######## design 1 ########
### The clock network, design 1

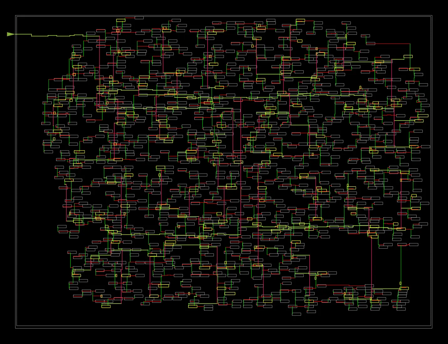
==> src/rtl/cpu_regfile_pkg.sv <==
`default_nettype none
// ============================================================================
//  Module      : cpu_regfile_pkg
//  Description : Shared constants and helpers for the CPU register file and
//                its load-use scoreboard.
//                ZERO_REG   - hard-wired zero register index
//                LINK_REG   - jal link register index
//                DEF_DATA_W - default register width
//                clog2()    - constant-evaluable ceil(log2(value))
//  Revision    : 1.0 - initial release
// ============================================================================
package cpu_regfile_pkg;

   localparam int ZERO_REG   = 0;
   localparam int LINK_REG   = 31;
   localparam int DEF_DATA_W = 32;

   // ceil(log2(value)); returns 0 for value <= 1.
   function automatic int clog2(input int value);
      int result;
      int rem;
      result = 0;
      rem    = value - 1;
      while (rem > 0) begin
         result = result + 1;
         rem    = rem >> 1;
      end
      return result;
   endfunction

endpackage
`default_nettype wire

==> src/rtl/regfile_busy_tracker.sv <==
`default_nettype none
// ============================================================================
//  Module      : regfile_busy_tracker
//  Description : Load scoreboard. Holds the per-register busy mask, the
//                outstanding-load counter, full detection and the sticky
//                protocol-error flag.
//  Ports       : iCpuClock, iCpuReset (async, active-high)
//                i_ld_issue / i_ld_addr        - load issue and destination
//                i_ld_done / i_ld_done_addr    - load return and destination
//                i_wr_en / i_wr_addr           - ALU writeback (error checks)
//                o_busy_mask                   - busy bit per register
//                o_ld_count / o_ld_full        - outstanding loads / at cap
//                o_err                         - sticky protocol error
//  Revision    : 1.0 - initial release
// ============================================================================
import cpu_regfile_pkg::*;

module regfile_busy_tracker #(
   parameter  int REG_CNT   = 32,
   parameter  int MAX_LOADS = 4,
   localparam int ADDR_W    = clog2(REG_CNT),
   localparam int CNT_W     = clog2(MAX_LOADS + 1)
) (
   input  logic                iCpuClock,
   input  logic                iCpuReset,
   input  logic                i_ld_issue,
   input  logic [ADDR_W-1:0]   i_ld_addr,
   input  logic                i_ld_done,
   input  logic [ADDR_W-1:0]   i_ld_done_addr,
   input  logic                i_wr_en,
   input  logic [ADDR_W-1:0]   i_wr_addr,
   output logic [REG_CNT-1:0]  o_busy_mask,
   output logic [CNT_W-1:0]    o_ld_count,
   output logic                o_ld_full,
   output logic                o_err
);

   logic [REG_CNT-1:0] r_busy;
   logic [CNT_W-1:0]   r_count;
   logic               r_err;

   logic               w_full;
   logic               w_done_ok;
   logic               w_issue_ok;
   logic               w_ld_nz;
   logic               w_wr_nz;
   logic               w_done_nz;
   logic [REG_CNT-1:0] w_busy_nxt;
   logic [CNT_W-1:0]   w_count_nxt;
   logic               w_err_evt;

   assign w_full    = (r_count == CNT_W'(MAX_LOADS));
   assign w_ld_nz   = (i_ld_addr      != ADDR_W'(ZERO_REG));
   assign w_wr_nz   = (i_wr_addr      != ADDR_W'(ZERO_REG));
   assign w_done_nz = (i_ld_done_addr != ADDR_W'(ZERO_REG));

   // A return with nothing outstanding only writes data; it never touches
   // the scoreboard.
   assign w_done_ok  = i_ld_done && (r_count != '0);
   // When full, a same-cycle return frees the slot the new issue takes.
   assign w_issue_ok = i_ld_issue && (!w_full || i_ld_done);

   always_comb begin
      w_busy_nxt = r_busy;
      if (w_done_ok) begin
         w_busy_nxt[i_ld_done_addr] = 1'b0;
      end
      // Issue is applied last: the new load is younger than the returning one.
      if (w_issue_ok && w_ld_nz) begin
         w_busy_nxt[i_ld_addr] = 1'b1;
      end
      w_busy_nxt[ZERO_REG] = 1'b0;
   end

   always_comb begin
      w_count_nxt = r_count;
      case ({w_issue_ok, w_done_ok})
         2'b10:   w_count_nxt = r_count + CNT_W'(1);
         2'b01:   w_count_nxt = r_count - CNT_W'(1);
         default: w_count_nxt = r_count;
      endcase
   end

   always_comb begin
      w_err_evt = 1'b0;
      // WAW on a pending load. Not an error when that same load retires in
      // this cycle, since the register is then no longer pending.
      if (i_ld_issue && w_ld_nz && r_busy[i_ld_addr] &&
          !(w_done_ok && w_done_nz && (i_ld_done_addr == i_ld_addr))) begin
         w_err_evt = 1'b1;
      end
      if (i_ld_issue && w_full && !i_ld_done) begin
         w_err_evt = 1'b1;
      end
      if (i_ld_done && (r_count == '0)) begin
         w_err_evt = 1'b1;
      end
      if (i_wr_en && w_wr_nz && r_busy[i_wr_addr]) begin
         w_err_evt = 1'b1;
      end
      if (i_wr_en && i_ld_done && w_wr_nz && (i_wr_addr == i_ld_done_addr)) begin
         w_err_evt = 1'b1;
      end
   end

   always_ff @(posedge iCpuClock or posedge iCpuReset) begin
      if (iCpuReset) begin
         r_busy  <= '0;
         r_count <= '0;
         r_err   <= 1'b0;
      end else begin
         r_busy  <= w_busy_nxt;
         r_count <= w_count_nxt;
         r_err   <= r_err | w_err_evt;
      end
   end

   assign o_busy_mask = r_busy;
   assign o_ld_count  = r_count;
   assign o_ld_full   = w_full;
   assign o_err       = r_err;

endmodule
`default_nettype wire

==> src/rtl/regfile_scoreboard.sv <==
`default_nettype none
// ============================================================================
//  Module      : regfile_scoreboard
//  Description : REG_CNT x DATA_W register file with two combinational read
//                ports, ALU and load-return write ports, and a load-use
//                scoreboard that stalls reads of registers awaiting a load.
//                Build option: REGFILE_BYPASS_EN - forward same-cycle write
//                data to the read ports and un-stall on a returning load.
//  Ports       : iCpuClock, iCpuReset (async, active-high)
//                iRs, iRt -> oDataRead1, oDataRead2   read ports
//                iWrEn, iWrAddr, iWrData              ALU writeback
//                iLdIssue, iLdAddr                    load issue
//                iLdDone, iLdDoneAddr, iLdData        load return
//                oStall, oBusyMask, oLdCount, oLdFull, oErr  scoreboard status
//  Revision    : 1.0 - initial release
// ============================================================================
import cpu_regfile_pkg::*;

module regfile_scoreboard #(
   parameter  int DATA_W    = DEF_DATA_W,
   parameter  int REG_CNT   = 32,
   parameter  int MAX_LOADS = 4,
   localparam int ADDR_W    = clog2(REG_CNT),
   localparam int CNT_W     = clog2(MAX_LOADS + 1)
) (
   input  logic                iCpuClock,
   input  logic                iCpuReset,
   input  logic [ADDR_W-1:0]   iRs,
   input  logic [ADDR_W-1:0]   iRt,
   output logic [DATA_W-1:0]   oDataRead1,
   output logic [DATA_W-1:0]   oDataRead2,
   input  logic                iWrEn,
   input  logic [ADDR_W-1:0]   iWrAddr,
   input  logic [DATA_W-1:0]   iWrData,
   input  logic                iLdIssue,
   input  logic [ADDR_W-1:0]   iLdAddr,
   input  logic                iLdDone,
   input  logic [ADDR_W-1:0]   iLdDoneAddr,
   input  logic [DATA_W-1:0]   iLdData,
   output logic                oStall,
   output logic [REG_CNT-1:0]  oBusyMask,
   output logic [CNT_W-1:0]    oLdCount,
   output logic                oLdFull,
   output logic                oErr
);

   // Entry 0 is only ever loaded with zero, so reads of R0 return 0.
   logic [DATA_W-1:0]  r_regs [REG_CNT];

   logic               w_alu_we;
   logic               w_ld_we;
   logic [REG_CNT-1:0] w_busy;
   logic [REG_CNT-1:0] w_stall_mask;
   logic [DATA_W-1:0]  w_rd1;
   logic [DATA_W-1:0]  w_rd2;

   assign w_alu_we = iWrEn   && (iWrAddr     != ADDR_W'(ZERO_REG));
   assign w_ld_we  = iLdDone && (iLdDoneAddr != ADDR_W'(ZERO_REG));

   regfile_busy_tracker #(
      .REG_CNT   (REG_CNT),
      .MAX_LOADS (MAX_LOADS)
   ) u_busy_tracker (
      .iCpuClock      (iCpuClock),
      .iCpuReset      (iCpuReset),
      .i_ld_issue     (iLdIssue),
      .i_ld_addr      (iLdAddr),
      .i_ld_done      (iLdDone),
      .i_ld_done_addr (iLdDoneAddr),
      .i_wr_en        (iWrEn),
      .i_wr_addr      (iWrAddr),
      .o_busy_mask    (w_busy),
      .o_ld_count     (oLdCount),
      .o_ld_full      (oLdFull),
      .o_err          (oErr)
   );

   // Load data wins over ALU data when both target the same register.
   always_ff @(posedge iCpuClock or posedge iCpuReset) begin
      if (iCpuReset) begin
         for (int i = 0; i < REG_CNT; i++) begin
            r_regs[i] <= '0;
         end
      end else begin
         for (int i = 1; i < REG_CNT; i++) begin
            if (w_ld_we && (iLdDoneAddr == ADDR_W'(i))) begin
               r_regs[i] <= iLdData;
            end else if (w_alu_we && (iWrAddr == ADDR_W'(i))) begin
               r_regs[i] <= iWrData;
            end
         end
      end
   end

   always_comb begin
      w_rd1 = r_regs[iRs];
      w_rd2 = r_regs[iRt];
`ifdef REGFILE_BYPASS_EN
      if (w_ld_we && (iLdDoneAddr == iRs)) begin
         w_rd1 = iLdData;
      end else if (w_alu_we && (iWrAddr == iRs)) begin
         w_rd1 = iWrData;
      end
      if (w_ld_we && (iLdDoneAddr == iRt)) begin
         w_rd2 = iLdData;
      end else if (w_alu_we && (iWrAddr == iRt)) begin
         w_rd2 = iWrData;
      end
`endif
   end

   always_comb begin
      w_stall_mask = w_busy;
`ifdef REGFILE_BYPASS_EN
      // The returning data is forwarded, so its register need not stall.
      if (iLdDone) begin
         w_stall_mask[iLdDoneAddr] = 1'b0;
      end
`endif
   end

   assign oDataRead1 = w_rd1;
   assign oDataRead2 = w_rd2;
   assign oStall     = w_stall_mask[iRs] | w_stall_mask[iRt];
   assign oBusyMask  = w_busy;

endmodule
`default_nettype wire

==> config.mk <==
export PLATFORM = sky130hd
export DESIGN_NAME = regfile_scoreboard
export DESIGN_NICKNAME = d
export VERILOG_FILES = /design/src/rtl/cpu_regfile_pkg.sv /design/src/rtl/regfile_busy_tracker.sv /design/src/rtl/regfile_scoreboard.sv
export SDC_FILE = /design/constraint.sdc
export NUM_CORES = 2
export LEC_CHECK = 0
export CAP_MARGIN = 20
export CORE_ASPECT_RATIO = 0.75
export CORE_MARGIN = 1
export CORE_UTILIZATION = 45
export DETAILED_ROUTE_END_ITERATION = 8
export HOLD_SLACK_MARGIN = 0.12
export SKIP_LAST_GASP = 1
export SLEW_MARGIN = 0
export SYNTH_ARGS = -nofsm -noshare
export SYNTH_HDL_FRONTEND = slang
export SYNTH_HIERARCHICAL = 1
export SYNTH_SLANG_ARGS = --single-unit
export TNS_END_PERCENT = 5
==> constraint.sdc <==
create_clock -name iCpuClock -period 72.3 [get_ports iCpuClock]
set_clock_uncertainty 0.05 [all_clocks]
set_input_delay 10.845 -clock iCpuClock [delete_from_list [all_inputs] [get_ports iCpuClock]]
set_output_delay 10.845 -clock iCpuClock [all_outputs]
set_load 0.005 [all_outputs]
==> impl_metrics.py <==
# Metrics from the implementation run
metrics = {
    "final_layout": {
        "drive_gt1_share_pct": 20.4,
    },
    "floorplan": {
        "pin_count": 196,
        "core.rowCount": 120,
    },
    "synthesis": {
        "synthAdderAreaFrac_pct": 0.0503,
        "synthDistinctLibCells": 57,
    },
    "run_status": {
        "status": "completed",
    },
    "grt": {
        "grt_overflow": 0,
    },
    "power_and_ir_drop": {
        "p_sw_uw": 637,
        "power_frac_seq_pct": 42.0,
        "ir_drop_mv": 0.0203,
    },
    "drt": {
        "drtPass1Iterations": 6,
        "routed_via_density": 6.61,
        "wl_met2_um": 106000,
    },
    "timing": {
        "worstMarginPinSlew_ns": 1.23,
    },
    "critical_path": {
        "reg2reg_depth": 4,
    },
    "cts": {
        "cts_setup_buffers": 0,
        "tritoncts": "done",
    },
}
## Picture notes: 'The clock network' of design 1
TritonCTS sink count: 1027
CTS buffer count: 111
CLK BUF: 148
clock network power: 627 uW
clk latency late pin: 0.74 ns


######## design 2 ########
### The clock network, design 2

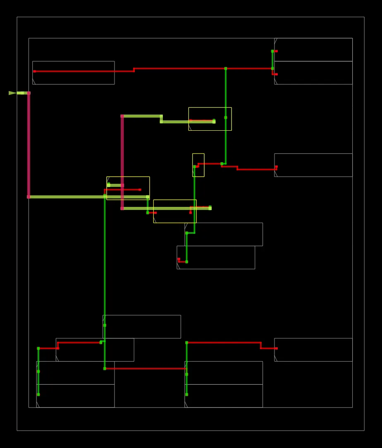
===== src/rtl/elevator_scheduler.sv =====
// elevator_scheduler: SCAN car controller sequencing motor, door and request-clear pulses.
// Define FAULT_WATCHDOG_EN to add the door/move watchdog and the latched FAULT state.
module elevator_scheduler #(
    parameter int NFLOORS      = 4,
    parameter int DWELL_CYCLES = 8,
    parameter int DOOR_TIMEOUT = 32,
    parameter int MOVE_TIMEOUT = 64
) (
    input  logic               clk,
    input  logic               reset,
    input  logic [NFLOORS-1:0] req,
    input  logic [1:0]         floor,
    input  logic               at_floor,
    input  logic               door_open_lim,
    input  logic               door_closed_lim,
    input  logic               obstruction,
    output logic               motor_up,
    output logic               motor_down,
    output logic               door_open_cmd,
    output logic               door_close_cmd,
    output logic [NFLOORS-1:0] req_clr,
    output logic               dir_up,
    output logic               fault
);
    localparam int DW = $clog2(DWELL_CYCLES + 1);
    localparam logic [DW-1:0] DWELL_LAST = DW'(DWELL_CYCLES - 1);
`ifdef FAULT_WATCHDOG_EN
    localparam int WW = $clog2(MOVE_TIMEOUT > DOOR_TIMEOUT ? MOVE_TIMEOUT : DOOR_TIMEOUT) + 1;
    localparam logic [WW-1:0] DOOR_LAST = WW'(DOOR_TIMEOUT - 1);
    localparam logic [WW-1:0] MOVE_LAST = WW'(MOVE_TIMEOUT - 1);
    typedef enum logic [2:0] {IDLE, MOVE_UP, MOVE_DN, OPEN, DWELL, CLOSE, FAULT} state_t;
    logic [WW-1:0] wd;
`else
    typedef enum logic [2:0] {IDLE, MOVE_UP, MOVE_DN, OPEN, DWELL, CLOSE} state_t;
`endif
    state_t state;
    logic [DW-1:0] cnt;
    logic [3:0] rq, cur, clr_q;
    logic dir_q, at_q, rise, here, above, below, end_floor;
    // Floors beyond NFLOORS read as never requested.
    for (genvar i = 0; i < 4; i++) begin : g_rq
        if (i < NFLOORS) begin : g_on
            assign rq[i] = req[i];
        end else begin : g_off
            assign rq[i] = 1'b0;
        end
    end
    assign cur       = 4'(1) << floor;
    assign here      = rq[floor];
    assign rise      = at_floor & ~at_q;
    assign end_floor = state == MOVE_UP ? floor == 2'(NFLOORS - 1) : floor == 2'd0;
    always_comb begin
        above = 1'b0;
        below = 1'b0;
        for (int i = 0; i < 4; i++) begin
            above = above | (rq[i] && i > int'(floor));
            below = below | (rq[i] && i < int'(floor));
        end
    end
    always_ff @(posedge clk or negedge reset) begin
        if (!reset) begin
            state <= IDLE;
            dir_q <= 1'b1;
            cnt   <= '0;
            clr_q <= '0;
            at_q  <= 1'b0;
`ifdef FAULT_WATCHDOG_EN
            wd    <= '0;
`endif
        end else begin
            at_q  <= at_floor;
            clr_q <= '0;
`ifdef FAULT_WATCHDOG_EN
            wd    <= wd + 1'b1;
`endif
            case (state)
                IDLE: begin
`ifdef FAULT_WATCHDOG_EN
                    wd <= '0;
`endif
                    if (door_closed_lim) begin
                        if (here) state <= OPEN;
                        else if (above && (dir_q || !below)) begin
                            state <= MOVE_UP;
                            dir_q <= 1'b1;
                        end else if (below) begin
                            state <= MOVE_DN;
                            dir_q <= 1'b0;
                        end
                    end
                end
                MOVE_UP, MOVE_DN: begin
                    if (rise) begin
`ifdef FAULT_WATCHDOG_EN
                        wd <= '0;
`endif
                        if (here) state <= OPEN;
                        else if (end_floor) state <= IDLE;
                    end
                end
                OPEN: begin
                    if (door_open_lim) begin
                        state <= DWELL;
                        cnt   <= '0;
                        clr_q <= cur;
                    end
                end
                DWELL: begin
`ifdef FAULT_WATCHDOG_EN
                    wd <= '0;
`endif
                    // A request still high in the pulse cycle is the one being cleared, not a new one.
                    if (here && clr_q == '0) begin
                        clr_q <= cur;
                        cnt   <= '0;
                    end else if (cnt == DWELL_LAST) state <= CLOSE;
                    else cnt <= cnt + 1'b1;
                end
                CLOSE: begin
                    if (obstruction || here) begin
                        state <= OPEN;
`ifdef FAULT_WATCHDOG_EN
                        wd    <= '0;
`endif
                    end else if (door_closed_lim) state <= IDLE;
                end
`ifdef FAULT_WATCHDOG_EN
                FAULT: wd <= '0;
`endif
                default: state <= IDLE;
            endcase
`ifdef FAULT_WATCHDOG_EN
            if (((state == OPEN || state == CLOSE) && wd == DOOR_LAST) ||
                ((state == MOVE_UP || state == MOVE_DN) && !rise && wd == MOVE_LAST)) begin
                state <= FAULT;
                clr_q <= '0;
            end
`endif
        end
    end
    assign motor_up       = state == MOVE_UP && door_closed_lim;
    assign motor_down     = state == MOVE_DN && door_closed_lim;
    assign door_open_cmd  = state == OPEN;
    assign door_close_cmd = state == CLOSE;
    assign req_clr        = clr_q[NFLOORS-1:0];
`ifdef FAULT_WATCHDOG_EN
    assign dir_up = dir_q && state != FAULT;
    assign fault  = state == FAULT;
`else
    assign dir_up = dir_q;
    assign fault  = 1'b0;
`endif
endmodule


===== config.mk =====
export PLATFORM = sky130hd
export DESIGN_NAME = elevator_scheduler
export DESIGN_NICKNAME = d
export VERILOG_FILES = /design/src/rtl/elevator_scheduler.sv
export SDC_FILE = /design/constraint.sdc
export NUM_CORES = 1
export LEC_CHECK = 0
export CORE_ASPECT_RATIO = 1.2
export CORE_UTILIZATION = 51
export CTS_BUF_LIST = sky130_fd_sc_hd__clkbuf_8
export CTS_CLUSTER_DIAMETER = 80
export CTS_CLUSTER_SIZE = 24
export DETAILED_ROUTE_END_ITERATION = 10
export GPL_TIMING_DRIVEN = 0
export PLACE_DENSITY_LB_ADDON = 0.08
export SLEW_MARGIN = 15
export SYNTH_ARGS = -nofsm -noshare
export SYNTH_HDL_FRONTEND = slang
export SYNTH_SLANG_ARGS = --single-unit

===== constraint.sdc =====
create_clock -name clk -period 2.2 [get_ports clk]
set_input_delay 0.33 -clock clk [delete_from_list [all_inputs] [get_ports clk]]
set_output_delay 0.33 -clock clk [all_outputs]
set_load 0.02 [all_outputs]

==> impl_metrics.py <==
# Metrics from the implementation run
metrics = {
    "run_status": {
        "status": "completed",
    },
    "critical_path": {
        "arrival_ns": 1.79,
        "reg2reg_from": "state[1]",
        "cp.buffers_inverters": 2,
    },
    "power_and_ir_drop": {
        "power_density_nw_per_um2": 1030,
        "p_sw_uw": 506,
    },
    "final_layout": {
        "buf_share_pct": 20.1,
        "finalNonFillerCells": 146,
        "final_util_pct": 72.5,
    },
    "synthesis": {
        "top_area_cell": "dfrtp_1",
    },
    "drt": {
        "num_vias": 882,
    },
    "floorplan": {
        "chipWidth_um": 41.0,
        "pin_count": 22,
    },
    "cts": {
        "cts_resized": 3,
        "numCtsBuffers": 3,
    },
    "timing": {
        "slew_viol_final": 0,
    },
}
## Picture notes: 'The clock network' of design 2
clk latency late pin: 0.25 ns
num sequential: 13
clock network power: 216 uW


######## design 3 ########
**src/rtl/load_store_unit_if.sv**
```systemverilog
// load_store_unit_if: CPU request/response and data-memory signals of the load/store unit
interface load_store_unit_if;
    logic        req_valid;
    logic        req_ready;
    logic        req_write;
    logic [2:0]  req_funct3;
    logic [31:0] req_addr;
    logic [31:0] req_wdata;
    logic        resp_valid;
    logic [31:0] resp_rdata;
    logic        resp_fault;
    logic [31:0] mem_addr;
    logic        mem_write_enable;
    logic [31:0] mem_wdata;
    logic [31:0] mem_rdata;

    modport master (
        output req_valid, req_write, req_funct3, req_addr, req_wdata, mem_rdata,
        input  req_ready, resp_valid, resp_rdata, resp_fault, mem_addr, mem_write_enable, mem_wdata
    );

    modport slave (
        input  req_valid, req_write, req_funct3, req_addr, req_wdata, mem_rdata,
        output req_ready, resp_valid, resp_rdata, resp_fault, mem_addr, mem_write_enable, mem_wdata
    );
endinterface

```
**src/rtl/load_store_unit.sv**
```systemverilog
// load_store_unit: RISC-V byte/half/word load-store with read-modify-write sub-word stores; MISALIGN_FAULT_EN makes misaligned H/W accesses fault instead of force-aligning
module load_store_unit (
    input logic             clk,
    input logic             reset,
    load_store_unit_if.slave bus
);
    typedef enum logic [1:0] {IDLE, RD, WR, RESP} state_t;

    state_t      state;
    state_t      state_nxt;
    logic        write_q;
    logic [2:0]  funct3_q;
    logic [31:0] addr_q;
    logic [31:0] wdata_q;
    logic [31:0] word_q;
    logic        fault_q;
    logic        legal;
    logic        req_fault;
    logic [31:0] req_addr_al;
    logic        accept;
    logic [7:0]  ld_byte;
    logic [15:0] ld_half;
    logic [31:0] load_data;
    logic [31:0] lane_mask;
    logic [31:0] merged;

    assign accept = (state == IDLE) && bus.req_valid;

    assign legal = bus.req_write ? (!bus.req_funct3[2] && bus.req_funct3[1:0] != 2'b11)
                                 : (bus.req_funct3[1:0] != 2'b11 && !(bus.req_funct3[2] && bus.req_funct3[1]));

`ifdef MISALIGN_FAULT_EN
    assign req_fault   = !legal || (bus.req_funct3[1:0] == 2'b01 && bus.req_addr[0])
                                || (bus.req_funct3[1:0] == 2'b10 && bus.req_addr[1:0] != 2'b00);
    assign req_addr_al = bus.req_addr;
`else
    assign req_fault   = !legal;
    assign req_addr_al = (bus.req_funct3[1:0] == 2'b01) ? {bus.req_addr[31:1], 1'b0} :
                         (bus.req_funct3[1:0] == 2'b10) ? {bus.req_addr[31:2], 2'b00} : bus.req_addr;
`endif

    assign ld_byte   = word_q[{addr_q[1:0], 3'b000} +: 8];
    assign ld_half   = word_q[{addr_q[1], 4'b0000} +: 16];
    assign load_data = (funct3_q[1:0] == 2'b00) ? {{24{!funct3_q[2] && ld_byte[7]}}, ld_byte} :
                       (funct3_q[1:0] == 2'b01) ? {{16{!funct3_q[2] && ld_half[15]}}, ld_half} : word_q;
    assign lane_mask = ((funct3_q[1:0] == 2'b00) ? 32'h0000_00FF : 32'h0000_FFFF) << {addr_q[1:0], 3'b000};
    assign merged    = (word_q & ~lane_mask) | ((wdata_q << {addr_q[1:0], 3'b000}) & lane_mask);

    // state register
    always_ff @(posedge clk) begin
        state <= reset ? IDLE : state_nxt;
    end

    // next-state: faults skip memory, SW skips the read, SB/SH read then write
    always_comb begin
        state_nxt = state;
        case (state)
            IDLE:    state_nxt = !bus.req_valid ? IDLE :
                                 req_fault ? RESP :
                                 (bus.req_write && bus.req_funct3[1:0] == 2'b10) ? WR : RD;
            RD:      state_nxt = write_q ? WR : RESP;
            WR:      state_nxt = RESP;
            default: state_nxt = IDLE;
        endcase
    end

    // request latch at accept and old-word capture at the end of RD
    always_ff @(posedge clk) begin
        if (reset) begin
            write_q  <= 1'b0;
            funct3_q <= 3'b000;
            addr_q   <= 32'h0;
            wdata_q  <= 32'h0;
            fault_q  <= 1'b0;
            word_q   <= 32'h0;
        end else begin
            if (accept) begin
                write_q  <= bus.req_write;
                funct3_q <= bus.req_funct3;
                addr_q   <= req_addr_al;
                wdata_q  <= bus.req_wdata;
                fault_q  <= req_fault;
            end
            if (state == RD) word_q <= bus.mem_rdata;
        end
    end

    // outputs decoded from state; memory write is suppressed while reset is high
    always_comb begin
        bus.req_ready        = (state == IDLE);
        bus.resp_valid       = (state == RESP);
        bus.resp_fault       = (state == RESP) && fault_q;
        bus.resp_rdata       = (state == RESP && !write_q && !fault_q) ? load_data : 32'h0;
        bus.mem_addr         = (state == RD || state == WR) ? {addr_q[31:2], 2'b00} : 32'h0;
        bus.mem_write_enable = (state == WR) && !reset;
        bus.mem_wdata        = (state != WR) ? 32'h0 : (funct3_q[1:0] == 2'b10) ? wdata_q : merged;
    end
endmodule

```
**src/flat_wrapper.sv**
```systemverilog
// flat-port wrapper written by rule: the top's interface ports become plain ports
module load_store_unit_flat 
  (clk, reset, bus_req_valid, bus_req_write, bus_req_funct3, bus_req_addr, bus_req_wdata, bus_mem_rdata, bus_req_ready, bus_resp_valid, bus_resp_rdata, bus_resp_fault, bus_mem_addr, bus_mem_write_enable, bus_mem_wdata);
  load_store_unit_if bus_i ();
  input logic clk;
  input logic reset;
  input wire logic [$bits(bus_i.req_valid)-1:0] bus_req_valid;
  input wire logic [$bits(bus_i.req_write)-1:0] bus_req_write;
  input wire logic [$bits(bus_i.req_funct3)-1:0] bus_req_funct3;
  input wire logic [$bits(bus_i.req_addr)-1:0] bus_req_addr;
  input wire logic [$bits(bus_i.req_wdata)-1:0] bus_req_wdata;
  input wire logic [$bits(bus_i.mem_rdata)-1:0] bus_mem_rdata;
  output wire logic [$bits(bus_i.req_ready)-1:0] bus_req_ready;
  output wire logic [$bits(bus_i.resp_valid)-1:0] bus_resp_valid;
  output wire logic [$bits(bus_i.resp_rdata)-1:0] bus_resp_rdata;
  output wire logic [$bits(bus_i.resp_fault)-1:0] bus_resp_fault;
  output wire logic [$bits(bus_i.mem_addr)-1:0] bus_mem_addr;
  output wire logic [$bits(bus_i.mem_write_enable)-1:0] bus_mem_write_enable;
  output wire logic [$bits(bus_i.mem_wdata)-1:0] bus_mem_wdata;
  assign bus_i.req_valid = bus_req_valid;
  assign bus_i.req_write = bus_req_write;
  assign bus_i.req_funct3 = bus_req_funct3;
  assign bus_i.req_addr = bus_req_addr;
  assign bus_i.req_wdata = bus_req_wdata;
  assign bus_i.mem_rdata = bus_mem_rdata;
  assign bus_req_ready = bus_i.req_ready;
  assign bus_resp_valid = bus_i.resp_valid;
  assign bus_resp_rdata = bus_i.resp_rdata;
  assign bus_resp_fault = bus_i.resp_fault;
  assign bus_mem_addr = bus_i.mem_addr;
  assign bus_mem_write_enable = bus_i.mem_write_enable;
  assign bus_mem_wdata = bus_i.mem_wdata;
  load_store_unit u_core (.clk(clk), .reset(reset), .bus(bus_i));
endmodule
```
**config.mk**
```make
export PLATFORM = sky130hd
export DESIGN_NAME = load_store_unit_flat
export DESIGN_NICKNAME = d
export VERILOG_FILES = /design/src/rtl/load_store_unit_if.sv /design/src/rtl/load_store_unit.sv /design/src/flat_wrapper.sv
export SDC_FILE = /design/constraint.sdc
export NUM_CORES = 1
export LEC_CHECK = 0
export CAP_MARGIN = 20
export CORE_UTILIZATION = 49
export DETAILED_ROUTE_END_ITERATION = 16
export PLACE_DENSITY = 0.92
export SYNTH_ARGS = -nofsm -noshare
export SYNTH_HDL_FRONTEND = slang
export SYNTH_SLANG_ARGS = --single-unit
```
**constraint.sdc**
```tcl
create_clock -name clk -period 4 [get_ports clk]
set_input_delay 0.8 -clock clk [delete_from_list [all_inputs] [get_ports clk]]
set_output_delay 0.8 -clock clk [all_outputs]
set_load 0.005 [all_outputs]
```
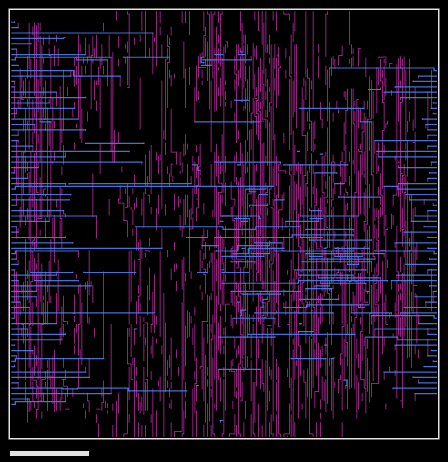
*Routed metal, one colour a layer, design 3*
Scale bar: 20 um. Only two layers are drawn.
| colour | layer | wire length |
|---|---|---|
| magenta | met2 | 8250 um |
| blue | met3 | 2150 um |

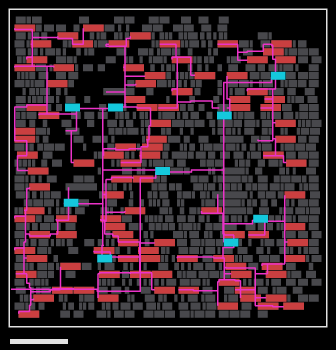
*Clock distribution, design 3*
Scale bar: 20 um.
[cyan] cells driving clock nets | count: 9
[red] flip-flops | count: 103
[magenta] clock wires | length: 1210 um
flops lie: all over the die
routed clock nets: 10

==> impl_metrics.py <==
# Metrics from the implementation run
metrics = {
    "power_and_ir_drop": {
        "p_comb_uw": 1570,
        "p_leak_uw": 0.00274,
    },
    "floorplan": {
        "die.size.y_um": 108,
    },
    "drt": {
        "met1_length_um": 6860,
        "routed_wl_um": 17900,
    },
    "placement": {
        "placed_area_um2": 7490,
    },
    "synthesis": {
        "synthSimpleGateAreaFrac_pct": 26.0,
        "area_leaders": "dfxtp_1, nand2_1, mux2i_1, a21oi_1, nor2_1",
    },
    "hold_path": {
        "worstHoldStart": "u_core.addr_q[5]",
    },
    "final_layout": {
        "finalNonFillerCells": 1025,
        "reg_top3": "u_core.addr_q: 32 flops, u_core.wdata_q: 32 flops, u_core.word_q: 32 flops",
        "multi_input_comb_cells": 534,
    },
    "grt": {
        "grt_pass1_wl_um": 27600,
        "use_met2_pct": 51.5,
        "grt_max_degree": 104,
    },
    "timing": {
        "fin_ws_ns": 0.314,
    },
    "cts": {
        "numCtsBuffers": 9,
        "cts_sinks": 103,
    },
    "critical_path": {
        "critPathKind": "register to primary output",
    },
    "run_status": {
        "status": "completed",
    },
}

######## design 4 ########
### Clock distribution, design 4

Scale bar: 50 um.
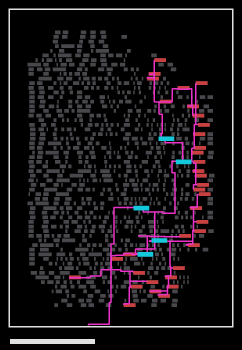
### M1 wires, design 4

Scale bar: 50 um. Cells faint in the background.
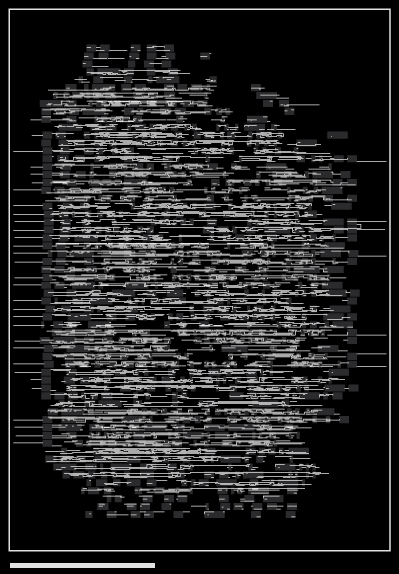
### config.mk
export PLATFORM = sky130hd
export DESIGN_NAME = shifter_arbiter
export DESIGN_NICKNAME = d
export VERILOG_FILES = /design/src/rtl/shifter_arbiter.sv
export SDC_FILE = /design/constraint.sdc
export NUM_CORES = 1
export LEC_CHECK = 0
export CAP_MARGIN = 15
export CELL_PAD_IN_SITES_DETAIL_PLACEMENT = 1
export CELL_PAD_IN_SITES_GLOBAL_PLACEMENT = 2
export CORE_ASPECT_RATIO = 1.5
export CORE_MARGIN = 10
export CORE_UTILIZATION = 34
export DETAILED_ROUTE_END_ITERATION = 10
export GPL_ROUTABILITY_DRIVEN = 0
export GPL_TIMING_DRIVEN = 0
export HOLD_SLACK_MARGIN = 0.03
export PLACE_DENSITY = 0.88
export RECOVER_POWER = 25
export SETUP_SLACK_MARGIN = 0.4
export SLEW_MARGIN = 0
export SYNTH_ARGS = -nofsm -noshare
export SYNTH_HDL_FRONTEND = slang
export SYNTH_SLANG_ARGS = --single-unit
### constraint.sdc
create_clock -name clock -period 8.35 [get_ports clock]
set_clock_uncertainty 0.15 [all_clocks]
set_input_delay 1.67 -clock clock [delete_from_list [all_inputs] [get_ports clock]]
set_output_delay 1.67 -clock clock [all_outputs]
set_load 0.01 [all_outputs]
### src/rtl/shifter_arbiter.sv
// Two-requester round-robin front end for a single registered shifter.
// Requester 0 is the ALU shift path, requester 1 the multdiv/aux unit.
// SLL and SRA share one left-shift core; SRA reverses the operand bits,
// shifts left, reverses back, then sign-fills the vacated high bits.
module shifter_arbiter #(
  parameter int WIDTH   = 32,
  parameter int SHAMT_W = 5
) (
  input  logic               clock,
  input  logic               reset,
  input  logic               req0,
  input  logic               op0,
  input  logic [WIDTH-1:0]   data_operandA0,
  input  logic [SHAMT_W-1:0] ctrl_shiftamt0,
  output logic               gnt0,
  input  logic               req1,
  input  logic               op1,
  input  logic [WIDTH-1:0]   data_operandA1,
  input  logic [SHAMT_W-1:0] ctrl_shiftamt1,
  output logic               gnt1,
  output logic [WIDTH-1:0]   data_result,
  output logic               done0,
  output logic               done1
);

  // r_ptr = 0 favours requester 0 under contention, 1 favours requester 1
  logic               r_ptr;
  logic [WIDTH-1:0]   r_result;
  logic               r_done0;
  logic               r_done1;

  logic               w_gnt0;
  logic               w_gnt1;
  logic               w_op;
  logic [WIDTH-1:0]   w_a;
  logic [SHAMT_W-1:0] w_shamt;
  logic [WIDTH-1:0]   w_core_in;
  logic [WIDTH-1:0]   w_core_out;
  logic [WIDTH-1:0]   w_unrev;
  logic [WIDTH-1:0]   w_fill;
  logic [WIDTH-1:0]   w_shift_res;

  // Grant: single request wins outright, contention resolved by pointer
  always_comb begin
    w_gnt0 = 1'b0;
    w_gnt1 = 1'b0;
    if (!reset) begin
      if (req0 && req1) begin
        w_gnt0 = ~r_ptr;
        w_gnt1 = r_ptr;
      end else begin
        w_gnt0 = req0;
        w_gnt1 = req1;
      end
    end
  end

  assign gnt0 = w_gnt0;
  assign gnt1 = w_gnt1;

  // Operand mux steered by the grant, then the single shared shift core
  always_comb begin
    w_op      = w_gnt1 ? op1            : op0;
    w_a       = w_gnt1 ? data_operandA1 : data_operandA0;
    w_shamt   = w_gnt1 ? ctrl_shiftamt1 : ctrl_shiftamt0;
    w_core_in = w_op ? {<<{w_a}} : w_a;
    w_core_out = w_core_in << w_shamt;
    w_unrev   = {<<{w_core_out}};
    // Top w_shamt bits set: these are the positions vacated by a right shift
    w_fill    = ~({WIDTH{1'b1}} >> w_shamt);
    if (w_op)
      w_shift_res = w_unrev | (w_a[WIDTH-1] ? w_fill : '0);
    else
      w_shift_res = w_core_out;
  end

  // Register result and owner pulse; rotate pointer on each accepted transfer
  always_ff @(posedge clock) begin
    if (reset) begin
      r_result <= '0;
      r_done0  <= 1'b0;
      r_done1  <= 1'b0;
      r_ptr    <= 1'b0;
    end else begin
      r_done0 <= w_gnt0;
      r_done1 <= w_gnt1;
      if (w_gnt0 || w_gnt1) begin
        r_result <= w_shift_res;
        r_ptr    <= w_gnt0;
      end
    end
  end

  assign data_result = r_result;
  assign done0       = r_done0;
  assign done1       = r_done1;

endmodule

==> impl_metrics.py <==
# Metrics from the implementation run
metrics = {
    "placement": {
        "place_ws_ns": 2.27,
        "dp_hpwl_um": 27400,
        "placed_area_um2": 7600,
        "port_buffers": 109,
    },
    "drt": {
        "wl_per_cell_um": 29.6,
        "met1_length_um": 11800,
        "met3_length_um": 2200,
        "drt_iter0_drc": 654,
    },
    "final_layout": {
        "syn2layout_area_growth_pct": 24.1,
        "nonClockBufferCount": 188,
        "drive_gt1_share_pct": 16.8,
        "final_util_pct": 43.0,
    },
    "floorplan": {
        "core.rowCount": 60,
    },
    "synthesis": {
        "yosysWarnings": 0,
    },
    "timing": {
        "finalHoldViolCount": 0,
        "min_period_ns": 6.16,
        "final.period_utilization_pct": 73.8,
        "setup_viol": 0,
    },
    "cts": {
        "clock_latency_ns": 0.30,
    },
    "grt": {
        "top_usage_layer": "met2",
    },
    "run_status": {
        "status": "completed",
    },
}
Notes on 'Clock distribution' of design 4 above:
[magenta] clock wires | length: 694 um
[red] flip-flops | count: 35
[cyan] cells driving clock nets | count: 5
routed clock nets: 6

Notes on 'M1 wires' of design 4 above:
wire length on this layer: 11800 um
nets with wire on the layer: 929
longest straight run: 41.2 um
share of all routed wire: 35%


######## design 5 ########
### The clock network, design 5

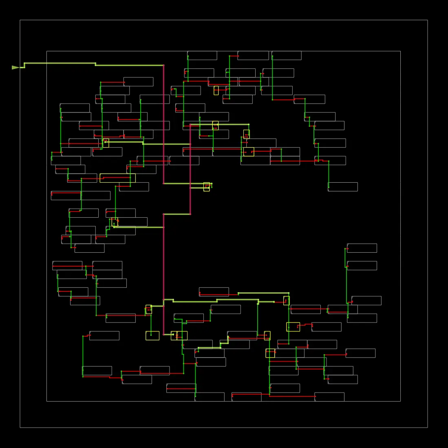
### Sequential cells coloured by netlist name, design 5

Scale bar: 50 um. Other sequential cells in the stronger grey, the rest of the logic in the fainter grey.
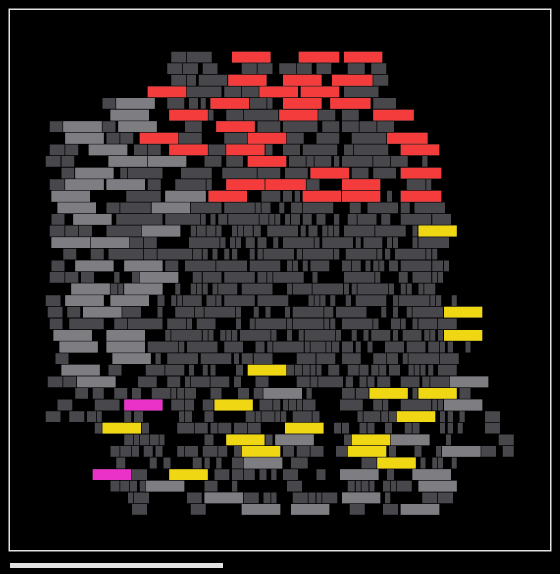
## src/rtl/fir_mac_sched.sv

```systemverilog
// 4-tap FIR with one shared 8x8 multiplier, one tap per cycle.
// Handshaked sample in / result out, runtime-writable coefficients.
module fir_mac_sched #(
    parameter logic [7:0] H0 = 8'd5,
    parameter logic [7:0] H1 = 8'd6,
    parameter logic [7:0] H2 = 8'd7,
    parameter logic [7:0] H3 = 8'd8
) (
    input  logic        clk,
    input  logic        reset,
    input  logic [7:0]  x,
    input  logic        in_valid,
    output logic        in_ready,
    output logic [15:0] y,
    output logic        out_valid,
    input  logic        out_ready,
    input  logic        coef_we,
    input  logic [1:0]  coef_addr,
    input  logic [7:0]  coef_wdata,
    output logic        busy,
    input  logic        flush
);
    typedef enum logic [1:0] {IDLE, MAC, OUT} state_e;

    state_e      state_q, state_d;
    logic [7:0]  d_q [4];
    logic [7:0]  d_d [4];
    logic [7:0]  h_q [4];
    logic [7:0]  h_d [4];
    logic [15:0] acc_q, acc_d;
    logic [15:0] y_q, y_d;
    logic [1:0]  tap_q, tap_d;
    logic        accept;
    logic [15:0] prod;
    logic [15:0] sum;

    // flush masks in_ready so a flushing cycle can never accept a sample
    assign in_ready  = (state_q == IDLE) && !flush;
    assign accept    = in_valid && in_ready;
    assign out_valid = (state_q == OUT);
    assign busy      = (state_q != IDLE);
    assign y         = y_q;

    assign prod = {8'd0, h_q[tap_q]} * {8'd0, d_q[tap_q]};
    assign sum  = acc_q + prod;

    always_comb begin
        state_d = state_q;
        d_d     = d_q;
        h_d     = h_q;
        acc_d   = acc_q;
        y_d     = y_q;
        tap_d   = tap_q;
        unique case (state_q)
            IDLE: begin
                if (coef_we) h_d[coef_addr] = coef_wdata;
                if (flush) begin
                    d_d = '{default: 8'd0};
                end else if (accept) begin
                    d_d     = '{x, d_q[0], d_q[1], d_q[2]};
                    acc_d   = 16'd0;
                    tap_d   = 2'd0;
                    state_d = MAC;
                end
            end
            MAC: begin
                acc_d = sum;
                tap_d = tap_q + 2'd1;
                if (tap_q == 2'd3) begin
                    y_d     = sum;
                    state_d = OUT;
                end
            end
            OUT: begin
                if (out_ready) state_d = IDLE;
            end
            default: state_d = IDLE;
        endcase
    end

    always_ff @(posedge clk or negedge reset) begin
        if (!reset) begin
            state_q <= IDLE;
            d_q     <= '{default: 8'd0};
            h_q     <= '{H0, H1, H2, H3};
            acc_q   <= 16'd0;
            y_q     <= 16'd0;
            tap_q   <= 2'd0;
        end else begin
            state_q <= state_d;
            d_q     <= d_d;
            h_q     <= h_d;
            acc_q   <= acc_d;
            y_q     <= y_d;
            tap_q   <= tap_d;
        end
    end
endmodule

```

## config.mk

```make
export PLATFORM = sky130hd
export DESIGN_NAME = fir_mac_sched
export DESIGN_NICKNAME = d
export VERILOG_FILES = /design/src/rtl/fir_mac_sched.sv
export SDC_FILE = /design/constraint.sdc
export NUM_CORES = 1
export LEC_CHECK = 0
export CAP_MARGIN = 10
export CORE_MARGIN = 8
export CORE_UTILIZATION = 55
export CTS_BUF_LIST = sky130_fd_sc_hd__clkbuf_2
export DETAILED_ROUTE_END_ITERATION = 12
export PLACE_DENSITY = 0.81
export SLEW_MARGIN = 20
export SYNTH_ARGS = -nofsm -noshare
export SYNTH_HDL_FRONTEND = slang
export SYNTH_SLANG_ARGS = --single-unit
```

## constraint.sdc

```tcl
create_clock -name clk -period 5.5 [get_ports clk]
set_clock_uncertainty 0.2 [all_clocks]
set_input_delay 0.55 -clock clk [delete_from_list [all_inputs] [get_ports clk]]
set_output_delay 0.55 -clock clk [all_outputs]
set_load 0.03 [all_outputs]
```

==> impl_metrics.py <==
# Metrics from the implementation run
metrics = {
    "run_status": {
        "status": "completed",
    },
    "grt": {
        "grt_pass1_wl_um": 23900,
        "grt_max_degree": 68,
    },
    "hold_path": {
        "min_path_type": "input port to async pin",
    },
    "synthesis": {
        "synth_xor_xnor_area_share_pct": 1.30,
        "async_flop_share_pct": 100,
        "synth_compound_gate_area_share_pct": 10.2,
        "top_cells_by_count": "inv_1, dfrtp_1, nand2_1",
        "synthDistinctLibCells": 50,
        "synthSimpleGateAreaFrac_pct": 11.0,
        "postSynthAreaPerCell_um2": 11.1,
    },
    "cts": {
        "clockBufferDepth": 2,
        "cts_resized": 0,
        "root_buffer": "clkbuf_2",
        "htree_levels": 3,
    },
    "final_layout": {
        "antenna_cells": 0,
        "clock_area_share_pct": 1.69,
        "layout.cells.most_common": "inv_1",
        "largestClassByArea": "combinational gates",
        "fillerInstances": 941,
    },
    "timing": {
        "slew_viol_final": 0,
    },
    "placement": {
        "dp_hpwl_um": 10900,
        "globalplace.congestion": 0.885,
    },
    "critical_path": {
        "r2r_end": "acc_q[15]",
        "worstPathRequired_ns": 5.84,
    },
    "floorplan": {
        "chipWidth_um": 127,
    },
    "power_and_ir_drop": {
        "clkPwrFrac_pct": 8.6,
    },
}
Notes on 'The clock network' of design 5 above:
num sequential: 100
CTS buffer count: 9

Notes on 'Sequential cells coloured by netlist name' of design 5 above:
| colour | netlist name | placed flops |
|---|---|---|
| magenta | `state_q` | 2 |
| red | `h_q` | 32 |
| yellow | `acc_q` | 16 |
not coloured: 50


######## design 6 ########
### Clock distribution, design 6

Scale bar: 20 um.
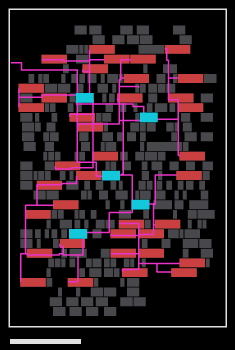
### Placement by cell class, design 6

Fill, decap, tap and diode cells in grey.
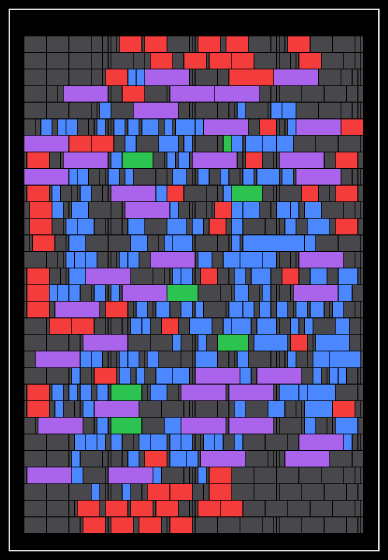
--- src/rtl/csi_hs_burst_sequencer_pkg.sv ---
`default_nettype none
// ============================================================================
// Module      : csi_hs_burst_sequencer_pkg
// Description : Types and constants shared by the D-PHY HS burst sequencer.
// Revision    : 1.0 - initial release
// ============================================================================
package csi_hs_burst_sequencer_pkg;

    localparam int N_DATA_LANES         = 2;
    localparam int HS_TX_WORD_BIT_WIDTH = 8;

    localparam int DEF_T_LPX        = 4;
    localparam int DEF_T_HS_PREPARE = 3;
    localparam int DEF_T_HS_ZERO    = 10;
    localparam int DEF_T_HS_TRAIL   = 6;
    localparam int DEF_T_HS_EXIT    = 8;

    typedef logic [HS_TX_WORD_BIT_WIDTH-1:0] t_hs_word;
    typedef t_hs_word [N_DATA_LANES-1:0]     t_data_lane_bus;

    localparam t_hs_word HS_SYNC_BYTE = 8'hB8;

    typedef enum logic [2:0] {
        LP00 = 3'd0,
        LP01 = 3'd1,
        LP10 = 3'd2,
        LP11 = 3'd3,
        HS0  = 3'd4,
        HS1  = 3'd5,
        HS   = 3'd6
    } t_phy_line_states;

    typedef enum logic [2:0] {
        IDLE   = 3'd0,
        LPX    = 3'd1,
        PREP   = 3'd2,
        HSZERO = 3'd3,
        SYNC   = 3'd4,
        DATA   = 3'd5,
        TRAIL  = 3'd6,
        EXIT   = 3'd7
    } t_hs_seq_state;

    function automatic int max_int(input int a, input int b);
        return (a > b) ? a : b;
    endfunction

endpackage
`default_nettype wire

--- src/rtl/csi_hs_burst_sequencer_if.sv ---
`default_nettype none
// ============================================================================
// Module      : csi_hs_burst_sequencer_if
// Description : Payload stream in, per-lane HS words and line states out.
// Revision    : 1.0 - initial release
// ============================================================================
interface csi_hs_burst_sequencer_if;
    import csi_hs_burst_sequencer_pkg::*;

    t_data_lane_bus   s_data;
    logic             s_valid;
    logic             s_last;
    logic             s_ready;
    t_data_lane_bus   hs_data;
    t_phy_line_states data_line_state [N_DATA_LANES];
    t_phy_line_states clk_line_state;
    logic             busy;
    logic             done;
    logic             underrun;

    modport master (
        output s_data, s_valid, s_last,
        input  s_ready, hs_data, data_line_state, clk_line_state, busy, done, underrun
    );

    modport slave (
        input  s_data, s_valid, s_last,
        output s_ready, hs_data, data_line_state, clk_line_state, busy, done, underrun
    );

endinterface
`default_nettype wire

--- src/rtl/csi_seq_timer.sv ---
`default_nettype none
// ============================================================================
// Module      : csi_seq_timer
// Description : Loadable down-counter; expired while the count sits at zero.
// Revision    : 1.0 - initial release
// ============================================================================
module csi_seq_timer #(
    parameter int WIDTH = 4
) (
    input  wire logic             clk,
    input  wire logic             rst,
    input  wire logic             load_i,
    input  wire logic [WIDTH-1:0] load_val_i,
    output logic                  expired_o
);

    logic [WIDTH-1:0] cnt_q;

    always_ff @(posedge clk) begin
        if (rst) begin
            cnt_q <= '0;
        end else if (load_i) begin
            cnt_q <= load_val_i;
        end else if (cnt_q != '0) begin
            cnt_q <= cnt_q - WIDTH'(1);
        end
    end

    assign expired_o = (cnt_q == '0);

endmodule
`default_nettype wire

--- src/rtl/csi_hs_burst_sequencer.sv ---
`default_nettype none
// ============================================================================
// Module      : csi_hs_burst_sequencer
// Description : Sequences one D-PHY HS burst (LP request, HS-zero, sync,
//               payload, trail, exit) across all data lanes.
// Revision    : 1.0 - initial release
// ============================================================================
module csi_hs_burst_sequencer
    import csi_hs_burst_sequencer_pkg::*;
#(
    parameter int T_LPX        = DEF_T_LPX,
    parameter int T_HS_PREPARE = DEF_T_HS_PREPARE,
    parameter int T_HS_ZERO    = DEF_T_HS_ZERO,
    parameter int T_HS_TRAIL   = DEF_T_HS_TRAIL,
    parameter int T_HS_EXIT    = DEF_T_HS_EXIT
) (
    input  wire logic               clk,
    input  wire logic               rst,
    csi_hs_burst_sequencer_if.slave bus
);

    localparam int T_MAX = max_int(max_int(max_int(T_LPX, T_HS_PREPARE),
                                           max_int(T_HS_ZERO, T_HS_TRAIL)), T_HS_EXIT);
    localparam int TMR_W = $clog2(T_MAX) + 1;
    localparam int W     = HS_TX_WORD_BIT_WIDTH;

    if (T_LPX < 1 || T_HS_PREPARE < 1 || T_HS_ZERO < 1 || T_HS_TRAIL < 1 || T_HS_EXIT < 1)
    begin : g_param_check
        $error("csi_hs_burst_sequencer: every T_* timing parameter must be >= 1");
    end

    t_hs_seq_state    state_q, state_d;
    t_phy_line_states line_q [N_DATA_LANES];
    t_phy_line_states line_d [N_DATA_LANES];
    t_phy_line_states clk_line_q, clk_line_d;
    t_data_lane_bus   hs_data_q, hs_data_d;
    logic [N_DATA_LANES-1:0] last_msb_q, last_msb_d;
    logic             s_ready_q, s_ready_d;
    logic             busy_q, busy_d;
    logic             done_q, done_d;
    logic             underrun_q, underrun_d;

    logic             tmr_load;
    logic [TMR_W-1:0] tmr_load_val;
    logic             tmr_expired;
    logic             hs_fire;

    assign hs_fire = (state_q == DATA) && bus.s_valid && s_ready_q;

    csi_seq_timer #(
        .WIDTH (TMR_W)
    ) u_timer (
        .clk        (clk),
        .rst        (rst),
        .load_i     (tmr_load),
        .load_val_i (tmr_load_val),
        .expired_o  (tmr_expired)
    );

    always_ff @(posedge clk) begin
        if (rst) begin
            state_q    <= IDLE;
            for (int i = 0; i < N_DATA_LANES; i++) begin
                line_q[i] <= LP11;
            end
            clk_line_q <= LP11;
            hs_data_q  <= '0;
            last_msb_q <= '0;
            s_ready_q  <= 1'b0;
            busy_q     <= 1'b0;
            done_q     <= 1'b0;
            underrun_q <= 1'b0;
        end else begin
            state_q    <= state_d;
            line_q     <= line_d;
            clk_line_q <= clk_line_d;
            hs_data_q  <= hs_data_d;
            last_msb_q <= last_msb_d;
            s_ready_q  <= s_ready_d;
            busy_q     <= busy_d;
            done_q     <= done_d;
            underrun_q <= underrun_d;
        end
    end

    // The timer is reloaded on every state entry so each phase lasts exactly T_x cycles.
    always_comb begin
        state_d = state_q;
        case (state_q)
            IDLE:    if (bus.s_valid) state_d = LPX;
            LPX:     if (tmr_expired) state_d = PREP;
            PREP:    if (tmr_expired) state_d = HSZERO;
            HSZERO:  if (tmr_expired) state_d = SYNC;
            SYNC:    state_d = DATA;
            DATA:    if (!bus.s_valid || (hs_fire && bus.s_last)) state_d = TRAIL;
            TRAIL:   if (tmr_expired) state_d = EXIT;
            EXIT:    if (tmr_expired) state_d = IDLE;
            default: state_d = IDLE;
        endcase

        tmr_load     = (state_d != state_q);
        tmr_load_val = '0;
        case (state_d)
            LPX:     tmr_load_val = TMR_W'(T_LPX - 1);
            PREP:    tmr_load_val = TMR_W'(T_HS_PREPARE - 1);
            HSZERO:  tmr_load_val = TMR_W'(T_HS_ZERO - 1);
            TRAIL:   tmr_load_val = TMR_W'(T_HS_TRAIL - 1);
            EXIT:    tmr_load_val = TMR_W'(T_HS_EXIT - 1);
            default: tmr_load_val = '0;
        endcase
    end

    // Line outputs follow the state one cycle later; s_ready looks ahead so the
    // first DATA cycle can already accept a word.
    always_comb begin
        line_d     = line_q;
        clk_line_d = clk_line_q;
        hs_data_d  = hs_data_q;
        last_msb_d = last_msb_q;
        s_ready_d  = (state_d == DATA);
        busy_d     = (state_q != IDLE);
        done_d     = 1'b0;
        underrun_d = 1'b0;

        case (state_q)
            IDLE, EXIT: begin
                for (int i = 0; i < N_DATA_LANES; i++) line_d[i] = LP11;
                clk_line_d = LP11;
                hs_data_d  = '0;
                done_d     = (state_q == EXIT) && tmr_expired;
            end
            LPX: begin
                for (int i = 0; i < N_DATA_LANES; i++) line_d[i] = LP01;
                clk_line_d = LP01;
                hs_data_d  = '0;
            end
            PREP: begin
                for (int i = 0; i < N_DATA_LANES; i++) line_d[i] = LP00;
                clk_line_d = LP00;
                hs_data_d  = '0;
            end
            HSZERO: begin
                for (int i = 0; i < N_DATA_LANES; i++) line_d[i] = HS0;
                clk_line_d = HS0;
                hs_data_d  = '0;
            end
            SYNC: begin
                for (int i = 0; i < N_DATA_LANES; i++) begin
                    line_d[i]     = HS1;
                    hs_data_d[i]  = HS_SYNC_BYTE;
                    last_msb_d[i] = HS_SYNC_BYTE[W-1];
                end
                clk_line_d = HS0;
            end
            DATA: begin
                clk_line_d = HS0;
                underrun_d = !bus.s_valid;
                if (hs_fire) begin
                    for (int i = 0; i < N_DATA_LANES; i++) begin
                        line_d[i]     = HS;
                        hs_data_d[i]  = bus.s_data[i];
                        last_msb_d[i] = bus.s_data[i][W-1];
                    end
                end
            end
            TRAIL: begin
                // Trail holds the inverse of the last bit sent on each lane.
                for (int i = 0; i < N_DATA_LANES; i++) begin
                    line_d[i]    = last_msb_q[i] ? HS0 : HS1;
                    hs_data_d[i] = {W{~last_msb_q[i]}};
                end
                clk_line_d = HS0;
            end
            default: begin
                for (int i = 0; i < N_DATA_LANES; i++) line_d[i] = LP11;
                clk_line_d = LP11;
            end
        endcase
    end

    assign bus.s_ready         = s_ready_q;
    assign bus.hs_data         = hs_data_q;
    assign bus.data_line_state = line_q;
    assign bus.clk_line_state  = clk_line_q;
    assign bus.busy            = busy_q;
    assign bus.done            = done_q;
    assign bus.underrun        = underrun_q;

endmodule
`default_nettype wire

--- src/flat_wrapper.sv ---
// flat-port wrapper written by rule: the top's interface ports become plain ports
module csi_hs_burst_sequencer_flat import csi_hs_burst_sequencer_pkg::*;
#(
    parameter int T_LPX        = DEF_T_LPX,
    parameter int T_HS_PREPARE = DEF_T_HS_PREPARE,
    parameter int T_HS_ZERO    = DEF_T_HS_ZERO,
    parameter int T_HS_TRAIL   = DEF_T_HS_TRAIL,
    parameter int T_HS_EXIT    = DEF_T_HS_EXIT
)
  (clk, rst, bus_s_data, bus_s_valid, bus_s_last, bus_s_ready, bus_hs_data, bus_data_line_state, bus_clk_line_state, bus_busy, bus_done, bus_underrun);
  csi_hs_burst_sequencer_if bus_i ();
  input  wire logic clk;
  input  wire logic rst;
  input wire logic [$bits(bus_i.s_data)-1:0] bus_s_data;
  input wire logic [$bits(bus_i.s_valid)-1:0] bus_s_valid;
  input wire logic [$bits(bus_i.s_last)-1:0] bus_s_last;
  output wire logic [$bits(bus_i.s_ready)-1:0] bus_s_ready;
  output wire logic [$bits(bus_i.hs_data)-1:0] bus_hs_data;
  output wire logic [$bits(bus_i.data_line_state)-1:0] bus_data_line_state;
  output wire logic [$bits(bus_i.clk_line_state)-1:0] bus_clk_line_state;
  output wire logic [$bits(bus_i.busy)-1:0] bus_busy;
  output wire logic [$bits(bus_i.done)-1:0] bus_done;
  output wire logic [$bits(bus_i.underrun)-1:0] bus_underrun;
  assign bus_i.s_data = bus_s_data;
  assign bus_i.s_valid = bus_s_valid;
  assign bus_i.s_last = bus_s_last;
  assign bus_s_ready = bus_i.s_ready;
  assign bus_hs_data = bus_i.hs_data;
  assign bus_data_line_state = {>>{bus_i.data_line_state}};
  assign bus_clk_line_state = bus_i.clk_line_state;
  assign bus_busy = bus_i.busy;
  assign bus_done = bus_i.done;
  assign bus_underrun = bus_i.underrun;
  csi_hs_burst_sequencer #(.T_LPX(T_LPX), .T_HS_PREPARE(T_HS_PREPARE), .T_HS_ZERO(T_HS_ZERO), .T_HS_TRAIL(T_HS_TRAIL), .T_HS_EXIT(T_HS_EXIT)) u_core (.clk(clk), .rst(rst), .bus(bus_i));
endmodule
--- config.mk ---
export PLATFORM = sky130hd
export DESIGN_NAME = csi_hs_burst_sequencer_flat
export DESIGN_NICKNAME = d
export VERILOG_FILES = /design/src/rtl/csi_hs_burst_sequencer_pkg.sv /design/src/rtl/csi_hs_burst_sequencer_if.sv /design/src/rtl/csi_seq_timer.sv /design/src/rtl/csi_hs_burst_sequencer.sv /design/src/flat_wrapper.sv
export SDC_FILE = /design/constraint.sdc
export NUM_CORES = 1
export LEC_CHECK = 0
export CORE_ASPECT_RATIO = 1.5
export CORE_MARGIN = 2
export CORE_UTILIZATION = 38
export DETAILED_ROUTE_END_ITERATION = 16
export GPL_ROUTABILITY_DRIVEN = 0
export PLACE_DENSITY = 0.65
export SLEW_MARGIN = 25
export SYNTH_ARGS = -nofsm -noshare
export SYNTH_HDL_FRONTEND = slang
export SYNTH_SLANG_ARGS = --single-unit
--- constraint.sdc ---
create_clock -name clk -period 2.4 [get_ports clk]
set_input_delay 0.48 -clock clk [delete_from_list [all_inputs] [get_ports clk]]
set_output_delay 0.48 -clock clk [all_outputs]
set_load 0.05 [all_outputs]
==> impl_metrics.py <==
# Metrics from the implementation run
metrics = {
    "floorplan": {
        "die-area_um2": 5350,
        "nWellTaps": 64,
        "pin_count": 49,
    },
    "synthesis": {
        "synthCells": 225,
        "synth_flops": 37,
    },
    "final_layout": {
        "nNetsFinal": 294,
        "stdcell_area_um2": 2460,
        "multi_input_comb_cells": 156,
    },
    "critical_path": {
        "r2r_slack_ns": 0.49,
        "reg2reg_from": "u_core.u_timer.cnt_q[0]",
        "worstPathRequired_ns": 1.92,
    },
    "run_status": {
        "status": "completed",
    },
    "grt": {
        "top_usage_layer": "met2",
    },
    "power_and_ir_drop": {
        "sequentialPower_uw": 790,
        "p_sw_uw": 922,
        "power_density_nw_per_um2": 946,
    },
    "drt": {
        "drt_iter0_drc": 49,
    },
}
About 'Clock distribution' of design 6:
[red] flip-flops | count: 37
[cyan] cells driving clock nets | count: 5
[magenta] clock wires | length: 509 um
routed clock nets: 6

About 'Placement by cell class' of design 6:
| colour | class | cells | share of their area |
|---|---|---|---|
| blue | all other logic | 169 | 41% |
| green | clock drivers and dummy loads | 7 | 3.6% |
| purple | flip-flops | 37 | 31% |
| red | other buffers and delay cells | 59 | 24% |


######## design 7 ########
### Clock distribution, design 7

Scale bar: 20 um.
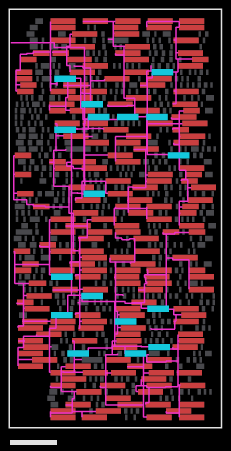
### Sequential cells coloured by netlist name, design 7

Scale bar: 20 um. Other sequential cells in the stronger grey, the rest of the logic in the fainter grey.
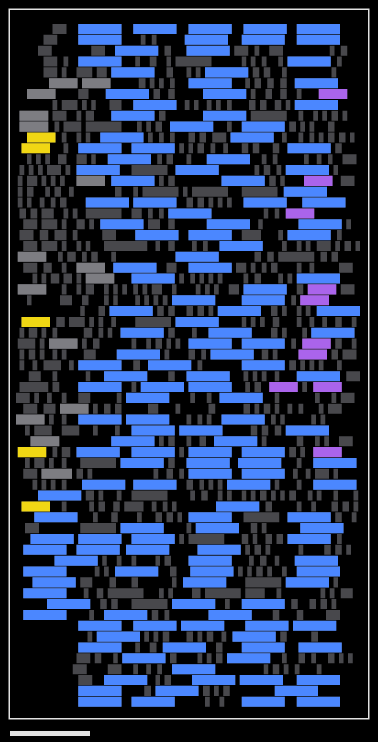
### The clock network, design 7

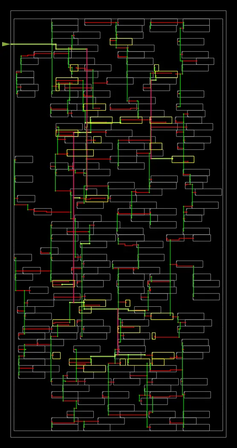
**src/rtl/uart_pkg.sv**
```systemverilog
// Shared constants for the UART receive path: default widths, FIFO geometry
// and the bit layout of a stored receive entry {ferr, perr, data}.
package uart_pkg;

    localparam int UART_DATA_W      = 8;
    localparam int UART_FIFO_DEPTH  = 16;
    localparam int UART_FIFO_AW     = $clog2(UART_FIFO_DEPTH);
    localparam int UART_FIFO_THRESH = 8;

    // Entry field offsets: data occupies [UART_DATA_W-1:0], flags sit above it
    localparam int ENT_PERR = UART_DATA_W;
    localparam int ENT_FERR = UART_DATA_W + 1;
    localparam int ENT_W    = UART_DATA_W + 2;

endpackage

```
**src/rtl/uart_fifo_ram.sv**
```systemverilog
// Simple dual-port storage for the receive FIFO: synchronous write, registered
// read. A read and a write to the same address in one cycle returns the old
// contents, which the full-FIFO read+write case relies on.
module uart_fifo_ram #(
    parameter int WIDTH = 10,
    parameter int DEPTH = 16,
    parameter int AW    = 4
) (
    input  logic             clk,
    input  logic             clr,
    input  logic             we,
    input  logic [AW-1:0]    waddr,
    input  logic [WIDTH-1:0] wdata,
    input  logic             re,
    input  logic [AW-1:0]    raddr,
    output logic [WIDTH-1:0] rdata
);

    logic [WIDTH-1:0] mem [DEPTH];
    logic [WIDTH-1:0] rdata_d;
    logic [WIDTH-1:0] rdata_q;

    // Storage write; contents are deliberately not reset
    always_ff @(posedge clk) begin
        if (we) begin
            mem[waddr] <= wdata;
        end
    end

    // Next read register value: load on read, otherwise hold the last entry
    always_comb begin
        rdata_d = rdata_q;
        if (re) begin
            rdata_d = mem[raddr];
        end
    end

    // Read output register, cleared by the synchronous reset
    always_ff @(posedge clk) begin
        if (clr) begin
            rdata_q <= '0;
        end else begin
            rdata_q <= rdata_d;
        end
    end

    assign rdata = rdata_q;

endmodule

```
**src/rtl/uart_rx_fifo.sv**
```systemverilog
// Receive-side byte buffer behind the UART receiver. Stores {ferr, perr, data}
// per received byte, returns entries one cycle after an accepted read, and
// reports registered occupancy, threshold interrupt and a sticky overrun flag.
module uart_rx_fifo
    import uart_pkg::*;
#(
    parameter int DATA_W = UART_DATA_W,
    parameter int DEPTH  = UART_FIFO_DEPTH,
    parameter int AW     = UART_FIFO_AW,
    parameter int THRESH = UART_FIFO_THRESH
) (
    input  logic              clk_uart,
    input  logic              clr,
    input  logic              wr_en,
    input  logic [DATA_W-1:0] wr_data,
    input  logic              wr_perr,
    input  logic              wr_ferr,
    input  logic              rd_en,
    output logic [DATA_W-1:0] rd_data,
    output logic              rd_perr,
    output logic              rd_ferr,
    output logic              rd_valid,
    output logic [AW:0]       count,
    output logic              empty,
    output logic              full,
    output logic              irq_thresh,
    output logic              overrun,
    input  logic              ovr_clr
);

    localparam int          EW       = DATA_W + 2;
    localparam logic [AW:0] PTR_ONE  = (AW + 1)'(1);
    localparam logic [AW:0] THRESH_C = (AW + 1)'(THRESH);

    logic [AW:0]   wr_ptr_d, wr_ptr_q;
    logic [AW:0]   rd_ptr_d, rd_ptr_q;
    logic [AW:0]   count_d, count_q;
    logic          empty_d, empty_q;
    logic          full_d, full_q;
    logic          irq_d, irq_q;
    logic          ovr_d, ovr_q;
    logic          rd_valid_d, rd_valid_q;

    logic          rd_accept;
    logic          wr_accept;
    logic [EW-1:0] wr_entry;
    logic [EW-1:0] rd_entry;

    assign wr_entry = {wr_ferr, wr_perr, wr_data};

    // Accept decisions and next-state pointers/flags. A read frees a slot in
    // the same cycle, so a full FIFO still accepts a write alongside a read;
    // an empty FIFO rejects the read, so there is no write-to-read bypass.
    always_comb begin
        rd_accept  = rd_en & ~empty_q;
        wr_accept  = wr_en & (~full_q | rd_accept);

        wr_ptr_d   = wr_ptr_q;
        rd_ptr_d   = rd_ptr_q;
        if (wr_accept) begin
            wr_ptr_d = wr_ptr_q + PTR_ONE;
        end
        if (rd_accept) begin
            rd_ptr_d = rd_ptr_q + PTR_ONE;
        end

        count_d    = wr_ptr_d - rd_ptr_d;
        empty_d    = (wr_ptr_d == rd_ptr_d);
        full_d     = (wr_ptr_d[AW-1:0] == rd_ptr_d[AW-1:0]) &&
                     (wr_ptr_d[AW] != rd_ptr_d[AW]);
        irq_d      = (count_d >= THRESH_C);

        // Dropped write sets, ovr_clr clears; set takes priority
        ovr_d      = (ovr_q & ~ovr_clr) | (wr_en & ~wr_accept);
        rd_valid_d = rd_accept;
    end

    // Control and status registers with synchronous reset
    always_ff @(posedge clk_uart) begin
        if (clr) begin
            wr_ptr_q   <= '0;
            rd_ptr_q   <= '0;
            count_q    <= '0;
            empty_q    <= 1'b1;
            full_q     <= 1'b0;
            irq_q      <= 1'b0;
            ovr_q      <= 1'b0;
            rd_valid_q <= 1'b0;
        end else begin
            wr_ptr_q   <= wr_ptr_d;
            rd_ptr_q   <= rd_ptr_d;
            count_q    <= count_d;
            empty_q    <= empty_d;
            full_q     <= full_d;
            irq_q      <= irq_d;
            ovr_q      <= ovr_d;
            rd_valid_q <= rd_valid_d;
        end
    end

    uart_fifo_ram #(
        .WIDTH (EW),
        .DEPTH (DEPTH),
        .AW    (AW)
    ) u_ram (
        .clk   (clk_uart),
        .clr   (clr),
        .we    (wr_accept),
        .waddr (wr_ptr_q[AW-1:0]),
        .wdata (wr_entry),
        .re    (rd_accept),
        .raddr (rd_ptr_q[AW-1:0]),
        .rdata (rd_entry)
    );

    assign rd_data    = rd_entry[DATA_W-1:0];
    assign rd_perr    = rd_entry[DATA_W];
    assign rd_ferr    = rd_entry[DATA_W+1];
    assign rd_valid   = rd_valid_q;
    assign count      = count_q;
    assign empty      = empty_q;
    assign full       = full_q;
    assign irq_thresh = irq_q;
    assign overrun    = ovr_q;

endmodule

```
**config.mk**
```make
export PLATFORM = sky130hd
export DESIGN_NAME = uart_rx_fifo
export DESIGN_NICKNAME = d
export VERILOG_FILES = /design/src/rtl/uart_pkg.sv /design/src/rtl/uart_fifo_ram.sv /design/src/rtl/uart_rx_fifo.sv
export SDC_FILE = /design/constraint.sdc
export NUM_CORES = 1
export LEC_CHECK = 0
export ABC_AREA = 1
export CELL_PAD_IN_SITES_DETAIL_PLACEMENT = 1
export CELL_PAD_IN_SITES_GLOBAL_PLACEMENT = 1
export CORE_ASPECT_RATIO = 2
export CORE_UTILIZATION = 52
export DETAILED_ROUTE_END_ITERATION = 8
export GPL_ROUTABILITY_DRIVEN = 1
export PLACE_DENSITY = 0.8
export SYNTH_ARGS = -nofsm -noshare
export SYNTH_HDL_FRONTEND = slang
export SYNTH_HIERARCHICAL = 1
export SYNTH_SLANG_ARGS = --single-unit
```
**constraint.sdc**
```tcl
create_clock -name clk_uart -period 5.5 [get_ports clk_uart]
set_clock_uncertainty 0.15 [all_clocks]
set_input_delay 1.1 -clock clk_uart [delete_from_list [all_inputs] [get_ports clk_uart]]
set_output_delay 1.1 -clock clk_uart [all_outputs]
set_load 0.02 [all_outputs]
```
==> impl_metrics.py <==
# Metrics from the implementation run
metrics = {
    "power_and_ir_drop": {
        "p_comb_uw": 889,
        "p_sw_share_pct": 30.4,
    },
    "drt": {
        "met1_length_um": 7520,
    },
    "hold_path": {
        "hold_path_depth": 4,
    },
    "cts": {
        "cts_sinks": 190,
        "tritoncts": "done",
        "postCtsHoldBufs": 0,
    },
    "synthesis": {
        "edf_count": 160,
        "top_cells_by_count": "nand2_1, edfxtp_1, nand3_1",
    },
    "final_layout": {
        "multi_input_comb_cells": 489,
        "stdcell_area_um2": 9000,
    },
    "run": {
        "maxCapViolCount": 0,
    },
    "grt": {
        "antenna_found_initial": 0,
    },
    "timing": {
        "clock.fmax_mhz": 280,
    },
    "placement": {
        "placed_area_um2": 8400,
    },
    "run_status": {
        "status": "completed",
    },
}
## Picture notes: 'Clock distribution' of design 7
[magenta] clock wires | length: 1970 um
[red] flip-flops | count: 190
[cyan] cells driving clock nets | count: 17
routed clock nets: 18
flops lie: all over the die

## Picture notes: 'Sequential cells coloured by netlist name' of design 7
| colour | netlist name | placed flops |
|---|---|---|
| yellow | `count` | 5 |
| purple | `u_ram/rdata` | 10 |
| blue | `u_ram/mem` | 160 |
not coloured: 15

## Picture notes: 'The clock network' of design 7
CTS buffer count: 17
CLK BUF: 24
clk latency late pin: 0.43 ns


######## design 8 ########
==> src/rtl/seg_pkg.sv <==
// Shared constants and types for the multiplexed seven-segment scan decoder.
// Segment patterns are active-low and written g..a (bit6 = g, bit0 = a).
package seg_pkg;

  localparam logic [3:0] BLANK_CODE = 4'hF;

  localparam logic [6:0] SEG_0     = 7'b1000000;
  localparam logic [6:0] SEG_1     = 7'b1111001;
  localparam logic [6:0] SEG_2     = 7'b0100100;
  localparam logic [6:0] SEG_3     = 7'b0110000;
  localparam logic [6:0] SEG_4     = 7'b0011001;
  localparam logic [6:0] SEG_5     = 7'b0010010;
  localparam logic [6:0] SEG_6     = 7'b0000010;
  localparam logic [6:0] SEG_7     = 7'b1111000;
  localparam logic [6:0] SEG_8     = 7'b0000000;
  localparam logic [6:0] SEG_9     = 7'b0010000;
  localparam logic [6:0] SEG_BLANK = 7'b1111111;

  typedef enum logic [1:0] {
    ST_IDLE   = 2'd0,
    ST_SETTLE = 2'd1,
    ST_HELD   = 2'd2
  } scan_state_e;

endpackage

==> src/rtl/seg_pattern_decode.sv <==
// Combinational seven-segment pattern to BCD decoder; the single decode table.
// Blank and illegal patterns both report BLANK_CODE as the value.
module seg_pattern_decode
  import seg_pkg::*;
(
  input  logic [6:0] seg,
  output logic [3:0] value,
  output logic       blank,
  output logic       illegal
);

  // Pattern lookup; anything not in the table is flagged illegal.
  always_comb begin
    value   = BLANK_CODE;
    blank   = 1'b0;
    illegal = 1'b0;
    case (seg)
      SEG_0:     value = 4'd0;
      SEG_1:     value = 4'd1;
      SEG_2:     value = 4'd2;
      SEG_3:     value = 4'd3;
      SEG_4:     value = 4'd4;
      SEG_5:     value = 4'd5;
      SEG_6:     value = 4'd6;
      SEG_7:     value = 4'd7;
      SEG_8:     value = 4'd8;
      SEG_9:     value = 4'd9;
      SEG_BLANK: blank = 1'b1;
      default:   illegal = 1'b1;
    endcase
  end

endmodule

==> src/rtl/seg_scan_decoder.sv <==
// Samples a multiplexed seven-segment display bus, debounces each digit dwell,
// and commits the decoded digit into per-digit registered outputs.
module seg_scan_decoder
  import seg_pkg::*;
#(
  parameter int NUM_DIG    = 4,
  parameter int STABLE_CNT = 4
) (
  input  logic                   clk,
  input  logic                   rst,
  input  logic [6:0]             seg_in,
  input  logic [NUM_DIG-1:0]     dig_en_n,
  output logic [4*NUM_DIG-1:0]   bcd_out,
  output logic [NUM_DIG-1:0]     blank_out,
  output logic [NUM_DIG-1:0]     digit_valid,
  output logic                   frame_done,
  output logic                   err_pattern,
  output logic                   err_sel
);

  localparam int                 SMP_W    = 7 + NUM_DIG;
  localparam logic [3:0]         CNT_MAX  = 4'(STABLE_CNT);
  localparam logic [3:0]         CNT_LAST = 4'(STABLE_CNT - 1);
  localparam logic [NUM_DIG-1:0] ALL_SEEN = '1;
  localparam logic [NUM_DIG-1:0] ONE_SEL  = NUM_DIG'(1);

  logic [SMP_W-1:0]   in_s;
  logic [SMP_W-1:0]   smp_r;
  logic [3:0]         cnt_r;
  logic [NUM_DIG-1:0] mask_r;
  logic [NUM_DIG-1:0] sel_s;
  logic [NUM_DIG-1:0] commit_bits_s;
  logic               changed_s;
  logic               onehot_s;
  logic               commit_s;
  logic [3:0]         dec_value_s;
  logic               dec_blank_s;
  logic               dec_illegal_s;
  scan_state_e        state_r;
  scan_state_e        state_nxt_s;

  assign in_s      = {seg_in, dig_en_n};
  assign changed_s = (in_s != smp_r);
  assign sel_s     = ~smp_r[NUM_DIG-1:0];
  assign onehot_s  = (sel_s != '0) && ((sel_s & (sel_s - ONE_SEL)) == '0);
  assign commit_bits_s = (commit_s && onehot_s) ? sel_s : '0;

  seg_pattern_decode u_decode (
    .seg     (smp_r[SMP_W-1:NUM_DIG]),
    .value   (dec_value_s),
    .blank   (dec_blank_s),
    .illegal (dec_illegal_s)
  );

  // Input sampler and saturating stability counter.
  always_ff @(posedge clk or posedge rst) begin
    if (rst) begin
      smp_r <= '1;
      cnt_r <= 4'd0;
    end else begin
      smp_r <= in_s;
      if (changed_s) begin
        cnt_r <= 4'd0;
      end else if (cnt_r != CNT_MAX) begin
        cnt_r <= cnt_r + 4'd1;
      end
    end
  end

  // Dwell state register.
  always_ff @(posedge clk or posedge rst) begin
    if (rst) begin
      state_r <= ST_IDLE;
    end else begin
      state_r <= state_nxt_s;
    end
  end

  // Next state; commit fires on the edge where the counter reaches STABLE_CNT.
  always_comb begin
    state_nxt_s = state_r;
    commit_s    = 1'b0;
    if (changed_s) begin
      state_nxt_s = (&dig_en_n) ? ST_IDLE : ST_SETTLE;
    end else begin
      case (state_r)
        ST_IDLE:   state_nxt_s = ST_IDLE;
        ST_SETTLE: begin
          if (cnt_r == CNT_LAST) begin
            state_nxt_s = ST_HELD;
            commit_s    = 1'b1;
          end else begin
            state_nxt_s = ST_SETTLE;
          end
        end
        ST_HELD:   state_nxt_s = ST_HELD;
        default:   state_nxt_s = ST_IDLE;
      endcase
    end
  end

  // Digit outputs, error pulses and frame tracking; a full mask reports one
  // edge late so a commit landing on that edge starts the next frame.
  always_ff @(posedge clk or posedge rst) begin
    if (rst) begin
      bcd_out     <= {NUM_DIG{BLANK_CODE}};
      blank_out   <= '1;
      digit_valid <= '0;
      frame_done  <= 1'b0;
      err_pattern <= 1'b0;
      err_sel     <= 1'b0;
      mask_r      <= '0;
    end else begin
      frame_done  <= (mask_r == ALL_SEEN);
      err_pattern <= commit_s && onehot_s && dec_illegal_s;
      err_sel     <= commit_s && !onehot_s;
      if (mask_r == ALL_SEEN) begin
        mask_r <= commit_bits_s;
      end else begin
        mask_r <= mask_r | commit_bits_s;
      end
      for (int i = 0; i < NUM_DIG; i++) begin
        if (commit_bits_s[i]) begin
          bcd_out[4*i +: 4] <= dec_value_s;
          blank_out[i]      <= dec_blank_s;
          digit_valid[i]    <= !dec_illegal_s;
        end
      end
    end
  end

endmodule

==> config.mk <==
export PLATFORM = sky130hd
export DESIGN_NAME = seg_scan_decoder
export DESIGN_NICKNAME = d
export VERILOG_FILES = /design/src/rtl/seg_pkg.sv /design/src/rtl/seg_pattern_decode.sv /design/src/rtl/seg_scan_decoder.sv
export SDC_FILE = /design/constraint.sdc
export NUM_CORES = 1
export LEC_CHECK = 0
export CAP_MARGIN = 10
export CORE_MARGIN = 2
export CORE_UTILIZATION = 29
export CTS_CLUSTER_DIAMETER = 100
export CTS_CLUSTER_SIZE = 16
export DETAILED_ROUTE_END_ITERATION = 12
export PLACE_DENSITY = 0.5
export SLEW_MARGIN = 20
export SYNTH_ARGS = -nofsm -noshare
export SYNTH_HDL_FRONTEND = slang
export SYNTH_SLANG_ARGS = --single-unit
==> constraint.sdc <==
create_clock -name clk -period 2.9 [get_ports clk]
set_input_delay 0.435 -clock clk [delete_from_list [all_inputs] [get_ports clk]]
set_output_delay 0.435 -clock clk [all_outputs]
set_load 0.01 [all_outputs]
==> impl_metrics.py <==
# Metrics from the implementation run
metrics = {
    "final_layout": {
        "top_register": "bcd_out",
        "syn2layout_area_growth_pct": 27.1,
        "fillerInstances": 744,
        "largest_register_ffs": 16,
        "final_util_pct": 37.5,
    },
    "grt": {
        "grtUsageMet3_pct": 2.79,
        "top_usage_layer": "met2",
        "grt_overflow": 0,
    },
    "synthesis": {
        "top_area_cell": "dfstp_2",
        "area_leaders": "dfstp_2, dfrtp_1, mux2_2, xor2_1, nor2_1",
        "synthDistinctLibCells": 41,
        "edf_count": 0,
    },
    "cts": {
        "root_buffer": "clkbuf_8",
        "cts_setup_buffers": 0,
        "numCtsBuffers": 5,
    },
    "run_status": {
        "status": "completed",
    },
    "drt": {
        "antenna_left": 0,
        "routed_via_density": 4.52,
    },
    "critical_path": {
        "cp.buffers_inverters": 0,
        "critPathLaunchType": "register",
    },
    "placement": {
        "dp_hpwl_um": 3510,
        "globalplace.congestion": 0.752,
    },
    "floorplan": {
        "core.rowCount": 32,
    },
    "power_and_ir_drop": {
        "cell_internal_pwr_uw": 981,
        "power_density_nw_per_um2": 446,
    },
}
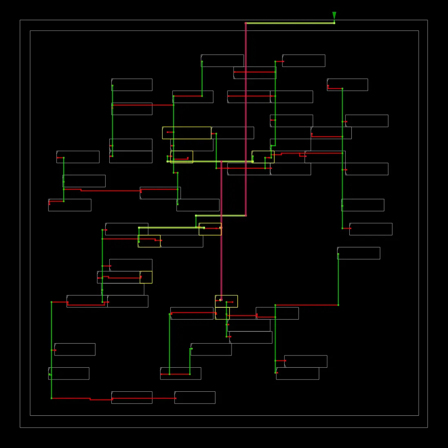
*The clock network, design 8*
TritonCTS sink count: 48
clk latency late pin: 0.30 ns


######## design 9 ########
### Clock distribution, design 9

Scale bar: 20 um.
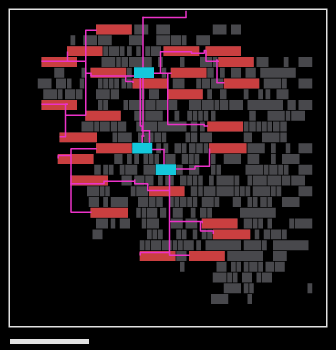
### Placement by cell class, design 9

Fill, decap, tap and diode cells in grey.
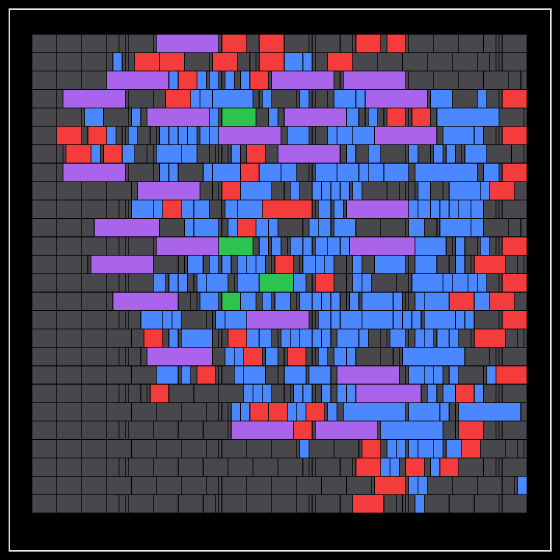
--- config.mk ---
export PLATFORM = sky130hd
export DESIGN_NAME = trdb_packet_scheduler
export DESIGN_NICKNAME = d
export VERILOG_FILES = /design/src/rtl/trdb_packet_scheduler.sv
export SDC_FILE = /design/constraint.sdc
export NUM_CORES = 1
export LEC_CHECK = 0
export ABC_AREA = 1
export CAP_MARGIN = 10
export CORE_MARGIN = 3
export CORE_UTILIZATION = 35
export CTS_CLUSTER_SIZE = 20
export DETAILED_ROUTE_END_ITERATION = 10
export HOLD_SLACK_MARGIN = 0.08
export PLACE_DENSITY = 0.68
export SYNTH_ARGS = -nofsm -noshare
export SYNTH_HDL_FRONTEND = slang
export SYNTH_SLANG_ARGS = --single-unit
--- constraint.sdc ---
create_clock -name clk_i -period 1.8 [get_ports clk_i]
set_input_delay 0.36 -clock clk_i [delete_from_list [all_inputs] [get_ports clk_i]]
set_output_delay 0.36 -clock clk_i [all_outputs]
set_load 0.01 [all_outputs]
--- src/rtl/trdb_packet_scheduler.sv ---
// trdb_packet_scheduler: turns sticky trace packet requests into held, prioritised emitter offers
// with a forced start-sync after a programmable number of accepted non-sync packets.
module trdb_packet_scheduler #(
   parameter int RESYNC_W = 16
) (
   input  logic                clk_i,
   input  logic                rst_ni,
   input  logic                exc_req_i,
   input  logic                bmap_full_i,
   input  logic                updiscon_req_i,
   input  logic [RESYNC_W-1:0] resync_max_i,
   input  logic                emit_ready_i,
   output logic                emit_valid_o,
   output logic [1:0]          packet_format_o,
   output logic [1:0]          packet_subformat_o,
   output logic                bmap_flush_o,
   output logic                resync_pend_o
);
   typedef enum logic {IDLE, OFFER} state_e;
   localparam logic [1:0] F_SYNC = 2'b11, F_ADDR_ONLY = 2'b10, F_BRANCH_FULL = 2'b01;
   localparam logic [1:0] SF_START = 2'b00, SF_EXCEPTION = 2'b01;
   state_e state;
   logic exc_q, start_q, bmap_q, addr_q;
   logic [RESYNC_W-1:0] cnt_q;
   logic acc, acc_sync, acc_exc, acc_bmap, resync_hit;
   logic exc_d, start_d, bmap_d, addr_d, any_d;
   logic [1:0] fmt_d, sf_d;
   assign emit_valid_o  = state == OFFER;
   assign resync_pend_o = start_q;
   // every packet kind serves the addr request, so any acceptance clears it
   always_comb begin
      acc        = emit_valid_o & emit_ready_i;
      acc_sync   = acc & (packet_format_o == F_SYNC);
      acc_exc    = acc_sync & (packet_subformat_o == SF_EXCEPTION);
      acc_bmap   = acc & (packet_format_o == F_BRANCH_FULL);
      resync_hit = (resync_max_i != '0) & (cnt_q >= resync_max_i) & ~acc_sync;
      exc_d      = (exc_q & ~acc_exc) | exc_req_i;
      start_d    = (start_q & ~acc_sync) | resync_hit;
      bmap_d     = (bmap_q & ~acc_sync & ~acc_bmap) | bmap_full_i;
      addr_d     = (addr_q & ~acc) | updiscon_req_i;
      any_d      = exc_d | start_d | bmap_d | addr_d;
      fmt_d      = (exc_d | start_d) ? F_SYNC : bmap_d ? F_BRANCH_FULL : addr_d ? F_ADDR_ONLY : 2'b00;
      sf_d       = exc_d ? SF_EXCEPTION : SF_START;
   end
   always_ff @(posedge clk_i or negedge rst_ni) begin
      if (!rst_ni) begin
         state              <= IDLE;
         packet_format_o    <= 2'b00;
         packet_subformat_o <= 2'b00;
         bmap_flush_o       <= 1'b0;
         cnt_q              <= '0;
         exc_q              <= 1'b0;
         start_q            <= 1'b1;
         bmap_q             <= 1'b0;
         addr_q             <= 1'b0;
      end else begin
         exc_q        <= exc_d;
         start_q      <= start_d;
         bmap_q       <= bmap_d;
         addr_q       <= addr_d;
         bmap_flush_o <= acc_sync | acc_bmap;
         if (acc) cnt_q <= acc_sync ? '0 : (&cnt_q ? cnt_q : cnt_q + RESYNC_W'(1));
         if (state == IDLE || acc) begin
            state              <= any_d ? OFFER : IDLE;
            packet_format_o    <= fmt_d;
            packet_subformat_o <= sf_d;
         end
      end
   end
endmodule

==> impl_metrics.py <==
# Metrics from the implementation run
metrics = {
    "run_status": {
        "status": "completed",
    },
    "final_layout": {
        "comb_area_share_pct": 45.2,
        "antenna_cells": 0,
        "multi_input_comb_cells": 191,
        "lay_top_cells": "nand2_1, inv_1, buf_4",
        "comb_area_um2": 1190,
    },
    "timing": {
        "slew_viol_final": 0,
        "setup-tns-final_ns": 0,
        "rsz0062_at_grt": "true",
        "fin_ws_ns": 0.0680,
    },
    "drt": {
        "antenna_left": 0,
        "num_vias": 1823,
    },
    "critical_path": {
        "path_depth": 11,
        "reg2reg_from": "cnt_q[5]",
        "critPathKind": "input port to register",
        "path_cells": "clkdlybuf4s50_1, inv_1, ha_1, nand2_1, o21ai_1, a21oi_1, nand2_1, nand3_2, nand3_2, nand2_1, inv_1",
        "worstPathRequired_ns": 1.98,
    },
    "placement": {
        "globalplace.congestion": 0.889,
        "port_buffers": 27,
    },
    "power_and_ir_drop": {
        "power_density_nw_per_um2": 512,
        "clkPwrFrac_pct": 25.8,
    },
    "synthesis": {
        "area_leaders": "dfrtp_1, nand2_1, ha_1, inv_1, xor2_1",
        "synthDistinctLibCells": 31,
        "muxShareOfSynthArea_pct": 0,
        "synth_xor_xnor_area_share_pct": 5.52,
        "edf_count": 0,
    },
    "grt": {
        "antenna_found_initial": 0,
    },
    "cts": {
        "cts_resized": 1,
        "tritoncts": "done",
    },
}
## Picture notes: 'Clock distribution' of design 9
[red] flip-flops | count: 25
[magenta] clock wires | length: 347 um
[cyan] cells driving clock nets | count: 3
routed clock nets: 4

## Picture notes: 'Placement by cell class' of design 9
| colour | class | cells | share of their area |
|---|---|---|---|
| red | other buffers and delay cells | 57 | 20% |
| purple | flip-flops | 25 | 25% |
| green | clock drivers and dummy loads | 4 | 1.9% |
| blue | all other logic | 233 | 53% |


######## design 10 ########
### Routed metal, one colour a layer, design 10

Scale bar: 50 um. Only two layers are drawn.
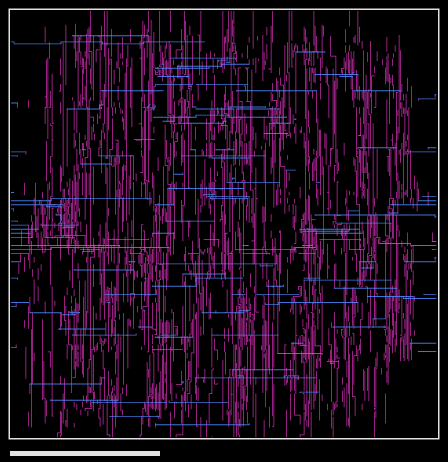
### Clock distribution, design 10

Scale bar: 50 um.
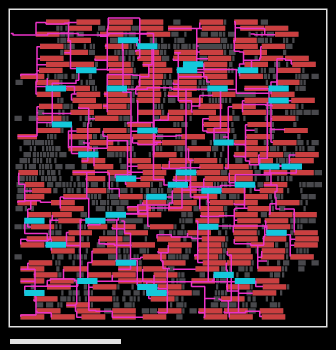
### The clock network, design 10

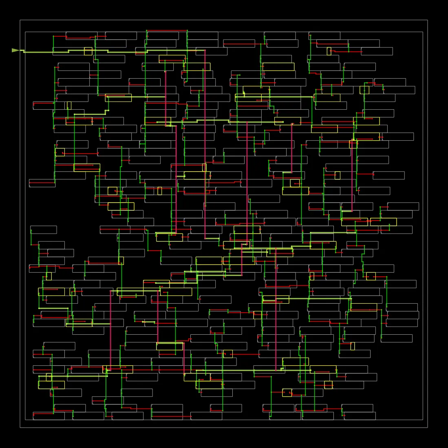
===== config.mk =====
export PLATFORM = sky130hd
export DESIGN_NAME = pipeline_drain_flat
export DESIGN_NICKNAME = d
export VERILOG_FILES = /design/src/rtl/pipeline_drain_if.sv /design/src/rtl/pipeline_drain.sv /design/src/flat_wrapper.sv
export SDC_FILE = /design/constraint.sdc
export NUM_CORES = 1
export LEC_CHECK = 0
export ABC_AREA = 1
export CORE_MARGIN = 1.5
export CORE_UTILIZATION = 55
export CTS_CLUSTER_DIAMETER = 40
export DETAILED_ROUTE_END_ITERATION = 6
export HOLD_SLACK_MARGIN = 0.08
export PLACE_DENSITY_LB_ADDON = 0.12
export REMOVE_ABC_BUFFERS = 1
export SYNTH_ARGS = -nofsm -noshare
export SYNTH_HDL_FRONTEND = slang
export SYNTH_SLANG_ARGS = --single-unit

===== constraint.sdc =====
create_clock -name clk -period 5.35 [get_ports clk]
set_input_delay 0.8025 -clock clk [delete_from_list [all_inputs] [get_ports clk]]
set_output_delay 0.8025 -clock clk [all_outputs]
set_load 0.05 [all_outputs]

===== src/rtl/pipeline_drain_if.sv =====
// Handshake bundle between the last pipeline stage, the drain FIFO and the
// downstream consumer.
//   in_data / in_valid : word from the pipeline (no ready; taken or dropped)
//   stall              : registered back-pressure toward the pipeline
//   out_data/out_valid : head-of-FIFO word presented to the consumer
//   out_ready          : consumer accepts out_data this cycle
// master = pipeline/consumer side, slave = drain FIFO side.
interface pipeline_drain_if #(
    parameter int WIDTH = 32
);
    logic [WIDTH-1:0] in_data;
    logic             in_valid;
    logic             stall;
    logic [WIDTH-1:0] out_data;
    logic             out_valid;
    logic             out_ready;

    modport master (
        output in_data, in_valid, out_ready,
        input  stall, out_data, out_valid
    );

    modport slave (
        input  in_data, in_valid, out_ready,
        output stall, out_data, out_valid
    );
endinterface


===== src/rtl/pipeline_drain.sv =====
// pipeline_drain: receiving end of the stall/valid pipeline interface.
// Buffers one word per cycle from the last pipeline stage in a DEPTH-entry
// FIFO and drains it to a consumer over valid/ready. Raises a registered
// stall once occupancy reaches DEPTH - STALL_SLACK so the words already in
// flight still fit. A word arriving while full (and not popped) is dropped
// and sets a sticky overflow flag.
// Ports:
//   clk      : clock, rising edge
//   reset    : asynchronous, active-high clear of all state
//   bus      : pipeline_drain_if.slave (in_data/in_valid/stall,
//              out_data/out_valid/out_ready)
//   flush    : synchronous discard of all buffered words (wins over push/pop)
//   count    : current occupancy, 0..DEPTH
//   overflow : sticky, set when a valid word was dropped; cleared by reset
module pipeline_drain #(
    parameter int WIDTH       = 32,
    parameter int DEPTH       = 8,
    parameter int STALL_SLACK = 2
) (
    input  logic                       clk,
    input  logic                       reset,
    pipeline_drain_if.slave            bus,
    input  logic                       flush,
    output logic [$clog2(DEPTH+1)-1:0] count,
    output logic                       overflow
);
    localparam int PTR_W = $clog2(DEPTH);
    localparam int CNT_W = $clog2(DEPTH + 1);
    localparam logic [CNT_W-1:0] FULL_C   = CNT_W'(DEPTH);
    localparam logic [CNT_W-1:0] THRESH_C = CNT_W'(DEPTH - STALL_SLACK);

    logic [WIDTH-1:0] mem_q [DEPTH];

    logic [PTR_W-1:0] wr_ptr_q, wr_ptr_d;
    logic [PTR_W-1:0] rd_ptr_q, rd_ptr_d;
    logic [CNT_W-1:0] count_q, count_d;
    logic             out_valid_q, out_valid_d;
    logic             stall_q, stall_d;
    logic             overflow_q, overflow_d;

    logic pop;
    logic push;
    logic drop;
    logic full;
    logic wr_en;

    always_comb begin
        // NOTE: every signal assigned here gets a default first, so no path
        // leaves it unassigned and no latch is inferred.
        wr_ptr_d    = wr_ptr_q;
        rd_ptr_d    = rd_ptr_q;
        count_d     = count_q;
        overflow_d  = overflow_q;
        wr_en       = 1'b0;

        full = (count_q == FULL_C);
        pop  = out_valid_q && bus.out_ready;
        // A full FIFO still accepts a word when the head leaves this cycle.
        push = bus.in_valid && (!full || pop);
        drop = bus.in_valid && full && !pop;

        if (flush) begin
            // Flush wins: the coincident word is discarded without counting
            // as an overflow and the coincident pop does not complete.
            wr_ptr_d = '0;
            rd_ptr_d = '0;
            count_d  = '0;
        end else begin
            if (push) begin
                wr_en    = 1'b1;
                wr_ptr_d = wr_ptr_q + PTR_W'(1);
            end
            if (pop) begin
                rd_ptr_d = rd_ptr_q + PTR_W'(1);
            end
            unique case ({push, pop})
                2'b10:   count_d = count_q + CNT_W'(1);
                2'b01:   count_d = count_q - CNT_W'(1);
                default: count_d = count_q;
            endcase
            if (drop) begin
                overflow_d = 1'b1;
            end
        end

        out_valid_d = (count_d != '0);
        // Stall is decided on next-cycle occupancy so it rises on the same
        // edge that makes count reach the threshold.
        stall_d     = (count_d >= THRESH_C);
    end

    always_ff @(posedge clk or posedge reset) begin
        if (reset) begin
            // NOTE: sequential state uses non-blocking assignments so every
            // flop samples its _d value from before the edge.
            wr_ptr_q    <= '0;
            rd_ptr_q    <= '0;
            count_q     <= '0;
            out_valid_q <= 1'b0;
            stall_q     <= 1'b0;
            overflow_q  <= 1'b0;
        end else begin
            wr_ptr_q    <= wr_ptr_d;
            rd_ptr_q    <= rd_ptr_d;
            count_q     <= count_d;
            out_valid_q <= out_valid_d;
            stall_q     <= stall_d;
            overflow_q  <= overflow_d;
        end
    end

    // NOTE: the storage array is deliberately not reset; contents are only
    // observable through out_data, which is masked while the FIFO is empty.
    always_ff @(posedge clk) begin
        if (wr_en) begin
            mem_q[wr_ptr_q] <= bus.in_data;
        end
    end

    assign bus.out_data  = out_valid_q ? mem_q[rd_ptr_q] : '0;
    assign bus.out_valid = out_valid_q;
    assign bus.stall     = stall_q;
    assign count         = count_q;
    assign overflow      = overflow_q;

endmodule


===== src/flat_wrapper.sv =====
// flat-port wrapper written by rule: the top's interface ports become plain ports
module pipeline_drain_flat 
#(
    parameter int WIDTH       = 32,
    parameter int DEPTH       = 8,
    parameter int STALL_SLACK = 2
)
  (clk, reset, flush, count, overflow, bus_in_data, bus_in_valid, bus_out_ready, bus_stall, bus_out_data, bus_out_valid);
  pipeline_drain_if #(.WIDTH(WIDTH)) bus_i ();
  input  logic clk;
  input  logic reset;
  input  logic flush;
  output logic [$clog2(DEPTH+1)-1:0] count;
  output logic overflow;
  input wire logic [$bits(bus_i.in_data)-1:0] bus_in_data;
  input wire logic [$bits(bus_i.in_valid)-1:0] bus_in_valid;
  input wire logic [$bits(bus_i.out_ready)-1:0] bus_out_ready;
  output wire logic [$bits(bus_i.stall)-1:0] bus_stall;
  output wire logic [$bits(bus_i.out_data)-1:0] bus_out_data;
  output wire logic [$bits(bus_i.out_valid)-1:0] bus_out_valid;
  assign bus_i.in_data = bus_in_data;
  assign bus_i.in_valid = bus_in_valid;
  assign bus_i.out_ready = bus_out_ready;
  assign bus_stall = bus_i.stall;
  assign bus_out_data = bus_i.out_data;
  assign bus_out_valid = bus_i.out_valid;
  pipeline_drain #(.WIDTH(WIDTH), .DEPTH(DEPTH), .STALL_SLACK(STALL_SLACK)) u_core (.clk(clk), .reset(reset), .bus(bus_i), .flush(flush), .count(count), .overflow(overflow));
endmodule

==> impl_metrics.py <==
# Metrics from the implementation run
metrics = {
    "grt": {
        "grt_pass1_vias": 6939,
        "grt_max_degree": 94,
    },
    "critical_path": {
        "path_cells": "buf_4, buf_4, nor2_1, o32ai_1, o21ai_0, nor2_1, clkdlybuf4s50_1",
        "critPathCaptureType": "primary output",
    },
    "final_layout": {
        "regArea_um2": 8020,
        "largestClassByArea": "registers",
        "buf_share_pct": 6.86,
    },
    "synthesis": {
        "synthAdderAreaFrac_pct": 0.349,
        "muxShareOfSynthArea_pct": 0,
    },
    "power_and_ir_drop": {
        "p_leak_uw": 0.00441,
        "sequentialPower_uw": 2450,
    },
    "timing": {
        "fin_ws_ns": 0.760,
        "finalHoldViolCount": 0,
        "holdWs_ns": 0.533,
    },
    "run_status": {
        "status": "completed",
    },
}
About 'Routed metal, one colour a layer' of design 10:
| colour | layer | wire length |
|---|---|---|
| blue | met3 | 1860 um |
| magenta | met2 | 11600 um |

About 'Clock distribution' of design 10:
[red] flip-flops | count: 269
[magenta] clock wires | length: 3010 um
[cyan] cells driving clock nets | count: 36
flops lie: all over the die
routed clock nets: 37

About 'The clock network' of design 10:
clock network power: 2280 uW
num sequential: 269
CTS buffer count: 36
Setup Skew: 0.0154 ns


######## design 11 ########
### Sequential cells coloured by netlist name, design 11

Scale bar: 20 um. Other sequential cells in the stronger grey, the rest of the logic in the fainter grey.
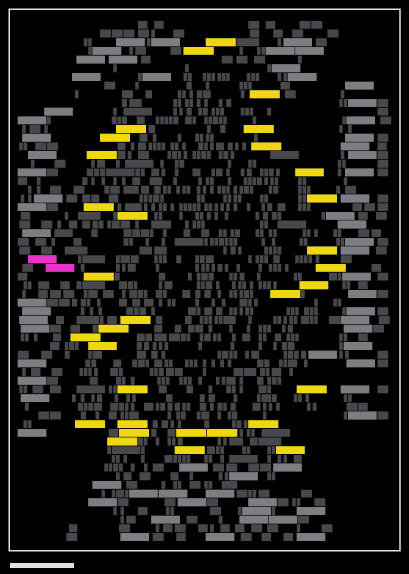
### Routed metal, one colour a layer, design 11

Scale bar: 20 um. Only two layers are drawn.
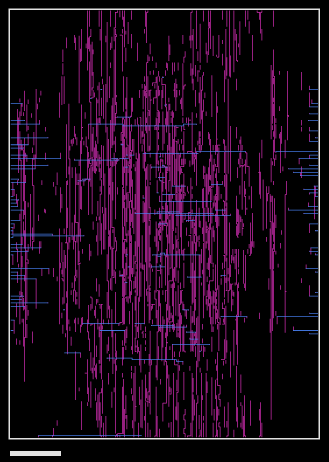
### Placement by cell class, design 11

Fill, decap, tap and diode cells in grey.
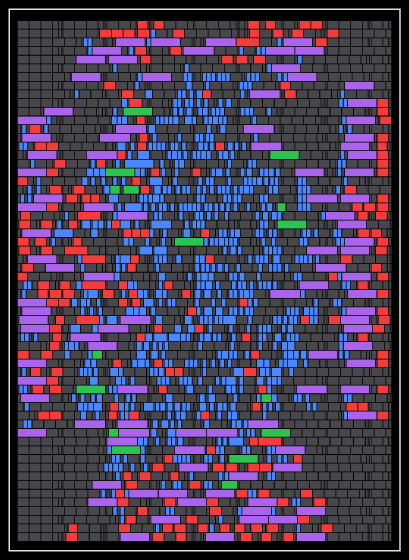
--- src/rtl/ncl_dr_counter_clk.sv ---
// Clocked dual-rail NCL counter: presents a WIDTH-bit count as NULL/DATA wavefronts
// paced by a synchronised consumer completion (ki), with up/down, load and wrap/saturate.
module ncl_dr_counter_clk #(
  parameter int unsigned      WIDTH       = 32,
  parameter logic [WIDTH-1:0] STEP        = WIDTH'(1),
  parameter bit               SATURATE    = 1'b0,
  parameter logic [WIDTH-1:0] RESET_VAL   = '0,
  parameter int unsigned      SYNC_STAGES = 2
) (
  input  logic             clk,
  input  logic             init_n,
  input  logic             en,
  input  logic             dir,
  input  logic             load,
  input  logic [WIDTH-1:0] load_val,
  input  logic             ki,
  output logic [WIDTH-1:0] sum_t,
  output logic [WIDTH-1:0] sum_f,
  output logic             cout_t,
  output logic             cout_f,
  output logic             ko,
  output logic [WIDTH-1:0] count
);

  typedef enum logic [0:0] {StNull, StData} state_e;

  state_e state_q, state_d;

  logic [SYNC_STAGES-1:0] ki_sync_q;
  logic                   kis;
  logic                   advance;

  logic [WIDTH-1:0] count_q, count_d;
  logic             wrap_q, wrap_d;

  logic [WIDTH:0]   up_sum;
  logic [WIDTH:0]   dn_diff;
  logic             ovf, unf;

  logic [WIDTH-1:0] sum_t_q, sum_t_d;
  logic [WIDTH-1:0] sum_f_q, sum_f_d;
  logic             cout_t_q, cout_t_d;
  logic             cout_f_q, cout_f_d;
  logic             ko_q, ko_d;

  // Raw ki is asynchronous to clk; only the last flop of this chain feeds logic.
  always_ff @(posedge clk or negedge init_n) begin
    if (!init_n) begin
      ki_sync_q <= '0;
    end else begin
      ki_sync_q <= {ki_sync_q[SYNC_STAGES-2:0], ki};
    end
  end

  assign kis = ki_sync_q[SYNC_STAGES-1];

  always_comb begin
    state_d = state_q;
    advance = 1'b0;
    unique case (state_q)
      StNull: begin
        if (kis) state_d = StData;
      end
      StData: begin
        if (!kis) begin
          state_d = StNull;
          advance = 1'b1;
        end
      end
      default: state_d = StNull;
    endcase
  end

  // One extra bit catches carry out (up) and borrow (down).
  assign up_sum  = {1'b0, count_q} + {1'b0, STEP};
  assign dn_diff = {1'b0, count_q} - {1'b0, STEP};
  assign ovf     = up_sum[WIDTH];
  assign unf     = dn_diff[WIDTH];

  always_comb begin
    count_d = count_q;
    wrap_d  = wrap_q;
    if (advance) begin
      if (load) begin
        count_d = load_val;
        wrap_d  = 1'b0;
      end else if (en) begin
        if (dir) begin
          wrap_d  = ovf;
          count_d = (ovf && SATURATE) ? '1 : up_sum[WIDTH-1:0];
        end else begin
          wrap_d  = unf;
          count_d = (unf && SATURATE) ? '0 : dn_diff[WIDTH-1:0];
        end
      end
    end
  end

  // count_q only moves when leaving DATA, so it is the value to present on entry.
  always_comb begin
    sum_t_d  = '0;
    sum_f_d  = '0;
    cout_t_d = 1'b0;
    cout_f_d = 1'b0;
    ko_d     = 1'b0;
    if (state_d == StData) begin
      sum_t_d  = count_q;
      sum_f_d  = ~count_q;
      cout_t_d = wrap_q;
      cout_f_d = ~wrap_q;
      ko_d     = 1'b1;
    end
  end

  always_ff @(posedge clk or negedge init_n) begin
    if (!init_n) begin
      state_q  <= StNull;
      count_q  <= RESET_VAL;
      wrap_q   <= 1'b0;
      sum_t_q  <= '0;
      sum_f_q  <= '0;
      cout_t_q <= 1'b0;
      cout_f_q <= 1'b0;
      ko_q     <= 1'b0;
    end else begin
      state_q  <= state_d;
      count_q  <= count_d;
      wrap_q   <= wrap_d;
      sum_t_q  <= sum_t_d;
      sum_f_q  <= sum_f_d;
      cout_t_q <= cout_t_d;
      cout_f_q <= cout_f_d;
      ko_q     <= ko_d;
    end
  end

  assign sum_t  = sum_t_q;
  assign sum_f  = sum_f_q;
  assign cout_t = cout_t_q;
  assign cout_f = cout_f_q;
  assign ko     = ko_q;
  assign count  = count_q;

  a_rails_exclusive: assert property (@(posedge clk) disable iff (!init_n)
    ((sum_t & sum_f) == '0) && !(cout_t && cout_f));

  a_data_stable: assert property (@(posedge clk) disable iff (!init_n)
    (ko && $past(ko)) |-> ($stable(sum_t) && $stable(sum_f) && $stable(cout_t)));

  a_null_empty: assert property (@(posedge clk) disable iff (!init_n)
    !ko |-> (sum_t == '0 && sum_f == '0 && !cout_t && !cout_f));

endmodule

--- config.mk ---
export PLATFORM = sky130hd
export DESIGN_NAME = ncl_dr_counter_clk
export DESIGN_NICKNAME = d
export VERILOG_FILES = /design/src/rtl/ncl_dr_counter_clk.sv
export SDC_FILE = /design/constraint.sdc
export NUM_CORES = 1
export LEC_CHECK = 0
export ABC_AREA = 1
export ABC_CLOCK_PERIOD_IN_PS = 2040
export CAP_MARGIN = 15
export CORE_ASPECT_RATIO = 1.4
export CORE_MARGIN = 2
export CORE_UTILIZATION = 30
export CTS_CLUSTER_DIAMETER = 50
export DETAILED_ROUTE_END_ITERATION = 12
export HOLD_SLACK_MARGIN = 0.15
export PLACE_DENSITY = 0.56
export SLEW_MARGIN = 20
export SYNTH_ARGS = -nofsm -noshare
export SYNTH_HDL_FRONTEND = slang
export SYNTH_SLANG_ARGS = --single-unit
--- constraint.sdc ---
create_clock -name clk -period 2.04 [get_ports clk]
set_clock_uncertainty 0.2 [all_clocks]
set_input_delay 0.408 -clock clk [delete_from_list [all_inputs] [get_ports clk]]
set_output_delay 0.408 -clock clk [all_outputs]
set_load 0.02 [all_outputs]
==> impl_metrics.py <==
# Metrics from the implementation run
metrics = {
    "run_status": {
        "status": "completed",
    },
    "grt": {
        "top_usage_layer": "met2",
        "antenna_found_initial": 0,
    },
    "hold_path": {
        "hold_path_depth": 0,
    },
    "drt": {
        "top_layer": "met4",
        "wl_per_cell_um": 14.5,
        "met3_length_um": 858,
    },
    "floorplan": {
        "nWellTaps": 248,
        "chipWidth_um": 122,
    },
    "timing": {
        "setup-tns-final_ns": 0,
    },
    "synthesis": {
        "ys_cells": 883,
        "top_area_cell": "dfrtp_1",
    },
    "final_layout": {
        "syn2layout_area_growth_pct": 41.2,
        "comb_area_um2": 2850,
        "lay_top_cells": "nand2_1, nor2_1, clkdlybuf4s50_1",
        "nonClockBufferCount": 203,
    },
    "critical_path": {
        "path_max_fanout": 7,
        "reg2reg_depth": 11,
        "arrival_ns": 1.37,
    },
    "power_and_ir_drop": {
        "ir_drop_mv": 0.440,
        "clk-power_uw": 1720,
        "power_frac_seq_pct": 39.4,
        "p_sw_share_pct": 37.7,
    },
}
About 'Sequential cells coloured by netlist name' of design 11:
| colour | netlist name | placed flops |
|---|---|---|
| magenta | `ki_sync_q` | 2 |
| yellow | `count` | 32 |
not coloured: 68

About 'Routed metal, one colour a layer' of design 11:
| colour | layer | wire length |
|---|---|---|
| blue | met3 | 858 um |
| magenta | met2 | 9480 um |

About 'Placement by cell class' of design 11:
| colour | class | cells | share of their area |
|---|---|---|---|
| blue | all other logic | 728 | 40% |
| purple | flip-flops | 102 | 33% |
| red | other buffers and delay cells | 203 | 24% |
| green | clock drivers and dummy loads | 16 | 3.7% |


######## design 12 ########
### Placement by cell class, design 12

Fill, decap, tap and diode cells in grey.
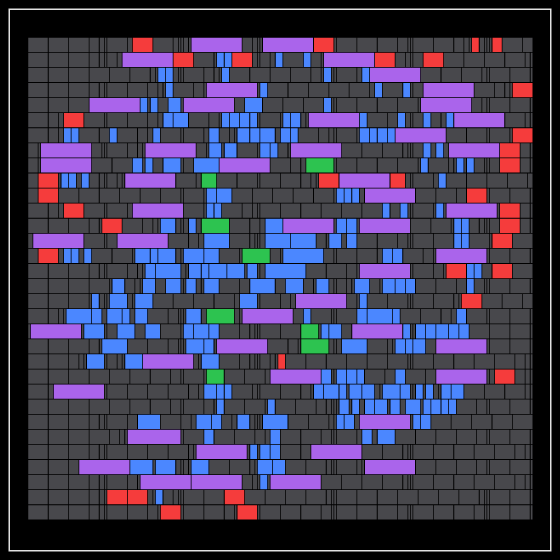
### Sequential cells coloured by netlist name, design 12

Scale bar: 20 um. Other sequential cells in the stronger grey, the rest of the logic in the fainter grey.
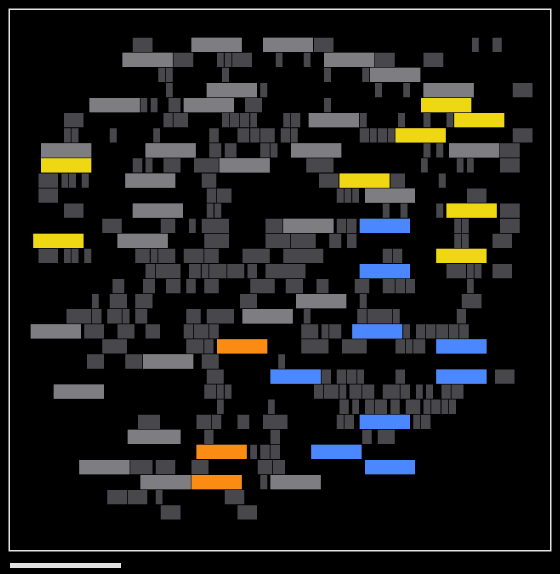
**config.mk**
```make
export PLATFORM = sky130hd
export DESIGN_NAME = program_loader
export DESIGN_NICKNAME = d
export VERILOG_FILES = /design/src/rtl/program_loader.sv
export SDC_FILE = /design/constraint.sdc
export NUM_CORES = 1
export LEC_CHECK = 0
export CAP_MARGIN = 20
export CORE_MARGIN = 3
export CORE_UTILIZATION = 30
export DETAILED_ROUTE_END_ITERATION = 8
export PLACE_DENSITY = 0.47
export RECOVER_POWER = 50
export SLEW_MARGIN = 0
export SYNTH_ARGS = -nofsm -noshare
export SYNTH_HDL_FRONTEND = slang
export SYNTH_SLANG_ARGS = --single-unit
```
**constraint.sdc**
```tcl
create_clock -name clk -period 7.25 [get_ports clk]
set_clock_uncertainty 0.05 [all_clocks]
set_input_delay 2.175 -clock clk [delete_from_list [all_inputs] [get_ports clk]]
set_output_delay 2.175 -clock clk [all_outputs]
set_load 0.005 [all_outputs]
```
**src/rtl/program_loader.sv**
```systemverilog
// program_loader: streams a LEN/payload/CHK frame into memory while holding the CPU, then releases it
//  clk          system clock
//  rst_n        asynchronous active-low reset
//  i_valid      source has a byte on i_data
//  i_data       stream byte
//  o_ready      loader accepts i_data this cycle
//  o_mem_addr   memory write address
//  o_mem_din    memory write data
//  o_mem_we     memory write enable, one cycle per payload byte
//  o_cpu_hold   processor stalled while high
//  o_done       load complete with good checksum (sticky)
//  o_error      checksum mismatch (sticky)
module program_loader #(
  parameter int ADDR_W = 8,
  parameter int DATA_W = 8,
  parameter logic [ADDR_W-1:0] BASE_ADDR = '0
) (
  input  logic              clk,
  input  logic              rst_n,
  input  logic              i_valid,
  input  logic [DATA_W-1:0] i_data,
  output logic              o_ready,
  output logic [ADDR_W-1:0] o_mem_addr,
  output logic [DATA_W-1:0] o_mem_din,
  output logic              o_mem_we,
  output logic              o_cpu_hold,
  output logic              o_done,
  output logic              o_error
);
  typedef enum logic [2:0] {S_LEN, S_LOAD, S_CHK, S_RUN, S_ERR} state_t;
  state_t            r_state;
  logic              r_ready, r_we, r_hold, r_done, r_error;
  logic [ADDR_W-1:0] r_addr, r_ptr;
  logic [DATA_W-1:0] r_din, r_sum;
  logic [DATA_W:0]   r_cnt;
  logic              w_acc;
  logic [DATA_W-1:0] w_chk;
  assign w_acc = i_valid & r_ready;
  assign w_chk = r_sum + i_data;
  // extra top bit lets a LEN byte of zero stand for a full 2^DATA_W payload
  always_ff @(posedge clk or negedge rst_n)
    if (!rst_n) begin
      r_state <= S_LEN;
      r_ready <= 1'b0;
      r_we    <= 1'b0;
      r_addr  <= BASE_ADDR;
      r_din   <= '0;
      r_hold  <= 1'b1;
      r_done  <= 1'b0;
      r_error <= 1'b0;
      r_cnt   <= '0;
      r_sum   <= '0;
      r_ptr   <= BASE_ADDR;
    end else begin
      r_we <= 1'b0;
      case (r_state)
        S_LEN: begin
          r_ready <= 1'b1;
          if (w_acc) begin
            r_cnt   <= {~|i_data, i_data};
            r_sum   <= '0;
            r_ptr   <= BASE_ADDR;
            r_state <= S_LOAD;
          end
        end
        S_LOAD: if (w_acc) begin
          r_we    <= 1'b1;
          r_din   <= i_data;
          r_addr  <= r_ptr;
          r_ptr   <= r_ptr + 1'b1;
          r_sum   <= w_chk;
          r_cnt   <= r_cnt - 1'b1;
          r_state <= (r_cnt == {{DATA_W{1'b0}}, 1'b1}) ? S_CHK : S_LOAD;
        end
        S_CHK: if (w_acc) begin
          r_ready <= 1'b0;
          r_state <= (w_chk == '0) ? S_RUN : S_ERR;
          r_hold  <= (w_chk != '0);
          r_done  <= (w_chk == '0);
          r_error <= (w_chk != '0);
        end
        default: r_ready <= 1'b0;
      endcase
    end
  assign o_ready    = r_ready;
  assign o_mem_addr = r_addr;
  assign o_mem_din  = r_din;
  assign o_mem_we   = r_we;
  assign o_cpu_hold = r_hold;
  assign o_done     = r_done;
  assign o_error    = r_error;
endmodule
```
==> impl_metrics.py <==
# Metrics from the implementation run
metrics = {
    "run_status": {
        "status": "complete, but fails checks",
        "violations": "max-capacitance violations, max-slew violations",
    },
    "final_layout": {
        "final_util_pct": 37.9,
        "syn2layout_area_growth_pct": 19.8,
        "fillerInstances": 812,
        "nClkBuffers": 5,
    },
    "timing": {
        "setup_viol": 0,
        "fin_ws_ns": 2.45,
        "slew_viol_final": 50,
    },
    "synthesis": {
        "postSynthAreaPerCell_um2": 9.18,
        "ys_cells": 273,
        "top_cells_by_count": "nand2_1, dfrtp_1, a21oi_1, o21ai_0",
        "ys_chip_area_um2": 2510,
    },
    "grt": {
        "grt_pass1_wl_um": 10100,
        "grt_usage_pct": 12.9,
        "grtUsageMet1_pct": 18.8,
    },
    "drt": {
        "routed_wl_um": 5990,
    },
    "placement": {
        "port_buffers": 31,
        "dp_hpwl_um": 4120,
    },
    "critical_path": {
        "path_depth": 8,
    },
    "power_and_ir_drop": {
        "p_sw_uw": 459,
        "power-top-group": "combinational cells",
        "power.total_uw": 1130,
        "power_density_nw_per_um2": 377,
    },
    "floorplan": {
        "initial_core_util_pct": 31.6,
    },
    "run": {
        "maxCapViolCount": 1,
    },
}
Notes on 'Placement by cell class' of design 12 above:
| colour | class | cells | share of their area |
|---|---|---|---|
| green | clock drivers and dummy loads | 8 | 3.3% |
| blue | all other logic | 213 | 43% |
| red | other buffers and delay cells | 34 | 11% |
| purple | flip-flops | 49 | 43% |

Notes on 'Sequential cells coloured by netlist name' of design 12 above:
| colour | netlist name | placed flops |
|---|---|---|
| blue | `r_cnt` | 9 |
| orange | `r_state` | 3 |
| yellow | `o_mem_din` | 8 |


######## design 13 ########
### Sequential cells coloured by netlist name, design 13

Scale bar: 50 um. Other sequential cells in the stronger grey, the rest of the logic in the fainter grey.
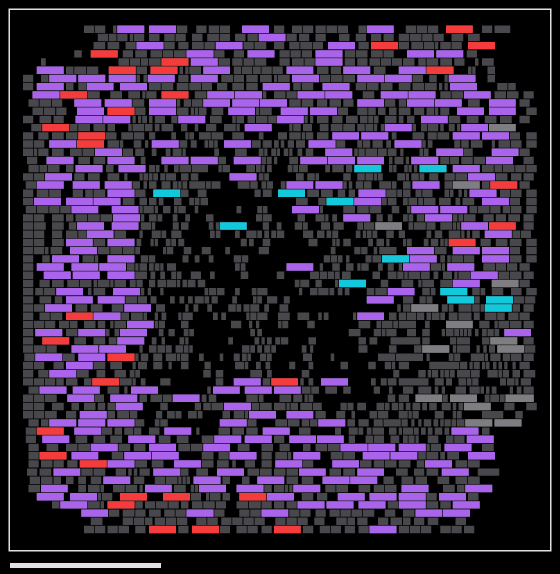
### Clock distribution, design 13

Scale bar: 50 um.
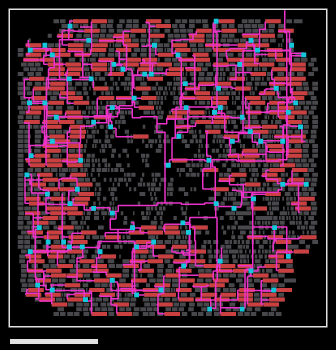
File: src/rtl/tm1638_chain_driver.sv
// TM1638 daisy-chain refresh serialiser feeding a downstream SPI word FIFO.
// Optional: define TM1638_SKIP_UNCHANGED_EN to skip boards whose image is unchanged.
module tm1638_chain_driver #(
    parameter int NUM_BOARDS = 4,
    parameter int BOARD_W    = (NUM_BOARDS > 1) ? $clog2(NUM_BOARDS) : 1,
    parameter int DATA_W     = 10 + BOARD_W
) (
    input  logic                      i_Clk,
    input  logic                      i_Rst_n,
    input  logic [NUM_BOARDS*64-1:0]  i_Segments,
    input  logic [NUM_BOARDS*8-1:0]   i_Leds,
    input  logic [2:0]                i_Brightness,
    input  logic                      i_Display_On,
    input  logic                      i_Valid,
    output logic                      o_Ready,
    input  logic                      i_SPI_FIFO_Full,
    output logic [DATA_W-1:0]         o_Data,
    output logic                      o_Write,
    output logic [2:0]                o_Diag_State,
    output logic [BOARD_W-1:0]        o_Diag_Board,
    output logic [3:0]                o_Diag_Grid
);

    typedef enum logic [2:0] {
        S_IDLE     = 3'd0,
        S_CMD_DATA = 3'd1,
        S_CMD_ADDR = 3'd2,
        S_DATA     = 3'd3,
        S_CMD_CTRL = 3'd4
    } state_t;

    state_t                   r_State;
    logic                     r_Ready;
    logic                     r_Pending;
    logic [DATA_W-1:0]        r_Data;
    logic [BOARD_W-1:0]       r_Board;
    logic [3:0]               r_Grid;

    logic [NUM_BOARDS*64-1:0] r_Seg;
    logic [NUM_BOARDS*8-1:0]  r_Led;
    logic [2:0]               r_Bri;
    logic                     r_On;

    logic                     w_Accept;
    logic                     w_Write;
    logic [3:0]               w_Addr;
    logic [7:0]               w_Byte;
    logic [NUM_BOARDS-1:0]    w_Send_Mask;
    logic [NUM_BOARDS-1:0]    w_Run_Mask;
    logic                     w_First_Ok;
    logic [BOARD_W-1:0]       w_First;
    logic                     w_Next_Ok;
    logic [BOARD_W-1:0]       w_Next;

    assign w_Accept     = i_Valid & r_Ready;
    assign w_Write      = r_Pending & ~i_SPI_FIFO_Full;

    assign o_Ready      = r_Ready;
    assign o_Write      = w_Write;
    assign o_Data       = r_Data;
    assign o_Diag_State = r_State;
    assign o_Diag_Board = r_Board;
    assign o_Diag_Grid  = r_Grid;

    function automatic logic [DATA_W-1:0] mk_word(
        input logic [BOARD_W-1:0] b,
        input logic [1:0]         f,
        input logic [7:0]         d
    );
        mk_word = {b, f, d};
    endfunction

`ifdef TM1638_SKIP_UNCHANGED_EN
    logic [75:0]           r_Hist [NUM_BOARDS];
    logic [NUM_BOARDS-1:0] r_Mask;

    // A board is sent only if its image or control byte differs from history
    always_comb begin
        w_Send_Mask = '0;
        for (int b = 0; b < NUM_BOARDS; b++) begin
            w_Send_Mask[b] = r_Hist[b] != {i_Display_On, i_Brightness,
                                           i_Leds[b*8 +: 8],
                                           i_Segments[b*64 +: 64]};
        end
    end

    assign w_Run_Mask = r_Mask;

    // History tracks what the accepted pass delivers; cleared to ones on reset
    always_ff @(posedge i_Clk or negedge i_Rst_n) begin
        if (!i_Rst_n) begin
            for (int b = 0; b < NUM_BOARDS; b++) r_Hist[b] <= '1;
            r_Mask <= '0;
        end else if (w_Accept) begin
            for (int b = 0; b < NUM_BOARDS; b++) begin
                r_Hist[b] <= {i_Display_On, i_Brightness,
                              i_Leds[b*8 +: 8], i_Segments[b*64 +: 64]};
            end
            r_Mask <= w_Send_Mask;
        end
    end
`else
    assign w_Send_Mask = '1;
    assign w_Run_Mask  = '1;
`endif

    // Lowest board to send on accept, and next board after the current one
    always_comb begin
        w_First_Ok = 1'b0;
        w_First    = '0;
        w_Next_Ok  = 1'b0;
        w_Next     = '0;
        for (int i = NUM_BOARDS - 1; i >= 0; i--) begin
            if (w_Send_Mask[i]) begin
                w_First_Ok = 1'b1;
                w_First    = BOARD_W'(i);
            end
            if (w_Run_Mask[i] && (i > int'(r_Board))) begin
                w_Next_Ok = 1'b1;
                w_Next    = BOARD_W'(i);
            end
        end
    end

    assign w_Addr = (r_State == S_DATA) ? r_Grid + 4'd1 : 4'd0;

    // Display RAM byte for the next address: even = segments, odd = LED bit
    always_comb begin
        w_Byte = 8'h00;
        for (int b = 0; b < NUM_BOARDS; b++) begin
            for (int g = 0; g < 8; g++) begin
                if (r_Board == BOARD_W'(b) && w_Addr[3:1] == 3'(g)) begin
                    w_Byte = w_Addr[0] ? {7'b0, r_Led[b*8 + g]}
                                       : r_Seg[b*64 + g*8 +: 8];
                end
            end
        end
    end

    // Shadow copy of the image, taken only on an accepted request
    always_ff @(posedge i_Clk or negedge i_Rst_n) begin
        if (!i_Rst_n) begin
            r_Seg <= '0;
            r_Led <= '0;
            r_Bri <= '0;
            r_On  <= 1'b0;
        end else if (w_Accept) begin
            r_Seg <= i_Segments;
            r_Led <= i_Leds;
            r_Bri <= i_Brightness;
            r_On  <= i_Display_On;
        end
    end

    // Sequencer: the held word advances only on the cycle it is written
    always_ff @(posedge i_Clk or negedge i_Rst_n) begin
        if (!i_Rst_n) begin
            r_State   <= S_IDLE;
            r_Ready   <= 1'b1;
            r_Pending <= 1'b0;
            r_Data    <= '0;
            r_Board   <= '0;
            r_Grid    <= '0;
        end else begin
            case (r_State)
                S_IDLE: begin
                    if (w_Accept && w_First_Ok) begin
                        r_State   <= S_CMD_DATA;
                        r_Ready   <= 1'b0;
                        r_Pending <= 1'b1;
                        r_Board   <= w_First;
                        r_Data    <= mk_word(w_First, 2'b11, 8'h40);
                    end
                end
                S_CMD_DATA: begin
                    if (w_Write) begin
                        r_State <= S_CMD_ADDR;
                        r_Data  <= mk_word(r_Board, 2'b01, 8'hC0);
                    end
                end
                S_CMD_ADDR: begin
                    if (w_Write) begin
                        r_State <= S_DATA;
                        r_Grid  <= 4'd0;
                        r_Data  <= mk_word(r_Board, 2'b00, w_Byte);
                    end
                end
                S_DATA: begin
                    if (w_Write) begin
                        if (r_Grid == 4'd15) begin
                            r_State <= S_CMD_CTRL;
                            r_Grid  <= 4'd0;
                            r_Data  <= mk_word(r_Board, 2'b11,
                                               {4'b1000, r_On, r_Bri});
                        end else begin
                            r_Grid <= w_Addr;
                            r_Data <= mk_word(r_Board,
                                              (w_Addr == 4'd15) ? 2'b10 : 2'b00,
                                              w_Byte);
                        end
                    end
                end
                S_CMD_CTRL: begin
                    if (w_Write) begin
                        if (w_Next_Ok) begin
                            r_State <= S_CMD_DATA;
                            r_Board <= w_Next;
                            r_Data  <= mk_word(w_Next, 2'b11, 8'h40);
                        end else begin
                            r_State   <= S_IDLE;
                            r_Ready   <= 1'b1;
                            r_Pending <= 1'b0;
                            r_Board   <= '0;
                        end
                    end
                end
                default: begin
                    r_State   <= S_IDLE;
                    r_Ready   <= 1'b1;
                    r_Pending <= 1'b0;
                    r_Board   <= '0;
                    r_Grid    <= '0;
                end
            endcase
        end
    end

endmodule

File: config.mk
export PLATFORM = sky130hd
export DESIGN_NAME = tm1638_chain_driver
export DESIGN_NICKNAME = d
export VERILOG_FILES = /design/src/rtl/tm1638_chain_driver.sv
export SDC_FILE = /design/constraint.sdc
export NUM_CORES = 1
export LEC_CHECK = 0
export ABC_CLOCK_PERIOD_IN_PS = 5500
export CORE_MARGIN = 4
export CORE_UTILIZATION = 55
export CTS_BUF_LIST = sky130_fd_sc_hd__clkbuf_4
export DETAILED_ROUTE_END_ITERATION = 10
export PLACE_DENSITY = 0.87
export SLEW_MARGIN = 5
export SYNTH_ARGS = -nofsm -noshare
export SYNTH_HDL_FRONTEND = slang
export SYNTH_SLANG_ARGS = --single-unit
File: constraint.sdc
create_clock -name i_Clk -period 5.5 [get_ports i_Clk]
set_input_delay 0.825 -clock i_Clk [delete_from_list [all_inputs] [get_ports i_Clk]]
set_output_delay 0.825 -clock i_Clk [all_outputs]
set_load 0.05 [all_outputs]
==> impl_metrics.py <==
# Metrics from the implementation run
metrics = {
    "grt": {
        "use_met2_pct": 54.5,
        "antenna_found_initial": 1,
    },
    "final_layout": {
        "stdcell_area_um2": 20600,
        "nClkBuffers": 116,
        "multi_input_comb_cells": 1003,
        "top_register": "r_Seg",
        "buf_share_pct": 16.7,
        "seq_area_share_pct": 38.3,
    },
    "drt": {
        "met1_length_um": 22100,
        "wl_met2_um": 26700,
        "route.detailed.drc": 1,
        "routed_via_density": 6.43,
        "antenna_left": 0,
    },
    "power_and_ir_drop": {
        "power_frac_seq_pct": 43.9,
        "clkPwrFrac_pct": 26.5,
        "power-top-group": "sequential cells",
    },
    "placement": {
        "dp.cells": 2067,
        "port_buffers": 318,
        "dp_hpwl_um": 40800,
    },
    "critical_path": {
        "critPathLaunch": "o_Diag_Grid[0]",
        "crit_path_frequent_cell": "nor2_1",
        "path_cells": "ha_1, nand4b_1, nor2_2, and3_1, nor2_1, o21a_1, a222oi_1, o311a_1, nor2_1",
        "reg2reg_depth": 9,
        "cp.buffers_inverters": 0,
    },
    "floorplan": {
        "nWellTaps": 384,
        "core_um2": 28800,
    },
    "synthesis": {
        "synth_xor_xnor_area_share_pct": 0.427,
    },
    "run_status": {
        "status": "complete, but fails checks",
        "violations": "design-rule violations",
    },
    "cts": {
        "tritoncts": "done",
    },
}
## Picture notes: 'Sequential cells coloured by netlist name' of design 13
| colour | netlist name | placed flops |
|---|---|---|
| purple | `r_Seg` | 256 |
| cyan | `o_Data` | 12 |
| red | `r_Led` | 32 |

## Picture notes: 'Clock distribution' of design 13
[cyan] cells driving clock nets | count: 83
[magenta] clock wires | length: 4420 um
[red] flip-flops | count: 315
routed clock nets: 84


######## design 14 ########
### Routed metal, one colour a layer, design 14

Scale bar: 20 um. Only two layers are drawn.
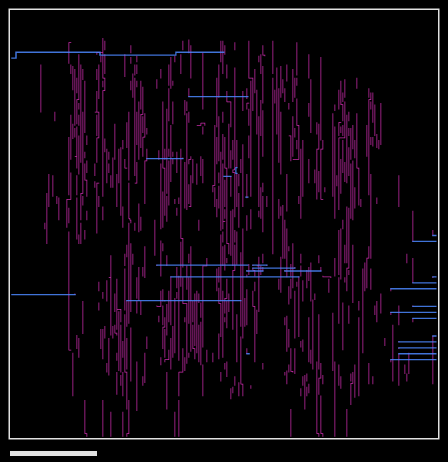
### Sequential cells coloured by netlist name, design 14

Scale bar: 20 um. Other sequential cells in the stronger grey, the rest of the logic in the fainter grey.
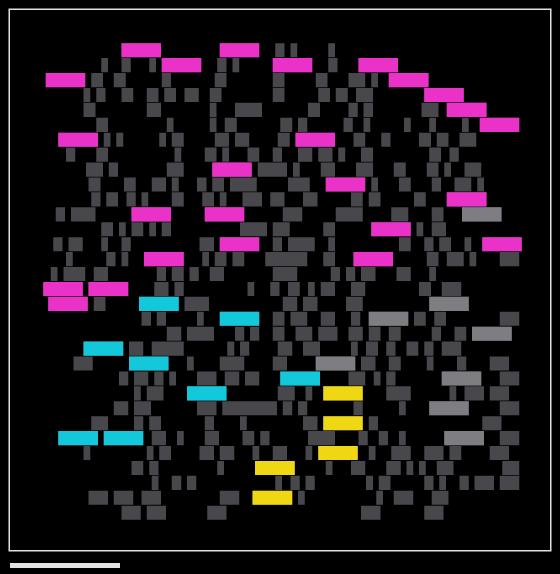
===== config.mk =====
export PLATFORM = sky130hd
export DESIGN_NAME = round_sequencer
export DESIGN_NICKNAME = d
export VERILOG_FILES = /design/src/rtl/round_sequencer.sv
export SDC_FILE = /design/constraint.sdc
export NUM_CORES = 1
export LEC_CHECK = 0
export ABC_CLOCK_PERIOD_IN_PS = 2590
export CAP_MARGIN = 10
export CELL_PAD_IN_SITES_DETAIL_PLACEMENT = 1
export CELL_PAD_IN_SITES_GLOBAL_PLACEMENT = 2
export CORE_MARGIN = 5
export CORE_UTILIZATION = 33
export CTS_CLUSTER_DIAMETER = 30
export CTS_CLUSTER_SIZE = 14
export DETAILED_ROUTE_END_ITERATION = 10
export HOLD_SLACK_MARGIN = 0.03
export PLACE_DENSITY_LB_ADDON = 0.2
export SLEW_MARGIN = 20
export SYNTH_ARGS = -nofsm -noshare
export SYNTH_HDL_FRONTEND = slang
export SYNTH_SLANG_ARGS = --single-unit

===== constraint.sdc =====
create_clock -name clk -period 2.59 [get_ports clk]
set_input_delay 0.259 -clock clk [delete_from_list [all_inputs] [get_ports clk]]
set_output_delay 0.259 -clock clk [all_outputs]
set_load 0.02 [all_outputs]

===== src/rtl/round_sequencer.sv =====
// Round sequencer: starts the safe-zone generator, runs a rating-scaled countdown, issues round end and win/lose.
// Optional ROUND_GRACE_STRICT_EN: a player who leaves the zone during the final grace window loses the round.
module round_sequencer #(
    parameter int RATING_WIDTH = 8,
    parameter int TIME_WIDTH   = 8,
    parameter int TICK_DIV     = 25000000,
    parameter int BASE_TICKS   = 200,
    parameter int STEP_TICKS   = 8,
    parameter int MIN_TICKS    = 40
`ifdef ROUND_GRACE_STRICT_EN
    ,
    parameter int GRACE_TICKS  = 5
`endif
) (
    input  logic                    clk,
    input  logic                    rst_n,
    input  logic                    i_regenerate_level,
    input  logic                    i_game_running,
    input  logic [RATING_WIDTH-1:0] i_current_rating,
    input  logic                    i_player_in_zone,
    output logic                    o_gen_start,
    input  logic                    i_gen_done,
    output logic                    o_ready,
    output logic                    o_round_ended,
    output logic                    o_is_win,
    output logic [TIME_WIDTH-1:0]   o_time_left,
    output logic                    o_busy
);

    localparam int CALC_W  = TIME_WIDTH + RATING_WIDTH + 1;
    localparam int PRESC_W = (TICK_DIV > 1) ? $clog2(TICK_DIV) : 1;
    localparam logic [PRESC_W-1:0] PRESC_MAX = PRESC_W'(TICK_DIV - 1);

    typedef enum logic [2:0] {
        ST_IDLE     = 3'd0,
        ST_GEN_WAIT = 3'd1,
        ST_ARMED    = 3'd2,
        ST_COUNT    = 3'd3,
        ST_END      = 3'd4
    } state_t;

    state_t                  state_r, state_s;
    logic [TIME_WIDTH-1:0]   len_r, len_s;
    logic [TIME_WIDTH-1:0]   time_left_r, time_left_s;
    logic [PRESC_W-1:0]      presc_r, presc_s;
    logic                    gen_start_r, gen_start_s;
    logic                    ready_r, ready_s;
    logic                    round_ended_r, round_ended_s;
    logic                    is_win_r, is_win_s;
    logic                    busy_r, busy_s;
`ifdef ROUND_GRACE_STRICT_EN
    logic                    grace_flag_r, grace_flag_s;
`endif

    // Round length; a product at or above the base saturates straight to the floor.
    function automatic logic [TIME_WIDTH-1:0] round_len(input logic [RATING_WIDTH-1:0] rating);
        logic [CALC_W-1:0] prod;
        logic [CALC_W-1:0] diff;
        prod = CALC_W'(rating) * CALC_W'(STEP_TICKS);
        diff = '0;
        if (prod >= CALC_W'(BASE_TICKS)) begin
            round_len = TIME_WIDTH'(MIN_TICKS);
        end else begin
            diff = CALC_W'(BASE_TICKS) - prod;
            if (diff < CALC_W'(MIN_TICKS)) begin
                round_len = TIME_WIDTH'(MIN_TICKS);
            end else begin
                round_len = TIME_WIDTH'(diff);
            end
        end
    endfunction

    // Next-state and next-output logic.
    always_comb begin
        state_s       = state_r;
        len_s         = len_r;
        time_left_s   = time_left_r;
        presc_s       = presc_r;
        gen_start_s   = 1'b0;
        ready_s       = 1'b0;
        round_ended_s = 1'b0;
        is_win_s      = is_win_r;
`ifdef ROUND_GRACE_STRICT_EN
        grace_flag_s  = grace_flag_r;
`endif

        case (state_r)
            ST_IDLE: begin
                state_s = ST_IDLE;
            end
            ST_GEN_WAIT: begin
                if (i_gen_done) begin
                    time_left_s = len_r;
                    ready_s     = 1'b1;
                    state_s     = ST_ARMED;
                end else begin
                    state_s = ST_GEN_WAIT;
                end
            end
            ST_ARMED: begin
                presc_s = '0;
                if (i_game_running) begin
                    state_s = ST_COUNT;
`ifdef ROUND_GRACE_STRICT_EN
                    grace_flag_s = 1'b0;
`endif
                end else begin
                    state_s = ST_ARMED;
                end
            end
            ST_COUNT: begin
`ifdef ROUND_GRACE_STRICT_EN
                if ((time_left_r <= TIME_WIDTH'(GRACE_TICKS)) && !i_player_in_zone) begin
                    grace_flag_s = 1'b1;
                end else begin
                    grace_flag_s = grace_flag_r;
                end
`endif
                if (!i_game_running) begin
                    presc_s = presc_r;
                end else if (presc_r == PRESC_MAX) begin
                    presc_s = '0;
                    // Saturate at zero so a stray tick can never wrap the counter.
                    if (time_left_r <= TIME_WIDTH'(1)) begin
                        time_left_s = '0;
                        state_s     = ST_END;
                    end else begin
                        time_left_s = time_left_r - TIME_WIDTH'(1);
                    end
                end else begin
                    presc_s = presc_r + PRESC_W'(1);
                end
            end
            ST_END: begin
                round_ended_s = 1'b1;
`ifdef ROUND_GRACE_STRICT_EN
                is_win_s      = i_player_in_zone & ~grace_flag_r;
`else
                is_win_s      = i_player_in_zone;
`endif
                state_s       = ST_IDLE;
            end
            default: begin
                state_s = ST_IDLE;
            end
        endcase

        // A regenerate request restarts generation from any state, overriding a same-cycle gen_done.
        if (i_regenerate_level) begin
            state_s     = ST_GEN_WAIT;
            len_s       = round_len(i_current_rating);
            time_left_s = time_left_r;
            gen_start_s = 1'b1;
            ready_s     = 1'b0;
        end else begin
            len_s = len_s;
        end

        busy_s = (state_s != ST_IDLE);
    end

    // State and output registers.
    always_ff @(posedge clk) begin
        if (!rst_n) begin
            state_r       <= ST_IDLE;
            len_r         <= '0;
            time_left_r   <= '0;
            presc_r       <= '0;
            gen_start_r   <= 1'b0;
            ready_r       <= 1'b0;
            round_ended_r <= 1'b0;
            is_win_r      <= 1'b0;
            busy_r        <= 1'b0;
`ifdef ROUND_GRACE_STRICT_EN
            grace_flag_r  <= 1'b0;
`endif
        end else begin
            state_r       <= state_s;
            len_r         <= len_s;
            time_left_r   <= time_left_s;
            presc_r       <= presc_s;
            gen_start_r   <= gen_start_s;
            ready_r       <= ready_s;
            round_ended_r <= round_ended_s;
            is_win_r      <= is_win_s;
            busy_r        <= busy_s;
`ifdef ROUND_GRACE_STRICT_EN
            grace_flag_r  <= grace_flag_s;
`endif
        end
    end

    assign o_gen_start   = gen_start_r;
    assign o_ready       = ready_r;
    assign o_round_ended = round_ended_r;
    assign o_is_win      = is_win_r;
    assign o_time_left   = time_left_r;
    assign o_busy        = busy_r;

endmodule

==> impl_metrics.py <==
# Metrics from the implementation run
metrics = {
    "floorplan": {
        "core_um2": 7690,
        "core.rowCount": 32,
    },
    "synthesis": {
        "logic_family": "simple AND/OR/NAND/NOR gates",
        "synth_compound_gate_area_share_pct": 18.7,
        "synth_flops": 46,
    },
    "power_and_ir_drop": {
        "power-top-group": "sequential cells",
    },
    "drt": {
        "routed_via_density": 5.59,
        "drt_iter0_drc": 120,
        "met1_length_um": 4170,
        "drtPass1Iterations": 4,
    },
    "final_layout": {
        "inv_count": 10,
        "nNetsFinal": 378,
        "final_util_pct": 41.0,
        "seq_area_share_pct": 29.3,
    },
    "timing": {
        "clock.fmax_mhz": 420,
        "worstMarginPinSlew_ns": 0.706,
    },
    "critical_path": {
        "critPathCaptureType": "register",
        "cp.buffers_inverters": 0,
        "path_cells": "or4b_4, nor4_4, a21oi_2, or4_1, a21oi_1",
    },
    "cts": {
        "cts_resized": 0,
        "tritoncts": "done",
    },
    "grt": {
        "use_met2_pct": 26.7,
    },
    "placement": {
        "placed_area_um2": 3060,
    },
    "hold_path": {
        "min_to": "len_r[7]",
    },
    "run_status": {
        "status": "completed",
    },
}
## Picture notes: 'Routed metal, one colour a layer' of design 14
| colour | layer | wire length |
|---|---|---|
| magenta | met2 | 3510 um |
| blue | met3 | 273 um |

## Picture notes: 'Sequential cells coloured by netlist name' of design 14
| colour | netlist name | placed flops |
|---|---|---|
| cyan | `o_time_left` | 8 |
| yellow | `len_r` | 5 |
| magenta | `presc_r` | 25 |
not coloured: 8


######## design 15 ########
===== src/rtl/mem_arbiter_if.sv =====
// mem_arbiter_if: CPU, debug-port and external RAM signals of the memory arbiter.
interface mem_arbiter_if;
    logic        i_cpuAccess;
    logic [16:0] i_cpuAddress;
    logic [7:0]  i_cpuData;
    logic        i_cpuWE;
    logic [7:0]  o_cpuData;
    logic        o_cpuHoldN;
    logic        i_dbgReq;
    logic        i_dbgWE;
    logic [16:0] i_dbgAddress;
    logic [7:0]  i_dbgData;
    logic        o_dbgAck;
    logic [7:0]  o_dbgData;
    logic [16:0] o_ramAddress;
    logic [7:0]  o_ramData;
    logic        o_ramWE;
    logic [7:0]  i_ramData;
    modport slave (
        input  i_cpuAccess, i_cpuAddress, i_cpuData, i_cpuWE, i_dbgReq, i_dbgWE,
               i_dbgAddress, i_dbgData, i_ramData,
        output o_cpuData, o_cpuHoldN, o_dbgAck, o_dbgData, o_ramAddress, o_ramData, o_ramWE
    );
    modport master (
        output i_cpuAccess, i_cpuAddress, i_cpuData, i_cpuWE, i_dbgReq, i_dbgWE,
               i_dbgAddress, i_dbgData, i_ramData,
        input  o_cpuData, o_cpuHoldN, o_dbgAck, o_dbgData, o_ramAddress, o_ramData, o_ramWE
    );
endinterface


===== src/rtl/mem_arbiter.sv =====
// mem_arbiter: shares one external RAM between a CPU and a four-phase debug port,
// forcing the CPU off after a bounded number of denied debug cycles.
module mem_arbiter #(
    parameter int ACCESS_CYCLES = 2,
    parameter int STARVE_LIMIT  = 8
) (
    input logic          i_clk,
    input logic          i_reset,
    mem_arbiter_if.slave io_bus
);
    typedef enum logic [1:0] {IDLE, ACCESS, DONE} state_t;
    localparam logic [7:0] LIMIT = 8'(STARVE_LIMIT);
    localparam logic [3:0] LAST  = 4'(ACCESS_CYCLES - 1);
    state_t      r_state, w_next;
    logic [7:0]  r_starve;
    logic [3:0]  r_cyc;
    logic        r_we;
    logic [16:0] r_addr;
    logic [7:0]  r_data;
    logic [7:0]  r_dbg_data;
    logic        w_grant;
    logic        w_last;
    assign w_grant = r_state == IDLE && io_bus.i_dbgReq && (!io_bus.i_cpuAccess || r_starve == LIMIT);
    assign w_last  = r_cyc == LAST;
    always_ff @(posedge i_clk or posedge i_reset) begin
        if (i_reset) r_state <= IDLE;
        else         r_state <= w_next;
    end
    always_comb begin
        w_next = r_state == IDLE   ? (w_grant ? ACCESS : IDLE) :
                 r_state == ACCESS ? (w_last ? DONE : ACCESS) :
                 (io_bus.i_dbgReq ? DONE : IDLE);
    end
    always_ff @(posedge i_clk or posedge i_reset) begin
        if (i_reset) begin
            r_starve   <= '0;
            r_cyc      <= '0;
            r_we       <= 1'b0;
            r_addr     <= '0;
            r_data     <= '0;
            r_dbg_data <= '0;
        end else begin
            if (r_state == IDLE)
                r_starve <= (w_grant || !io_bus.i_dbgReq) ? 8'd0 :
                            (io_bus.i_cpuAccess && r_starve < LIMIT) ? r_starve + 8'd1 : r_starve;
            if (w_grant) begin
                r_cyc  <= '0;
                r_we   <= io_bus.i_dbgWE;
                r_addr <= io_bus.i_dbgAddress;
                r_data <= io_bus.i_dbgData;
            end
            if (r_state == ACCESS) r_cyc <= r_cyc + 4'd1;
            if (r_state == ACCESS && w_last && !r_we) r_dbg_data <= io_bus.i_ramData;
        end
    end
    // the final ACCESS cycle is a hold cycle: address stays, write strobe drops
    always_comb begin
        io_bus.o_ramAddress = r_state == IDLE ? io_bus.i_cpuAddress : r_addr;
        io_bus.o_ramData    = r_state == IDLE ? io_bus.i_cpuData : r_data;
        io_bus.o_ramWE      = r_state == IDLE   ? io_bus.i_cpuAccess & io_bus.i_cpuWE :
                              r_state == ACCESS ? r_we & ~w_last : 1'b0;
        io_bus.o_cpuData    = io_bus.i_ramData;
        io_bus.o_cpuHoldN   = r_state == IDLE;
        io_bus.o_dbgAck     = r_state == DONE;
        io_bus.o_dbgData    = r_dbg_data;
    end
endmodule


===== src/flat_wrapper.sv =====
// flat-port wrapper written by rule: the top's interface ports become plain ports
module mem_arbiter_flat 
#(
    parameter int ACCESS_CYCLES = 2,
    parameter int STARVE_LIMIT  = 8
)
  (i_clk, i_reset, io_bus_i_cpuAccess, io_bus_i_cpuAddress, io_bus_i_cpuData, io_bus_i_cpuWE, io_bus_i_dbgReq, io_bus_i_dbgWE, io_bus_i_dbgAddress, io_bus_i_dbgData, io_bus_i_ramData, io_bus_o_cpuData, io_bus_o_cpuHoldN, io_bus_o_dbgAck, io_bus_o_dbgData, io_bus_o_ramAddress, io_bus_o_ramData, io_bus_o_ramWE);
  mem_arbiter_if io_bus_i ();
  input logic i_clk;
  input logic i_reset;
  input wire logic [$bits(io_bus_i.i_cpuAccess)-1:0] io_bus_i_cpuAccess;
  input wire logic [$bits(io_bus_i.i_cpuAddress)-1:0] io_bus_i_cpuAddress;
  input wire logic [$bits(io_bus_i.i_cpuData)-1:0] io_bus_i_cpuData;
  input wire logic [$bits(io_bus_i.i_cpuWE)-1:0] io_bus_i_cpuWE;
  input wire logic [$bits(io_bus_i.i_dbgReq)-1:0] io_bus_i_dbgReq;
  input wire logic [$bits(io_bus_i.i_dbgWE)-1:0] io_bus_i_dbgWE;
  input wire logic [$bits(io_bus_i.i_dbgAddress)-1:0] io_bus_i_dbgAddress;
  input wire logic [$bits(io_bus_i.i_dbgData)-1:0] io_bus_i_dbgData;
  input wire logic [$bits(io_bus_i.i_ramData)-1:0] io_bus_i_ramData;
  output wire logic [$bits(io_bus_i.o_cpuData)-1:0] io_bus_o_cpuData;
  output wire logic [$bits(io_bus_i.o_cpuHoldN)-1:0] io_bus_o_cpuHoldN;
  output wire logic [$bits(io_bus_i.o_dbgAck)-1:0] io_bus_o_dbgAck;
  output wire logic [$bits(io_bus_i.o_dbgData)-1:0] io_bus_o_dbgData;
  output wire logic [$bits(io_bus_i.o_ramAddress)-1:0] io_bus_o_ramAddress;
  output wire logic [$bits(io_bus_i.o_ramData)-1:0] io_bus_o_ramData;
  output wire logic [$bits(io_bus_i.o_ramWE)-1:0] io_bus_o_ramWE;
  assign io_bus_i.i_cpuAccess = io_bus_i_cpuAccess;
  assign io_bus_i.i_cpuAddress = io_bus_i_cpuAddress;
  assign io_bus_i.i_cpuData = io_bus_i_cpuData;
  assign io_bus_i.i_cpuWE = io_bus_i_cpuWE;
  assign io_bus_i.i_dbgReq = io_bus_i_dbgReq;
  assign io_bus_i.i_dbgWE = io_bus_i_dbgWE;
  assign io_bus_i.i_dbgAddress = io_bus_i_dbgAddress;
  assign io_bus_i.i_dbgData = io_bus_i_dbgData;
  assign io_bus_i.i_ramData = io_bus_i_ramData;
  assign io_bus_o_cpuData = io_bus_i.o_cpuData;
  assign io_bus_o_cpuHoldN = io_bus_i.o_cpuHoldN;
  assign io_bus_o_dbgAck = io_bus_i.o_dbgAck;
  assign io_bus_o_dbgData = io_bus_i.o_dbgData;
  assign io_bus_o_ramAddress = io_bus_i.o_ramAddress;
  assign io_bus_o_ramData = io_bus_i.o_ramData;
  assign io_bus_o_ramWE = io_bus_i.o_ramWE;
  mem_arbiter #(.ACCESS_CYCLES(ACCESS_CYCLES), .STARVE_LIMIT(STARVE_LIMIT)) u_core (.i_clk(i_clk), .i_reset(i_reset), .io_bus(io_bus_i));
endmodule

===== config.mk =====
export PLATFORM = sky130hd
export DESIGN_NAME = mem_arbiter_flat
export DESIGN_NICKNAME = d
export VERILOG_FILES = /design/src/rtl/mem_arbiter_if.sv /design/src/rtl/mem_arbiter.sv /design/src/flat_wrapper.sv
export SDC_FILE = /design/constraint.sdc
export NUM_CORES = 1
export LEC_CHECK = 0
export ABC_AREA = 1
export CAP_MARGIN = 20
export CORE_UTILIZATION = 45
export DETAILED_ROUTE_END_ITERATION = 7
export HOLD_SLACK_MARGIN = 0.08
export PLACE_DENSITY_LB_ADDON = 0.12
export SETUP_SLACK_MARGIN = 0.2
export SLEW_MARGIN = 20
export SYNTH_ARGS = -nofsm -noshare
export SYNTH_HDL_FRONTEND = slang
export SYNTH_SLANG_ARGS = --single-unit

===== constraint.sdc =====
create_clock -name i_clk -period 4.6 [get_ports i_clk]
set_clock_uncertainty 0.2 [all_clocks]
set_input_delay 1.38 -clock i_clk [delete_from_list [all_inputs] [get_ports i_clk]]
set_output_delay 1.38 -clock i_clk [all_outputs]
set_load 0.1 [all_outputs]

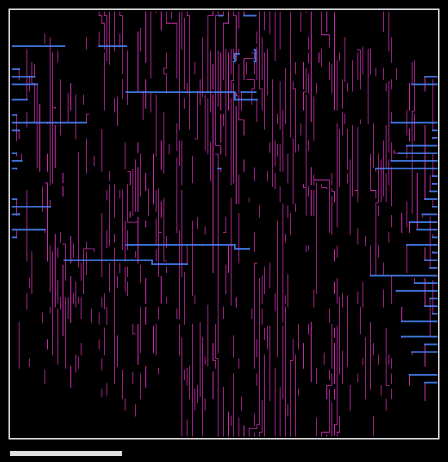
*Routed metal, one colour a layer, design 15*
Scale bar: 20 um. Only two layers are drawn.
| colour | layer | wire length |
|---|---|---|
| magenta | met2 | 3000 um |
| blue | met3 | 264 um |

==> impl_metrics.py <==
# Metrics from the implementation run
metrics = {
    "critical_path": {
        "path_depth": 4,
        "reg2reg_from": "u_core.r_starve[0]",
        "crit_path_end": "io_bus_o_ramWE",
        "r2r_end": "u_core.r_starve[2]",
    },
    "grt": {
        "grt_usage_pct": 22.2,
        "grtUsageMet3_pct": 5.15,
    },
    "drt": {
        "drtPass1Iterations": 4,
        "route.detailed.drc": 0,
        "top_layer": "met4",
    },
    "timing": {
        "slew_viol_final": 0,
        "final.period_utilization_pct": 88.2,
        "setup-tns-final_ns": 0,
        "worstMarginPinSlew_ns": 0.990,
        "max_slew_margin_pct": 33.8,
    },
    "hold_path": {
        "min_to": "u_core.r_data[2]",
    },
    "final_layout": {
        "stdcell_area_um2": 3990,
        "layout.cells.most_common": "nand2_1",
        "nonClockBufferCount": 110,
    },
    "cts": {
        "cts_setup_buffers": 0,
        "clock_latency_ns": 0.30,
    },
    "placement": {
        "placed_area_um2": 3860,
    },
    "synthesis": {
        "postSynthAreaPerCell_um2": 8.41,
    },
    "floorplan": {
        "die-area_um2": 5800,
    },
    "run_status": {
        "status": "completed",
    },
}
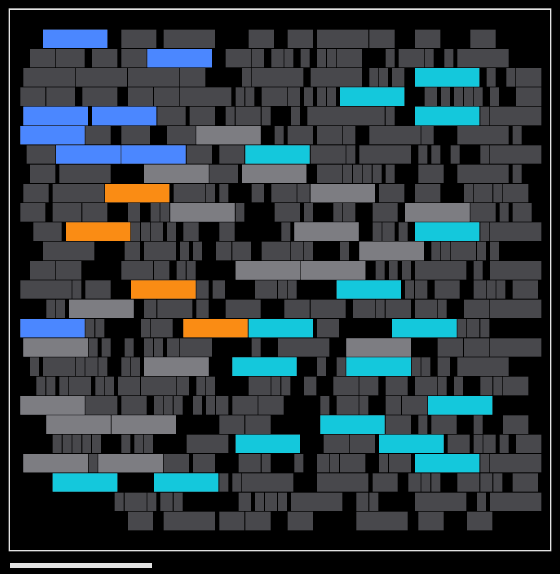
*Sequential cells coloured by netlist name, design 15*
Scale bar: 20 um. Other sequential cells in the stronger grey, the rest of the logic in the fainter grey.
| colour | netlist name | placed flops |
|---|---|---|
| blue | `u_core.io_bus.o_dbgData` | 8 |
| orange | `u_core.r_cyc` | 4 |
| cyan | `u_core.r_addr` | 17 |


######## design 16 ########
### Clock distribution, design 16

Scale bar: 50 um.
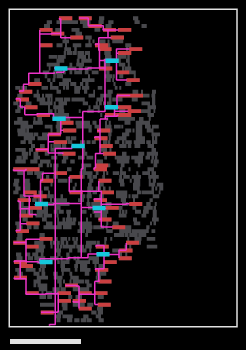
$ cat config.mk
export PLATFORM = sky130hd
export DESIGN_NAME = draw_vector_line_flat
export DESIGN_NICKNAME = d
export VERILOG_FILES = /design/src/rtl/vector_display_pkg.sv /design/src/rtl/draw_vector_line_if.sv /design/src/rtl/draw_vector_line_step.sv /design/src/rtl/draw_vector_line.sv /design/src/flat_wrapper.sv
export SDC_FILE = /design/constraint.sdc
export NUM_CORES = 1
export LEC_CHECK = 0
export ABC_CLOCK_PERIOD_IN_PS = 9900
export CAP_MARGIN = 10
export CORE_AREA = 2 2 157 220
export DETAILED_ROUTE_END_ITERATION = 16
export DIE_AREA = 0 0 159 222
export GPL_TIMING_DRIVEN = 0
export PLACE_DENSITY = 0.49
export SLEW_MARGIN = 15
export SYNTH_ARGS = -nofsm -noshare
export SYNTH_HDL_FRONTEND = slang
export SYNTH_HIERARCHICAL = 1
export SYNTH_SLANG_ARGS = --single-unit
$ cat constraint.sdc
create_clock -name clk -period 9.9 [get_ports clk]
set_input_delay 1.98 -clock clk [delete_from_list [all_inputs] [get_ports clk]]
set_output_delay 1.98 -clock clk [all_outputs]
set_load 0.005 [all_outputs]
$ cat src/rtl/vector_display_pkg.sv
// Shared types and defaults for the vector-display pipeline: FSM state
// encoding, default coordinate type and default dwell length.
package vector_display_pkg;

    typedef enum logic [1:0] {
        IDLE  = 2'd0,
        SETUP = 2'd1,
        PLOT  = 2'd2
    } state_t;

    localparam int COORD_WIDTH          = 8;
    localparam int DWELL_CYCLES_DEFAULT = 4;

    typedef logic [COORD_WIDTH-1:0] coord_t;

endpackage

$ cat src/rtl/draw_vector_line_if.sv
// Master <-> line rasteriser bundle: go strobe, vector coordinates, busy and
// beam position. o_beam exists only when DRAW_VECTOR_LINE_BEAM_EN is defined.
interface draw_vector_line_if #(
    parameter int OUT_WIDTH = vector_display_pkg::COORD_WIDTH
);
    logic                 go;
    logic [OUT_WIDTH-1:0] i_start_x;
    logic [OUT_WIDTH-1:0] i_start_y;
    logic [OUT_WIDTH-1:0] i_end_x;
    logic [OUT_WIDTH-1:0] i_end_y;
    logic                 busy;
    logic [OUT_WIDTH-1:0] o_x;
    logic [OUT_WIDTH-1:0] o_y;
    logic                 o_valid;
`ifdef DRAW_VECTOR_LINE_BEAM_EN
    logic                 o_beam;

    modport master (
        output go, i_start_x, i_start_y, i_end_x, i_end_y,
        input  busy, o_x, o_y, o_valid, o_beam
    );

    modport slave (
        input  go, i_start_x, i_start_y, i_end_x, i_end_y,
        output busy, o_x, o_y, o_valid, o_beam
    );
`else
    modport master (
        output go, i_start_x, i_start_y, i_end_x, i_end_y,
        input  busy, o_x, o_y, o_valid
    );

    modport slave (
        input  go, i_start_x, i_start_y, i_end_x, i_end_y,
        output busy, o_x, o_y, o_valid
    );
`endif
endinterface

$ cat src/rtl/draw_vector_line_step.sv
// One combinational Bresenham step: next error term and next beam position
// from the current point, plus a flag telling whether the end point is reached.
module draw_vector_line_step
    import vector_display_pkg::*;
#(
    parameter int OUT_WIDTH = COORD_WIDTH
) (
    input  logic signed [OUT_WIDTH+1:0] err,
    input  logic signed [OUT_WIDTH+1:0] dx,
    input  logic signed [OUT_WIDTH+1:0] dy,
    input  logic                        step_x_pos,
    input  logic                        step_y_pos,
    input  logic        [OUT_WIDTH-1:0] cur_x,
    input  logic        [OUT_WIDTH-1:0] cur_y,
    input  logic        [OUT_WIDTH-1:0] end_x,
    input  logic        [OUT_WIDTH-1:0] end_y,
    output logic signed [OUT_WIDTH+1:0] err_next,
    output logic        [OUT_WIDTH-1:0] x_next,
    output logic        [OUT_WIDTH-1:0] y_next,
    output logic                        at_end
);

    logic signed [OUT_WIDTH+1:0] e2;
    logic signed [OUT_WIDTH+1:0] err_acc;

    always_comb begin
        // err stays within [dy, dx], so doubling it still fits OUT_WIDTH+2 bits
        e2      = err <<< 1;
        err_acc = err;
        x_next  = cur_x;
        y_next  = cur_y;
        if (e2 >= dy) begin
            err_acc = err_acc + dy;
            x_next  = step_x_pos ? cur_x + OUT_WIDTH'(1) : cur_x - OUT_WIDTH'(1);
        end
        if (e2 <= dx) begin
            err_acc = err_acc + dx;
            y_next  = step_y_pos ? cur_y + OUT_WIDTH'(1) : cur_y - OUT_WIDTH'(1);
        end
        err_next = err_acc;
        at_end   = (cur_x == end_x) && (cur_y == end_y);
    end

endmodule

$ cat src/rtl/draw_vector_line.sv
// Bresenham line rasteriser: one vector per go, each point held DWELL_CYCLES
// cycles for DAC settling. Optional o_beam output under DRAW_VECTOR_LINE_BEAM_EN.
module draw_vector_line
    import vector_display_pkg::*;
#(
    parameter int OUT_WIDTH    = COORD_WIDTH,
    parameter int DWELL_CYCLES = DWELL_CYCLES_DEFAULT
) (
    input  logic            clk,
    input  logic            rst_n,
    draw_vector_line_if.slave bus
);

    localparam int EW  = OUT_WIDTH + 2;
    localparam int DWW = (DWELL_CYCLES > 1) ? $clog2(DWELL_CYCLES) : 1;
    localparam logic [DWW-1:0] DWELL_LOAD = DWW'(DWELL_CYCLES - 1);

    state_t                state_q, state_d;
    logic [OUT_WIDTH-1:0]  sx_q, sx_d, sy_q, sy_d;
    logic [OUT_WIDTH-1:0]  ex_q, ex_d, ey_q, ey_d;
    logic [OUT_WIDTH-1:0]  x_q, x_d, y_q, y_d;
    logic signed [EW-1:0]  dx_q, dx_d, dy_q, dy_d, err_q, err_d;
    logic                  step_x_pos_q, step_x_pos_d;
    logic                  step_y_pos_q, step_y_pos_d;
    logic                  valid_q, valid_d;
    logic [DWW-1:0]        dwell_q, dwell_d;

    logic signed [EW-1:0]  step_err;
    logic [OUT_WIDTH-1:0]  step_x, step_y;
    logic                  at_end;
    logic [EW-1:0]         abs_dx, abs_dy;

    draw_vector_line_step #(
        .OUT_WIDTH (OUT_WIDTH)
    ) u_step (
        .err        (err_q),
        .dx         (dx_q),
        .dy         (dy_q),
        .step_x_pos (step_x_pos_q),
        .step_y_pos (step_y_pos_q),
        .cur_x      (x_q),
        .cur_y      (y_q),
        .end_x      (ex_q),
        .end_y      (ey_q),
        .err_next   (step_err),
        .x_next     (step_x),
        .y_next     (step_y),
        .at_end     (at_end)
    );

    always_comb begin
        abs_dx = (ex_q > sx_q) ? EW'(ex_q) - EW'(sx_q) : EW'(sx_q) - EW'(ex_q);
        abs_dy = (ey_q > sy_q) ? EW'(ey_q) - EW'(sy_q) : EW'(sy_q) - EW'(ey_q);
    end

`ifdef DRAW_VECTOR_LINE_BEAM_EN
    logic beam_q, beam_d;
`endif

    always_comb begin
        state_d      = state_q;
        sx_d         = sx_q;
        sy_d         = sy_q;
        ex_d         = ex_q;
        ey_d         = ey_q;
        x_d          = x_q;
        y_d          = y_q;
        dx_d         = dx_q;
        dy_d         = dy_q;
        err_d        = err_q;
        step_x_pos_d = step_x_pos_q;
        step_y_pos_d = step_y_pos_q;
        valid_d      = 1'b0;
        dwell_d      = dwell_q;
`ifdef DRAW_VECTOR_LINE_BEAM_EN
        beam_d       = beam_q;
`endif
        case (state_q)
            IDLE: begin
                if (bus.go) begin
                    sx_d    = bus.i_start_x;
                    sy_d    = bus.i_start_y;
                    ex_d    = bus.i_end_x;
                    ey_d    = bus.i_end_y;
                    state_d = SETUP;
`ifdef DRAW_VECTOR_LINE_BEAM_EN
                    // A zero-length vector is a positioning move: keep the beam blanked
                    beam_d  = !((bus.i_start_x == bus.i_end_x) &&
                                (bus.i_start_y == bus.i_end_y));
`endif
                end
            end
            SETUP: begin
                dx_d         = $signed(abs_dx);
                dy_d         = -$signed(abs_dy);
                err_d        = $signed(abs_dx) - $signed(abs_dy);
                step_x_pos_d = (ex_q > sx_q);
                step_y_pos_d = (ey_q > sy_q);
                x_d          = sx_q;
                y_d          = sy_q;
                valid_d      = 1'b1;
                dwell_d      = DWELL_LOAD;
                state_d      = PLOT;
            end
            PLOT: begin
                if (dwell_q != '0) begin
                    dwell_d = dwell_q - DWW'(1);
                end else if (at_end) begin
                    state_d = IDLE;
`ifdef DRAW_VECTOR_LINE_BEAM_EN
                    beam_d  = 1'b0;
`endif
                end else begin
                    err_d   = step_err;
                    x_d     = step_x;
                    y_d     = step_y;
                    valid_d = 1'b1;
                    dwell_d = DWELL_LOAD;
                end
            end
            default: state_d = IDLE;
        endcase
    end

    always_ff @(posedge clk or negedge rst_n) begin
        if (!rst_n) begin
            state_q      <= IDLE;
            sx_q         <= '0;
            sy_q         <= '0;
            ex_q         <= '0;
            ey_q         <= '0;
            x_q          <= '0;
            y_q          <= '0;
            dx_q         <= '0;
            dy_q         <= '0;
            err_q        <= '0;
            step_x_pos_q <= 1'b0;
            step_y_pos_q <= 1'b0;
            valid_q      <= 1'b0;
            dwell_q      <= '0;
        end else begin
            state_q      <= state_d;
            sx_q         <= sx_d;
            sy_q         <= sy_d;
            ex_q         <= ex_d;
            ey_q         <= ey_d;
            x_q          <= x_d;
            y_q          <= y_d;
            dx_q         <= dx_d;
            dy_q         <= dy_d;
            err_q        <= err_d;
            step_x_pos_q <= step_x_pos_d;
            step_y_pos_q <= step_y_pos_d;
            valid_q      <= valid_d;
            dwell_q      <= dwell_d;
        end
    end

`ifdef DRAW_VECTOR_LINE_BEAM_EN
    always_ff @(posedge clk or negedge rst_n) begin
        if (!rst_n) begin
            beam_q <= 1'b0;
        end else begin
            beam_q <= beam_d;
        end
    end

    assign bus.o_beam = beam_q;
`endif

    // busy covers the go cycle itself so the master never sees a gap
    assign bus.busy    = (state_q != IDLE) || bus.go;
    assign bus.o_x     = x_q;
    assign bus.o_y     = y_q;
    assign bus.o_valid = valid_q;

endmodule
$ cat src/flat_wrapper.sv
// flat-port wrapper written by rule: the top's interface ports become plain ports
module draw_vector_line_flat import vector_display_pkg::*;
#(
    parameter int OUT_WIDTH    = COORD_WIDTH,
    parameter int DWELL_CYCLES = DWELL_CYCLES_DEFAULT
)
  (clk, rst_n, bus_go, bus_i_start_x, bus_i_start_y, bus_i_end_x, bus_i_end_y, bus_busy, bus_o_x, bus_o_y, bus_o_valid);
  draw_vector_line_if #(.OUT_WIDTH(OUT_WIDTH)) bus_i ();
  input  logic clk;
  input  logic rst_n;
  input wire logic [$bits(bus_i.go)-1:0] bus_go;
  input wire logic [$bits(bus_i.i_start_x)-1:0] bus_i_start_x;
  input wire logic [$bits(bus_i.i_start_y)-1:0] bus_i_start_y;
  input wire logic [$bits(bus_i.i_end_x)-1:0] bus_i_end_x;
  input wire logic [$bits(bus_i.i_end_y)-1:0] bus_i_end_y;
  output wire logic [$bits(bus_i.busy)-1:0] bus_busy;
  output wire logic [$bits(bus_i.o_x)-1:0] bus_o_x;
  output wire logic [$bits(bus_i.o_y)-1:0] bus_o_y;
  output wire logic [$bits(bus_i.o_valid)-1:0] bus_o_valid;
  assign bus_i.go = bus_go;
  assign bus_i.i_start_x = bus_i_start_x;
  assign bus_i.i_start_y = bus_i_start_y;
  assign bus_i.i_end_x = bus_i_end_x;
  assign bus_i.i_end_y = bus_i_end_y;
  assign bus_busy = bus_i.busy;
  assign bus_o_x = bus_i.o_x;
  assign bus_o_y = bus_i.o_y;
  assign bus_o_valid = bus_i.o_valid;
  draw_vector_line #(.OUT_WIDTH(OUT_WIDTH), .DWELL_CYCLES(DWELL_CYCLES)) u_core (.clk(clk), .rst_n(rst_n), .bus(bus_i));
endmodule
==> impl_metrics.py <==
# Metrics from the implementation run
metrics = {
    "run_status": {
        "status": "completed",
    },
    "critical_path": {
        "worstPathRequired_ns": 7.92,
        "critPathCaptureType": "primary output",
        "crit_path_frequent_cell": "clkdlybuf4s50_1",
        "cp.buffers_inverters": 3,
    },
    "synthesis": {
        "yosysWarnings": 6,
        "postSynthAreaPerCell_um2": 9.18,
    },
    "floorplan": {
        "die-area_um2": 35300,
        "core.rowCount": 79,
        "chipWidth_um": 159,
    },
    "grt": {
        "grt_usage_pct": 13.2,
        "grt_max_degree": 52,
    },
    "run": {
        "warnings": 48,
    },
    "placement": {
        "port_buffers": 52,
        "placed_area_um2": 8780,
    },
    "drt": {
        "route.detailed.drc": 0,
    },
    "hold_path": {
        "min_to": "u_core/dy_q[9]",
        "hold_path_depth": 1,
    },
    "timing": {
        "setup_viol": 0,
        "setup-tns-final_ns": 0,
    },
    "final_layout": {
        "layout.cells.most_common": "ha_1",
    },
}
Notes on 'Clock distribution' of design 16 above:
[magenta] clock wires | length: 1390 um
[red] flip-flops | count: 83
[cyan] cells driving clock nets | count: 9
routed clock nets: 10


######## design 17 ########
`config.mk`:
```
export PLATFORM = sky130hd
export DESIGN_NAME = lc4_decode_queue
export DESIGN_NICKNAME = d
export VERILOG_FILES = /design/src/rtl/lc4_decode_queue.sv
export SDC_FILE = /design/constraint.sdc
export NUM_CORES = 1
export LEC_CHECK = 0
export CAP_MARGIN = 10
export CORE_ASPECT_RATIO = 1.5
export CORE_MARGIN = 4
export CORE_UTILIZATION = 30
export DETAILED_ROUTE_END_ITERATION = 8
export PLACE_DENSITY = 0.58
export SLEW_MARGIN = 5
export SYNTH_ARGS = -nofsm -noshare
export SYNTH_HDL_FRONTEND = slang
export SYNTH_SLANG_ARGS = --single-unit
```
`constraint.sdc`:
```
create_clock -name i_clk -period 4.66 [get_ports i_clk]
set_input_delay 0.932 -clock i_clk [delete_from_list [all_inputs] [get_ports i_clk]]
set_output_delay 0.932 -clock i_clk [all_outputs]
set_load 0.02 [all_outputs]
```
`src/rtl/lc4_decode_queue.sv`:
```
// Buffered decode stage for the 20-bit LC4-ECC ISA: instruction FIFO, head decoder,
// pending-write scoreboard and a single valid/ready output register toward execute.
module lc4_decode_queue #(
    parameter int unsigned INSN_W = 20,
    parameter int unsigned OP_W   = 5,
    parameter int unsigned REG_W  = 5,
    parameter int unsigned DEPTH  = 4
) (
    input  logic                     i_clk,
    input  logic                     i_rst,
    input  logic [INSN_W-1:0]        i_in_insn,
    input  logic                     i_in_valid,
    output logic                     o_in_ready,
    input  logic                     i_flush,
    output logic                     o_out_valid,
    input  logic                     i_out_ready,
    output logic [INSN_W-1:0]        o_out_insn,
    output logic [REG_W-1:0]         o_out_r1sel,
    output logic [REG_W-1:0]         o_out_r2sel,
    output logic [REG_W-1:0]         o_out_wsel,
    output logic                     o_out_r1re,
    output logic                     o_out_r2re,
    output logic                     o_out_regfile_we,
    output logic                     o_out_nzp_we,
    output logic                     o_out_select_pc_plus_one,
    output logic                     o_out_is_branch,
    output logic                     o_out_is_control_insn,
    input  logic                     i_wb_valid,
    input  logic [REG_W-1:0]         i_wb_sel,
    output logic                     o_stall_hazard,
    output logic [$clog2(DEPTH):0]   o_count
);

    localparam int unsigned PTR_W = $clog2(DEPTH);
    localparam int unsigned CNT_W = PTR_W + 1;
    localparam int unsigned NREG  = 2 ** REG_W;
    localparam logic [REG_W-1:0] LINK_REG = REG_W'(7);

    logic [INSN_W-1:0] r_mem [DEPTH];
    logic [PTR_W-1:0]  r_wr_ptr;
    logic [PTR_W-1:0]  r_rd_ptr;
    logic [CNT_W-1:0]  r_count;
    logic [NREG-1:0]   r_pending;

    logic [INSN_W-1:0] w_head;
    logic [OP_W-1:0]   w_op;
    logic [31:0]       w_op_idx;
    logic [REG_W-1:0]  w_r1sel, w_r2sel, w_wsel;
    logic              w_r1re, w_r2re, w_nzp_extra, w_no_rf_write;
    logic              w_nzp_we, w_regfile_we, w_is_jsr, w_is_rti, w_is_branch;
    logic              w_full, w_head_valid, w_hazard, w_push, w_issue;

    assign w_head   = r_mem[r_rd_ptr];
    assign w_op     = w_head[INSN_W-1 -: OP_W];
    assign w_op_idx = 32'(w_op);

    assign w_is_jsr    = (w_op_idx == 32'd8);
    assign w_is_rti    = (w_op_idx == 32'd10);
    assign w_is_branch = (w_op_idx <= 32'd4);
    assign w_r1sel     = w_is_rti ? LINK_REG : w_head[2*REG_W-1:REG_W];
    assign w_r2sel     = w_head[REG_W-1:0];
    assign w_wsel      = w_is_jsr ? LINK_REG : w_head[3*REG_W-1:2*REG_W];

    // Opcode-set membership for the head instruction's read/write enables.
    always_comb begin
        w_r1re        = 1'b0;
        w_r2re        = 1'b0;
        w_nzp_extra   = 1'b0;
        w_no_rf_write = 1'b0;
        case (w_op_idx)
            32'd5, 32'd6, 32'd12, 32'd13, 32'd14, 32'd15, 32'd18, 32'd20, 32'd21: begin
                w_r1re = 1'b1;
                w_r2re = 1'b1;
            end
            32'd7, 32'd9, 32'd16, 32'd19, 32'd22, 32'd25: w_r1re = 1'b1;
            default: ;
        endcase
        case (w_op_idx)
            32'd8, 32'd11, 32'd23, 32'd24, 32'd25: w_nzp_extra = 1'b1;
            default: ;
        endcase
        case (w_op_idx)
            32'd16, 32'd19, 32'd24, 32'd25: w_no_rf_write = 1'b1;
            default: ;
        endcase
    end

    assign w_nzp_we     = w_r1re | w_nzp_extra;
    assign w_regfile_we = w_nzp_we & ~w_no_rf_write;

    assign w_full       = (r_count == CNT_W'(DEPTH));
    assign w_head_valid = (r_count != '0);
    // Scoreboard is read from registered state only; a same-cycle writeback does not bypass.
    assign w_hazard     = w_head_valid & ((w_r1re & r_pending[w_r1sel]) |
                                          (w_r2re & r_pending[w_r2sel]) |
                                          (w_regfile_we & r_pending[w_wsel]));
    assign w_push       = i_in_valid & ~w_full;
    assign w_issue      = w_head_valid & ~w_hazard & (~o_out_valid | i_out_ready);

    assign o_in_ready     = ~w_full;
    assign o_stall_hazard = w_hazard;
    assign o_count        = r_count;

    // FIFO pointers and occupancy; flush empties the queue and drops any push/pop.
    always_ff @(posedge i_clk) begin
        if (i_rst || i_flush) begin
            r_wr_ptr <= '0;
            r_rd_ptr <= '0;
            r_count  <= '0;
        end else begin
            if (w_push) r_wr_ptr <= r_wr_ptr + PTR_W'(1);
            if (w_issue) r_rd_ptr <= r_rd_ptr + PTR_W'(1);
            case ({w_push, w_issue})
                2'b10:   r_count <= r_count + CNT_W'(1);
                2'b01:   r_count <= r_count - CNT_W'(1);
                default: r_count <= r_count;
            endcase
        end
    end

    // FIFO storage write at the tail.
    always_ff @(posedge i_clk) begin
        if (!i_rst && !i_flush && w_push) r_mem[r_wr_ptr] <= i_in_insn;
    end

    // Output bundle register: load on issue, drop on consume, hold while stalled by execute.
    always_ff @(posedge i_clk) begin
        if (i_rst) begin
            o_out_valid              <= 1'b0;
            o_out_insn               <= '0;
            o_out_r1sel              <= '0;
            o_out_r2sel              <= '0;
            o_out_wsel               <= '0;
            o_out_r1re               <= 1'b0;
            o_out_r2re               <= 1'b0;
            o_out_regfile_we         <= 1'b0;
            o_out_nzp_we             <= 1'b0;
            o_out_select_pc_plus_one <= 1'b0;
            o_out_is_branch          <= 1'b0;
            o_out_is_control_insn    <= 1'b0;
        end else if (i_flush) begin
            o_out_valid <= 1'b0;
        end else if (w_issue) begin
            o_out_valid              <= 1'b1;
            o_out_insn               <= w_head;
            o_out_r1sel              <= w_r1sel;
            o_out_r2sel              <= w_r2sel;
            o_out_wsel               <= w_wsel;
            o_out_r1re               <= w_r1re;
            o_out_r2re               <= w_r2re;
            o_out_regfile_we         <= w_regfile_we;
            o_out_nzp_we             <= w_nzp_we;
            o_out_select_pc_plus_one <= w_is_jsr;
            o_out_is_branch          <= w_is_branch;
            o_out_is_control_insn    <= w_is_jsr | w_is_rti;
        end else if (i_out_ready) begin
            o_out_valid <= 1'b0;
        end
    end

    // Pending-write scoreboard; the set is written last so it wins over a same-register clear.
    // Flush leaves it intact because in-flight producers still retire through writeback.
    always_ff @(posedge i_clk) begin
        if (i_rst) begin
            r_pending <= '0;
        end else begin
            if (i_wb_valid) r_pending[i_wb_sel] <= 1'b0;
            if (w_issue && !i_flush && w_regfile_we) r_pending[w_wsel] <= 1'b1;
        end
    end

endmodule

```
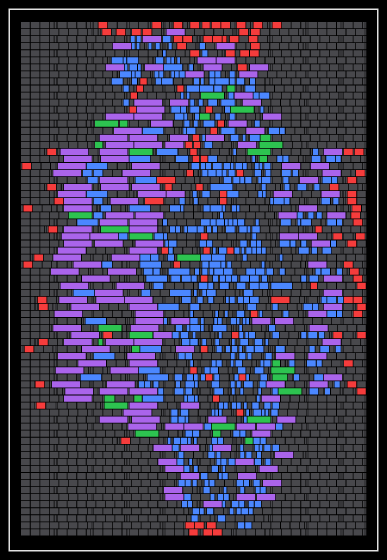
*Placement by cell class, design 17*
Fill, decap, tap and diode cells in grey.
| colour | class | cells | share of their area |
|---|---|---|---|
| red | other buffers and delay cells | 117 | 12% |
| blue | all other logic | 506 | 40% |
| green | clock drivers and dummy loads | 32 | 6.2% |
| purple | flip-flops | 159 | 42% |

==> impl_metrics.py <==
# Metrics from the implementation run
metrics = {
    "critical_path": {
        "path_max_fanout": 9,
        "r2r_slack_ns": 0.30,
        "critPathKind": "register to primary output",
    },
    "final_layout": {
        "largest_register_ffs": 80,
        "regArea_um2": 3990,
        "syn2layout_area_growth_pct": 23.7,
    },
    "drt": {
        "top_layer": "met4",
        "met3_length_um": 962,
    },
    "run_status": {
        "status": "completed",
    },
    "timing": {
        "slew_viol_final": 0,
    },
    "power_and_ir_drop": {
        "pwr-share-comb_pct": 12.5,
        "p_sw_share_pct": 26.5,
    },
    "synthesis": {
        "synth_dominant_cell_count": "edfxtp_1",
    },
    "hold_path": {
        "min_to": "o_out_insn[15]",
    },
    "floorplan": {
        "pin_count": 79,
        "chipWidth_um": 142,
    },
    "grt": {
        "top_usage_layer": "met2",
    },
}
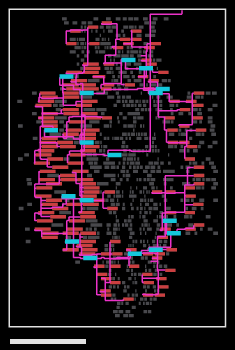
*Clock distribution, design 17*
Scale bar: 50 um.
[red] flip-flops | count: 159
[magenta] clock wires | length: 1990 um
[cyan] cells driving clock nets | count: 17
routed clock nets: 18


######## design 18 ########
### The clock network, design 18

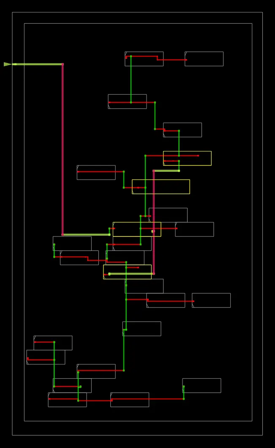
File: config.mk
export PLATFORM = sky130hd
export DESIGN_NAME = gate_op_arbiter
export DESIGN_NICKNAME = d
export VERILOG_FILES = /design/src/rtl/gate_op_arbiter.sv
export SDC_FILE = /design/constraint.sdc
export NUM_CORES = 1
export LEC_CHECK = 0
export CAP_MARGIN = 15
export CELL_PAD_IN_SITES_DETAIL_PLACEMENT = 1
export CELL_PAD_IN_SITES_GLOBAL_PLACEMENT = 1
export CORE_ASPECT_RATIO = 1.75
export CORE_MARGIN = 2
export CORE_UTILIZATION = 34
export CTS_BUF_LIST = sky130_fd_sc_hd__clkbuf_16
export CTS_CLUSTER_SIZE = 25
export DETAILED_ROUTE_END_ITERATION = 10
export PLACE_DENSITY = 0.83
export SYNTH_ARGS = -nofsm -noshare
export SYNTH_HDL_FRONTEND = slang
export SYNTH_SLANG_ARGS = --single-unit
File: constraint.sdc
create_clock -name clk -period 3.48 [get_ports clk]
set_input_delay 0.696 -clock clk [delete_from_list [all_inputs] [get_ports clk]]
set_output_delay 0.696 -clock clk [all_outputs]
set_load 0.005 [all_outputs]
File: src/rtl/gate_op_arbiter.sv
// gate_op_arbiter: round-robin arbiter serialising NREQ requesters onto one registered NOT/XOR/NAND unit
module gate_op_arbiter #(
  parameter int NREQ = 4,
  parameter int W = 2,
  localparam int IDW = $clog2(NREQ)
) (
  input  logic              clk,
  input  logic              rst,
  input  logic [NREQ-1:0]   req,
  input  logic [2*NREQ-1:0] op_i,
  input  logic [W*NREQ-1:0] a_i,
  input  logic [W*NREQ-1:0] b_i,
  output logic [NREQ-1:0]   gnt,
  output logic              rsp_valid,
  input  logic              rsp_ready,
  output logic [W-1:0]      rsp_data,
  output logic [IDW-1:0]    rsp_id,
  output logic              rsp_err,
  output logic              busy
);
  typedef enum logic [1:0] {IDLE, EXEC, RESP} state_t;
  state_t state;
  logic [IDW-1:0] ptr, sel, pick;
  logic [1:0] op_r;
  logic [W-1:0] a_r, b_r, res;
  // scan from the lowest priority up so the earliest hit after ptr wins
  always_comb begin
    pick = ptr;
    for (int i = NREQ - 1; i >= 0; i--)
      if (req[(int'(ptr) + i) % NREQ]) pick = IDW'((int'(ptr) + i) % NREQ);
  end
  always_comb res = op_r == 2'b00 ? ~a_r : op_r == 2'b01 ? a_r ^ b_r : op_r == 2'b10 ? ~(a_r & b_r) : '0;
  assign busy = state != IDLE;
  always_ff @(posedge clk) begin
    if (rst) begin
      state <= IDLE;
      ptr <= '0;
      sel <= '0;
      op_r <= '0;
      a_r <= '0;
      b_r <= '0;
      gnt <= '0;
      rsp_valid <= 1'b0;
      rsp_data <= '0;
      rsp_id <= '0;
      rsp_err <= 1'b0;
    end else begin
      case (state)
        IDLE: if (|req) begin
          sel <= pick;
          op_r <= op_i[2*pick +: 2];
          a_r <= a_i[W*pick +: W];
          b_r <= b_i[W*pick +: W];
          gnt <= NREQ'(1) << pick;
          state <= EXEC;
        end
        EXEC: begin
          gnt <= '0;
          rsp_valid <= 1'b1;
          rsp_data <= res;
          rsp_id <= sel;
          rsp_err <= &op_r;
          state <= RESP;
        end
        RESP: if (rsp_ready) begin
          rsp_valid <= 1'b0;
          ptr <= sel == IDW'(NREQ - 1) ? '0 : sel + 1'b1;
          state <= IDLE;
        end
        default: state <= IDLE;
      endcase
    end
  end
endmodule

==> impl_metrics.py <==
# Metrics from the implementation run
metrics = {
    "synthesis": {
        "synth_xor_xnor_area_share_pct": 0,
        "synth_compound_gate_area_share_pct": 16.9,
        "synth_flops": 22,
        "muxShareOfSynthArea_pct": 13.0,
    },
    "floorplan": {
        "initial_core_util_pct": 34.6,
        "chipWidth_um": 48.0,
    },
    "final_layout": {
        "fillerInstances": 383,
        "antenna_cells": 0,
        "lay_top_cells": "clkdlybuf4s50_1, dfxtp_1, mux2i_1",
        "stdcell_area_um2": 1690,
        "buf_share_pct": 24.4,
    },
    "power_and_ir_drop": {
        "cell_internal_pwr_uw": 592,
        "power_density_nw_per_um2": 464,
        "p_sw_share_pct": 24.3,
        "ir_drop_mv": 0.320,
    },
    "run_status": {
        "status": "completed",
    },
    "cts": {
        "cts_setup_buffers": 0,
        "htree_levels": 1,
        "clock_latency_ns": 0.26,
    },
    "placement": {
        "place_ws_ns": 0.868,
    },
    "grt": {
        "use_met2_pct": 37.9,
        "top_usage_layer": "met2",
        "grt_pass1_vias": 1217,
    },
    "run": {
        "warnings": 26,
    },
    "critical_path": {
        "critPathLaunchType": "input port",
        "path_delay_family": "AND-OR/OR-AND gates",
        "r2r_slack_ns": 1.74,
    },
    "timing": {
        "holdWs_ns": 0.461,
    },
}
Notes on 'The clock network' of design 18 above:
TritonCTS sink count: 22
Setup Skew: 0.00142 ns
num sequential: 22
CLK BUF: 3


######## design 19 ########
File: src/rtl/vga_timing_gen.sv
// Purpose : parametrised raster timing generator (hs/vs, de, visible x/y, line/frame strobes).
// Latency : 1 enabled cycle from the hc/vc counter state to the registered outputs.
// Backpressure: pix_en=0 freezes counters and every output register (strobes stay high while held).
//
// Ports:
//   clk_vga                 pixel clock
//   rst                     synchronous active-high reset (overrides pix_en)
//   pix_en                  clock enable
//   hs, vs                  sync outputs, active level set by HS_POL / VS_POL
//   de                      visible-window flag
//   hc_visible, vc_visible  visible coordinates, forced to 0 outside the window
//   line_start              first visible pixel of each visible line
//   frame_start             visible pixel (0,0)
//   frame_cnt [15:0]        frames started since reset; present only with `define VGA_FRAME_CNT_EN
//
// Line order is sync, back porch, visible, front porch. Frames use the same order.

module vga_timing_gen #(
   parameter int H_VISIBLE = 1024,
   parameter int H_FP      = 24,
   parameter int H_SYNC    = 136,
   parameter int H_BP      = 160,
   parameter int V_VISIBLE = 768,
   parameter int V_FP      = 3,
   parameter int V_SYNC    = 6,
   parameter int V_BP      = 29,
   parameter int HS_POL    = 0,
   parameter int VS_POL    = 0,
   parameter int CW        = 11
) (
   input  logic          clk_vga,
   input  logic          rst,
   input  logic          pix_en,
   output logic          hs,
   output logic          vs,
   output logic          de,
   output logic [CW-1:0] hc_visible,
   output logic [CW-1:0] vc_visible,
   output logic          line_start,
   output logic          frame_start
`ifdef VGA_FRAME_CNT_EN
   ,
   output logic [15:0]   frame_cnt
`endif
);

   localparam int H_TOTAL     = H_SYNC + H_BP + H_VISIBLE + H_FP;
   localparam int V_TOTAL     = V_SYNC + V_BP + V_VISIBLE + V_FP;
   localparam int H_ACT_START = H_SYNC + H_BP;
   localparam int H_ACT_END   = H_ACT_START + H_VISIBLE;
   localparam int V_ACT_START = V_SYNC + V_BP;
   localparam int V_ACT_END   = V_ACT_START + V_VISIBLE;
   localparam logic HS_ACT    = (HS_POL != 0);
   localparam logic VS_ACT    = (VS_POL != 0);

   // Every decode constant is at most TOTAL-1 (front porch >= 1), so CW bits hold them all.
   if (H_TOTAL > (1 << CW) || V_TOTAL > (1 << CW)) begin : g_bad_cw
      $error("vga_timing_gen: CW too narrow for H_TOTAL/V_TOTAL");
   end
   if (H_VISIBLE < 1 || H_FP < 1 || H_SYNC < 1 || H_BP < 1 ||
       V_VISIBLE < 1 || V_FP < 1 || V_SYNC < 1 || V_BP < 1) begin : g_bad_timing
      $error("vga_timing_gen: every timing parameter must be >= 1");
   end

   logic [CW-1:0] r_hc;
   logic [CW-1:0] r_vc;

   logic          w_h_last;
   logic          w_v_last;
   logic          w_hsync_act;
   logic          w_vsync_act;
   logic          w_hvis;
   logic          w_vvis;
   logic          w_de;
   logic          w_line_start;

   logic          r_hs;
   logic          r_vs;
   logic          r_de;
   logic [CW-1:0] r_hc_vis;
   logic [CW-1:0] r_vc_vis;
   logic          r_line_start;
   logic          r_frame_start;

   assign w_h_last     = (r_hc == CW'(H_TOTAL - 1));
   assign w_v_last     = (r_vc == CW'(V_TOTAL - 1));
   assign w_hsync_act  = (r_hc < CW'(H_SYNC));
   assign w_vsync_act  = (r_vc < CW'(V_SYNC));
   assign w_hvis       = (r_hc >= CW'(H_ACT_START)) && (r_hc < CW'(H_ACT_END));
   assign w_vvis       = (r_vc >= CW'(V_ACT_START)) && (r_vc < CW'(V_ACT_END));
   assign w_de         = w_hvis && w_vvis;
   assign w_line_start = w_de && (r_hc == CW'(H_ACT_START));

   // Raster counters: vc advances only on the hc wrap, both wrap together at the frame end.
   always_ff @(posedge clk_vga) begin
      if (rst) begin
         r_hc <= '0;
         r_vc <= '0;
      end else if (pix_en) begin
         if (w_h_last) begin
            r_hc <= '0;
            r_vc <= w_v_last ? '0 : r_vc + CW'(1);
         end else begin
            r_hc <= r_hc + CW'(1);
         end
      end
   end

   // Output stage: registering the decode keeps every output glitch-free.
   always_ff @(posedge clk_vga) begin
      if (rst) begin
         r_hs          <= ~HS_ACT;
         r_vs          <= ~VS_ACT;
         r_de          <= 1'b0;
         r_hc_vis      <= '0;
         r_vc_vis      <= '0;
         r_line_start  <= 1'b0;
         r_frame_start <= 1'b0;
      end else if (pix_en) begin
         r_hs          <= w_hsync_act ? HS_ACT : ~HS_ACT;
         r_vs          <= w_vsync_act ? VS_ACT : ~VS_ACT;
         r_de          <= w_de;
         r_hc_vis      <= w_de ? r_hc - CW'(H_ACT_START) : '0;
         r_vc_vis      <= w_de ? r_vc - CW'(V_ACT_START) : '0;
         r_line_start  <= w_line_start;
         r_frame_start <= w_line_start && (r_vc == CW'(V_ACT_START));
      end
   end

   assign hs          = r_hs;
   assign vs          = r_vs;
   assign de          = r_de;
   assign hc_visible  = r_hc_vis;
   assign vc_visible  = r_vc_vis;
   assign line_start  = r_line_start;
   assign frame_start = r_frame_start;

`ifdef VGA_FRAME_CNT_EN
   // r_wrapped marks that the counters now sit at (0,0) because of a frame wrap
   // (not because of reset), so the count bumps on the same edge that presents
   // the new frame's first sync cycle at the outputs.
   logic        r_wrapped;
   logic [15:0] r_frame_cnt;

   always_ff @(posedge clk_vga) begin
      if (rst) begin
         r_wrapped   <= 1'b0;
         r_frame_cnt <= '0;
      end else if (pix_en) begin
         r_wrapped <= w_h_last && w_v_last;
         if (r_wrapped) begin
            r_frame_cnt <= r_frame_cnt + 16'd1;
         end
      end
   end

   assign frame_cnt = r_frame_cnt;
`endif

endmodule
File: config.mk
export PLATFORM = sky130hd
export DESIGN_NAME = vga_timing_gen
export DESIGN_NICKNAME = d
export VERILOG_FILES = /design/src/rtl/vga_timing_gen.sv
export SDC_FILE = /design/constraint.sdc
export NUM_CORES = 1
export LEC_CHECK = 0
export CAP_MARGIN = 25
export CORE_ASPECT_RATIO = 1.1
export CORE_UTILIZATION = 35
export CTS_BUF_LIST = sky130_fd_sc_hd__clkbuf_4
export DETAILED_ROUTE_END_ITERATION = 16
export DONT_BUFFER_PORTS = 1
export GPL_TIMING_DRIVEN = 0
export MAX_ROUTING_LAYER = met4
export PLACE_DENSITY_LB_ADDON = 0.05
export SLEW_MARGIN = 20
export SYNTH_ARGS = -nofsm -noshare
export SYNTH_HDL_FRONTEND = slang
export SYNTH_SLANG_ARGS = --single-unit
File: constraint.sdc
create_clock -name clk_vga -period 1.6 [get_ports clk_vga]
set_input_delay 0.24 -clock clk_vga [delete_from_list [all_inputs] [get_ports clk_vga]]
set_output_delay 0.24 -clock clk_vga [all_outputs]
set_load 0.1 [all_outputs]
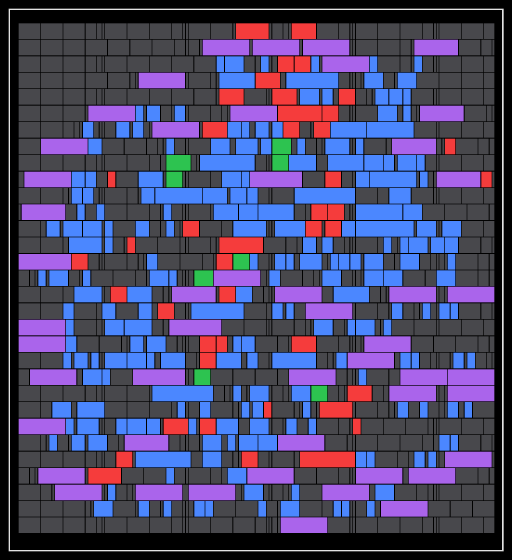
*Placement by cell class, design 19*
Fill, decap, tap and diode cells in grey.
| colour | class | cells | share of their area |
|---|---|---|---|
| purple | flip-flops | 49 | 34% |
| blue | all other logic | 211 | 51% |
| green | clock drivers and dummy loads | 8 | 2.1% |
| red | other buffers and delay cells | 43 | 13% |

==> impl_metrics.py <==
# Metrics from the implementation run
metrics = {
    "run_status": {
        "violations": "negative setup slack",
        "status": "complete, but fails checks",
    },
    "floorplan": {
        "die.size.y_um": 89.2,
        "die-area_um2": 7240,
    },
    "timing": {
        "fin_ws_ns": -0.161,
        "clock.fmax_mhz": 568,
        "rsz0062_at_grt": "true",
        "finalHoldViolCount": 0,
        "setup_viol": 29,
    },
    "critical_path": {
        "r2r_slack_ns": -0.16,
        "max_stage_delay_ns": 0.35,
    },
    "power_and_ir_drop": {
        "sequentialPower_uw": 1250,
        "p_leak_uw": 0.00126,
    },
    "drt": {
        "met3_length_um": 254,
        "drt_iter0_drc": 98,
    },
    "placement": {
        "placed_area_um2": 2560,
    },
    "final_layout": {
        "comb_area_um2": 1560,
        "buf_share_pct": 12.4,
    },
    "grt": {
        "grt_pass1_wl_um": 9720,
    },
    "cts": {
        "postCtsHoldBufs": 0,
    },
}

######## design 20 ########
### Sequential cells coloured by netlist name, design 20

Scale bar: 20 um. Other sequential cells in the stronger grey, the rest of the logic in the fainter grey.
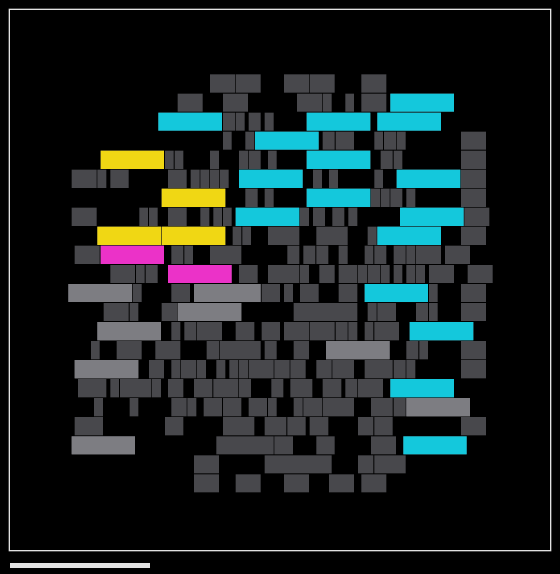
### Clock distribution, design 20

Scale bar: 20 um.
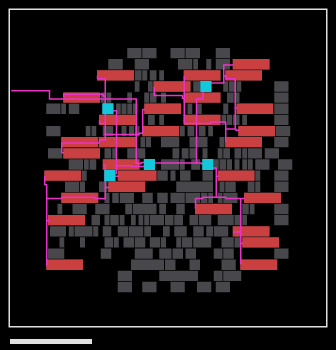
===== src/rtl/mux_scan_ctrl.sv =====
// ---------------------------------------------------------------------------
// mux_scan_ctrl
//   Scan sequencer sitting directly upstream of a 4:1 channel mux. It drives
//   the mux select, waits DWELL cycles for the mux output to settle, captures
//   the muxed value and presents it on a valid/ready stream tagged with its
//   channel. A per-channel snapshot register keeps the last captured value of
//   every channel. Channels are visited round-robin through the set bits of
//   ch_mask.
//
//   Optional feature (compile-time macro SCAN_CHANGE_DETECT_EN):
//     When defined, a capture whose value equals the channel's snapshot (and
//     the channel has been captured at least once since reset) is not emitted;
//     the sequencer advances immediately as if the sample had been accepted.
//     When undefined, every capture is emitted and no seen storage exists.
//
// Parameters
//   DW     data width of mux_out, sample_data and each snapshot entry
//   DWELL  cycles from a select change to the capture (>= 1)
//   CW     dwell counter width, derived from DWELL
//
// Ports
//   clk           in   rising-edge clock
//   reset         in   asynchronous active-high reset
//   enable        in   scan enable
//   ch_mask       in   [3:0] channel i scanned when bit i is set
//   mux_out       in   [DW-1:0] output of the 4:1 mux
//   select        out  [1:0] mux select (registered)
//   sample_valid  out  sample stream valid
//   sample_ready  in   sample stream ready
//   sample_ch     out  [1:0] channel of the current sample
//   sample_data   out  [DW-1:0] captured value
//   frame_done    out  one-cycle pulse when the last enabled channel of a
//                      pass has been handed off
//   snapshot      out  [4*DW-1:0] last capture per channel, ch i at [i*DW +: DW]
// ---------------------------------------------------------------------------
module mux_scan_ctrl #(
  parameter int DW    = 4,
  parameter int DWELL = 3,
  parameter int CW    = $clog2(DWELL + 1)
) (
  input  logic            clk,
  input  logic            reset,
  input  logic            enable,
  input  logic [3:0]      ch_mask,
  input  logic [DW-1:0]   mux_out,
  output logic [1:0]      select,
  output logic            sample_valid,
  input  logic            sample_ready,
  output logic [1:0]      sample_ch,
  output logic [DW-1:0]   sample_data,
  output logic            frame_done,
  output logic [4*DW-1:0] snapshot
);

  typedef enum logic [1:0] {
    IDLE   = 2'd0,
    SETTLE = 2'd1,
    EMIT   = 2'd2
  } state_t;

  localparam logic [CW-1:0] LAST_CNT = CW'(DWELL - 1);

  state_t          state;
  logic [CW-1:0]   counter;

  logic            mask_nz;
  logic            pass_end;
  logic [1:0]      first_ch;
  logic [1:0]      next_sel;
  logic [DW-1:0]   cur_snap;

`ifdef SCAN_CHANGE_DETECT_EN
  logic [3:0]      seen;
`endif

  // Lowest set bit of the mask; 0 when the mask is empty (caller guards).
  function automatic logic [1:0] lowest_ch(input logic [3:0] m);
    logic [1:0] r;
    r = 2'd0;
    for (int i = 3; i >= 0; i--) begin
      if (m[i]) r = 2'(i);
    end
    return r;
  endfunction

  // Next set bit strictly above cur, wrapping past 3 to the lowest set bit.
  // The circular search cur+1, cur+2, cur+3 gives exactly that order; if no
  // other bit is set the current channel is rescanned.
  function automatic logic [1:0] next_ch(input logic [3:0] m,
                                         input logic [1:0] cur);
    logic [1:0] r;
    logic [1:0] c;
    r = cur;
    for (int k = 3; k >= 1; k--) begin
      c = cur + 2'(k);
      if (m[c]) r = c;
    end
    return r;
  endfunction

  // True when cur closes a pass: it is the highest set bit of the mask, or
  // it has been removed from the mask while in flight.
  function automatic logic closes_pass(input logic [3:0] m,
                                       input logic [1:0] cur);
    logic last;
    last = 1'b1;
    for (int i = 0; i < 4; i++) begin
      if (i > int'(cur) && m[i]) last = 1'b0;
    end
    return last || !m[cur];
  endfunction

  always_comb begin
    mask_nz  = |ch_mask;
    pass_end = closes_pass(ch_mask, select);
    first_ch = lowest_ch(ch_mask);
    next_sel = next_ch(ch_mask, select);
    cur_snap = snapshot[select*DW +: DW];
  end

  always_ff @(posedge clk or posedge reset) begin
    if (reset) begin
      state        <= IDLE;
      counter      <= '0;
      select       <= 2'd0;
      sample_valid <= 1'b0;
      sample_ch    <= 2'd0;
      sample_data  <= '0;
      frame_done   <= 1'b0;
      snapshot     <= '0;
`ifdef SCAN_CHANGE_DETECT_EN
      seen         <= 4'd0;
`endif
    end else begin
      frame_done <= 1'b0;
      case (state)
        // ---- idle: wait for a scan request ----
        IDLE: begin
          if (enable && mask_nz) begin
            select  <= first_ch;
            counter <= '0;
            state   <= SETTLE;
          end
        end

        // ---- settle: let the mux output stabilise, then capture ----
        SETTLE: begin
          if (!enable) begin
            // Abort without touching the sample or the snapshot.
            state <= IDLE;
          end else if (counter == LAST_CNT) begin
            snapshot[select*DW +: DW] <= mux_out;
`ifdef SCAN_CHANGE_DETECT_EN
            if (seen[select] && mux_out == cur_snap) begin
              // Unchanged value: skip the stream and advance right away.
              frame_done <= pass_end;
              if (!mask_nz) begin
                state <= IDLE;
              end else begin
                select  <= next_sel;
                counter <= '0;
                state   <= SETTLE;
              end
            end else begin
              seen[select] <= 1'b1;
              sample_data  <= mux_out;
              sample_ch    <= select;
              sample_valid <= 1'b1;
              state        <= EMIT;
            end
`else
            sample_data  <= mux_out;
            sample_ch    <= select;
            sample_valid <= 1'b1;
            state        <= EMIT;
`endif
          end else begin
            counter <= counter + CW'(1);
          end
        end

        // ---- emit: hold the sample until it is accepted ----
        EMIT: begin
          if (sample_ready) begin
            sample_valid <= 1'b0;
            frame_done   <= pass_end;
            if (!enable || !mask_nz) begin
              state <= IDLE;
            end else begin
              select  <= next_sel;
              counter <= '0;
              state   <= SETTLE;
            end
          end
        end

        default: state <= IDLE;
      endcase
    end
  end

endmodule


===== config.mk =====
export PLATFORM = sky130hd
export DESIGN_NAME = mux_scan_ctrl
export DESIGN_NICKNAME = d
export VERILOG_FILES = /design/src/rtl/mux_scan_ctrl.sv
export SDC_FILE = /design/constraint.sdc
export NUM_CORES = 1
export LEC_CHECK = 0
export CORE_MARGIN = 8
export CORE_UTILIZATION = 45
export CTS_BUF_LIST = sky130_fd_sc_hd__clkbuf_4
export DETAILED_ROUTE_END_ITERATION = 10
export HOLD_SLACK_MARGIN = 0.06
export PLACE_DENSITY = 0.76
export SKIP_LAST_GASP = 1
export SLEW_MARGIN = 20
export SYNTH_ARGS = -nofsm -noshare
export SYNTH_HDL_FRONTEND = slang
export SYNTH_SLANG_ARGS = --single-unit

===== constraint.sdc =====
create_clock -name clk -period 2.4 [get_ports clk]
set_input_delay 0.48 -clock clk [delete_from_list [all_inputs] [get_ports clk]]
set_output_delay 0.48 -clock clk [all_outputs]
set_load 0.03 [all_outputs]

==> impl_metrics.py <==
# Metrics from the implementation run
metrics = {
    "run_status": {
        "status": "completed",
    },
    "power_and_ir_drop": {
        "p_leak_uw": 0.000983,
        "pwr-share-comb_pct": 57.4,
    },
    "grt": {
        "grt_pass1_wl_um": 6630,
        "top_usage_layer": "met2",
        "grtUsageMet1_pct": 15.7,
    },
    "drt": {
        "drt_iter0_drc": 68,
        "met3_length_um": 245,
        "routed_via_density": 5.10,
    },
    "final_layout": {
        "reg_top3": "snapshot: 16 flops, sample_data: 4 flops",
        "flops": 30,
    },
    "hold_path": {
        "min_path_type": "register to register",
    },
    "cts": {
        "postCtsHoldBufs": 0,
        "numCtsBuffers": 5,
    },
    "floorplan": {
        "nWellTaps": 48,
        "core.rowCount": 22,
        "initial_core_util_pct": 46.3,
    },
    "critical_path": {
        "critPathKind": "register to primary output",
        "arrival_ns": 1.60,
    },
    "synthesis": {
        "logic_family": "simple AND/OR/NAND/NOR gates",
    },
    "placement": {
        "placed_area_um2": 2140,
    },
    "timing": {
        "fin_skew_ns": 0.0117,
    },
}
About 'Sequential cells coloured by netlist name' of design 20:
| colour | netlist name | placed flops |
|---|---|---|
| cyan | `snapshot` | 16 |
| magenta | `sample_ch` | 2 |
| yellow | `sample_data` | 4 |

About 'Clock distribution' of design 20:
[magenta] clock wires | length: 337 um
[cyan] cells driving clock nets | count: 5
[red] flip-flops | count: 30
routed clock nets: 6


######## design 21 ########
### config.mk
export PLATFORM = sky130hd
export DESIGN_NAME = serial_adder_flat
export DESIGN_NICKNAME = d
export VERILOG_FILES = /design/src/rtl/serial_adder_if.sv /design/src/rtl/serial_adder.sv /design/src/flat_wrapper.sv
export SDC_FILE = /design/constraint.sdc
export NUM_CORES = 1
export LEC_CHECK = 0
export ABC_AREA = 1
export CORE_ASPECT_RATIO = 1.75
export CORE_UTILIZATION = 45
export DETAILED_ROUTE_END_ITERATION = 10
export PLACE_DENSITY_LB_ADDON = 0.25
export SYNTH_ARGS = -nofsm -noshare
export SYNTH_HDL_FRONTEND = slang
export SYNTH_SLANG_ARGS = --single-unit
### constraint.sdc
create_clock -name clk -period 1.6 [get_ports clk]
set_input_delay 0.32 -clock clk [delete_from_list [all_inputs] [get_ports clk]]
set_output_delay 0.32 -clock clk [all_outputs]
set_load 0.005 [all_outputs]
### src/rtl/serial_adder_if.sv
// ============================================================================
// Module   : serial_adder_if
// Brief    : Start/done handshake and operand/result bus for serial_adder.
//            The sub signal exists only when SERIAL_ADDER_SUB_EN is defined.
// Revision : 1.0 - initial release
// ============================================================================
`default_nettype none

interface serial_adder_if #(
  parameter int WIDTH = 8
);
  logic             start;
  logic [WIDTH-1:0] a;
  logic [WIDTH-1:0] b;
  logic             cin;
`ifdef SERIAL_ADDER_SUB_EN
  logic             sub;
`endif
  logic [WIDTH-1:0] sum;
  logic             cout;
  logic             ovf;
  logic             busy;
  logic             done;

  modport master (
`ifdef SERIAL_ADDER_SUB_EN
    output sub,
`endif
    output start, a, b, cin,
    input  sum, cout, ovf, busy, done
  );

  modport slave (
`ifdef SERIAL_ADDER_SUB_EN
    input  sub,
`endif
    input  start, a, b, cin,
    output sum, cout, ovf, busy, done
  );
endinterface

`default_nettype wire

### src/rtl/serial_adder.sv
// ============================================================================
// Module   : serial_adder
// Brief    : Bit-serial LSB-first adder, one full-adder cell plus a registered
//            carry. SERIAL_ADDER_SUB_EN adds a subtract mode (a - b).
// Revision : 1.0 - initial release
// ============================================================================
`default_nettype none

module serial_adder #(
  parameter int WIDTH = 8
) (
  input  wire logic     clk,
  input  wire logic     rst_n,
  serial_adder_if.slave bus
);

  localparam int CNT_W = (WIDTH > 2) ? $clog2(WIDTH) : 1;
  localparam logic [CNT_W-1:0] C_CNT_LAST = CNT_W'(WIDTH - 1);

  typedef enum logic [1:0] {
    S_IDLE = 2'd0,
    S_RUN  = 2'd1,
    S_DONE = 2'd2
  } state_t;

  state_t           r_state, w_state_nxt;
  logic [WIDTH-1:0] r_a_sh, w_a_sh_nxt;
  logic [WIDTH-1:0] r_b_sh, w_b_sh_nxt;
  logic [WIDTH-1:0] r_sum, w_sum_nxt;
  logic [CNT_W-1:0] r_cnt, w_cnt_nxt;
  logic             r_carry, w_carry_nxt;
  logic             r_cout, w_cout_nxt;
  logic             r_ovf, w_ovf_nxt;
  logic             r_busy, w_busy_nxt;
  logic             r_done, w_done_nxt;

  logic             w_s;
  logic             w_c;

  assign w_s = r_a_sh[0] ^ r_b_sh[0] ^ r_carry;
  assign w_c = (r_a_sh[0] & r_b_sh[0]) | (r_a_sh[0] & r_carry) | (r_b_sh[0] & r_carry);

  always_comb begin
    w_state_nxt = r_state;
    w_a_sh_nxt  = r_a_sh;
    w_b_sh_nxt  = r_b_sh;
    w_sum_nxt   = r_sum;
    w_cnt_nxt   = r_cnt;
    w_carry_nxt = r_carry;
    w_cout_nxt  = r_cout;
    w_ovf_nxt   = r_ovf;
    w_busy_nxt  = r_busy;
    w_done_nxt  = r_done;

    case (r_state)
      S_IDLE: begin
        if (bus.start) begin
          w_a_sh_nxt  = bus.a;
          w_b_sh_nxt  = bus.b;
          w_carry_nxt = bus.cin;
`ifdef SERIAL_ADDER_SUB_EN
          // Two's-complement subtract: invert b and force the carry-in.
          if (bus.sub) begin
            w_b_sh_nxt  = ~bus.b;
            w_carry_nxt = 1'b1;
          end
`endif
          w_cnt_nxt   = '0;
          w_busy_nxt  = 1'b1;
          w_state_nxt = S_RUN;
        end
      end

      S_RUN: begin
        w_a_sh_nxt  = r_a_sh >> 1;
        w_b_sh_nxt  = r_b_sh >> 1;
        w_sum_nxt   = {w_s, r_sum[WIDTH-1:1]};
        w_carry_nxt = w_c;
        w_cnt_nxt   = r_cnt + 1'b1;
        if (r_cnt == C_CNT_LAST) begin
          // r_carry is the carry into the MSB, w_c the carry out of it.
          w_cout_nxt  = w_c;
          w_ovf_nxt   = r_carry ^ w_c;
          w_busy_nxt  = 1'b0;
          w_done_nxt  = 1'b1;
          w_state_nxt = S_DONE;
        end
      end

      S_DONE: begin
        w_done_nxt  = 1'b0;
        w_state_nxt = S_IDLE;
      end

      default: begin
        w_state_nxt = S_IDLE;
      end
    endcase
  end

  always_ff @(posedge clk or negedge rst_n) begin
    if (!rst_n) begin
      r_state <= S_IDLE;
      r_a_sh  <= '0;
      r_b_sh  <= '0;
      r_sum   <= '0;
      r_cnt   <= '0;
      r_carry <= 1'b0;
      r_cout  <= 1'b0;
      r_ovf   <= 1'b0;
      r_busy  <= 1'b0;
      r_done  <= 1'b0;
    end else begin
      r_state <= w_state_nxt;
      r_a_sh  <= w_a_sh_nxt;
      r_b_sh  <= w_b_sh_nxt;
      r_sum   <= w_sum_nxt;
      r_cnt   <= w_cnt_nxt;
      r_carry <= w_carry_nxt;
      r_cout  <= w_cout_nxt;
      r_ovf   <= w_ovf_nxt;
      r_busy  <= w_busy_nxt;
      r_done  <= w_done_nxt;
    end
  end

  assign bus.sum  = r_sum;
  assign bus.cout = r_cout;
  assign bus.ovf  = r_ovf;
  assign bus.busy = r_busy;
  assign bus.done = r_done;

endmodule

`default_nettype wire
### src/flat_wrapper.sv
// flat-port wrapper written by rule: the top's interface ports become plain ports
module serial_adder_flat 
#(
  parameter int WIDTH = 8
)
  (clk, rst_n, bus_start, bus_a, bus_b, bus_cin, bus_sum, bus_cout, bus_ovf, bus_busy, bus_done);
  serial_adder_if #(.WIDTH(WIDTH)) bus_i ();
  input  wire logic clk;
  input  wire logic rst_n;
  input wire logic [$bits(bus_i.start)-1:0] bus_start;
  input wire logic [$bits(bus_i.a)-1:0] bus_a;
  input wire logic [$bits(bus_i.b)-1:0] bus_b;
  input wire logic [$bits(bus_i.cin)-1:0] bus_cin;
  output wire logic [$bits(bus_i.sum)-1:0] bus_sum;
  output wire logic [$bits(bus_i.cout)-1:0] bus_cout;
  output wire logic [$bits(bus_i.ovf)-1:0] bus_ovf;
  output wire logic [$bits(bus_i.busy)-1:0] bus_busy;
  output wire logic [$bits(bus_i.done)-1:0] bus_done;
  assign bus_i.start = bus_start;
  assign bus_i.a = bus_a;
  assign bus_i.b = bus_b;
  assign bus_i.cin = bus_cin;
  assign bus_sum = bus_i.sum;
  assign bus_cout = bus_i.cout;
  assign bus_ovf = bus_i.ovf;
  assign bus_busy = bus_i.busy;
  assign bus_done = bus_i.done;
  serial_adder #(.WIDTH(WIDTH)) u_core (.clk(clk), .rst_n(rst_n), .bus(bus_i));
endmodule
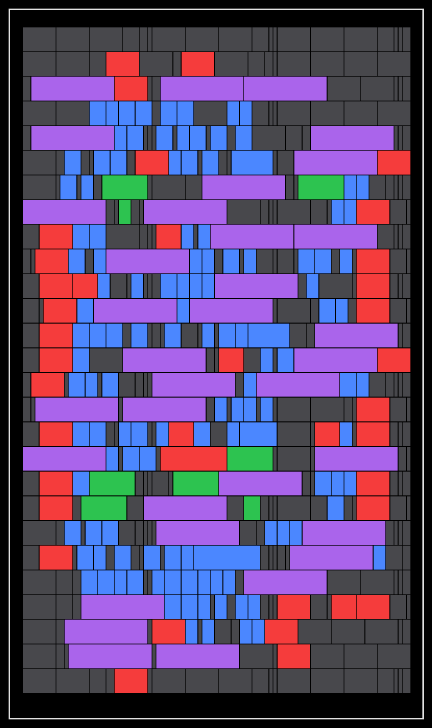
*Placement by cell class, design 21*
Fill, decap, tap and diode cells in grey.
| colour | class | cells | share of their area |
|---|---|---|---|
| purple | flip-flops | 34 | 45% |
| red | other buffers and delay cells | 38 | 20% |
| green | clock drivers and dummy loads | 8 | 4.8% |
| blue | all other logic | 125 | 31% |

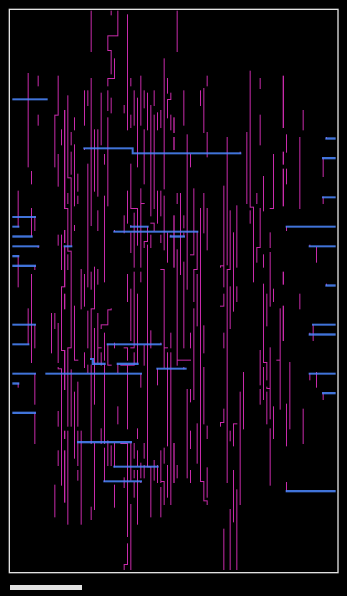
*Routed metal, one colour a layer, design 21*
Scale bar: 10 um. Only two layers are drawn.
| colour | layer | wire length |
|---|---|---|
| magenta | met2 | 1600 um |
| blue | met3 | 150 um |

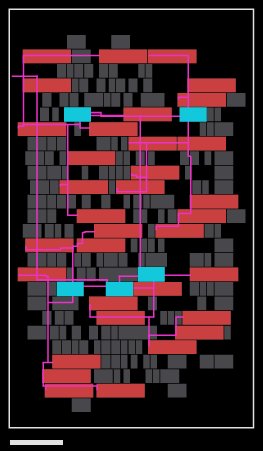
*Clock distribution, design 21*
Scale bar: 10 um.
[cyan] cells driving clock nets | count: 5
[magenta] clock wires | length: 406 um
[red] flip-flops | count: 34
routed clock nets: 6
flops lie: all over the die

==> impl_metrics.py <==
# Metrics from the implementation run
metrics = {
    "grt": {
        "grt_pass1_vias": 1214,
        "grt_pass1_wl_um": 5090,
    },
    "critical_path": {
        "path_cells": "clkdlybuf4s50_1",
        "path_max_fanout": 2,
    },
    "drt": {
        "drtPass1Iterations": 4,
        "wl_per_cell_um": 12.3,
    },
    "power_and_ir_drop": {
        "sequentialPower_uw": 1410,
        "clk-power_uw": 633,
        "p_sw_uw": 1180,
        "p_sw_share_pct": 35.1,
        "pwr-share-comb_pct": 39.0,
        "cell_internal_pwr_uw": 2180,
    },
    "run_status": {
        "status": "completed",
    },
    "cts": {
        "clockBufferDepth": 2,
    },
    "run": {
        "warnings": 26,
    },
    "placement": {
        "placed_area_um2": 1860,
    },
    "synthesis": {
        "flop_cell": "dfrtp_1",
        "yosysWarnings": 0,
    },
    "timing": {
        "final.period_utilization_pct": 93.6,
        "max_slew_margin_pct": 72.0,
    },
    "final_layout": {
        "stdcell_area_um2": 1960,
    },
}

######## design 22 ########
### Routed metal, one colour a layer, design 22

Scale bar: 20 um. Only two layers are drawn.
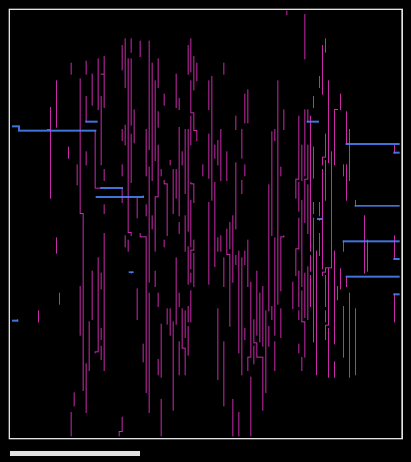
### Placement by cell class, design 22

Fill, decap, tap and diode cells in grey.
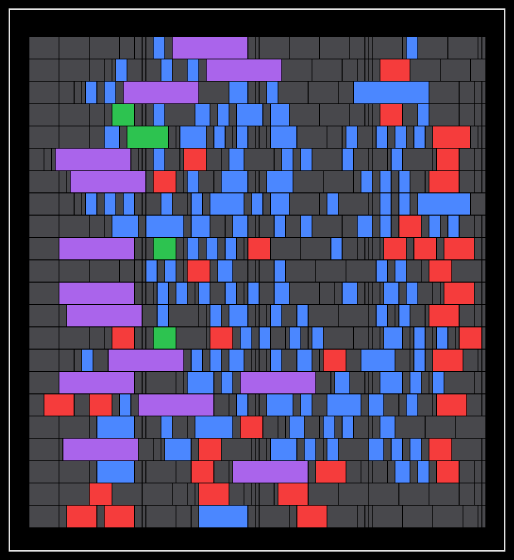
$ cat config.mk
export PLATFORM = sky130hd
export DESIGN_NAME = pressure_sequencer
export DESIGN_NICKNAME = d
export VERILOG_FILES = /design/src/rtl/pressure_sequencer.sv
export SDC_FILE = /design/constraint.sdc
export NUM_CORES = 1
export LEC_CHECK = 0
export ABC_AREA = 1
export CELL_PAD_IN_SITES_DETAIL_PLACEMENT = 1
export CELL_PAD_IN_SITES_GLOBAL_PLACEMENT = 2
export CORE_ASPECT_RATIO = 1.1
export CORE_MARGIN = 2
export CORE_UTILIZATION = 29
export DETAILED_ROUTE_END_ITERATION = 16
export PLACE_DENSITY = 0.85
export SLEW_MARGIN = 20
export SYNTH_ARGS = -nofsm -noshare
export SYNTH_HDL_FRONTEND = slang
export SYNTH_SLANG_ARGS = --single-unit
$ cat constraint.sdc
create_clock -name clock -period 1.95 [get_ports clock]
set_clock_uncertainty 0.1 [all_clocks]
set_input_delay 0.4875 -clock clock [delete_from_list [all_inputs] [get_ports clock]]
set_output_delay 0.4875 -clock clock [all_outputs]
set_load 0.03 [all_outputs]
$ cat src/rtl/pressure_sequencer.sv
// Timed pressurize/depressurize sequencer: IDLE -> PRESS|DEPRESS for D cycles -> DONE pulse.
// Define PRESS_ABORT_EN to add the abort input and aborted pulse output.
module pressure_sequencer #(
  parameter int DUR_W           = 8,
  parameter int DEPRESS_EN_MODE = 1
) (
  input  logic             clock,
  input  logic             reset,
  input  logic             start,
  input  logic             mode,
  input  logic [DUR_W-1:0] duration,
`ifdef PRESS_ABORT_EN
  input  logic             abort,
  output logic             aborted,
`endif
  output logic             pressurizing,
  output logic             depressurizing,
  output logic             busy,
  output logic             done
);

  localparam logic [1:0] IDLE    = 2'd0;
  localparam logic [1:0] PRESS   = 2'd1;
  localparam logic [1:0] DEPRESS = 2'd2;
  localparam logic [1:0] DONE    = 2'd3;

  logic [1:0]       state_q, state_d;
  logic [DUR_W-1:0] cnt_q, cnt_d;
  logic             mode_q, mode_d;
  logic             eff_mode;
  logic             press_q, depress_q, busy_q, done_q;
`ifdef PRESS_ABORT_EN
  logic             abort_hit_d;
  logic             aborted_q;
`endif

  // A pressurize-only build treats every request as pressurize.
  assign eff_mode = (DEPRESS_EN_MODE != 0) ? mode : 1'b1;

  always_comb begin
    state_d = state_q;
    cnt_d   = cnt_q;
    mode_d  = mode_q;
`ifdef PRESS_ABORT_EN
    abort_hit_d = 1'b0;
`endif
    case (state_q)
      PRESS, DEPRESS: begin
`ifdef PRESS_ABORT_EN
        if (abort) begin
          state_d     = IDLE;
          abort_hit_d = 1'b1;
        end else
`endif
        if (cnt_q == '0) begin
          state_d = DONE;
        end else begin
          cnt_d = cnt_q - DUR_W'(1);
        end
      end
      default: begin
        state_d = IDLE;
        if (start) begin
          mode_d = eff_mode;
          // Counter holds D-1 so the phase lasts exactly D cycles without needing D itself.
          if (duration == '0) begin
            state_d = DONE;
            cnt_d   = '0;
          end else begin
            cnt_d   = duration - DUR_W'(1);
            state_d = eff_mode ? PRESS : DEPRESS;
          end
        end
      end
    endcase
  end

  always_ff @(posedge clock or negedge reset) begin
    if (!reset) begin
      state_q   <= IDLE;
      cnt_q     <= '0;
      mode_q    <= 1'b0;
      press_q   <= 1'b0;
      depress_q <= 1'b0;
      busy_q    <= 1'b0;
      done_q    <= 1'b0;
`ifdef PRESS_ABORT_EN
      aborted_q <= 1'b0;
`endif
    end else begin
      state_q   <= state_d;
      cnt_q     <= cnt_d;
      mode_q    <= mode_d;
      press_q   <= (state_d == PRESS);
      depress_q <= (state_d == DEPRESS);
      busy_q    <= (state_d == PRESS) || (state_d == DEPRESS);
      done_q    <= (state_d == DONE);
`ifdef PRESS_ABORT_EN
      aborted_q <= abort_hit_d;
`endif
    end
  end

  assign pressurizing   = press_q;
  assign depressurizing = depress_q;
  assign busy           = busy_q;
  assign done           = done_q;
`ifdef PRESS_ABORT_EN
  assign aborted        = aborted_q;
`endif

endmodule

==> impl_metrics.py <==
# Metrics from the implementation run
metrics = {
    "critical_path": {
        "path_cells": "clkdlybuf4s50_1",
        "path_depth": 1,
    },
    "final_layout": {
        "reg_top3": "cnt_q: 8 flops, state_q: 2 flops",
        "finalNonFillerCells": 233,
        "comb_area_um2": 589,
        "regArea_um2": 350,
        "drive_gt1_share_pct": 24.9,
        "comb_area_share_pct": 40.8,
        "multi_input_comb_cells": 105,
    },
    "synthesis": {
        "area_leaders": "dfrtp_1, nand2_1, inv_1, nor2_1, ha_1",
        "ys_cells": 147,
        "edf_count": 0,
        "muxShareOfSynthArea_pct": 0,
        "synthSimpleGateAreaFrac_pct": 32.8,
        "top_cells_by_count": "nand2_1, inv_1, nor2_1",
        "yosysWarnings": 0,
    },
    "run_status": {
        "status": "completed",
    },
    "power_and_ir_drop": {
        "p_leak_uw": 0.000744,
        "power-top-group": "combinational cells",
    },
    "placement": {
        "globalplace.congestion": 0.826,
    },
    "drt": {
        "wl_met2_um": 1500,
    },
    "timing": {
        "holdWs_ns": 0.392,
        "final.period_utilization_pct": 98.1,
    },
    "run": {
        "maxCapViolCount": 0,
    },
    "cts": {
        "numCtsBuffers": 3,
        "clock_latency_ns": 0.29,
    },
    "floorplan": {
        "initial_core_util_pct": 30.2,
    },
}
Notes on 'Routed metal, one colour a layer' of design 22 above:
| colour | layer | wire length |
|---|---|---|
| magenta | met2 | 1500 um |
| blue | met3 | 61.3 um |

Notes on 'Placement by cell class' of design 22 above:
| colour | class | cells | share of their area |
|---|---|---|---|
| blue | all other logic | 131 | 50% |
| purple | flip-flops | 14 | 25% |
| red | other buffers and delay cells | 36 | 22% |
| green | clock drivers and dummy loads | 4 | 2.6% |


######## design 23 ########
### Routed metal, one colour a layer, design 23

Scale bar: 10 um. Only two layers are drawn.
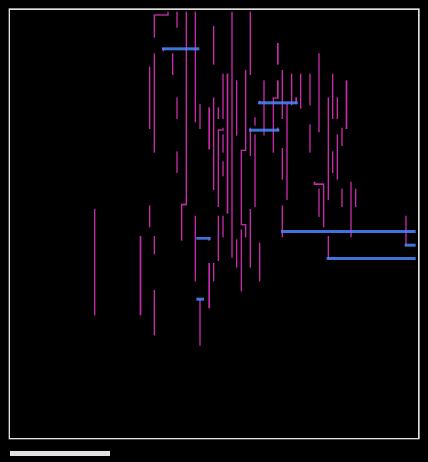
### Placement by cell class, design 23

Fill, decap, tap and diode cells in grey.
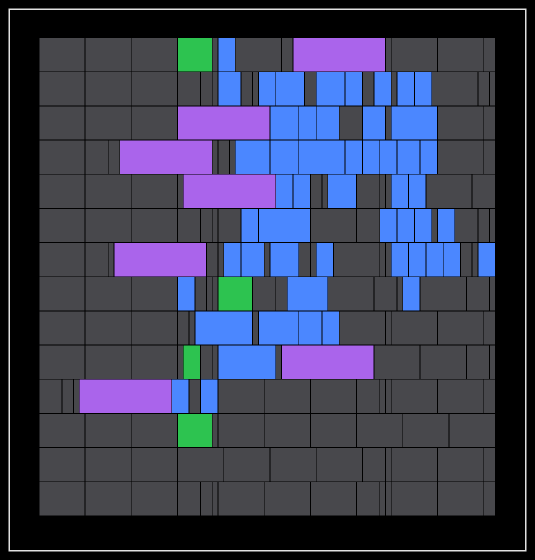
==> config.mk <==
export PLATFORM = sky130hd
export DESIGN_NAME = audio_source_arbiter
export DESIGN_NICKNAME = d
export VERILOG_FILES = /design/src/rtl/audio_arb_pkg.sv /design/src/rtl/arb_down_counter.sv /design/src/rtl/audio_source_arbiter.sv
export SDC_FILE = /design/constraint.sdc
export NUM_CORES = 1
export LEC_CHECK = 0
export ABC_AREA = 1
export CORE_AREA = 2 2 39 41
export CTS_CLUSTER_DIAMETER = 80
export DETAILED_ROUTE_END_ITERATION = 7
export DIE_AREA = 0 0 41 43
export DONT_BUFFER_PORTS = 1
export SYNTH_ARGS = -nofsm -noshare
export SYNTH_HDL_FRONTEND = slang
export SYNTH_SLANG_ARGS = --single-unit
==> constraint.sdc <==
create_clock -name CLK -period 2.1 [get_ports CLK]
set_input_delay 0.525 -clock CLK [delete_from_list [all_inputs] [get_ports CLK]]
set_output_delay 0.525 -clock CLK [all_outputs]
set_load 0.01 [all_outputs]
==> src/rtl/audio_arb_pkg.sv <==
// Shared types and defaults for the audio source arbiter.
// The muted handover gap is built only when AUDIO_ARB_GAP_EN is defined.
package audio_arb_pkg;

  typedef enum logic [2:0] {
    StIdle,
    StSong,
    StGap,
    StNote,
    StHold
  } arb_state_t;

  localparam int unsigned HoldCyclesDef = 4;
  localparam int unsigned GapCyclesDef  = 2;

  function automatic int unsigned max_u(input int unsigned a, input int unsigned b);
    return (a > b) ? a : b;
  endfunction

endpackage

==> src/rtl/arb_down_counter.sv <==
// Loadable down-counter timing the GAP and HOLD intervals; reads 0 whenever idle.
module arb_down_counter #(
  parameter int unsigned Width = 3
) (
  input  logic             clk_i,
  input  logic             rst_i,
  input  logic             load_i,
  input  logic [Width-1:0] load_val_i,
  input  logic             en_i,
  output logic             zero_o
);

  logic [Width-1:0] cnt_d, cnt_q;

  always_comb begin
    cnt_d = '0;
    if (load_i) begin
      cnt_d = load_val_i;
    end else if (en_i && (cnt_q != '0)) begin
      cnt_d = cnt_q - 1'b1;
    end
  end

  always_ff @(posedge clk_i) begin
    if (rst_i) begin
      cnt_q <= '0;
    end else begin
      cnt_q <= cnt_d;
    end
  end

  // Flags the last counted cycle: the decrement at this edge reaches zero.
  assign zero_o = (cnt_q <= Width'(1));

endmodule

==> src/rtl/audio_source_arbiter.sv <==
// Arbitrates the note and song tone streams onto one registered audio output.
// Define AUDIO_ARB_GAP_EN to insert a muted GAP on every source handover.
module audio_source_arbiter
  import audio_arb_pkg::*;
#(
  parameter int unsigned HOLD_CYCLES = HoldCyclesDef,
  parameter int unsigned GAP_CYCLES  = GapCyclesDef
) (
  input  logic CLK,
  input  logic RST,
  input  logic noteReq,
  input  logic songReq,
  input  logic audioNote,
  input  logic audioSong,
  output logic audioSel,
  output logic songPause,
  output logic audioOut
);

  localparam int unsigned CntW = $clog2(max_u(HOLD_CYCLES, GAP_CYCLES) + 1);

  arb_state_t      state_d, state_q;
  logic            audio_d, audio_q;
  logic            cnt_load, cnt_en, cnt_zero;
  logic [CntW-1:0] cnt_load_val;
`ifdef AUDIO_ARB_GAP_EN
  arb_state_t      target_d, target_q;
`endif

  always_comb begin
    state_d      = state_q;
    cnt_load     = 1'b0;
    cnt_load_val = '0;
    cnt_en       = 1'b0;
`ifdef AUDIO_ARB_GAP_EN
    target_d     = target_q;
`endif
    case (state_q)
      StIdle: begin
        if (noteReq) begin
          state_d = StNote;
        end else if (songReq) begin
          state_d = StSong;
        end
      end
      StSong: begin
        if (noteReq) begin
`ifdef AUDIO_ARB_GAP_EN
          state_d      = StGap;
          target_d     = StNote;
          cnt_load     = 1'b1;
          cnt_load_val = CntW'(GAP_CYCLES);
`else
          state_d      = StNote;
`endif
        end else if (!songReq) begin
          state_d = StIdle;
        end
      end
`ifdef AUDIO_ARB_GAP_EN
      StGap: begin
        cnt_en = 1'b1;
        // A late note request retargets the gap without restarting its count.
        if (noteReq) begin
          target_d = StNote;
        end
        if (cnt_zero) begin
          if (noteReq || (target_q == StNote)) begin
            state_d = StNote;
          end else if (songReq) begin
            state_d = StSong;
          end else begin
            state_d = StIdle;
          end
        end
      end
`endif
      StNote: begin
        if (!noteReq) begin
          state_d      = StHold;
          cnt_load     = 1'b1;
          cnt_load_val = CntW'(HOLD_CYCLES);
        end
      end
      StHold: begin
        if (noteReq) begin
          state_d = StNote;
        end else begin
          cnt_en = 1'b1;
          if (cnt_zero) begin
            if (songReq) begin
`ifdef AUDIO_ARB_GAP_EN
              state_d      = StGap;
              target_d     = StSong;
              cnt_load     = 1'b1;
              cnt_load_val = CntW'(GAP_CYCLES);
`else
              state_d      = StSong;
`endif
            end else begin
              state_d = StIdle;
            end
          end
        end
      end
      default: state_d = StIdle;
    endcase
  end

  always_comb begin
    case (state_q)
      StNote, StHold: audio_d = audioNote;
      StSong:         audio_d = audioSong;
      default:        audio_d = 1'b0;
    endcase
  end

  always_ff @(posedge CLK) begin
    if (RST) begin
      state_q  <= StIdle;
      audio_q  <= 1'b0;
`ifdef AUDIO_ARB_GAP_EN
      target_q <= StSong;
`endif
    end else begin
      state_q  <= state_d;
      audio_q  <= audio_d;
`ifdef AUDIO_ARB_GAP_EN
      target_q <= target_d;
`endif
    end
  end

  arb_down_counter #(
    .Width (CntW)
  ) u_cnt (
    .clk_i      (CLK),
    .rst_i      (RST),
    .load_i     (cnt_load),
    .load_val_i (cnt_load_val),
    .en_i       (cnt_en),
    .zero_o     (cnt_zero)
  );

  assign audioSel  = (state_q == StNote) || (state_q == StHold);
  assign songPause = songReq && (state_q != StSong);
  assign audioOut  = audio_q;

endmodule
==> impl_metrics.py <==
# Metrics from the implementation run
metrics = {
    "cts": {
        "cts_sinks": 7,
        "htree_levels": 1,
        "postCtsHoldBufs": 0,
        "cts_setup_buffers": 0,
        "cts_resized": 0,
        "clk_pin_slew_ns": 0.05,
        "numCtsBuffers": 3,
    },
    "floorplan": {
        "die.size.y_um": 43,
        "initial_core_util_pct": 29.6,
        "chipWidth_um": 41,
    },
    "synthesis": {
        "synthAdderAreaFrac_pct": 6.12,
        "syn-num-nets": 67,
        "netlist_area_um2": 409,
        "flop_cell": "dfxtp_1",
        "ys_cells": 59,
    },
    "power_and_ir_drop": {
        "p_sw_uw": 90.5,
        "clk-power_uw": 125,
        "p_leak_uw": 0.000201,
        "pwr-share-comb_pct": 14.4,
    },
    "timing": {
        "min_period_ns": 1.59,
    },
    "run_status": {
        "status": "completed",
    },
    "placement": {
        "placed_area_um2": 429,
    },
    "hold_path": {
        "min_path_type": "input port to register",
    },
    "critical_path": {
        "r2r_slack_ns": 0.94,
        "critPathCaptureType": "primary output",
        "path_cells": "nor2_2, nand2_2, nand2_1",
    },
    "drt": {
        "top_layer": "met4",
        "wl_per_cell_um": 9.72,
    },
    "final_layout": {
        "largestClassByArea": "combinational gates",
        "syn2layout_area_growth_pct": 11.3,
    },
}
## Picture notes: 'Routed metal, one colour a layer' of design 23
| colour | layer | wire length |
|---|---|---|
| magenta | met2 | 353 um |
| blue | met3 | 33.9 um |

## Picture notes: 'Placement by cell class' of design 23
| colour | class | cells | share of their area |
|---|---|---|---|
| blue | all other logic | 52 | 62% |
| purple | flip-flops | 7 | 32% |
| green | clock drivers and dummy loads | 4 | 6.0% |


######## design 24 ########
### Routed metal, one colour a layer, design 24

Scale bar: 20 um. Only two layers are drawn.
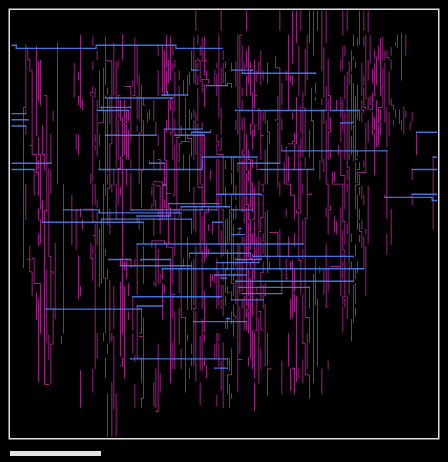
### Sequential cells coloured by netlist name, design 24

Scale bar: 20 um. Other sequential cells in the stronger grey, the rest of the logic in the fainter grey.
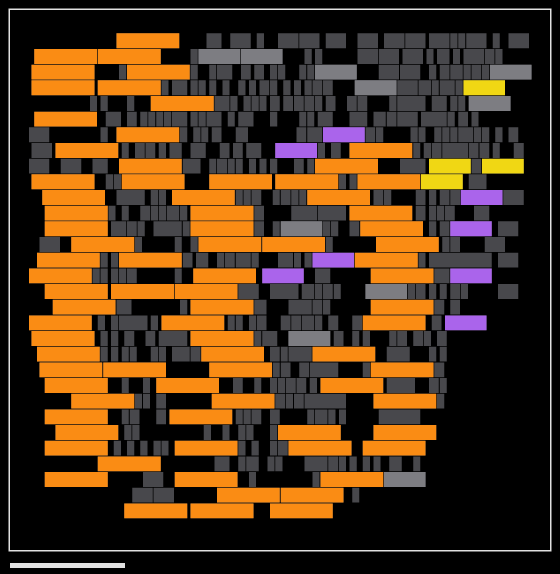
File: config.mk
export PLATFORM = sky130hd
export DESIGN_NAME = param_sync_fifo
export DESIGN_NICKNAME = d
export VERILOG_FILES = /design/src/rtl/fifo_pkg.sv /design/src/rtl/fifo_ram.sv /design/src/rtl/param_sync_fifo.sv
export SDC_FILE = /design/constraint.sdc
export NUM_CORES = 1
export LEC_CHECK = 0
export ABC_AREA = 1
export CAP_MARGIN = 40
export CORE_MARGIN = 3
export CORE_UTILIZATION = 58
export DETAILED_ROUTE_END_ITERATION = 6
export PLACE_DENSITY = 0.79
export SYNTH_ARGS = -nofsm -noshare
export SYNTH_HDL_FRONTEND = slang
export SYNTH_SLANG_ARGS = --single-unit
File: constraint.sdc
create_clock -name clk -period 2.41 [get_ports clk]
set_clock_uncertainty 0.15 [all_clocks]
set_input_delay 0.482 -clock clk [delete_from_list [all_inputs] [get_ports clk]]
set_output_delay 0.482 -clock clk [all_outputs]
set_load 0.01 [all_outputs]
File: src/rtl/fifo_pkg.sv
// Shared helpers for the parametrised synchronous FIFO: width functions and
// a packed status bundle that wrappers can pass around as one signal.
package fifo_pkg;

  function automatic int ptr_w(input int depth);
    return (depth > 1) ? $clog2(depth) : 1;
  endfunction

  function automatic int cnt_w(input int depth);
    return $clog2(depth + 1);
  endfunction

  typedef struct packed {
    logic full;
    logic empty;
    logic almost_full;
    logic almost_empty;
    logic overflow;
    logic underflow;
  } fifo_status_t;

endpackage

File: src/rtl/fifo_ram.sv
// WIDTH x DEPTH storage with one synchronous write port and a registered,
// read-enabled output port that resets to zero.
module fifo_ram
  import fifo_pkg::*;
#(
  parameter int WIDTH = 8,
  parameter int DEPTH = 10,
  parameter int AW    = ptr_w(DEPTH)
) (
  input  logic             clk,
  input  logic             reset,
  input  logic             wr_en,
  input  logic [AW-1:0]    wr_addr,
  input  logic [WIDTH-1:0] wr_data,
  input  logic             rd_en,
  input  logic [AW-1:0]    rd_addr,
  output logic [WIDTH-1:0] rd_data
);

  logic [WIDTH-1:0] mem [DEPTH];

  // NOTE: the array gets no reset branch; that keeps it a plain RAM, and the
  // pointers guarantee no entry is read before it has been written.
  always_ff @(posedge clk) begin
    if (wr_en) mem[wr_addr] <= wr_data;
  end

  always_ff @(posedge clk) begin
    if (!reset)     rd_data <= '0;
    else if (rd_en) rd_data <= mem[rd_addr];
  end

endmodule

File: src/rtl/param_sync_fifo.sv
// Single-clock FIFO: pointers, occupancy, threshold flags and sticky error
// flags around a fifo_ram. Synchronous active-low reset.
module param_sync_fifo
  import fifo_pkg::*;
#(
  parameter int WIDTH    = 8,
  parameter int DEPTH    = 10,
  parameter int AF_LEVEL = DEPTH - 2,
  parameter int AE_LEVEL = 2
) (
  input  logic                      clk,
  input  logic                      reset,
  input  logic [WIDTH-1:0]          Data_In,
  input  logic                      wr_en,
  input  logic                      rd_en,
  output logic [WIDTH-1:0]          Data_Out,
  output logic                      Full,
  output logic                      Empty,
  output logic                      almost_full,
  output logic                      almost_empty,
  output logic [cnt_w(DEPTH)-1:0]   count,
  output logic                      overflow,
  output logic                      underflow,
  input  logic                      clr_err
);

  localparam int PW = ptr_w(DEPTH);
  localparam int CW = cnt_w(DEPTH);
  localparam logic [PW-1:0] LAST_PTR = PW'(DEPTH - 1);

  if (WIDTH < 1) begin : g_bad_width
    $error("param_sync_fifo: WIDTH must be >= 1");
  end
  if (DEPTH < 2) begin : g_bad_depth
    $error("param_sync_fifo: DEPTH must be >= 2");
  end
  if (AF_LEVEL < 1 || AF_LEVEL > DEPTH) begin : g_bad_af
    $error("param_sync_fifo: AF_LEVEL must be in 1..DEPTH");
  end
  if (AE_LEVEL < 0 || AE_LEVEL > DEPTH - 1) begin : g_bad_ae
    $error("param_sync_fifo: AE_LEVEL must be in 0..DEPTH-1");
  end

  logic [PW-1:0] wr_ptr, rd_ptr;
  logic          push_ok, pop_ok;
  fifo_status_t  status;

  // Explicit wrap so non-power-of-two depths never index past DEPTH-1.
  function automatic logic [PW-1:0] ptr_inc(input logic [PW-1:0] p);
    return (p == LAST_PTR) ? '0 : p + 1'b1;
  endfunction

  // NOTE: every field is assigned on every pass, so no latch can be inferred.
  always_comb begin
    status.full         = (count == CW'(DEPTH));
    status.empty        = (count == '0);
    status.almost_full  = (count >= CW'(AF_LEVEL));
    status.almost_empty = (count <= CW'(AE_LEVEL));
    status.overflow     = overflow;
    status.underflow    = underflow;
  end

  assign Full         = status.full;
  assign Empty        = status.empty;
  assign almost_full  = status.almost_full;
  assign almost_empty = status.almost_empty;

  assign push_ok = wr_en & ~Full;
  assign pop_ok  = rd_en & ~Empty;

  // NOTE: non-blocking updates, so every term here reads the pre-edge state.
  always_ff @(posedge clk) begin
    if (!reset) begin
      wr_ptr    <= '0;
      rd_ptr    <= '0;
      count     <= '0;
      overflow  <= 1'b0;
      underflow <= 1'b0;
    end else begin
      if (push_ok) wr_ptr <= ptr_inc(wr_ptr);
      if (pop_ok)  rd_ptr <= ptr_inc(rd_ptr);
      case ({push_ok, pop_ok})
        2'b10:   count <= count + 1'b1;
        2'b01:   count <= count - 1'b1;
        default: ;
      endcase
      // Set has priority over a coincident clear.
      if (wr_en && Full)   overflow <= 1'b1;
      else if (clr_err)    overflow <= 1'b0;
      if (rd_en && Empty)  underflow <= 1'b1;
      else if (clr_err)    underflow <= 1'b0;
    end
  end

  fifo_ram #(
    .WIDTH (WIDTH),
    .DEPTH (DEPTH),
    .AW    (PW)
  ) u_ram (
    .clk     (clk),
    .reset   (reset),
    .wr_en   (push_ok),
    .wr_addr (wr_ptr),
    .wr_data (Data_In),
    .rd_en   (pop_ok),
    .rd_addr (rd_ptr),
    .rd_data (Data_Out)
  );

  a_not_full_and_empty: assert property (@(posedge clk) !(Full && Empty));
  a_full_holds:         assert property (@(posedge clk) Full && !rd_en && reset |=> Full);
  a_empty_holds:        assert property (@(posedge clk) Empty && !wr_en && reset |=> Empty);
  a_count_bound:        assert property (@(posedge clk) count <= CW'(DEPTH));

endmodule

==> impl_metrics.py <==
# Metrics from the implementation run
metrics = {
    "run_status": {
        "status": "completed",
    },
    "synthesis": {
        "postSynthAreaPerCell_um2": 10.1,
        "ys_cells": 442,
        "synthAdderAreaFrac_pct": 0.841,
        "synthSimpleGateAreaFrac_pct": 20.8,
        "top_cells_by_count": "nand2_1, edfxtp_1, nor2_1",
        "flop_cell": "edfxtp_1",
    },
    "floorplan": {
        "core_um2": 7370,
        "nWellTaps": 99,
    },
    "final_layout": {
        "finalNonFillerCells": 585,
        "buf_share_pct": 8.67,
        "nNetsFinal": 497,
    },
    "grt": {
        "grt_pass1_wl_um": 14800,
    },
    "power_and_ir_drop": {
        "sequentialPower_uw": 2130,
    },
    "critical_path": {
        "critPathKind": "register to primary output",
        "critPathCaptureType": "primary output",
    },
    "drt": {
        "antenna_left": 0,
        "routed_wl_um": 9180,
    },
    "run": {
        "warnings": 27,
    },
}
Notes on 'Routed metal, one colour a layer' of design 24 above:
| colour | layer | wire length |
|---|---|---|
| magenta | met2 | 4590 um |
| blue | met3 | 743 um |

Notes on 'Sequential cells coloured by netlist name' of design 24 above:
| colour | netlist name | placed flops |
|---|---|---|
| yellow | `count` | 4 |
| purple | `u_ram.rd_data` | 8 |
| orange | `u_ram.mem` | 80 |
not coloured: 10


######## design 25 ########
### Clock distribution, design 25

Scale bar: 20 um.
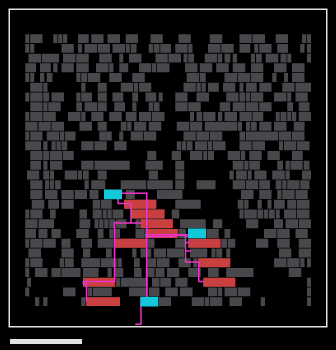
### Placement by cell class, design 25

Fill, decap, tap and diode cells in grey.
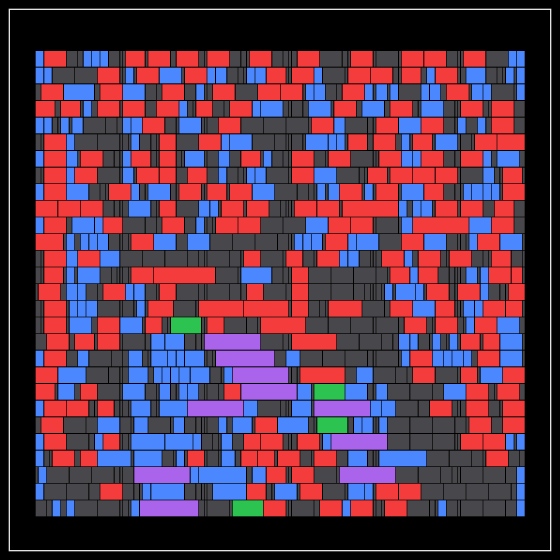
### Sequential cells coloured by netlist name, design 25

Scale bar: 20 um. Other sequential cells in the stronger grey, the rest of the logic in the fainter grey.
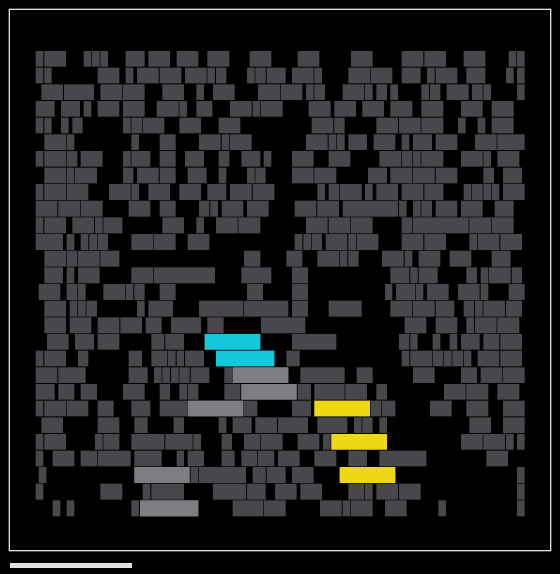
`src/rtl/eth_tx_pkg.sv`:
```
// Shared types, defaults and per-source slice helpers for the Ethernet TX arbiter.
package eth_tx_pkg;

  localparam int unsigned MaxSrc       = 8;
  localparam int unsigned SrcIdxW      = 3;
  localparam int unsigned CtrlWordsDef = 6;
  localparam logic [31:0] CtrlFlagDef  = 32'hA000_0000;

  typedef enum logic [1:0] {
    StIdle,
    StCtrl,
    StData
  } tx_state_e;

  // Callers zero-extend their packed source vectors to MaxSrc lanes.
  function automatic logic [31:0] src_tdata(input logic [MaxSrc*32-1:0] vec,
                                            input logic [SrcIdxW-1:0]   k);
    return vec[{k, 5'd0} +: 32];
  endfunction

  function automatic logic [3:0] src_tkeep(input logic [MaxSrc*4-1:0] vec,
                                           input logic [SrcIdxW-1:0]  k);
    return vec[{k, 2'd0} +: 4];
  endfunction

endpackage

```
`src/rtl/rr_grant_sel.sv`:
```
// Combinational round-robin picker: first set request above last_i, wrapping around.
module rr_grant_sel #(
  parameter int unsigned NUM_SRC = 3
) (
  input  logic [NUM_SRC-1:0]         req_i,
  input  logic [$clog2(NUM_SRC)-1:0] last_i,
  output logic                       any_o,
  output logic [$clog2(NUM_SRC)-1:0] idx_o
);

  localparam int unsigned IdxW = $clog2(NUM_SRC);

  always_comb begin
    logic             found;
    logic [IdxW-1:0]  cand;
    found = 1'b0;
    cand  = '0;
    idx_o = '0;
    any_o = |req_i;
    for (int unsigned i = 1; i <= NUM_SRC; i++) begin
      cand = IdxW'((32'(last_i) + i) % NUM_SRC);
      if (!found && req_i[cand]) begin
        found = 1'b1;
        idx_o = cand;
      end
    end
  end

endmodule

```
`src/rtl/eth_tx_arbiter.sv`:
```
// Round-robin arbiter sharing one Ethernet TX core: per frame, a control transfer on
// eth_txc followed by the granted source's frame passed through on eth_txd.
module eth_tx_arbiter
  import eth_tx_pkg::*;
#(
  parameter int unsigned NUM_SRC    = 3,
  parameter int unsigned DATA_WIDTH = 32,
  parameter int unsigned CTRL_WORDS = CtrlWordsDef,
  parameter logic [31:0] CTRL_FLAG  = CtrlFlagDef
) (
  input  logic                              clk,
  input  logic                              rst,
  input  logic [NUM_SRC*DATA_WIDTH-1:0]     s_axis_tdata,
  input  logic [NUM_SRC*DATA_WIDTH/8-1:0]   s_axis_tkeep,
  input  logic [NUM_SRC-1:0]                s_axis_tvalid,
  input  logic [NUM_SRC-1:0]                s_axis_tlast,
  output logic [NUM_SRC-1:0]                s_axis_tready,
  output logic                              eth_txc_tvalid,
  output logic [31:0]                       eth_txc_tdata,
  output logic [3:0]                        eth_txc_tkeep,
  output logic                              eth_txc_tlast,
  input  logic                              eth_txc_tready,
  output logic                              eth_txd_tvalid,
  output logic [31:0]                       eth_txd_tdata,
  output logic [3:0]                        eth_txd_tkeep,
  output logic                              eth_txd_tlast,
  input  logic                              eth_txd_tready,
  output logic [$clog2(NUM_SRC)-1:0]        grant,
  output logic                              busy,
  output logic                              frame_done
);

  localparam int unsigned IdxW = $clog2(NUM_SRC);
  localparam int unsigned CntW = $clog2(CTRL_WORDS);

  tx_state_e       state_q, state_d;
  logic [CntW-1:0] ctrl_cnt_q, ctrl_cnt_d;
  logic [IdxW-1:0] last_grant_q, last_grant_d;
  logic [IdxW-1:0] grant_q, grant_d;
  logic            frame_done_q, frame_done_d;

  logic            pick_any;
  logic [IdxW-1:0] pick_idx;

  logic [MaxSrc*32-1:0] tdata_ext;
  logic [MaxSrc*4-1:0]  tkeep_ext;
  logic                 ctrl_last;
  logic                 src_valid;
  logic                 src_last;

  rr_grant_sel #(
    .NUM_SRC(NUM_SRC)
  ) u_rr_grant_sel (
    .req_i (s_axis_tvalid),
    .last_i(last_grant_q),
    .any_o (pick_any),
    .idx_o (pick_idx)
  );

  always_comb begin
    tdata_ext = '0;
    tkeep_ext = '0;
    tdata_ext[NUM_SRC*DATA_WIDTH-1:0]   = s_axis_tdata;
    tkeep_ext[NUM_SRC*DATA_WIDTH/8-1:0] = s_axis_tkeep;
  end

  assign ctrl_last = (ctrl_cnt_q == CntW'(CTRL_WORDS - 1));
  assign src_valid = s_axis_tvalid[grant_q];
  assign src_last  = s_axis_tlast[grant_q];

  always_comb begin
    state_d        = state_q;
    ctrl_cnt_d     = ctrl_cnt_q;
    last_grant_d   = last_grant_q;
    grant_d        = grant_q;
    frame_done_d   = 1'b0;
    eth_txc_tvalid = 1'b0;
    eth_txc_tdata  = '0;
    eth_txc_tkeep  = '0;
    eth_txc_tlast  = 1'b0;
    eth_txd_tvalid = 1'b0;
    eth_txd_tdata  = '0;
    eth_txd_tkeep  = '0;
    eth_txd_tlast  = 1'b0;
    s_axis_tready  = '0;

    unique case (state_q)
      StIdle: begin
        if (pick_any) begin
          grant_d = pick_idx;
          state_d = StCtrl;
        end
      end

      StCtrl: begin
        eth_txc_tvalid = 1'b1;
        eth_txc_tkeep  = 4'hF;
        eth_txc_tdata  = (ctrl_cnt_q == '0) ? CTRL_FLAG : 32'h0;
        eth_txc_tlast  = ctrl_last;
        if (eth_txc_tready) begin
          if (ctrl_last) begin
            ctrl_cnt_d = '0;
            state_d    = StData;
          end else begin
            ctrl_cnt_d = ctrl_cnt_q + CntW'(1);
          end
        end
      end

      StData: begin
        // Pure pass-through: source bubbles show up as txd_tvalid low.
        eth_txd_tvalid         = src_valid;
        eth_txd_tdata          = src_tdata(tdata_ext, SrcIdxW'(grant_q));
        eth_txd_tkeep          = src_tkeep(tkeep_ext, SrcIdxW'(grant_q));
        eth_txd_tlast          = src_last;
        s_axis_tready[grant_q] = eth_txd_tready;
        if (src_valid && eth_txd_tready && src_last) begin
          last_grant_d = grant_q;
          frame_done_d = 1'b1;
          state_d      = StIdle;
        end
      end

      default: state_d = StIdle;
    endcase
  end

  always_ff @(posedge clk or posedge rst) begin
    if (rst) begin
      state_q      <= StIdle;
      ctrl_cnt_q   <= '0;
      last_grant_q <= IdxW'(NUM_SRC - 1);
      grant_q      <= '0;
      frame_done_q <= 1'b0;
    end else begin
      state_q      <= state_d;
      ctrl_cnt_q   <= ctrl_cnt_d;
      last_grant_q <= last_grant_d;
      grant_q      <= grant_d;
      frame_done_q <= frame_done_d;
    end
  end

  assign grant      = grant_q;
  assign busy       = (state_q != StIdle);
  assign frame_done = frame_done_q;

endmodule
```
`config.mk`:
```
export PLATFORM = sky130hd
export DESIGN_NAME = eth_tx_arbiter
export DESIGN_NICKNAME = d
export VERILOG_FILES = /design/src/rtl/eth_tx_pkg.sv /design/src/rtl/rr_grant_sel.sv /design/src/rtl/eth_tx_arbiter.sv
export SDC_FILE = /design/constraint.sdc
export NUM_CORES = 1
export LEC_CHECK = 0
export ABC_CLOCK_PERIOD_IN_PS = 2050
export CAP_MARGIN = 20
export CORE_MARGIN = 4
export CORE_UTILIZATION = 29
export CTS_BUF_LIST = sky130_fd_sc_hd__clkbuf_8
export DETAILED_ROUTE_END_ITERATION = 10
export GPL_ROUTABILITY_DRIVEN = 1
export PLACE_DENSITY_LB_ADDON = 0.12
export SLEW_MARGIN = 10
export SYNTH_ARGS = -nofsm -noshare
export SYNTH_HDL_FRONTEND = slang
export SYNTH_SLANG_ARGS = --single-unit
```
`constraint.sdc`:
```
create_clock -name clk -period 2.05 [get_ports clk]
set_input_delay 0.3075 -clock clk [delete_from_list [all_inputs] [get_ports clk]]
set_output_delay 0.3075 -clock clk [all_outputs]
set_load 0.005 [all_outputs]
```
==> impl_metrics.py <==
# Metrics from the implementation run
metrics = {
    "synthesis": {
        "synth_compound_gate_area_share_pct": 16.5,
        "synth_seq_share_pct": 13.5,
    },
    "final_layout": {
        "comb_area_um2": 1410,
        "largest_register_ffs": 3,
        "nonClockBufferCount": 207,
        "antenna_cells": 0,
        "regArea_um2": 253,
        "finalNonFillerCells": 533,
    },
    "drt": {
        "drt_iter0_drc": 43,
        "wl_met2_um": 4310,
        "wl_per_cell_um": 15.2,
    },
    "timing": {
        "min_period_ns": 2.03,
    },
    "grt": {
        "grt_usage_pct": 17.8,
        "grtUsageMet1_pct": 19.2,
    },
    "run_status": {
        "status": "completed",
    },
    "critical_path": {
        "path_cells": "buf_12, buf_4, mux2i_1, o2bb2ai_2, and2_1, dlygate4sd2_1",
    },
}
## Picture notes: 'Clock distribution' of design 25
[cyan] cells driving clock nets | count: 3
[magenta] clock wires | length: 153 um
[red] flip-flops | count: 10
routed clock nets: 4

## Picture notes: 'Placement by cell class' of design 25
| colour | class | cells | share of their area |
|---|---|---|---|
| green | clock drivers and dummy loads | 4 | 1.4% |
| blue | all other logic | 237 | 37% |
| red | other buffers and delay cells | 207 | 54% |
| purple | flip-flops | 10 | 6.6% |

## Picture notes: 'Sequential cells coloured by netlist name' of design 25
| colour | netlist name | placed flops |
|---|---|---|
| yellow | `ctrl_cnt_q` | 3 |
| cyan | `grant` | 2 |


######## design 26 ########
`config.mk`:
```
export PLATFORM = sky130hd
export DESIGN_NAME = axi_lite_regfile_flat
export DESIGN_NICKNAME = d
export VERILOG_FILES = /design/src/rtl/axi_lite_regfile_if.sv /design/src/rtl/axi_lite_regfile.sv /design/src/flat_wrapper.sv
export SDC_FILE = /design/constraint.sdc
export NUM_CORES = 2
export LEC_CHECK = 0
export CORE_AREA = 2 2 480 482
export DETAILED_ROUTE_END_ITERATION = 12
export DIE_AREA = 0 0 482 484
export PLACE_DENSITY_LB_ADDON = 0.05
export SYNTH_ARGS = -nofsm -noshare
export SYNTH_HDL_FRONTEND = slang
export SYNTH_SLANG_ARGS = --single-unit
```
`constraint.sdc`:
```
create_clock -name i_clk -period 3.1 [get_ports i_clk]
set_input_delay 0.465 -clock i_clk [delete_from_list [all_inputs] [get_ports i_clk]]
set_output_delay 0.465 -clock i_clk [all_outputs]
set_load 0.005 [all_outputs]
```
`src/rtl/axi_lite_regfile_if.sv`:
```
// AXI-Lite bus bundle between one master and the register bank.
interface axi_lite_regfile_if #(
  parameter int ADDR_WIDTH = 16,
  parameter int DATA_WIDTH = 64
);
  logic [ADDR_WIDTH-1:0]   awaddr;
  logic [2:0]              awprot;
  logic                    awvalid;
  logic                    awready;
  logic [DATA_WIDTH-1:0]   wdata;
  logic [DATA_WIDTH/8-1:0] wstrb;
  logic                    wvalid;
  logic                    wready;
  logic [1:0]              bresp;
  logic                    bvalid;
  logic                    bready;
  logic [ADDR_WIDTH-1:0]   araddr;
  logic [2:0]              arprot;
  logic                    arvalid;
  logic                    arready;
  logic [DATA_WIDTH-1:0]   rdata;
  logic [1:0]              rresp;
  logic                    rvalid;
  logic                    rready;

  modport master (
    output awaddr, awprot, awvalid, wdata, wstrb, wvalid, bready,
           araddr, arprot, arvalid, rready,
    input  awready, wready, bresp, bvalid, arready, rdata, rresp, rvalid
  );

  modport slave (
    input  awaddr, awprot, awvalid, wdata, wstrb, wvalid, bready,
           araddr, arprot, arvalid, rready,
    output awready, wready, bresp, bvalid, arready, rdata, rresp, rvalid
  );
endinterface

```
`src/rtl/axi_lite_regfile.sv`:
```
// AXI-Lite slave register bank: NUM_RW byte-writable control registers
// followed by NUM_RO read-only status inputs, with independent read/write FSMs.
module axi_lite_regfile #(
  parameter int                    ADDR_WIDTH = 16,
  parameter int                    DATA_WIDTH = 64,
  parameter int                    NUM_RW     = 8,
  parameter int                    NUM_RO     = 8,
  parameter logic [DATA_WIDTH-1:0] RST_VAL    = '0
) (
  input  logic                              i_clk,
  input  logic                              i_rst,
  axi_lite_regfile_if.slave                 s_axi,
  output logic [NUM_RW*DATA_WIDTH-1:0]      o_ctrl,
  input  logic [NUM_RO*DATA_WIDTH-1:0]      i_status,
  output logic                              o_wr_pulse,
  output logic [$clog2(NUM_RW+NUM_RO)-1:0]  o_wr_idx
);
  localparam int STRB_W = DATA_WIDTH / 8;
  localparam int OFF_W  = $clog2(STRB_W);
  localparam int IDX_AW = ADDR_WIDTH - OFF_W;
  localparam int IDX_W  = $clog2(NUM_RW + NUM_RO);
  localparam logic [IDX_AW-1:0] RW_END = IDX_AW'(NUM_RW);
  localparam logic [IDX_AW-1:0] RO_END = IDX_AW'(NUM_RW + NUM_RO);
  localparam logic [1:0] OKAY = 2'b00, SLVERR = 2'b10, DECERR = 2'b11;

  typedef enum logic {W_IDLE, W_RESP} w_state_t;
  typedef enum logic {R_IDLE, R_DATA} r_state_t;

  w_state_t w_state, w_state_nxt;
  r_state_t r_state, r_state_nxt;

  logic [NUM_RW-1:0][DATA_WIDTH-1:0] ctrl_q;
  logic [NUM_RO-1:0][DATA_WIDTH-1:0] status;

  logic                  aw_held, w_held;
  logic [ADDR_WIDTH-1:0] aw_addr_q;
  logic [DATA_WIDTH-1:0] w_data_q;
  logic [STRB_W-1:0]     w_strb_q;
  logic [1:0]            bresp_q;

  logic                  w_open, aw_hs, w_hs, commit, cm_rw;
  logic [ADDR_WIDTH-1:0] cm_addr;
  logic [DATA_WIDTH-1:0] cm_data;
  logic [STRB_W-1:0]     cm_strb;
  logic [IDX_AW-1:0]     cm_idx;
  logic [1:0]            cm_resp;

  logic                  ar_open, ar_hs;
  logic [IDX_AW-1:0]     rd_idx;
  logic [DATA_WIDTH-1:0] rd_data, rdata_q;
  logic [1:0]            rd_resp, rresp_q;

  assign status = i_status;
  assign o_ctrl = ctrl_q;

  // Write path: AW and W are collected independently; commit once both are present
  assign w_open        = (w_state == W_IDLE) && !i_rst;
  assign s_axi.awready = w_open && !aw_held;
  assign s_axi.wready  = w_open && !w_held;
  assign s_axi.bvalid  = (w_state == W_RESP);
  assign s_axi.bresp   = bresp_q;
  assign aw_hs         = s_axi.awvalid && w_open && !aw_held;
  assign w_hs          = s_axi.wvalid && w_open && !w_held;
  assign commit        = w_open && (aw_held || aw_hs) && (w_held || w_hs);

  assign cm_addr = aw_held ? aw_addr_q : s_axi.awaddr;
  assign cm_data = w_held  ? w_data_q  : s_axi.wdata;
  assign cm_strb = w_held  ? w_strb_q  : s_axi.wstrb;
  assign cm_idx  = cm_addr[ADDR_WIDTH-1:OFF_W];
  assign cm_resp = (cm_idx < RW_END) ? OKAY : (cm_idx < RO_END) ? SLVERR : DECERR;
  assign cm_rw   = commit && (cm_idx < RW_END);

  always_comb begin
    w_state_nxt = w_state;
    case (w_state)
      W_IDLE:  if (commit) w_state_nxt = W_RESP;
      W_RESP:  if (s_axi.bready) w_state_nxt = W_IDLE;
      default: w_state_nxt = W_IDLE;
    endcase
  end

  always_ff @(posedge i_clk) begin
    if (i_rst) begin
      w_state    <= W_IDLE;
      aw_held    <= 1'b0;
      w_held     <= 1'b0;
      aw_addr_q  <= '0;
      w_data_q   <= '0;
      w_strb_q   <= '0;
      bresp_q    <= OKAY;
      o_wr_pulse <= 1'b0;
      o_wr_idx   <= '0;
    end else begin
      w_state    <= w_state_nxt;
      o_wr_pulse <= cm_rw;
      if (commit) begin
        aw_held <= 1'b0;
        w_held  <= 1'b0;
        bresp_q <= cm_resp;
        if (cm_rw) o_wr_idx <= cm_idx[IDX_W-1:0];
      end else begin
        if (aw_hs) begin
          aw_held   <= 1'b1;
          aw_addr_q <= s_axi.awaddr;
        end
        if (w_hs) begin
          w_held   <= 1'b1;
          w_data_q <= s_axi.wdata;
          w_strb_q <= s_axi.wstrb;
        end
      end
    end
  end

  for (genvar k = 0; k < NUM_RW; k++) begin : g_ctrl
    logic [DATA_WIDTH-1:0] r;
    always_ff @(posedge i_clk) begin
      if (i_rst) r <= RST_VAL;
      else if (cm_rw && cm_idx == IDX_AW'(k))
        for (int b = 0; b < STRB_W; b++)
          if (cm_strb[b]) r[b*8 +: 8] <= cm_data[b*8 +: 8];
    end
    assign ctrl_q[k] = r;
  end

  // Read path: data is captured at the AR edge, so a same-edge commit is not yet visible
  assign ar_open       = (r_state == R_IDLE) && !i_rst;
  assign s_axi.arready = ar_open;
  assign ar_hs         = s_axi.arvalid && ar_open;
  assign s_axi.rvalid  = (r_state == R_DATA);
  assign s_axi.rdata   = rdata_q;
  assign s_axi.rresp   = rresp_q;
  assign rd_idx        = s_axi.araddr[ADDR_WIDTH-1:OFF_W];

  always_comb begin
    rd_data = '0;
    rd_resp = DECERR;
    for (int k = 0; k < NUM_RW; k++)
      if (rd_idx == IDX_AW'(k)) begin
        rd_data = ctrl_q[k];
        rd_resp = OKAY;
      end
    for (int k = 0; k < NUM_RO; k++)
      if (rd_idx == IDX_AW'(NUM_RW + k)) begin
        rd_data = status[k];
        rd_resp = OKAY;
      end
  end

  always_comb begin
    r_state_nxt = r_state;
    case (r_state)
      R_IDLE:  if (ar_hs) r_state_nxt = R_DATA;
      R_DATA:  if (s_axi.rready) r_state_nxt = R_IDLE;
      default: r_state_nxt = R_IDLE;
    endcase
  end

  always_ff @(posedge i_clk) begin
    if (i_rst) begin
      r_state <= R_IDLE;
      rdata_q <= '0;
      rresp_q <= OKAY;
    end else begin
      r_state <= r_state_nxt;
      if (ar_hs) begin
        rdata_q <= rd_data;
        rresp_q <= rd_resp;
      end
    end
  end

  logic unused_ok;
  assign unused_ok = ^{s_axi.awprot, s_axi.arprot, cm_addr[OFF_W-1:0], s_axi.araddr[OFF_W-1:0]};
endmodule

```
`src/flat_wrapper.sv`:
```
// flat-port wrapper written by rule: the top's interface ports become plain ports
module axi_lite_regfile_flat 
#(
  parameter int                    ADDR_WIDTH = 16,
  parameter int                    DATA_WIDTH = 64,
  parameter int                    NUM_RW     = 8,
  parameter int                    NUM_RO     = 8,
  parameter logic [DATA_WIDTH-1:0] RST_VAL    = '0
)
  (i_clk, i_rst, o_ctrl, i_status, o_wr_pulse, o_wr_idx, s_axi_awaddr, s_axi_awprot, s_axi_awvalid, s_axi_wdata, s_axi_wstrb, s_axi_wvalid, s_axi_bready, s_axi_araddr, s_axi_arprot, s_axi_arvalid, s_axi_rready, s_axi_awready, s_axi_wready, s_axi_bresp, s_axi_bvalid, s_axi_arready, s_axi_rdata, s_axi_rresp, s_axi_rvalid);
  axi_lite_regfile_if #(.ADDR_WIDTH(ADDR_WIDTH), .DATA_WIDTH(DATA_WIDTH)) s_axi_i ();
  input  logic i_clk;
  input  logic i_rst;
  output logic [NUM_RW*DATA_WIDTH-1:0] o_ctrl;
  input  logic [NUM_RO*DATA_WIDTH-1:0] i_status;
  output logic o_wr_pulse;
  output logic [$clog2(NUM_RW+NUM_RO)-1:0] o_wr_idx;
  input wire logic [$bits(s_axi_i.awaddr)-1:0] s_axi_awaddr;
  input wire logic [$bits(s_axi_i.awprot)-1:0] s_axi_awprot;
  input wire logic [$bits(s_axi_i.awvalid)-1:0] s_axi_awvalid;
  input wire logic [$bits(s_axi_i.wdata)-1:0] s_axi_wdata;
  input wire logic [$bits(s_axi_i.wstrb)-1:0] s_axi_wstrb;
  input wire logic [$bits(s_axi_i.wvalid)-1:0] s_axi_wvalid;
  input wire logic [$bits(s_axi_i.bready)-1:0] s_axi_bready;
  input wire logic [$bits(s_axi_i.araddr)-1:0] s_axi_araddr;
  input wire logic [$bits(s_axi_i.arprot)-1:0] s_axi_arprot;
  input wire logic [$bits(s_axi_i.arvalid)-1:0] s_axi_arvalid;
  input wire logic [$bits(s_axi_i.rready)-1:0] s_axi_rready;
  output wire logic [$bits(s_axi_i.awready)-1:0] s_axi_awready;
  output wire logic [$bits(s_axi_i.wready)-1:0] s_axi_wready;
  output wire logic [$bits(s_axi_i.bresp)-1:0] s_axi_bresp;
  output wire logic [$bits(s_axi_i.bvalid)-1:0] s_axi_bvalid;
  output wire logic [$bits(s_axi_i.arready)-1:0] s_axi_arready;
  output wire logic [$bits(s_axi_i.rdata)-1:0] s_axi_rdata;
  output wire logic [$bits(s_axi_i.rresp)-1:0] s_axi_rresp;
  output wire logic [$bits(s_axi_i.rvalid)-1:0] s_axi_rvalid;
  assign s_axi_i.awaddr = s_axi_awaddr;
  assign s_axi_i.awprot = s_axi_awprot;
  assign s_axi_i.awvalid = s_axi_awvalid;
  assign s_axi_i.wdata = s_axi_wdata;
  assign s_axi_i.wstrb = s_axi_wstrb;
  assign s_axi_i.wvalid = s_axi_wvalid;
  assign s_axi_i.bready = s_axi_bready;
  assign s_axi_i.araddr = s_axi_araddr;
  assign s_axi_i.arprot = s_axi_arprot;
  assign s_axi_i.arvalid = s_axi_arvalid;
  assign s_axi_i.rready = s_axi_rready;
  assign s_axi_awready = s_axi_i.awready;
  assign s_axi_wready = s_axi_i.wready;
  assign s_axi_bresp = s_axi_i.bresp;
  assign s_axi_bvalid = s_axi_i.bvalid;
  assign s_axi_arready = s_axi_i.arready;
  assign s_axi_rdata = s_axi_i.rdata;
  assign s_axi_rresp = s_axi_i.rresp;
  assign s_axi_rvalid = s_axi_i.rvalid;
  axi_lite_regfile #(.ADDR_WIDTH(ADDR_WIDTH), .DATA_WIDTH(DATA_WIDTH), .NUM_RW(NUM_RW), .NUM_RO(NUM_RO), .RST_VAL(RST_VAL)) u_core (.i_clk(i_clk), .i_rst(i_rst), .s_axi(s_axi_i), .o_ctrl(o_ctrl), .i_status(i_status), .o_wr_pulse(o_wr_pulse), .o_wr_idx(o_wr_idx));
endmodule
```
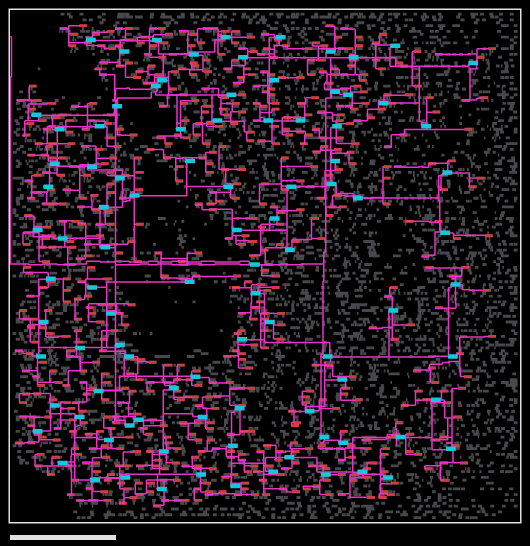
*Clock distribution, design 26*
Scale bar: 100 um.
[cyan] cells driving clock nets | count: 96
[red] flip-flops | count: 673
[magenta] clock wires | length: 14500 um
routed clock nets: 97

==> impl_metrics.py <==
# Metrics from the implementation run
metrics = {
    "timing": {
        "min_period_ns": 3.03,
        "finalHoldViolCount": 0,
    },
    "final_layout": {
        "nNetsFinal": 6498,
        "nonClockBufferCount": 1895,
        "comb_area_um2": 22000,
        "finalNonFillerCells": 9008,
        "lay_top_cells": "clkdlybuf4s50_1, dfxtp_1, mux2i_1",
    },
    "drt": {
        "drt_iter0_drc": 3582,
        "wl_met2_um": 163000,
        "met1_length_um": 150000,
    },
    "floorplan": {
        "nWellTaps": 3026,
        "core.rowCount": 176,
    },
    "critical_path": {
        "r2r_end": "u_core.s_axi.rdata[60]",
        "max_stage_delay_ns": 0.73,
        "reg2reg_depth": 7,
    },
    "power_and_ir_drop": {
        "p_sw_share_pct": 29.2,
    },
    "grt": {
        "top_usage_layer": "met2",
    },
    "hold_path": {
        "min_path_type": "input port to register",
    },
    "cts": {
        "clock_latency_ns": 0.76,
        "clk_pin_slew_ns": 0.06,
    },
    "run_status": {
        "status": "completed",
    },
    "synthesis": {
        "yosysWarnings": 0,
        "logic_family": "simple AND/OR/NAND/NOR gates",
        "synth_flops": 673,
    },
}
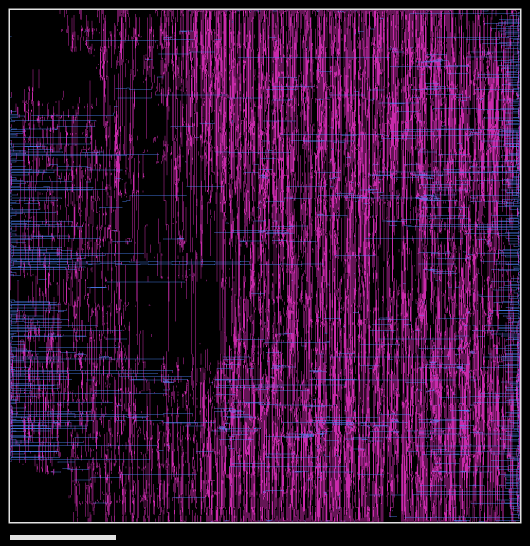
*Routed metal, one colour a layer, design 26*
Scale bar: 100 um. Only two layers are drawn.
| colour | layer | wire length |
|---|---|---|
| magenta | met2 | 163 mm |
| blue | met3 | 21.0 mm |



==> notes/layouts.md <==
Pictures saved along the way, in no particular order.

Placement by cell class.
Fill, decap, tap and diode cells in grey.
panel A
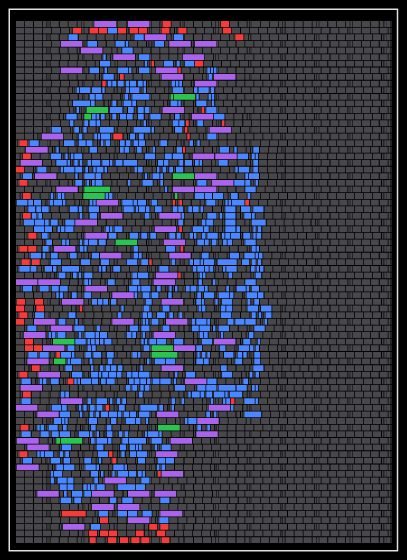
panel B
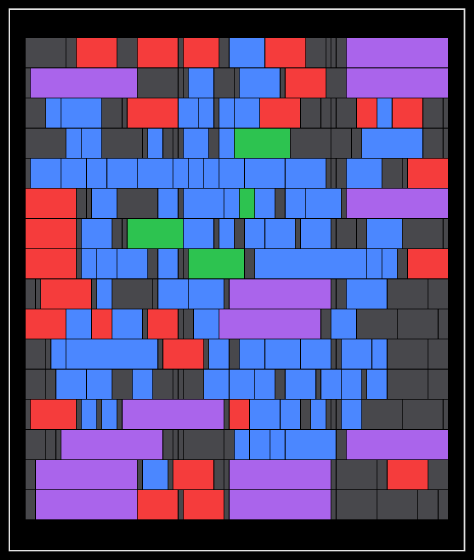
panel C
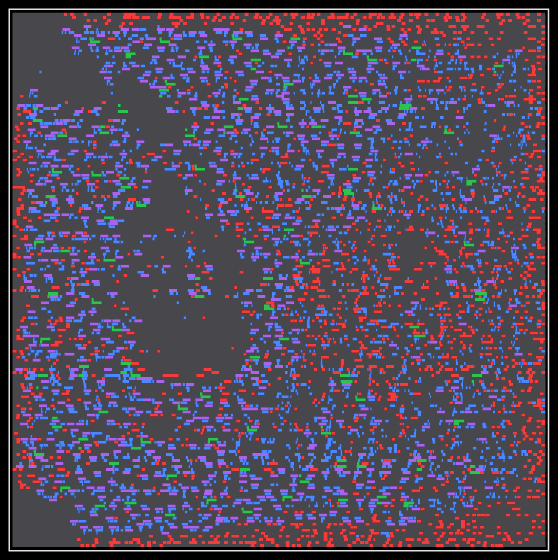
panel D
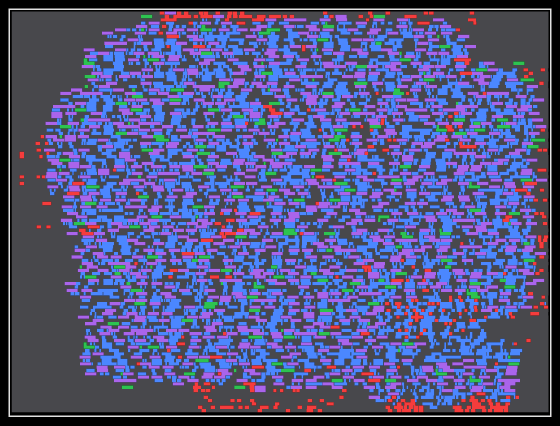
panel E
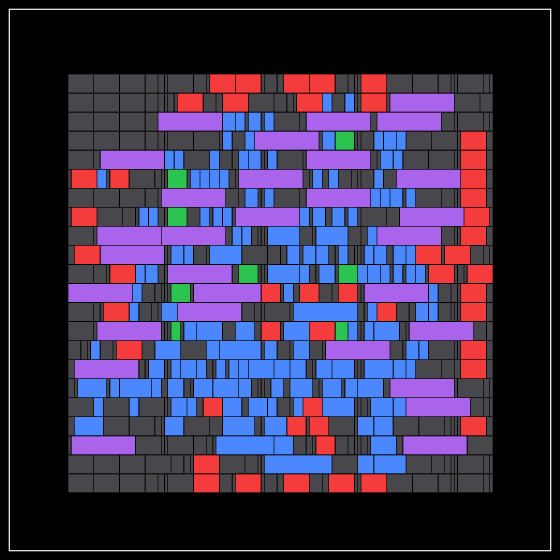
panel F
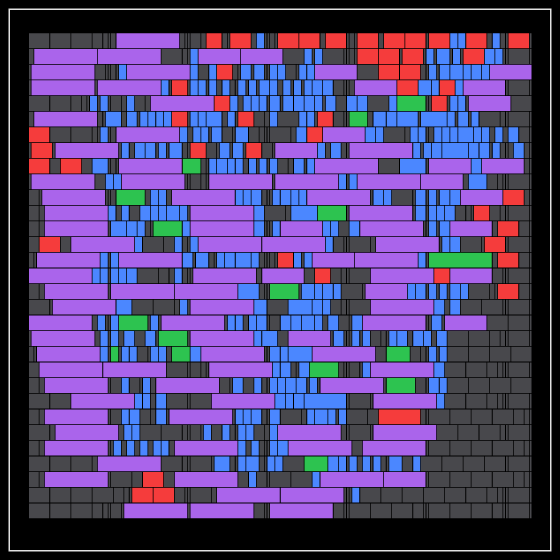
| from | picture |
|---|---|
| design 26 | panel C |
| design 24 | panel F |
| design 20 | panel E |
| design 16 | panel A |
| design 1 | panel D |
| design 2 | panel B |

Key to panel A:
| colour | class | cells | share of their area |
|---|---|---|---|
| green | clock drivers and dummy loads | 16 | 3.8% |
| red | other buffers and delay cells | 79 | 7.8% |
| blue | all other logic | 727 | 64% |
| purple | flip-flops | 83 | 24% |


## Gallery

Placement by cell class.
Fill, decap, tap and diode cells in grey.
picture 1
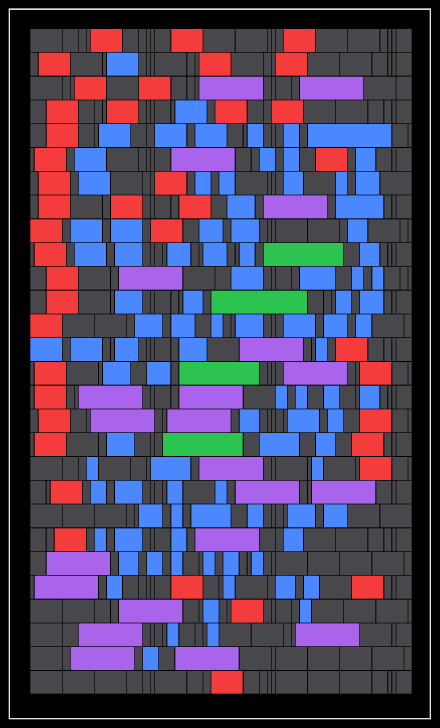
picture 2
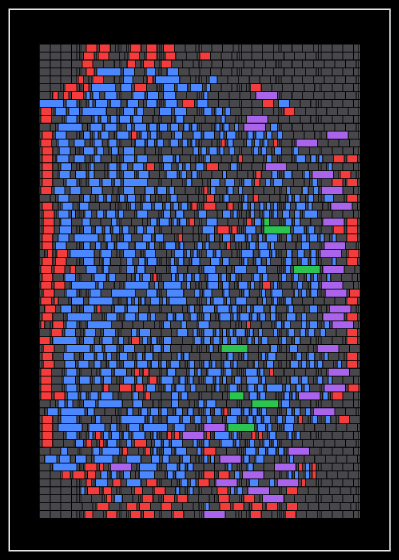
picture 3
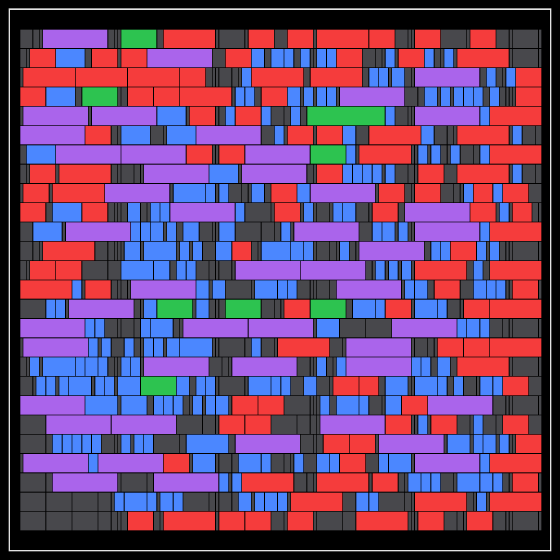
picture 4
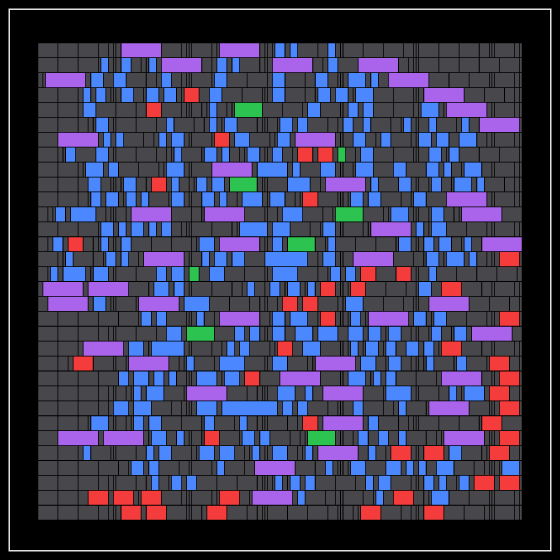
picture 5
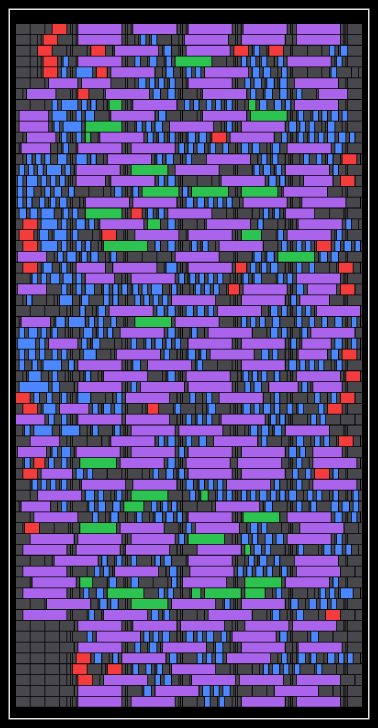
picture 6
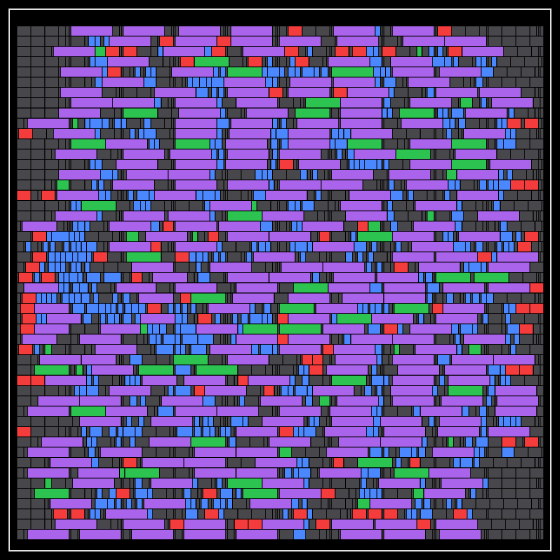
- fewest cells: picture 1
- most sequential cells: picture 6
Picture 3 is design 15.
Picture 1 is design 18.
Picture 4 is design 14.
Picture 5 is design 7.
Picture 6 is design 10.
Picture 2 is design 4.

Key to picture 5:
| colour | class | cells | share of their area |
|---|---|---|---|
| purple | flip-flops | 190 | 62% |
| green | clock drivers and dummy loads | 31 | 6.8% |
| red | other buffers and delay cells | 41 | 4.5% |
| blue | all other logic | 528 | 27% |

Power is estimated from default activity; no workload was simulated.
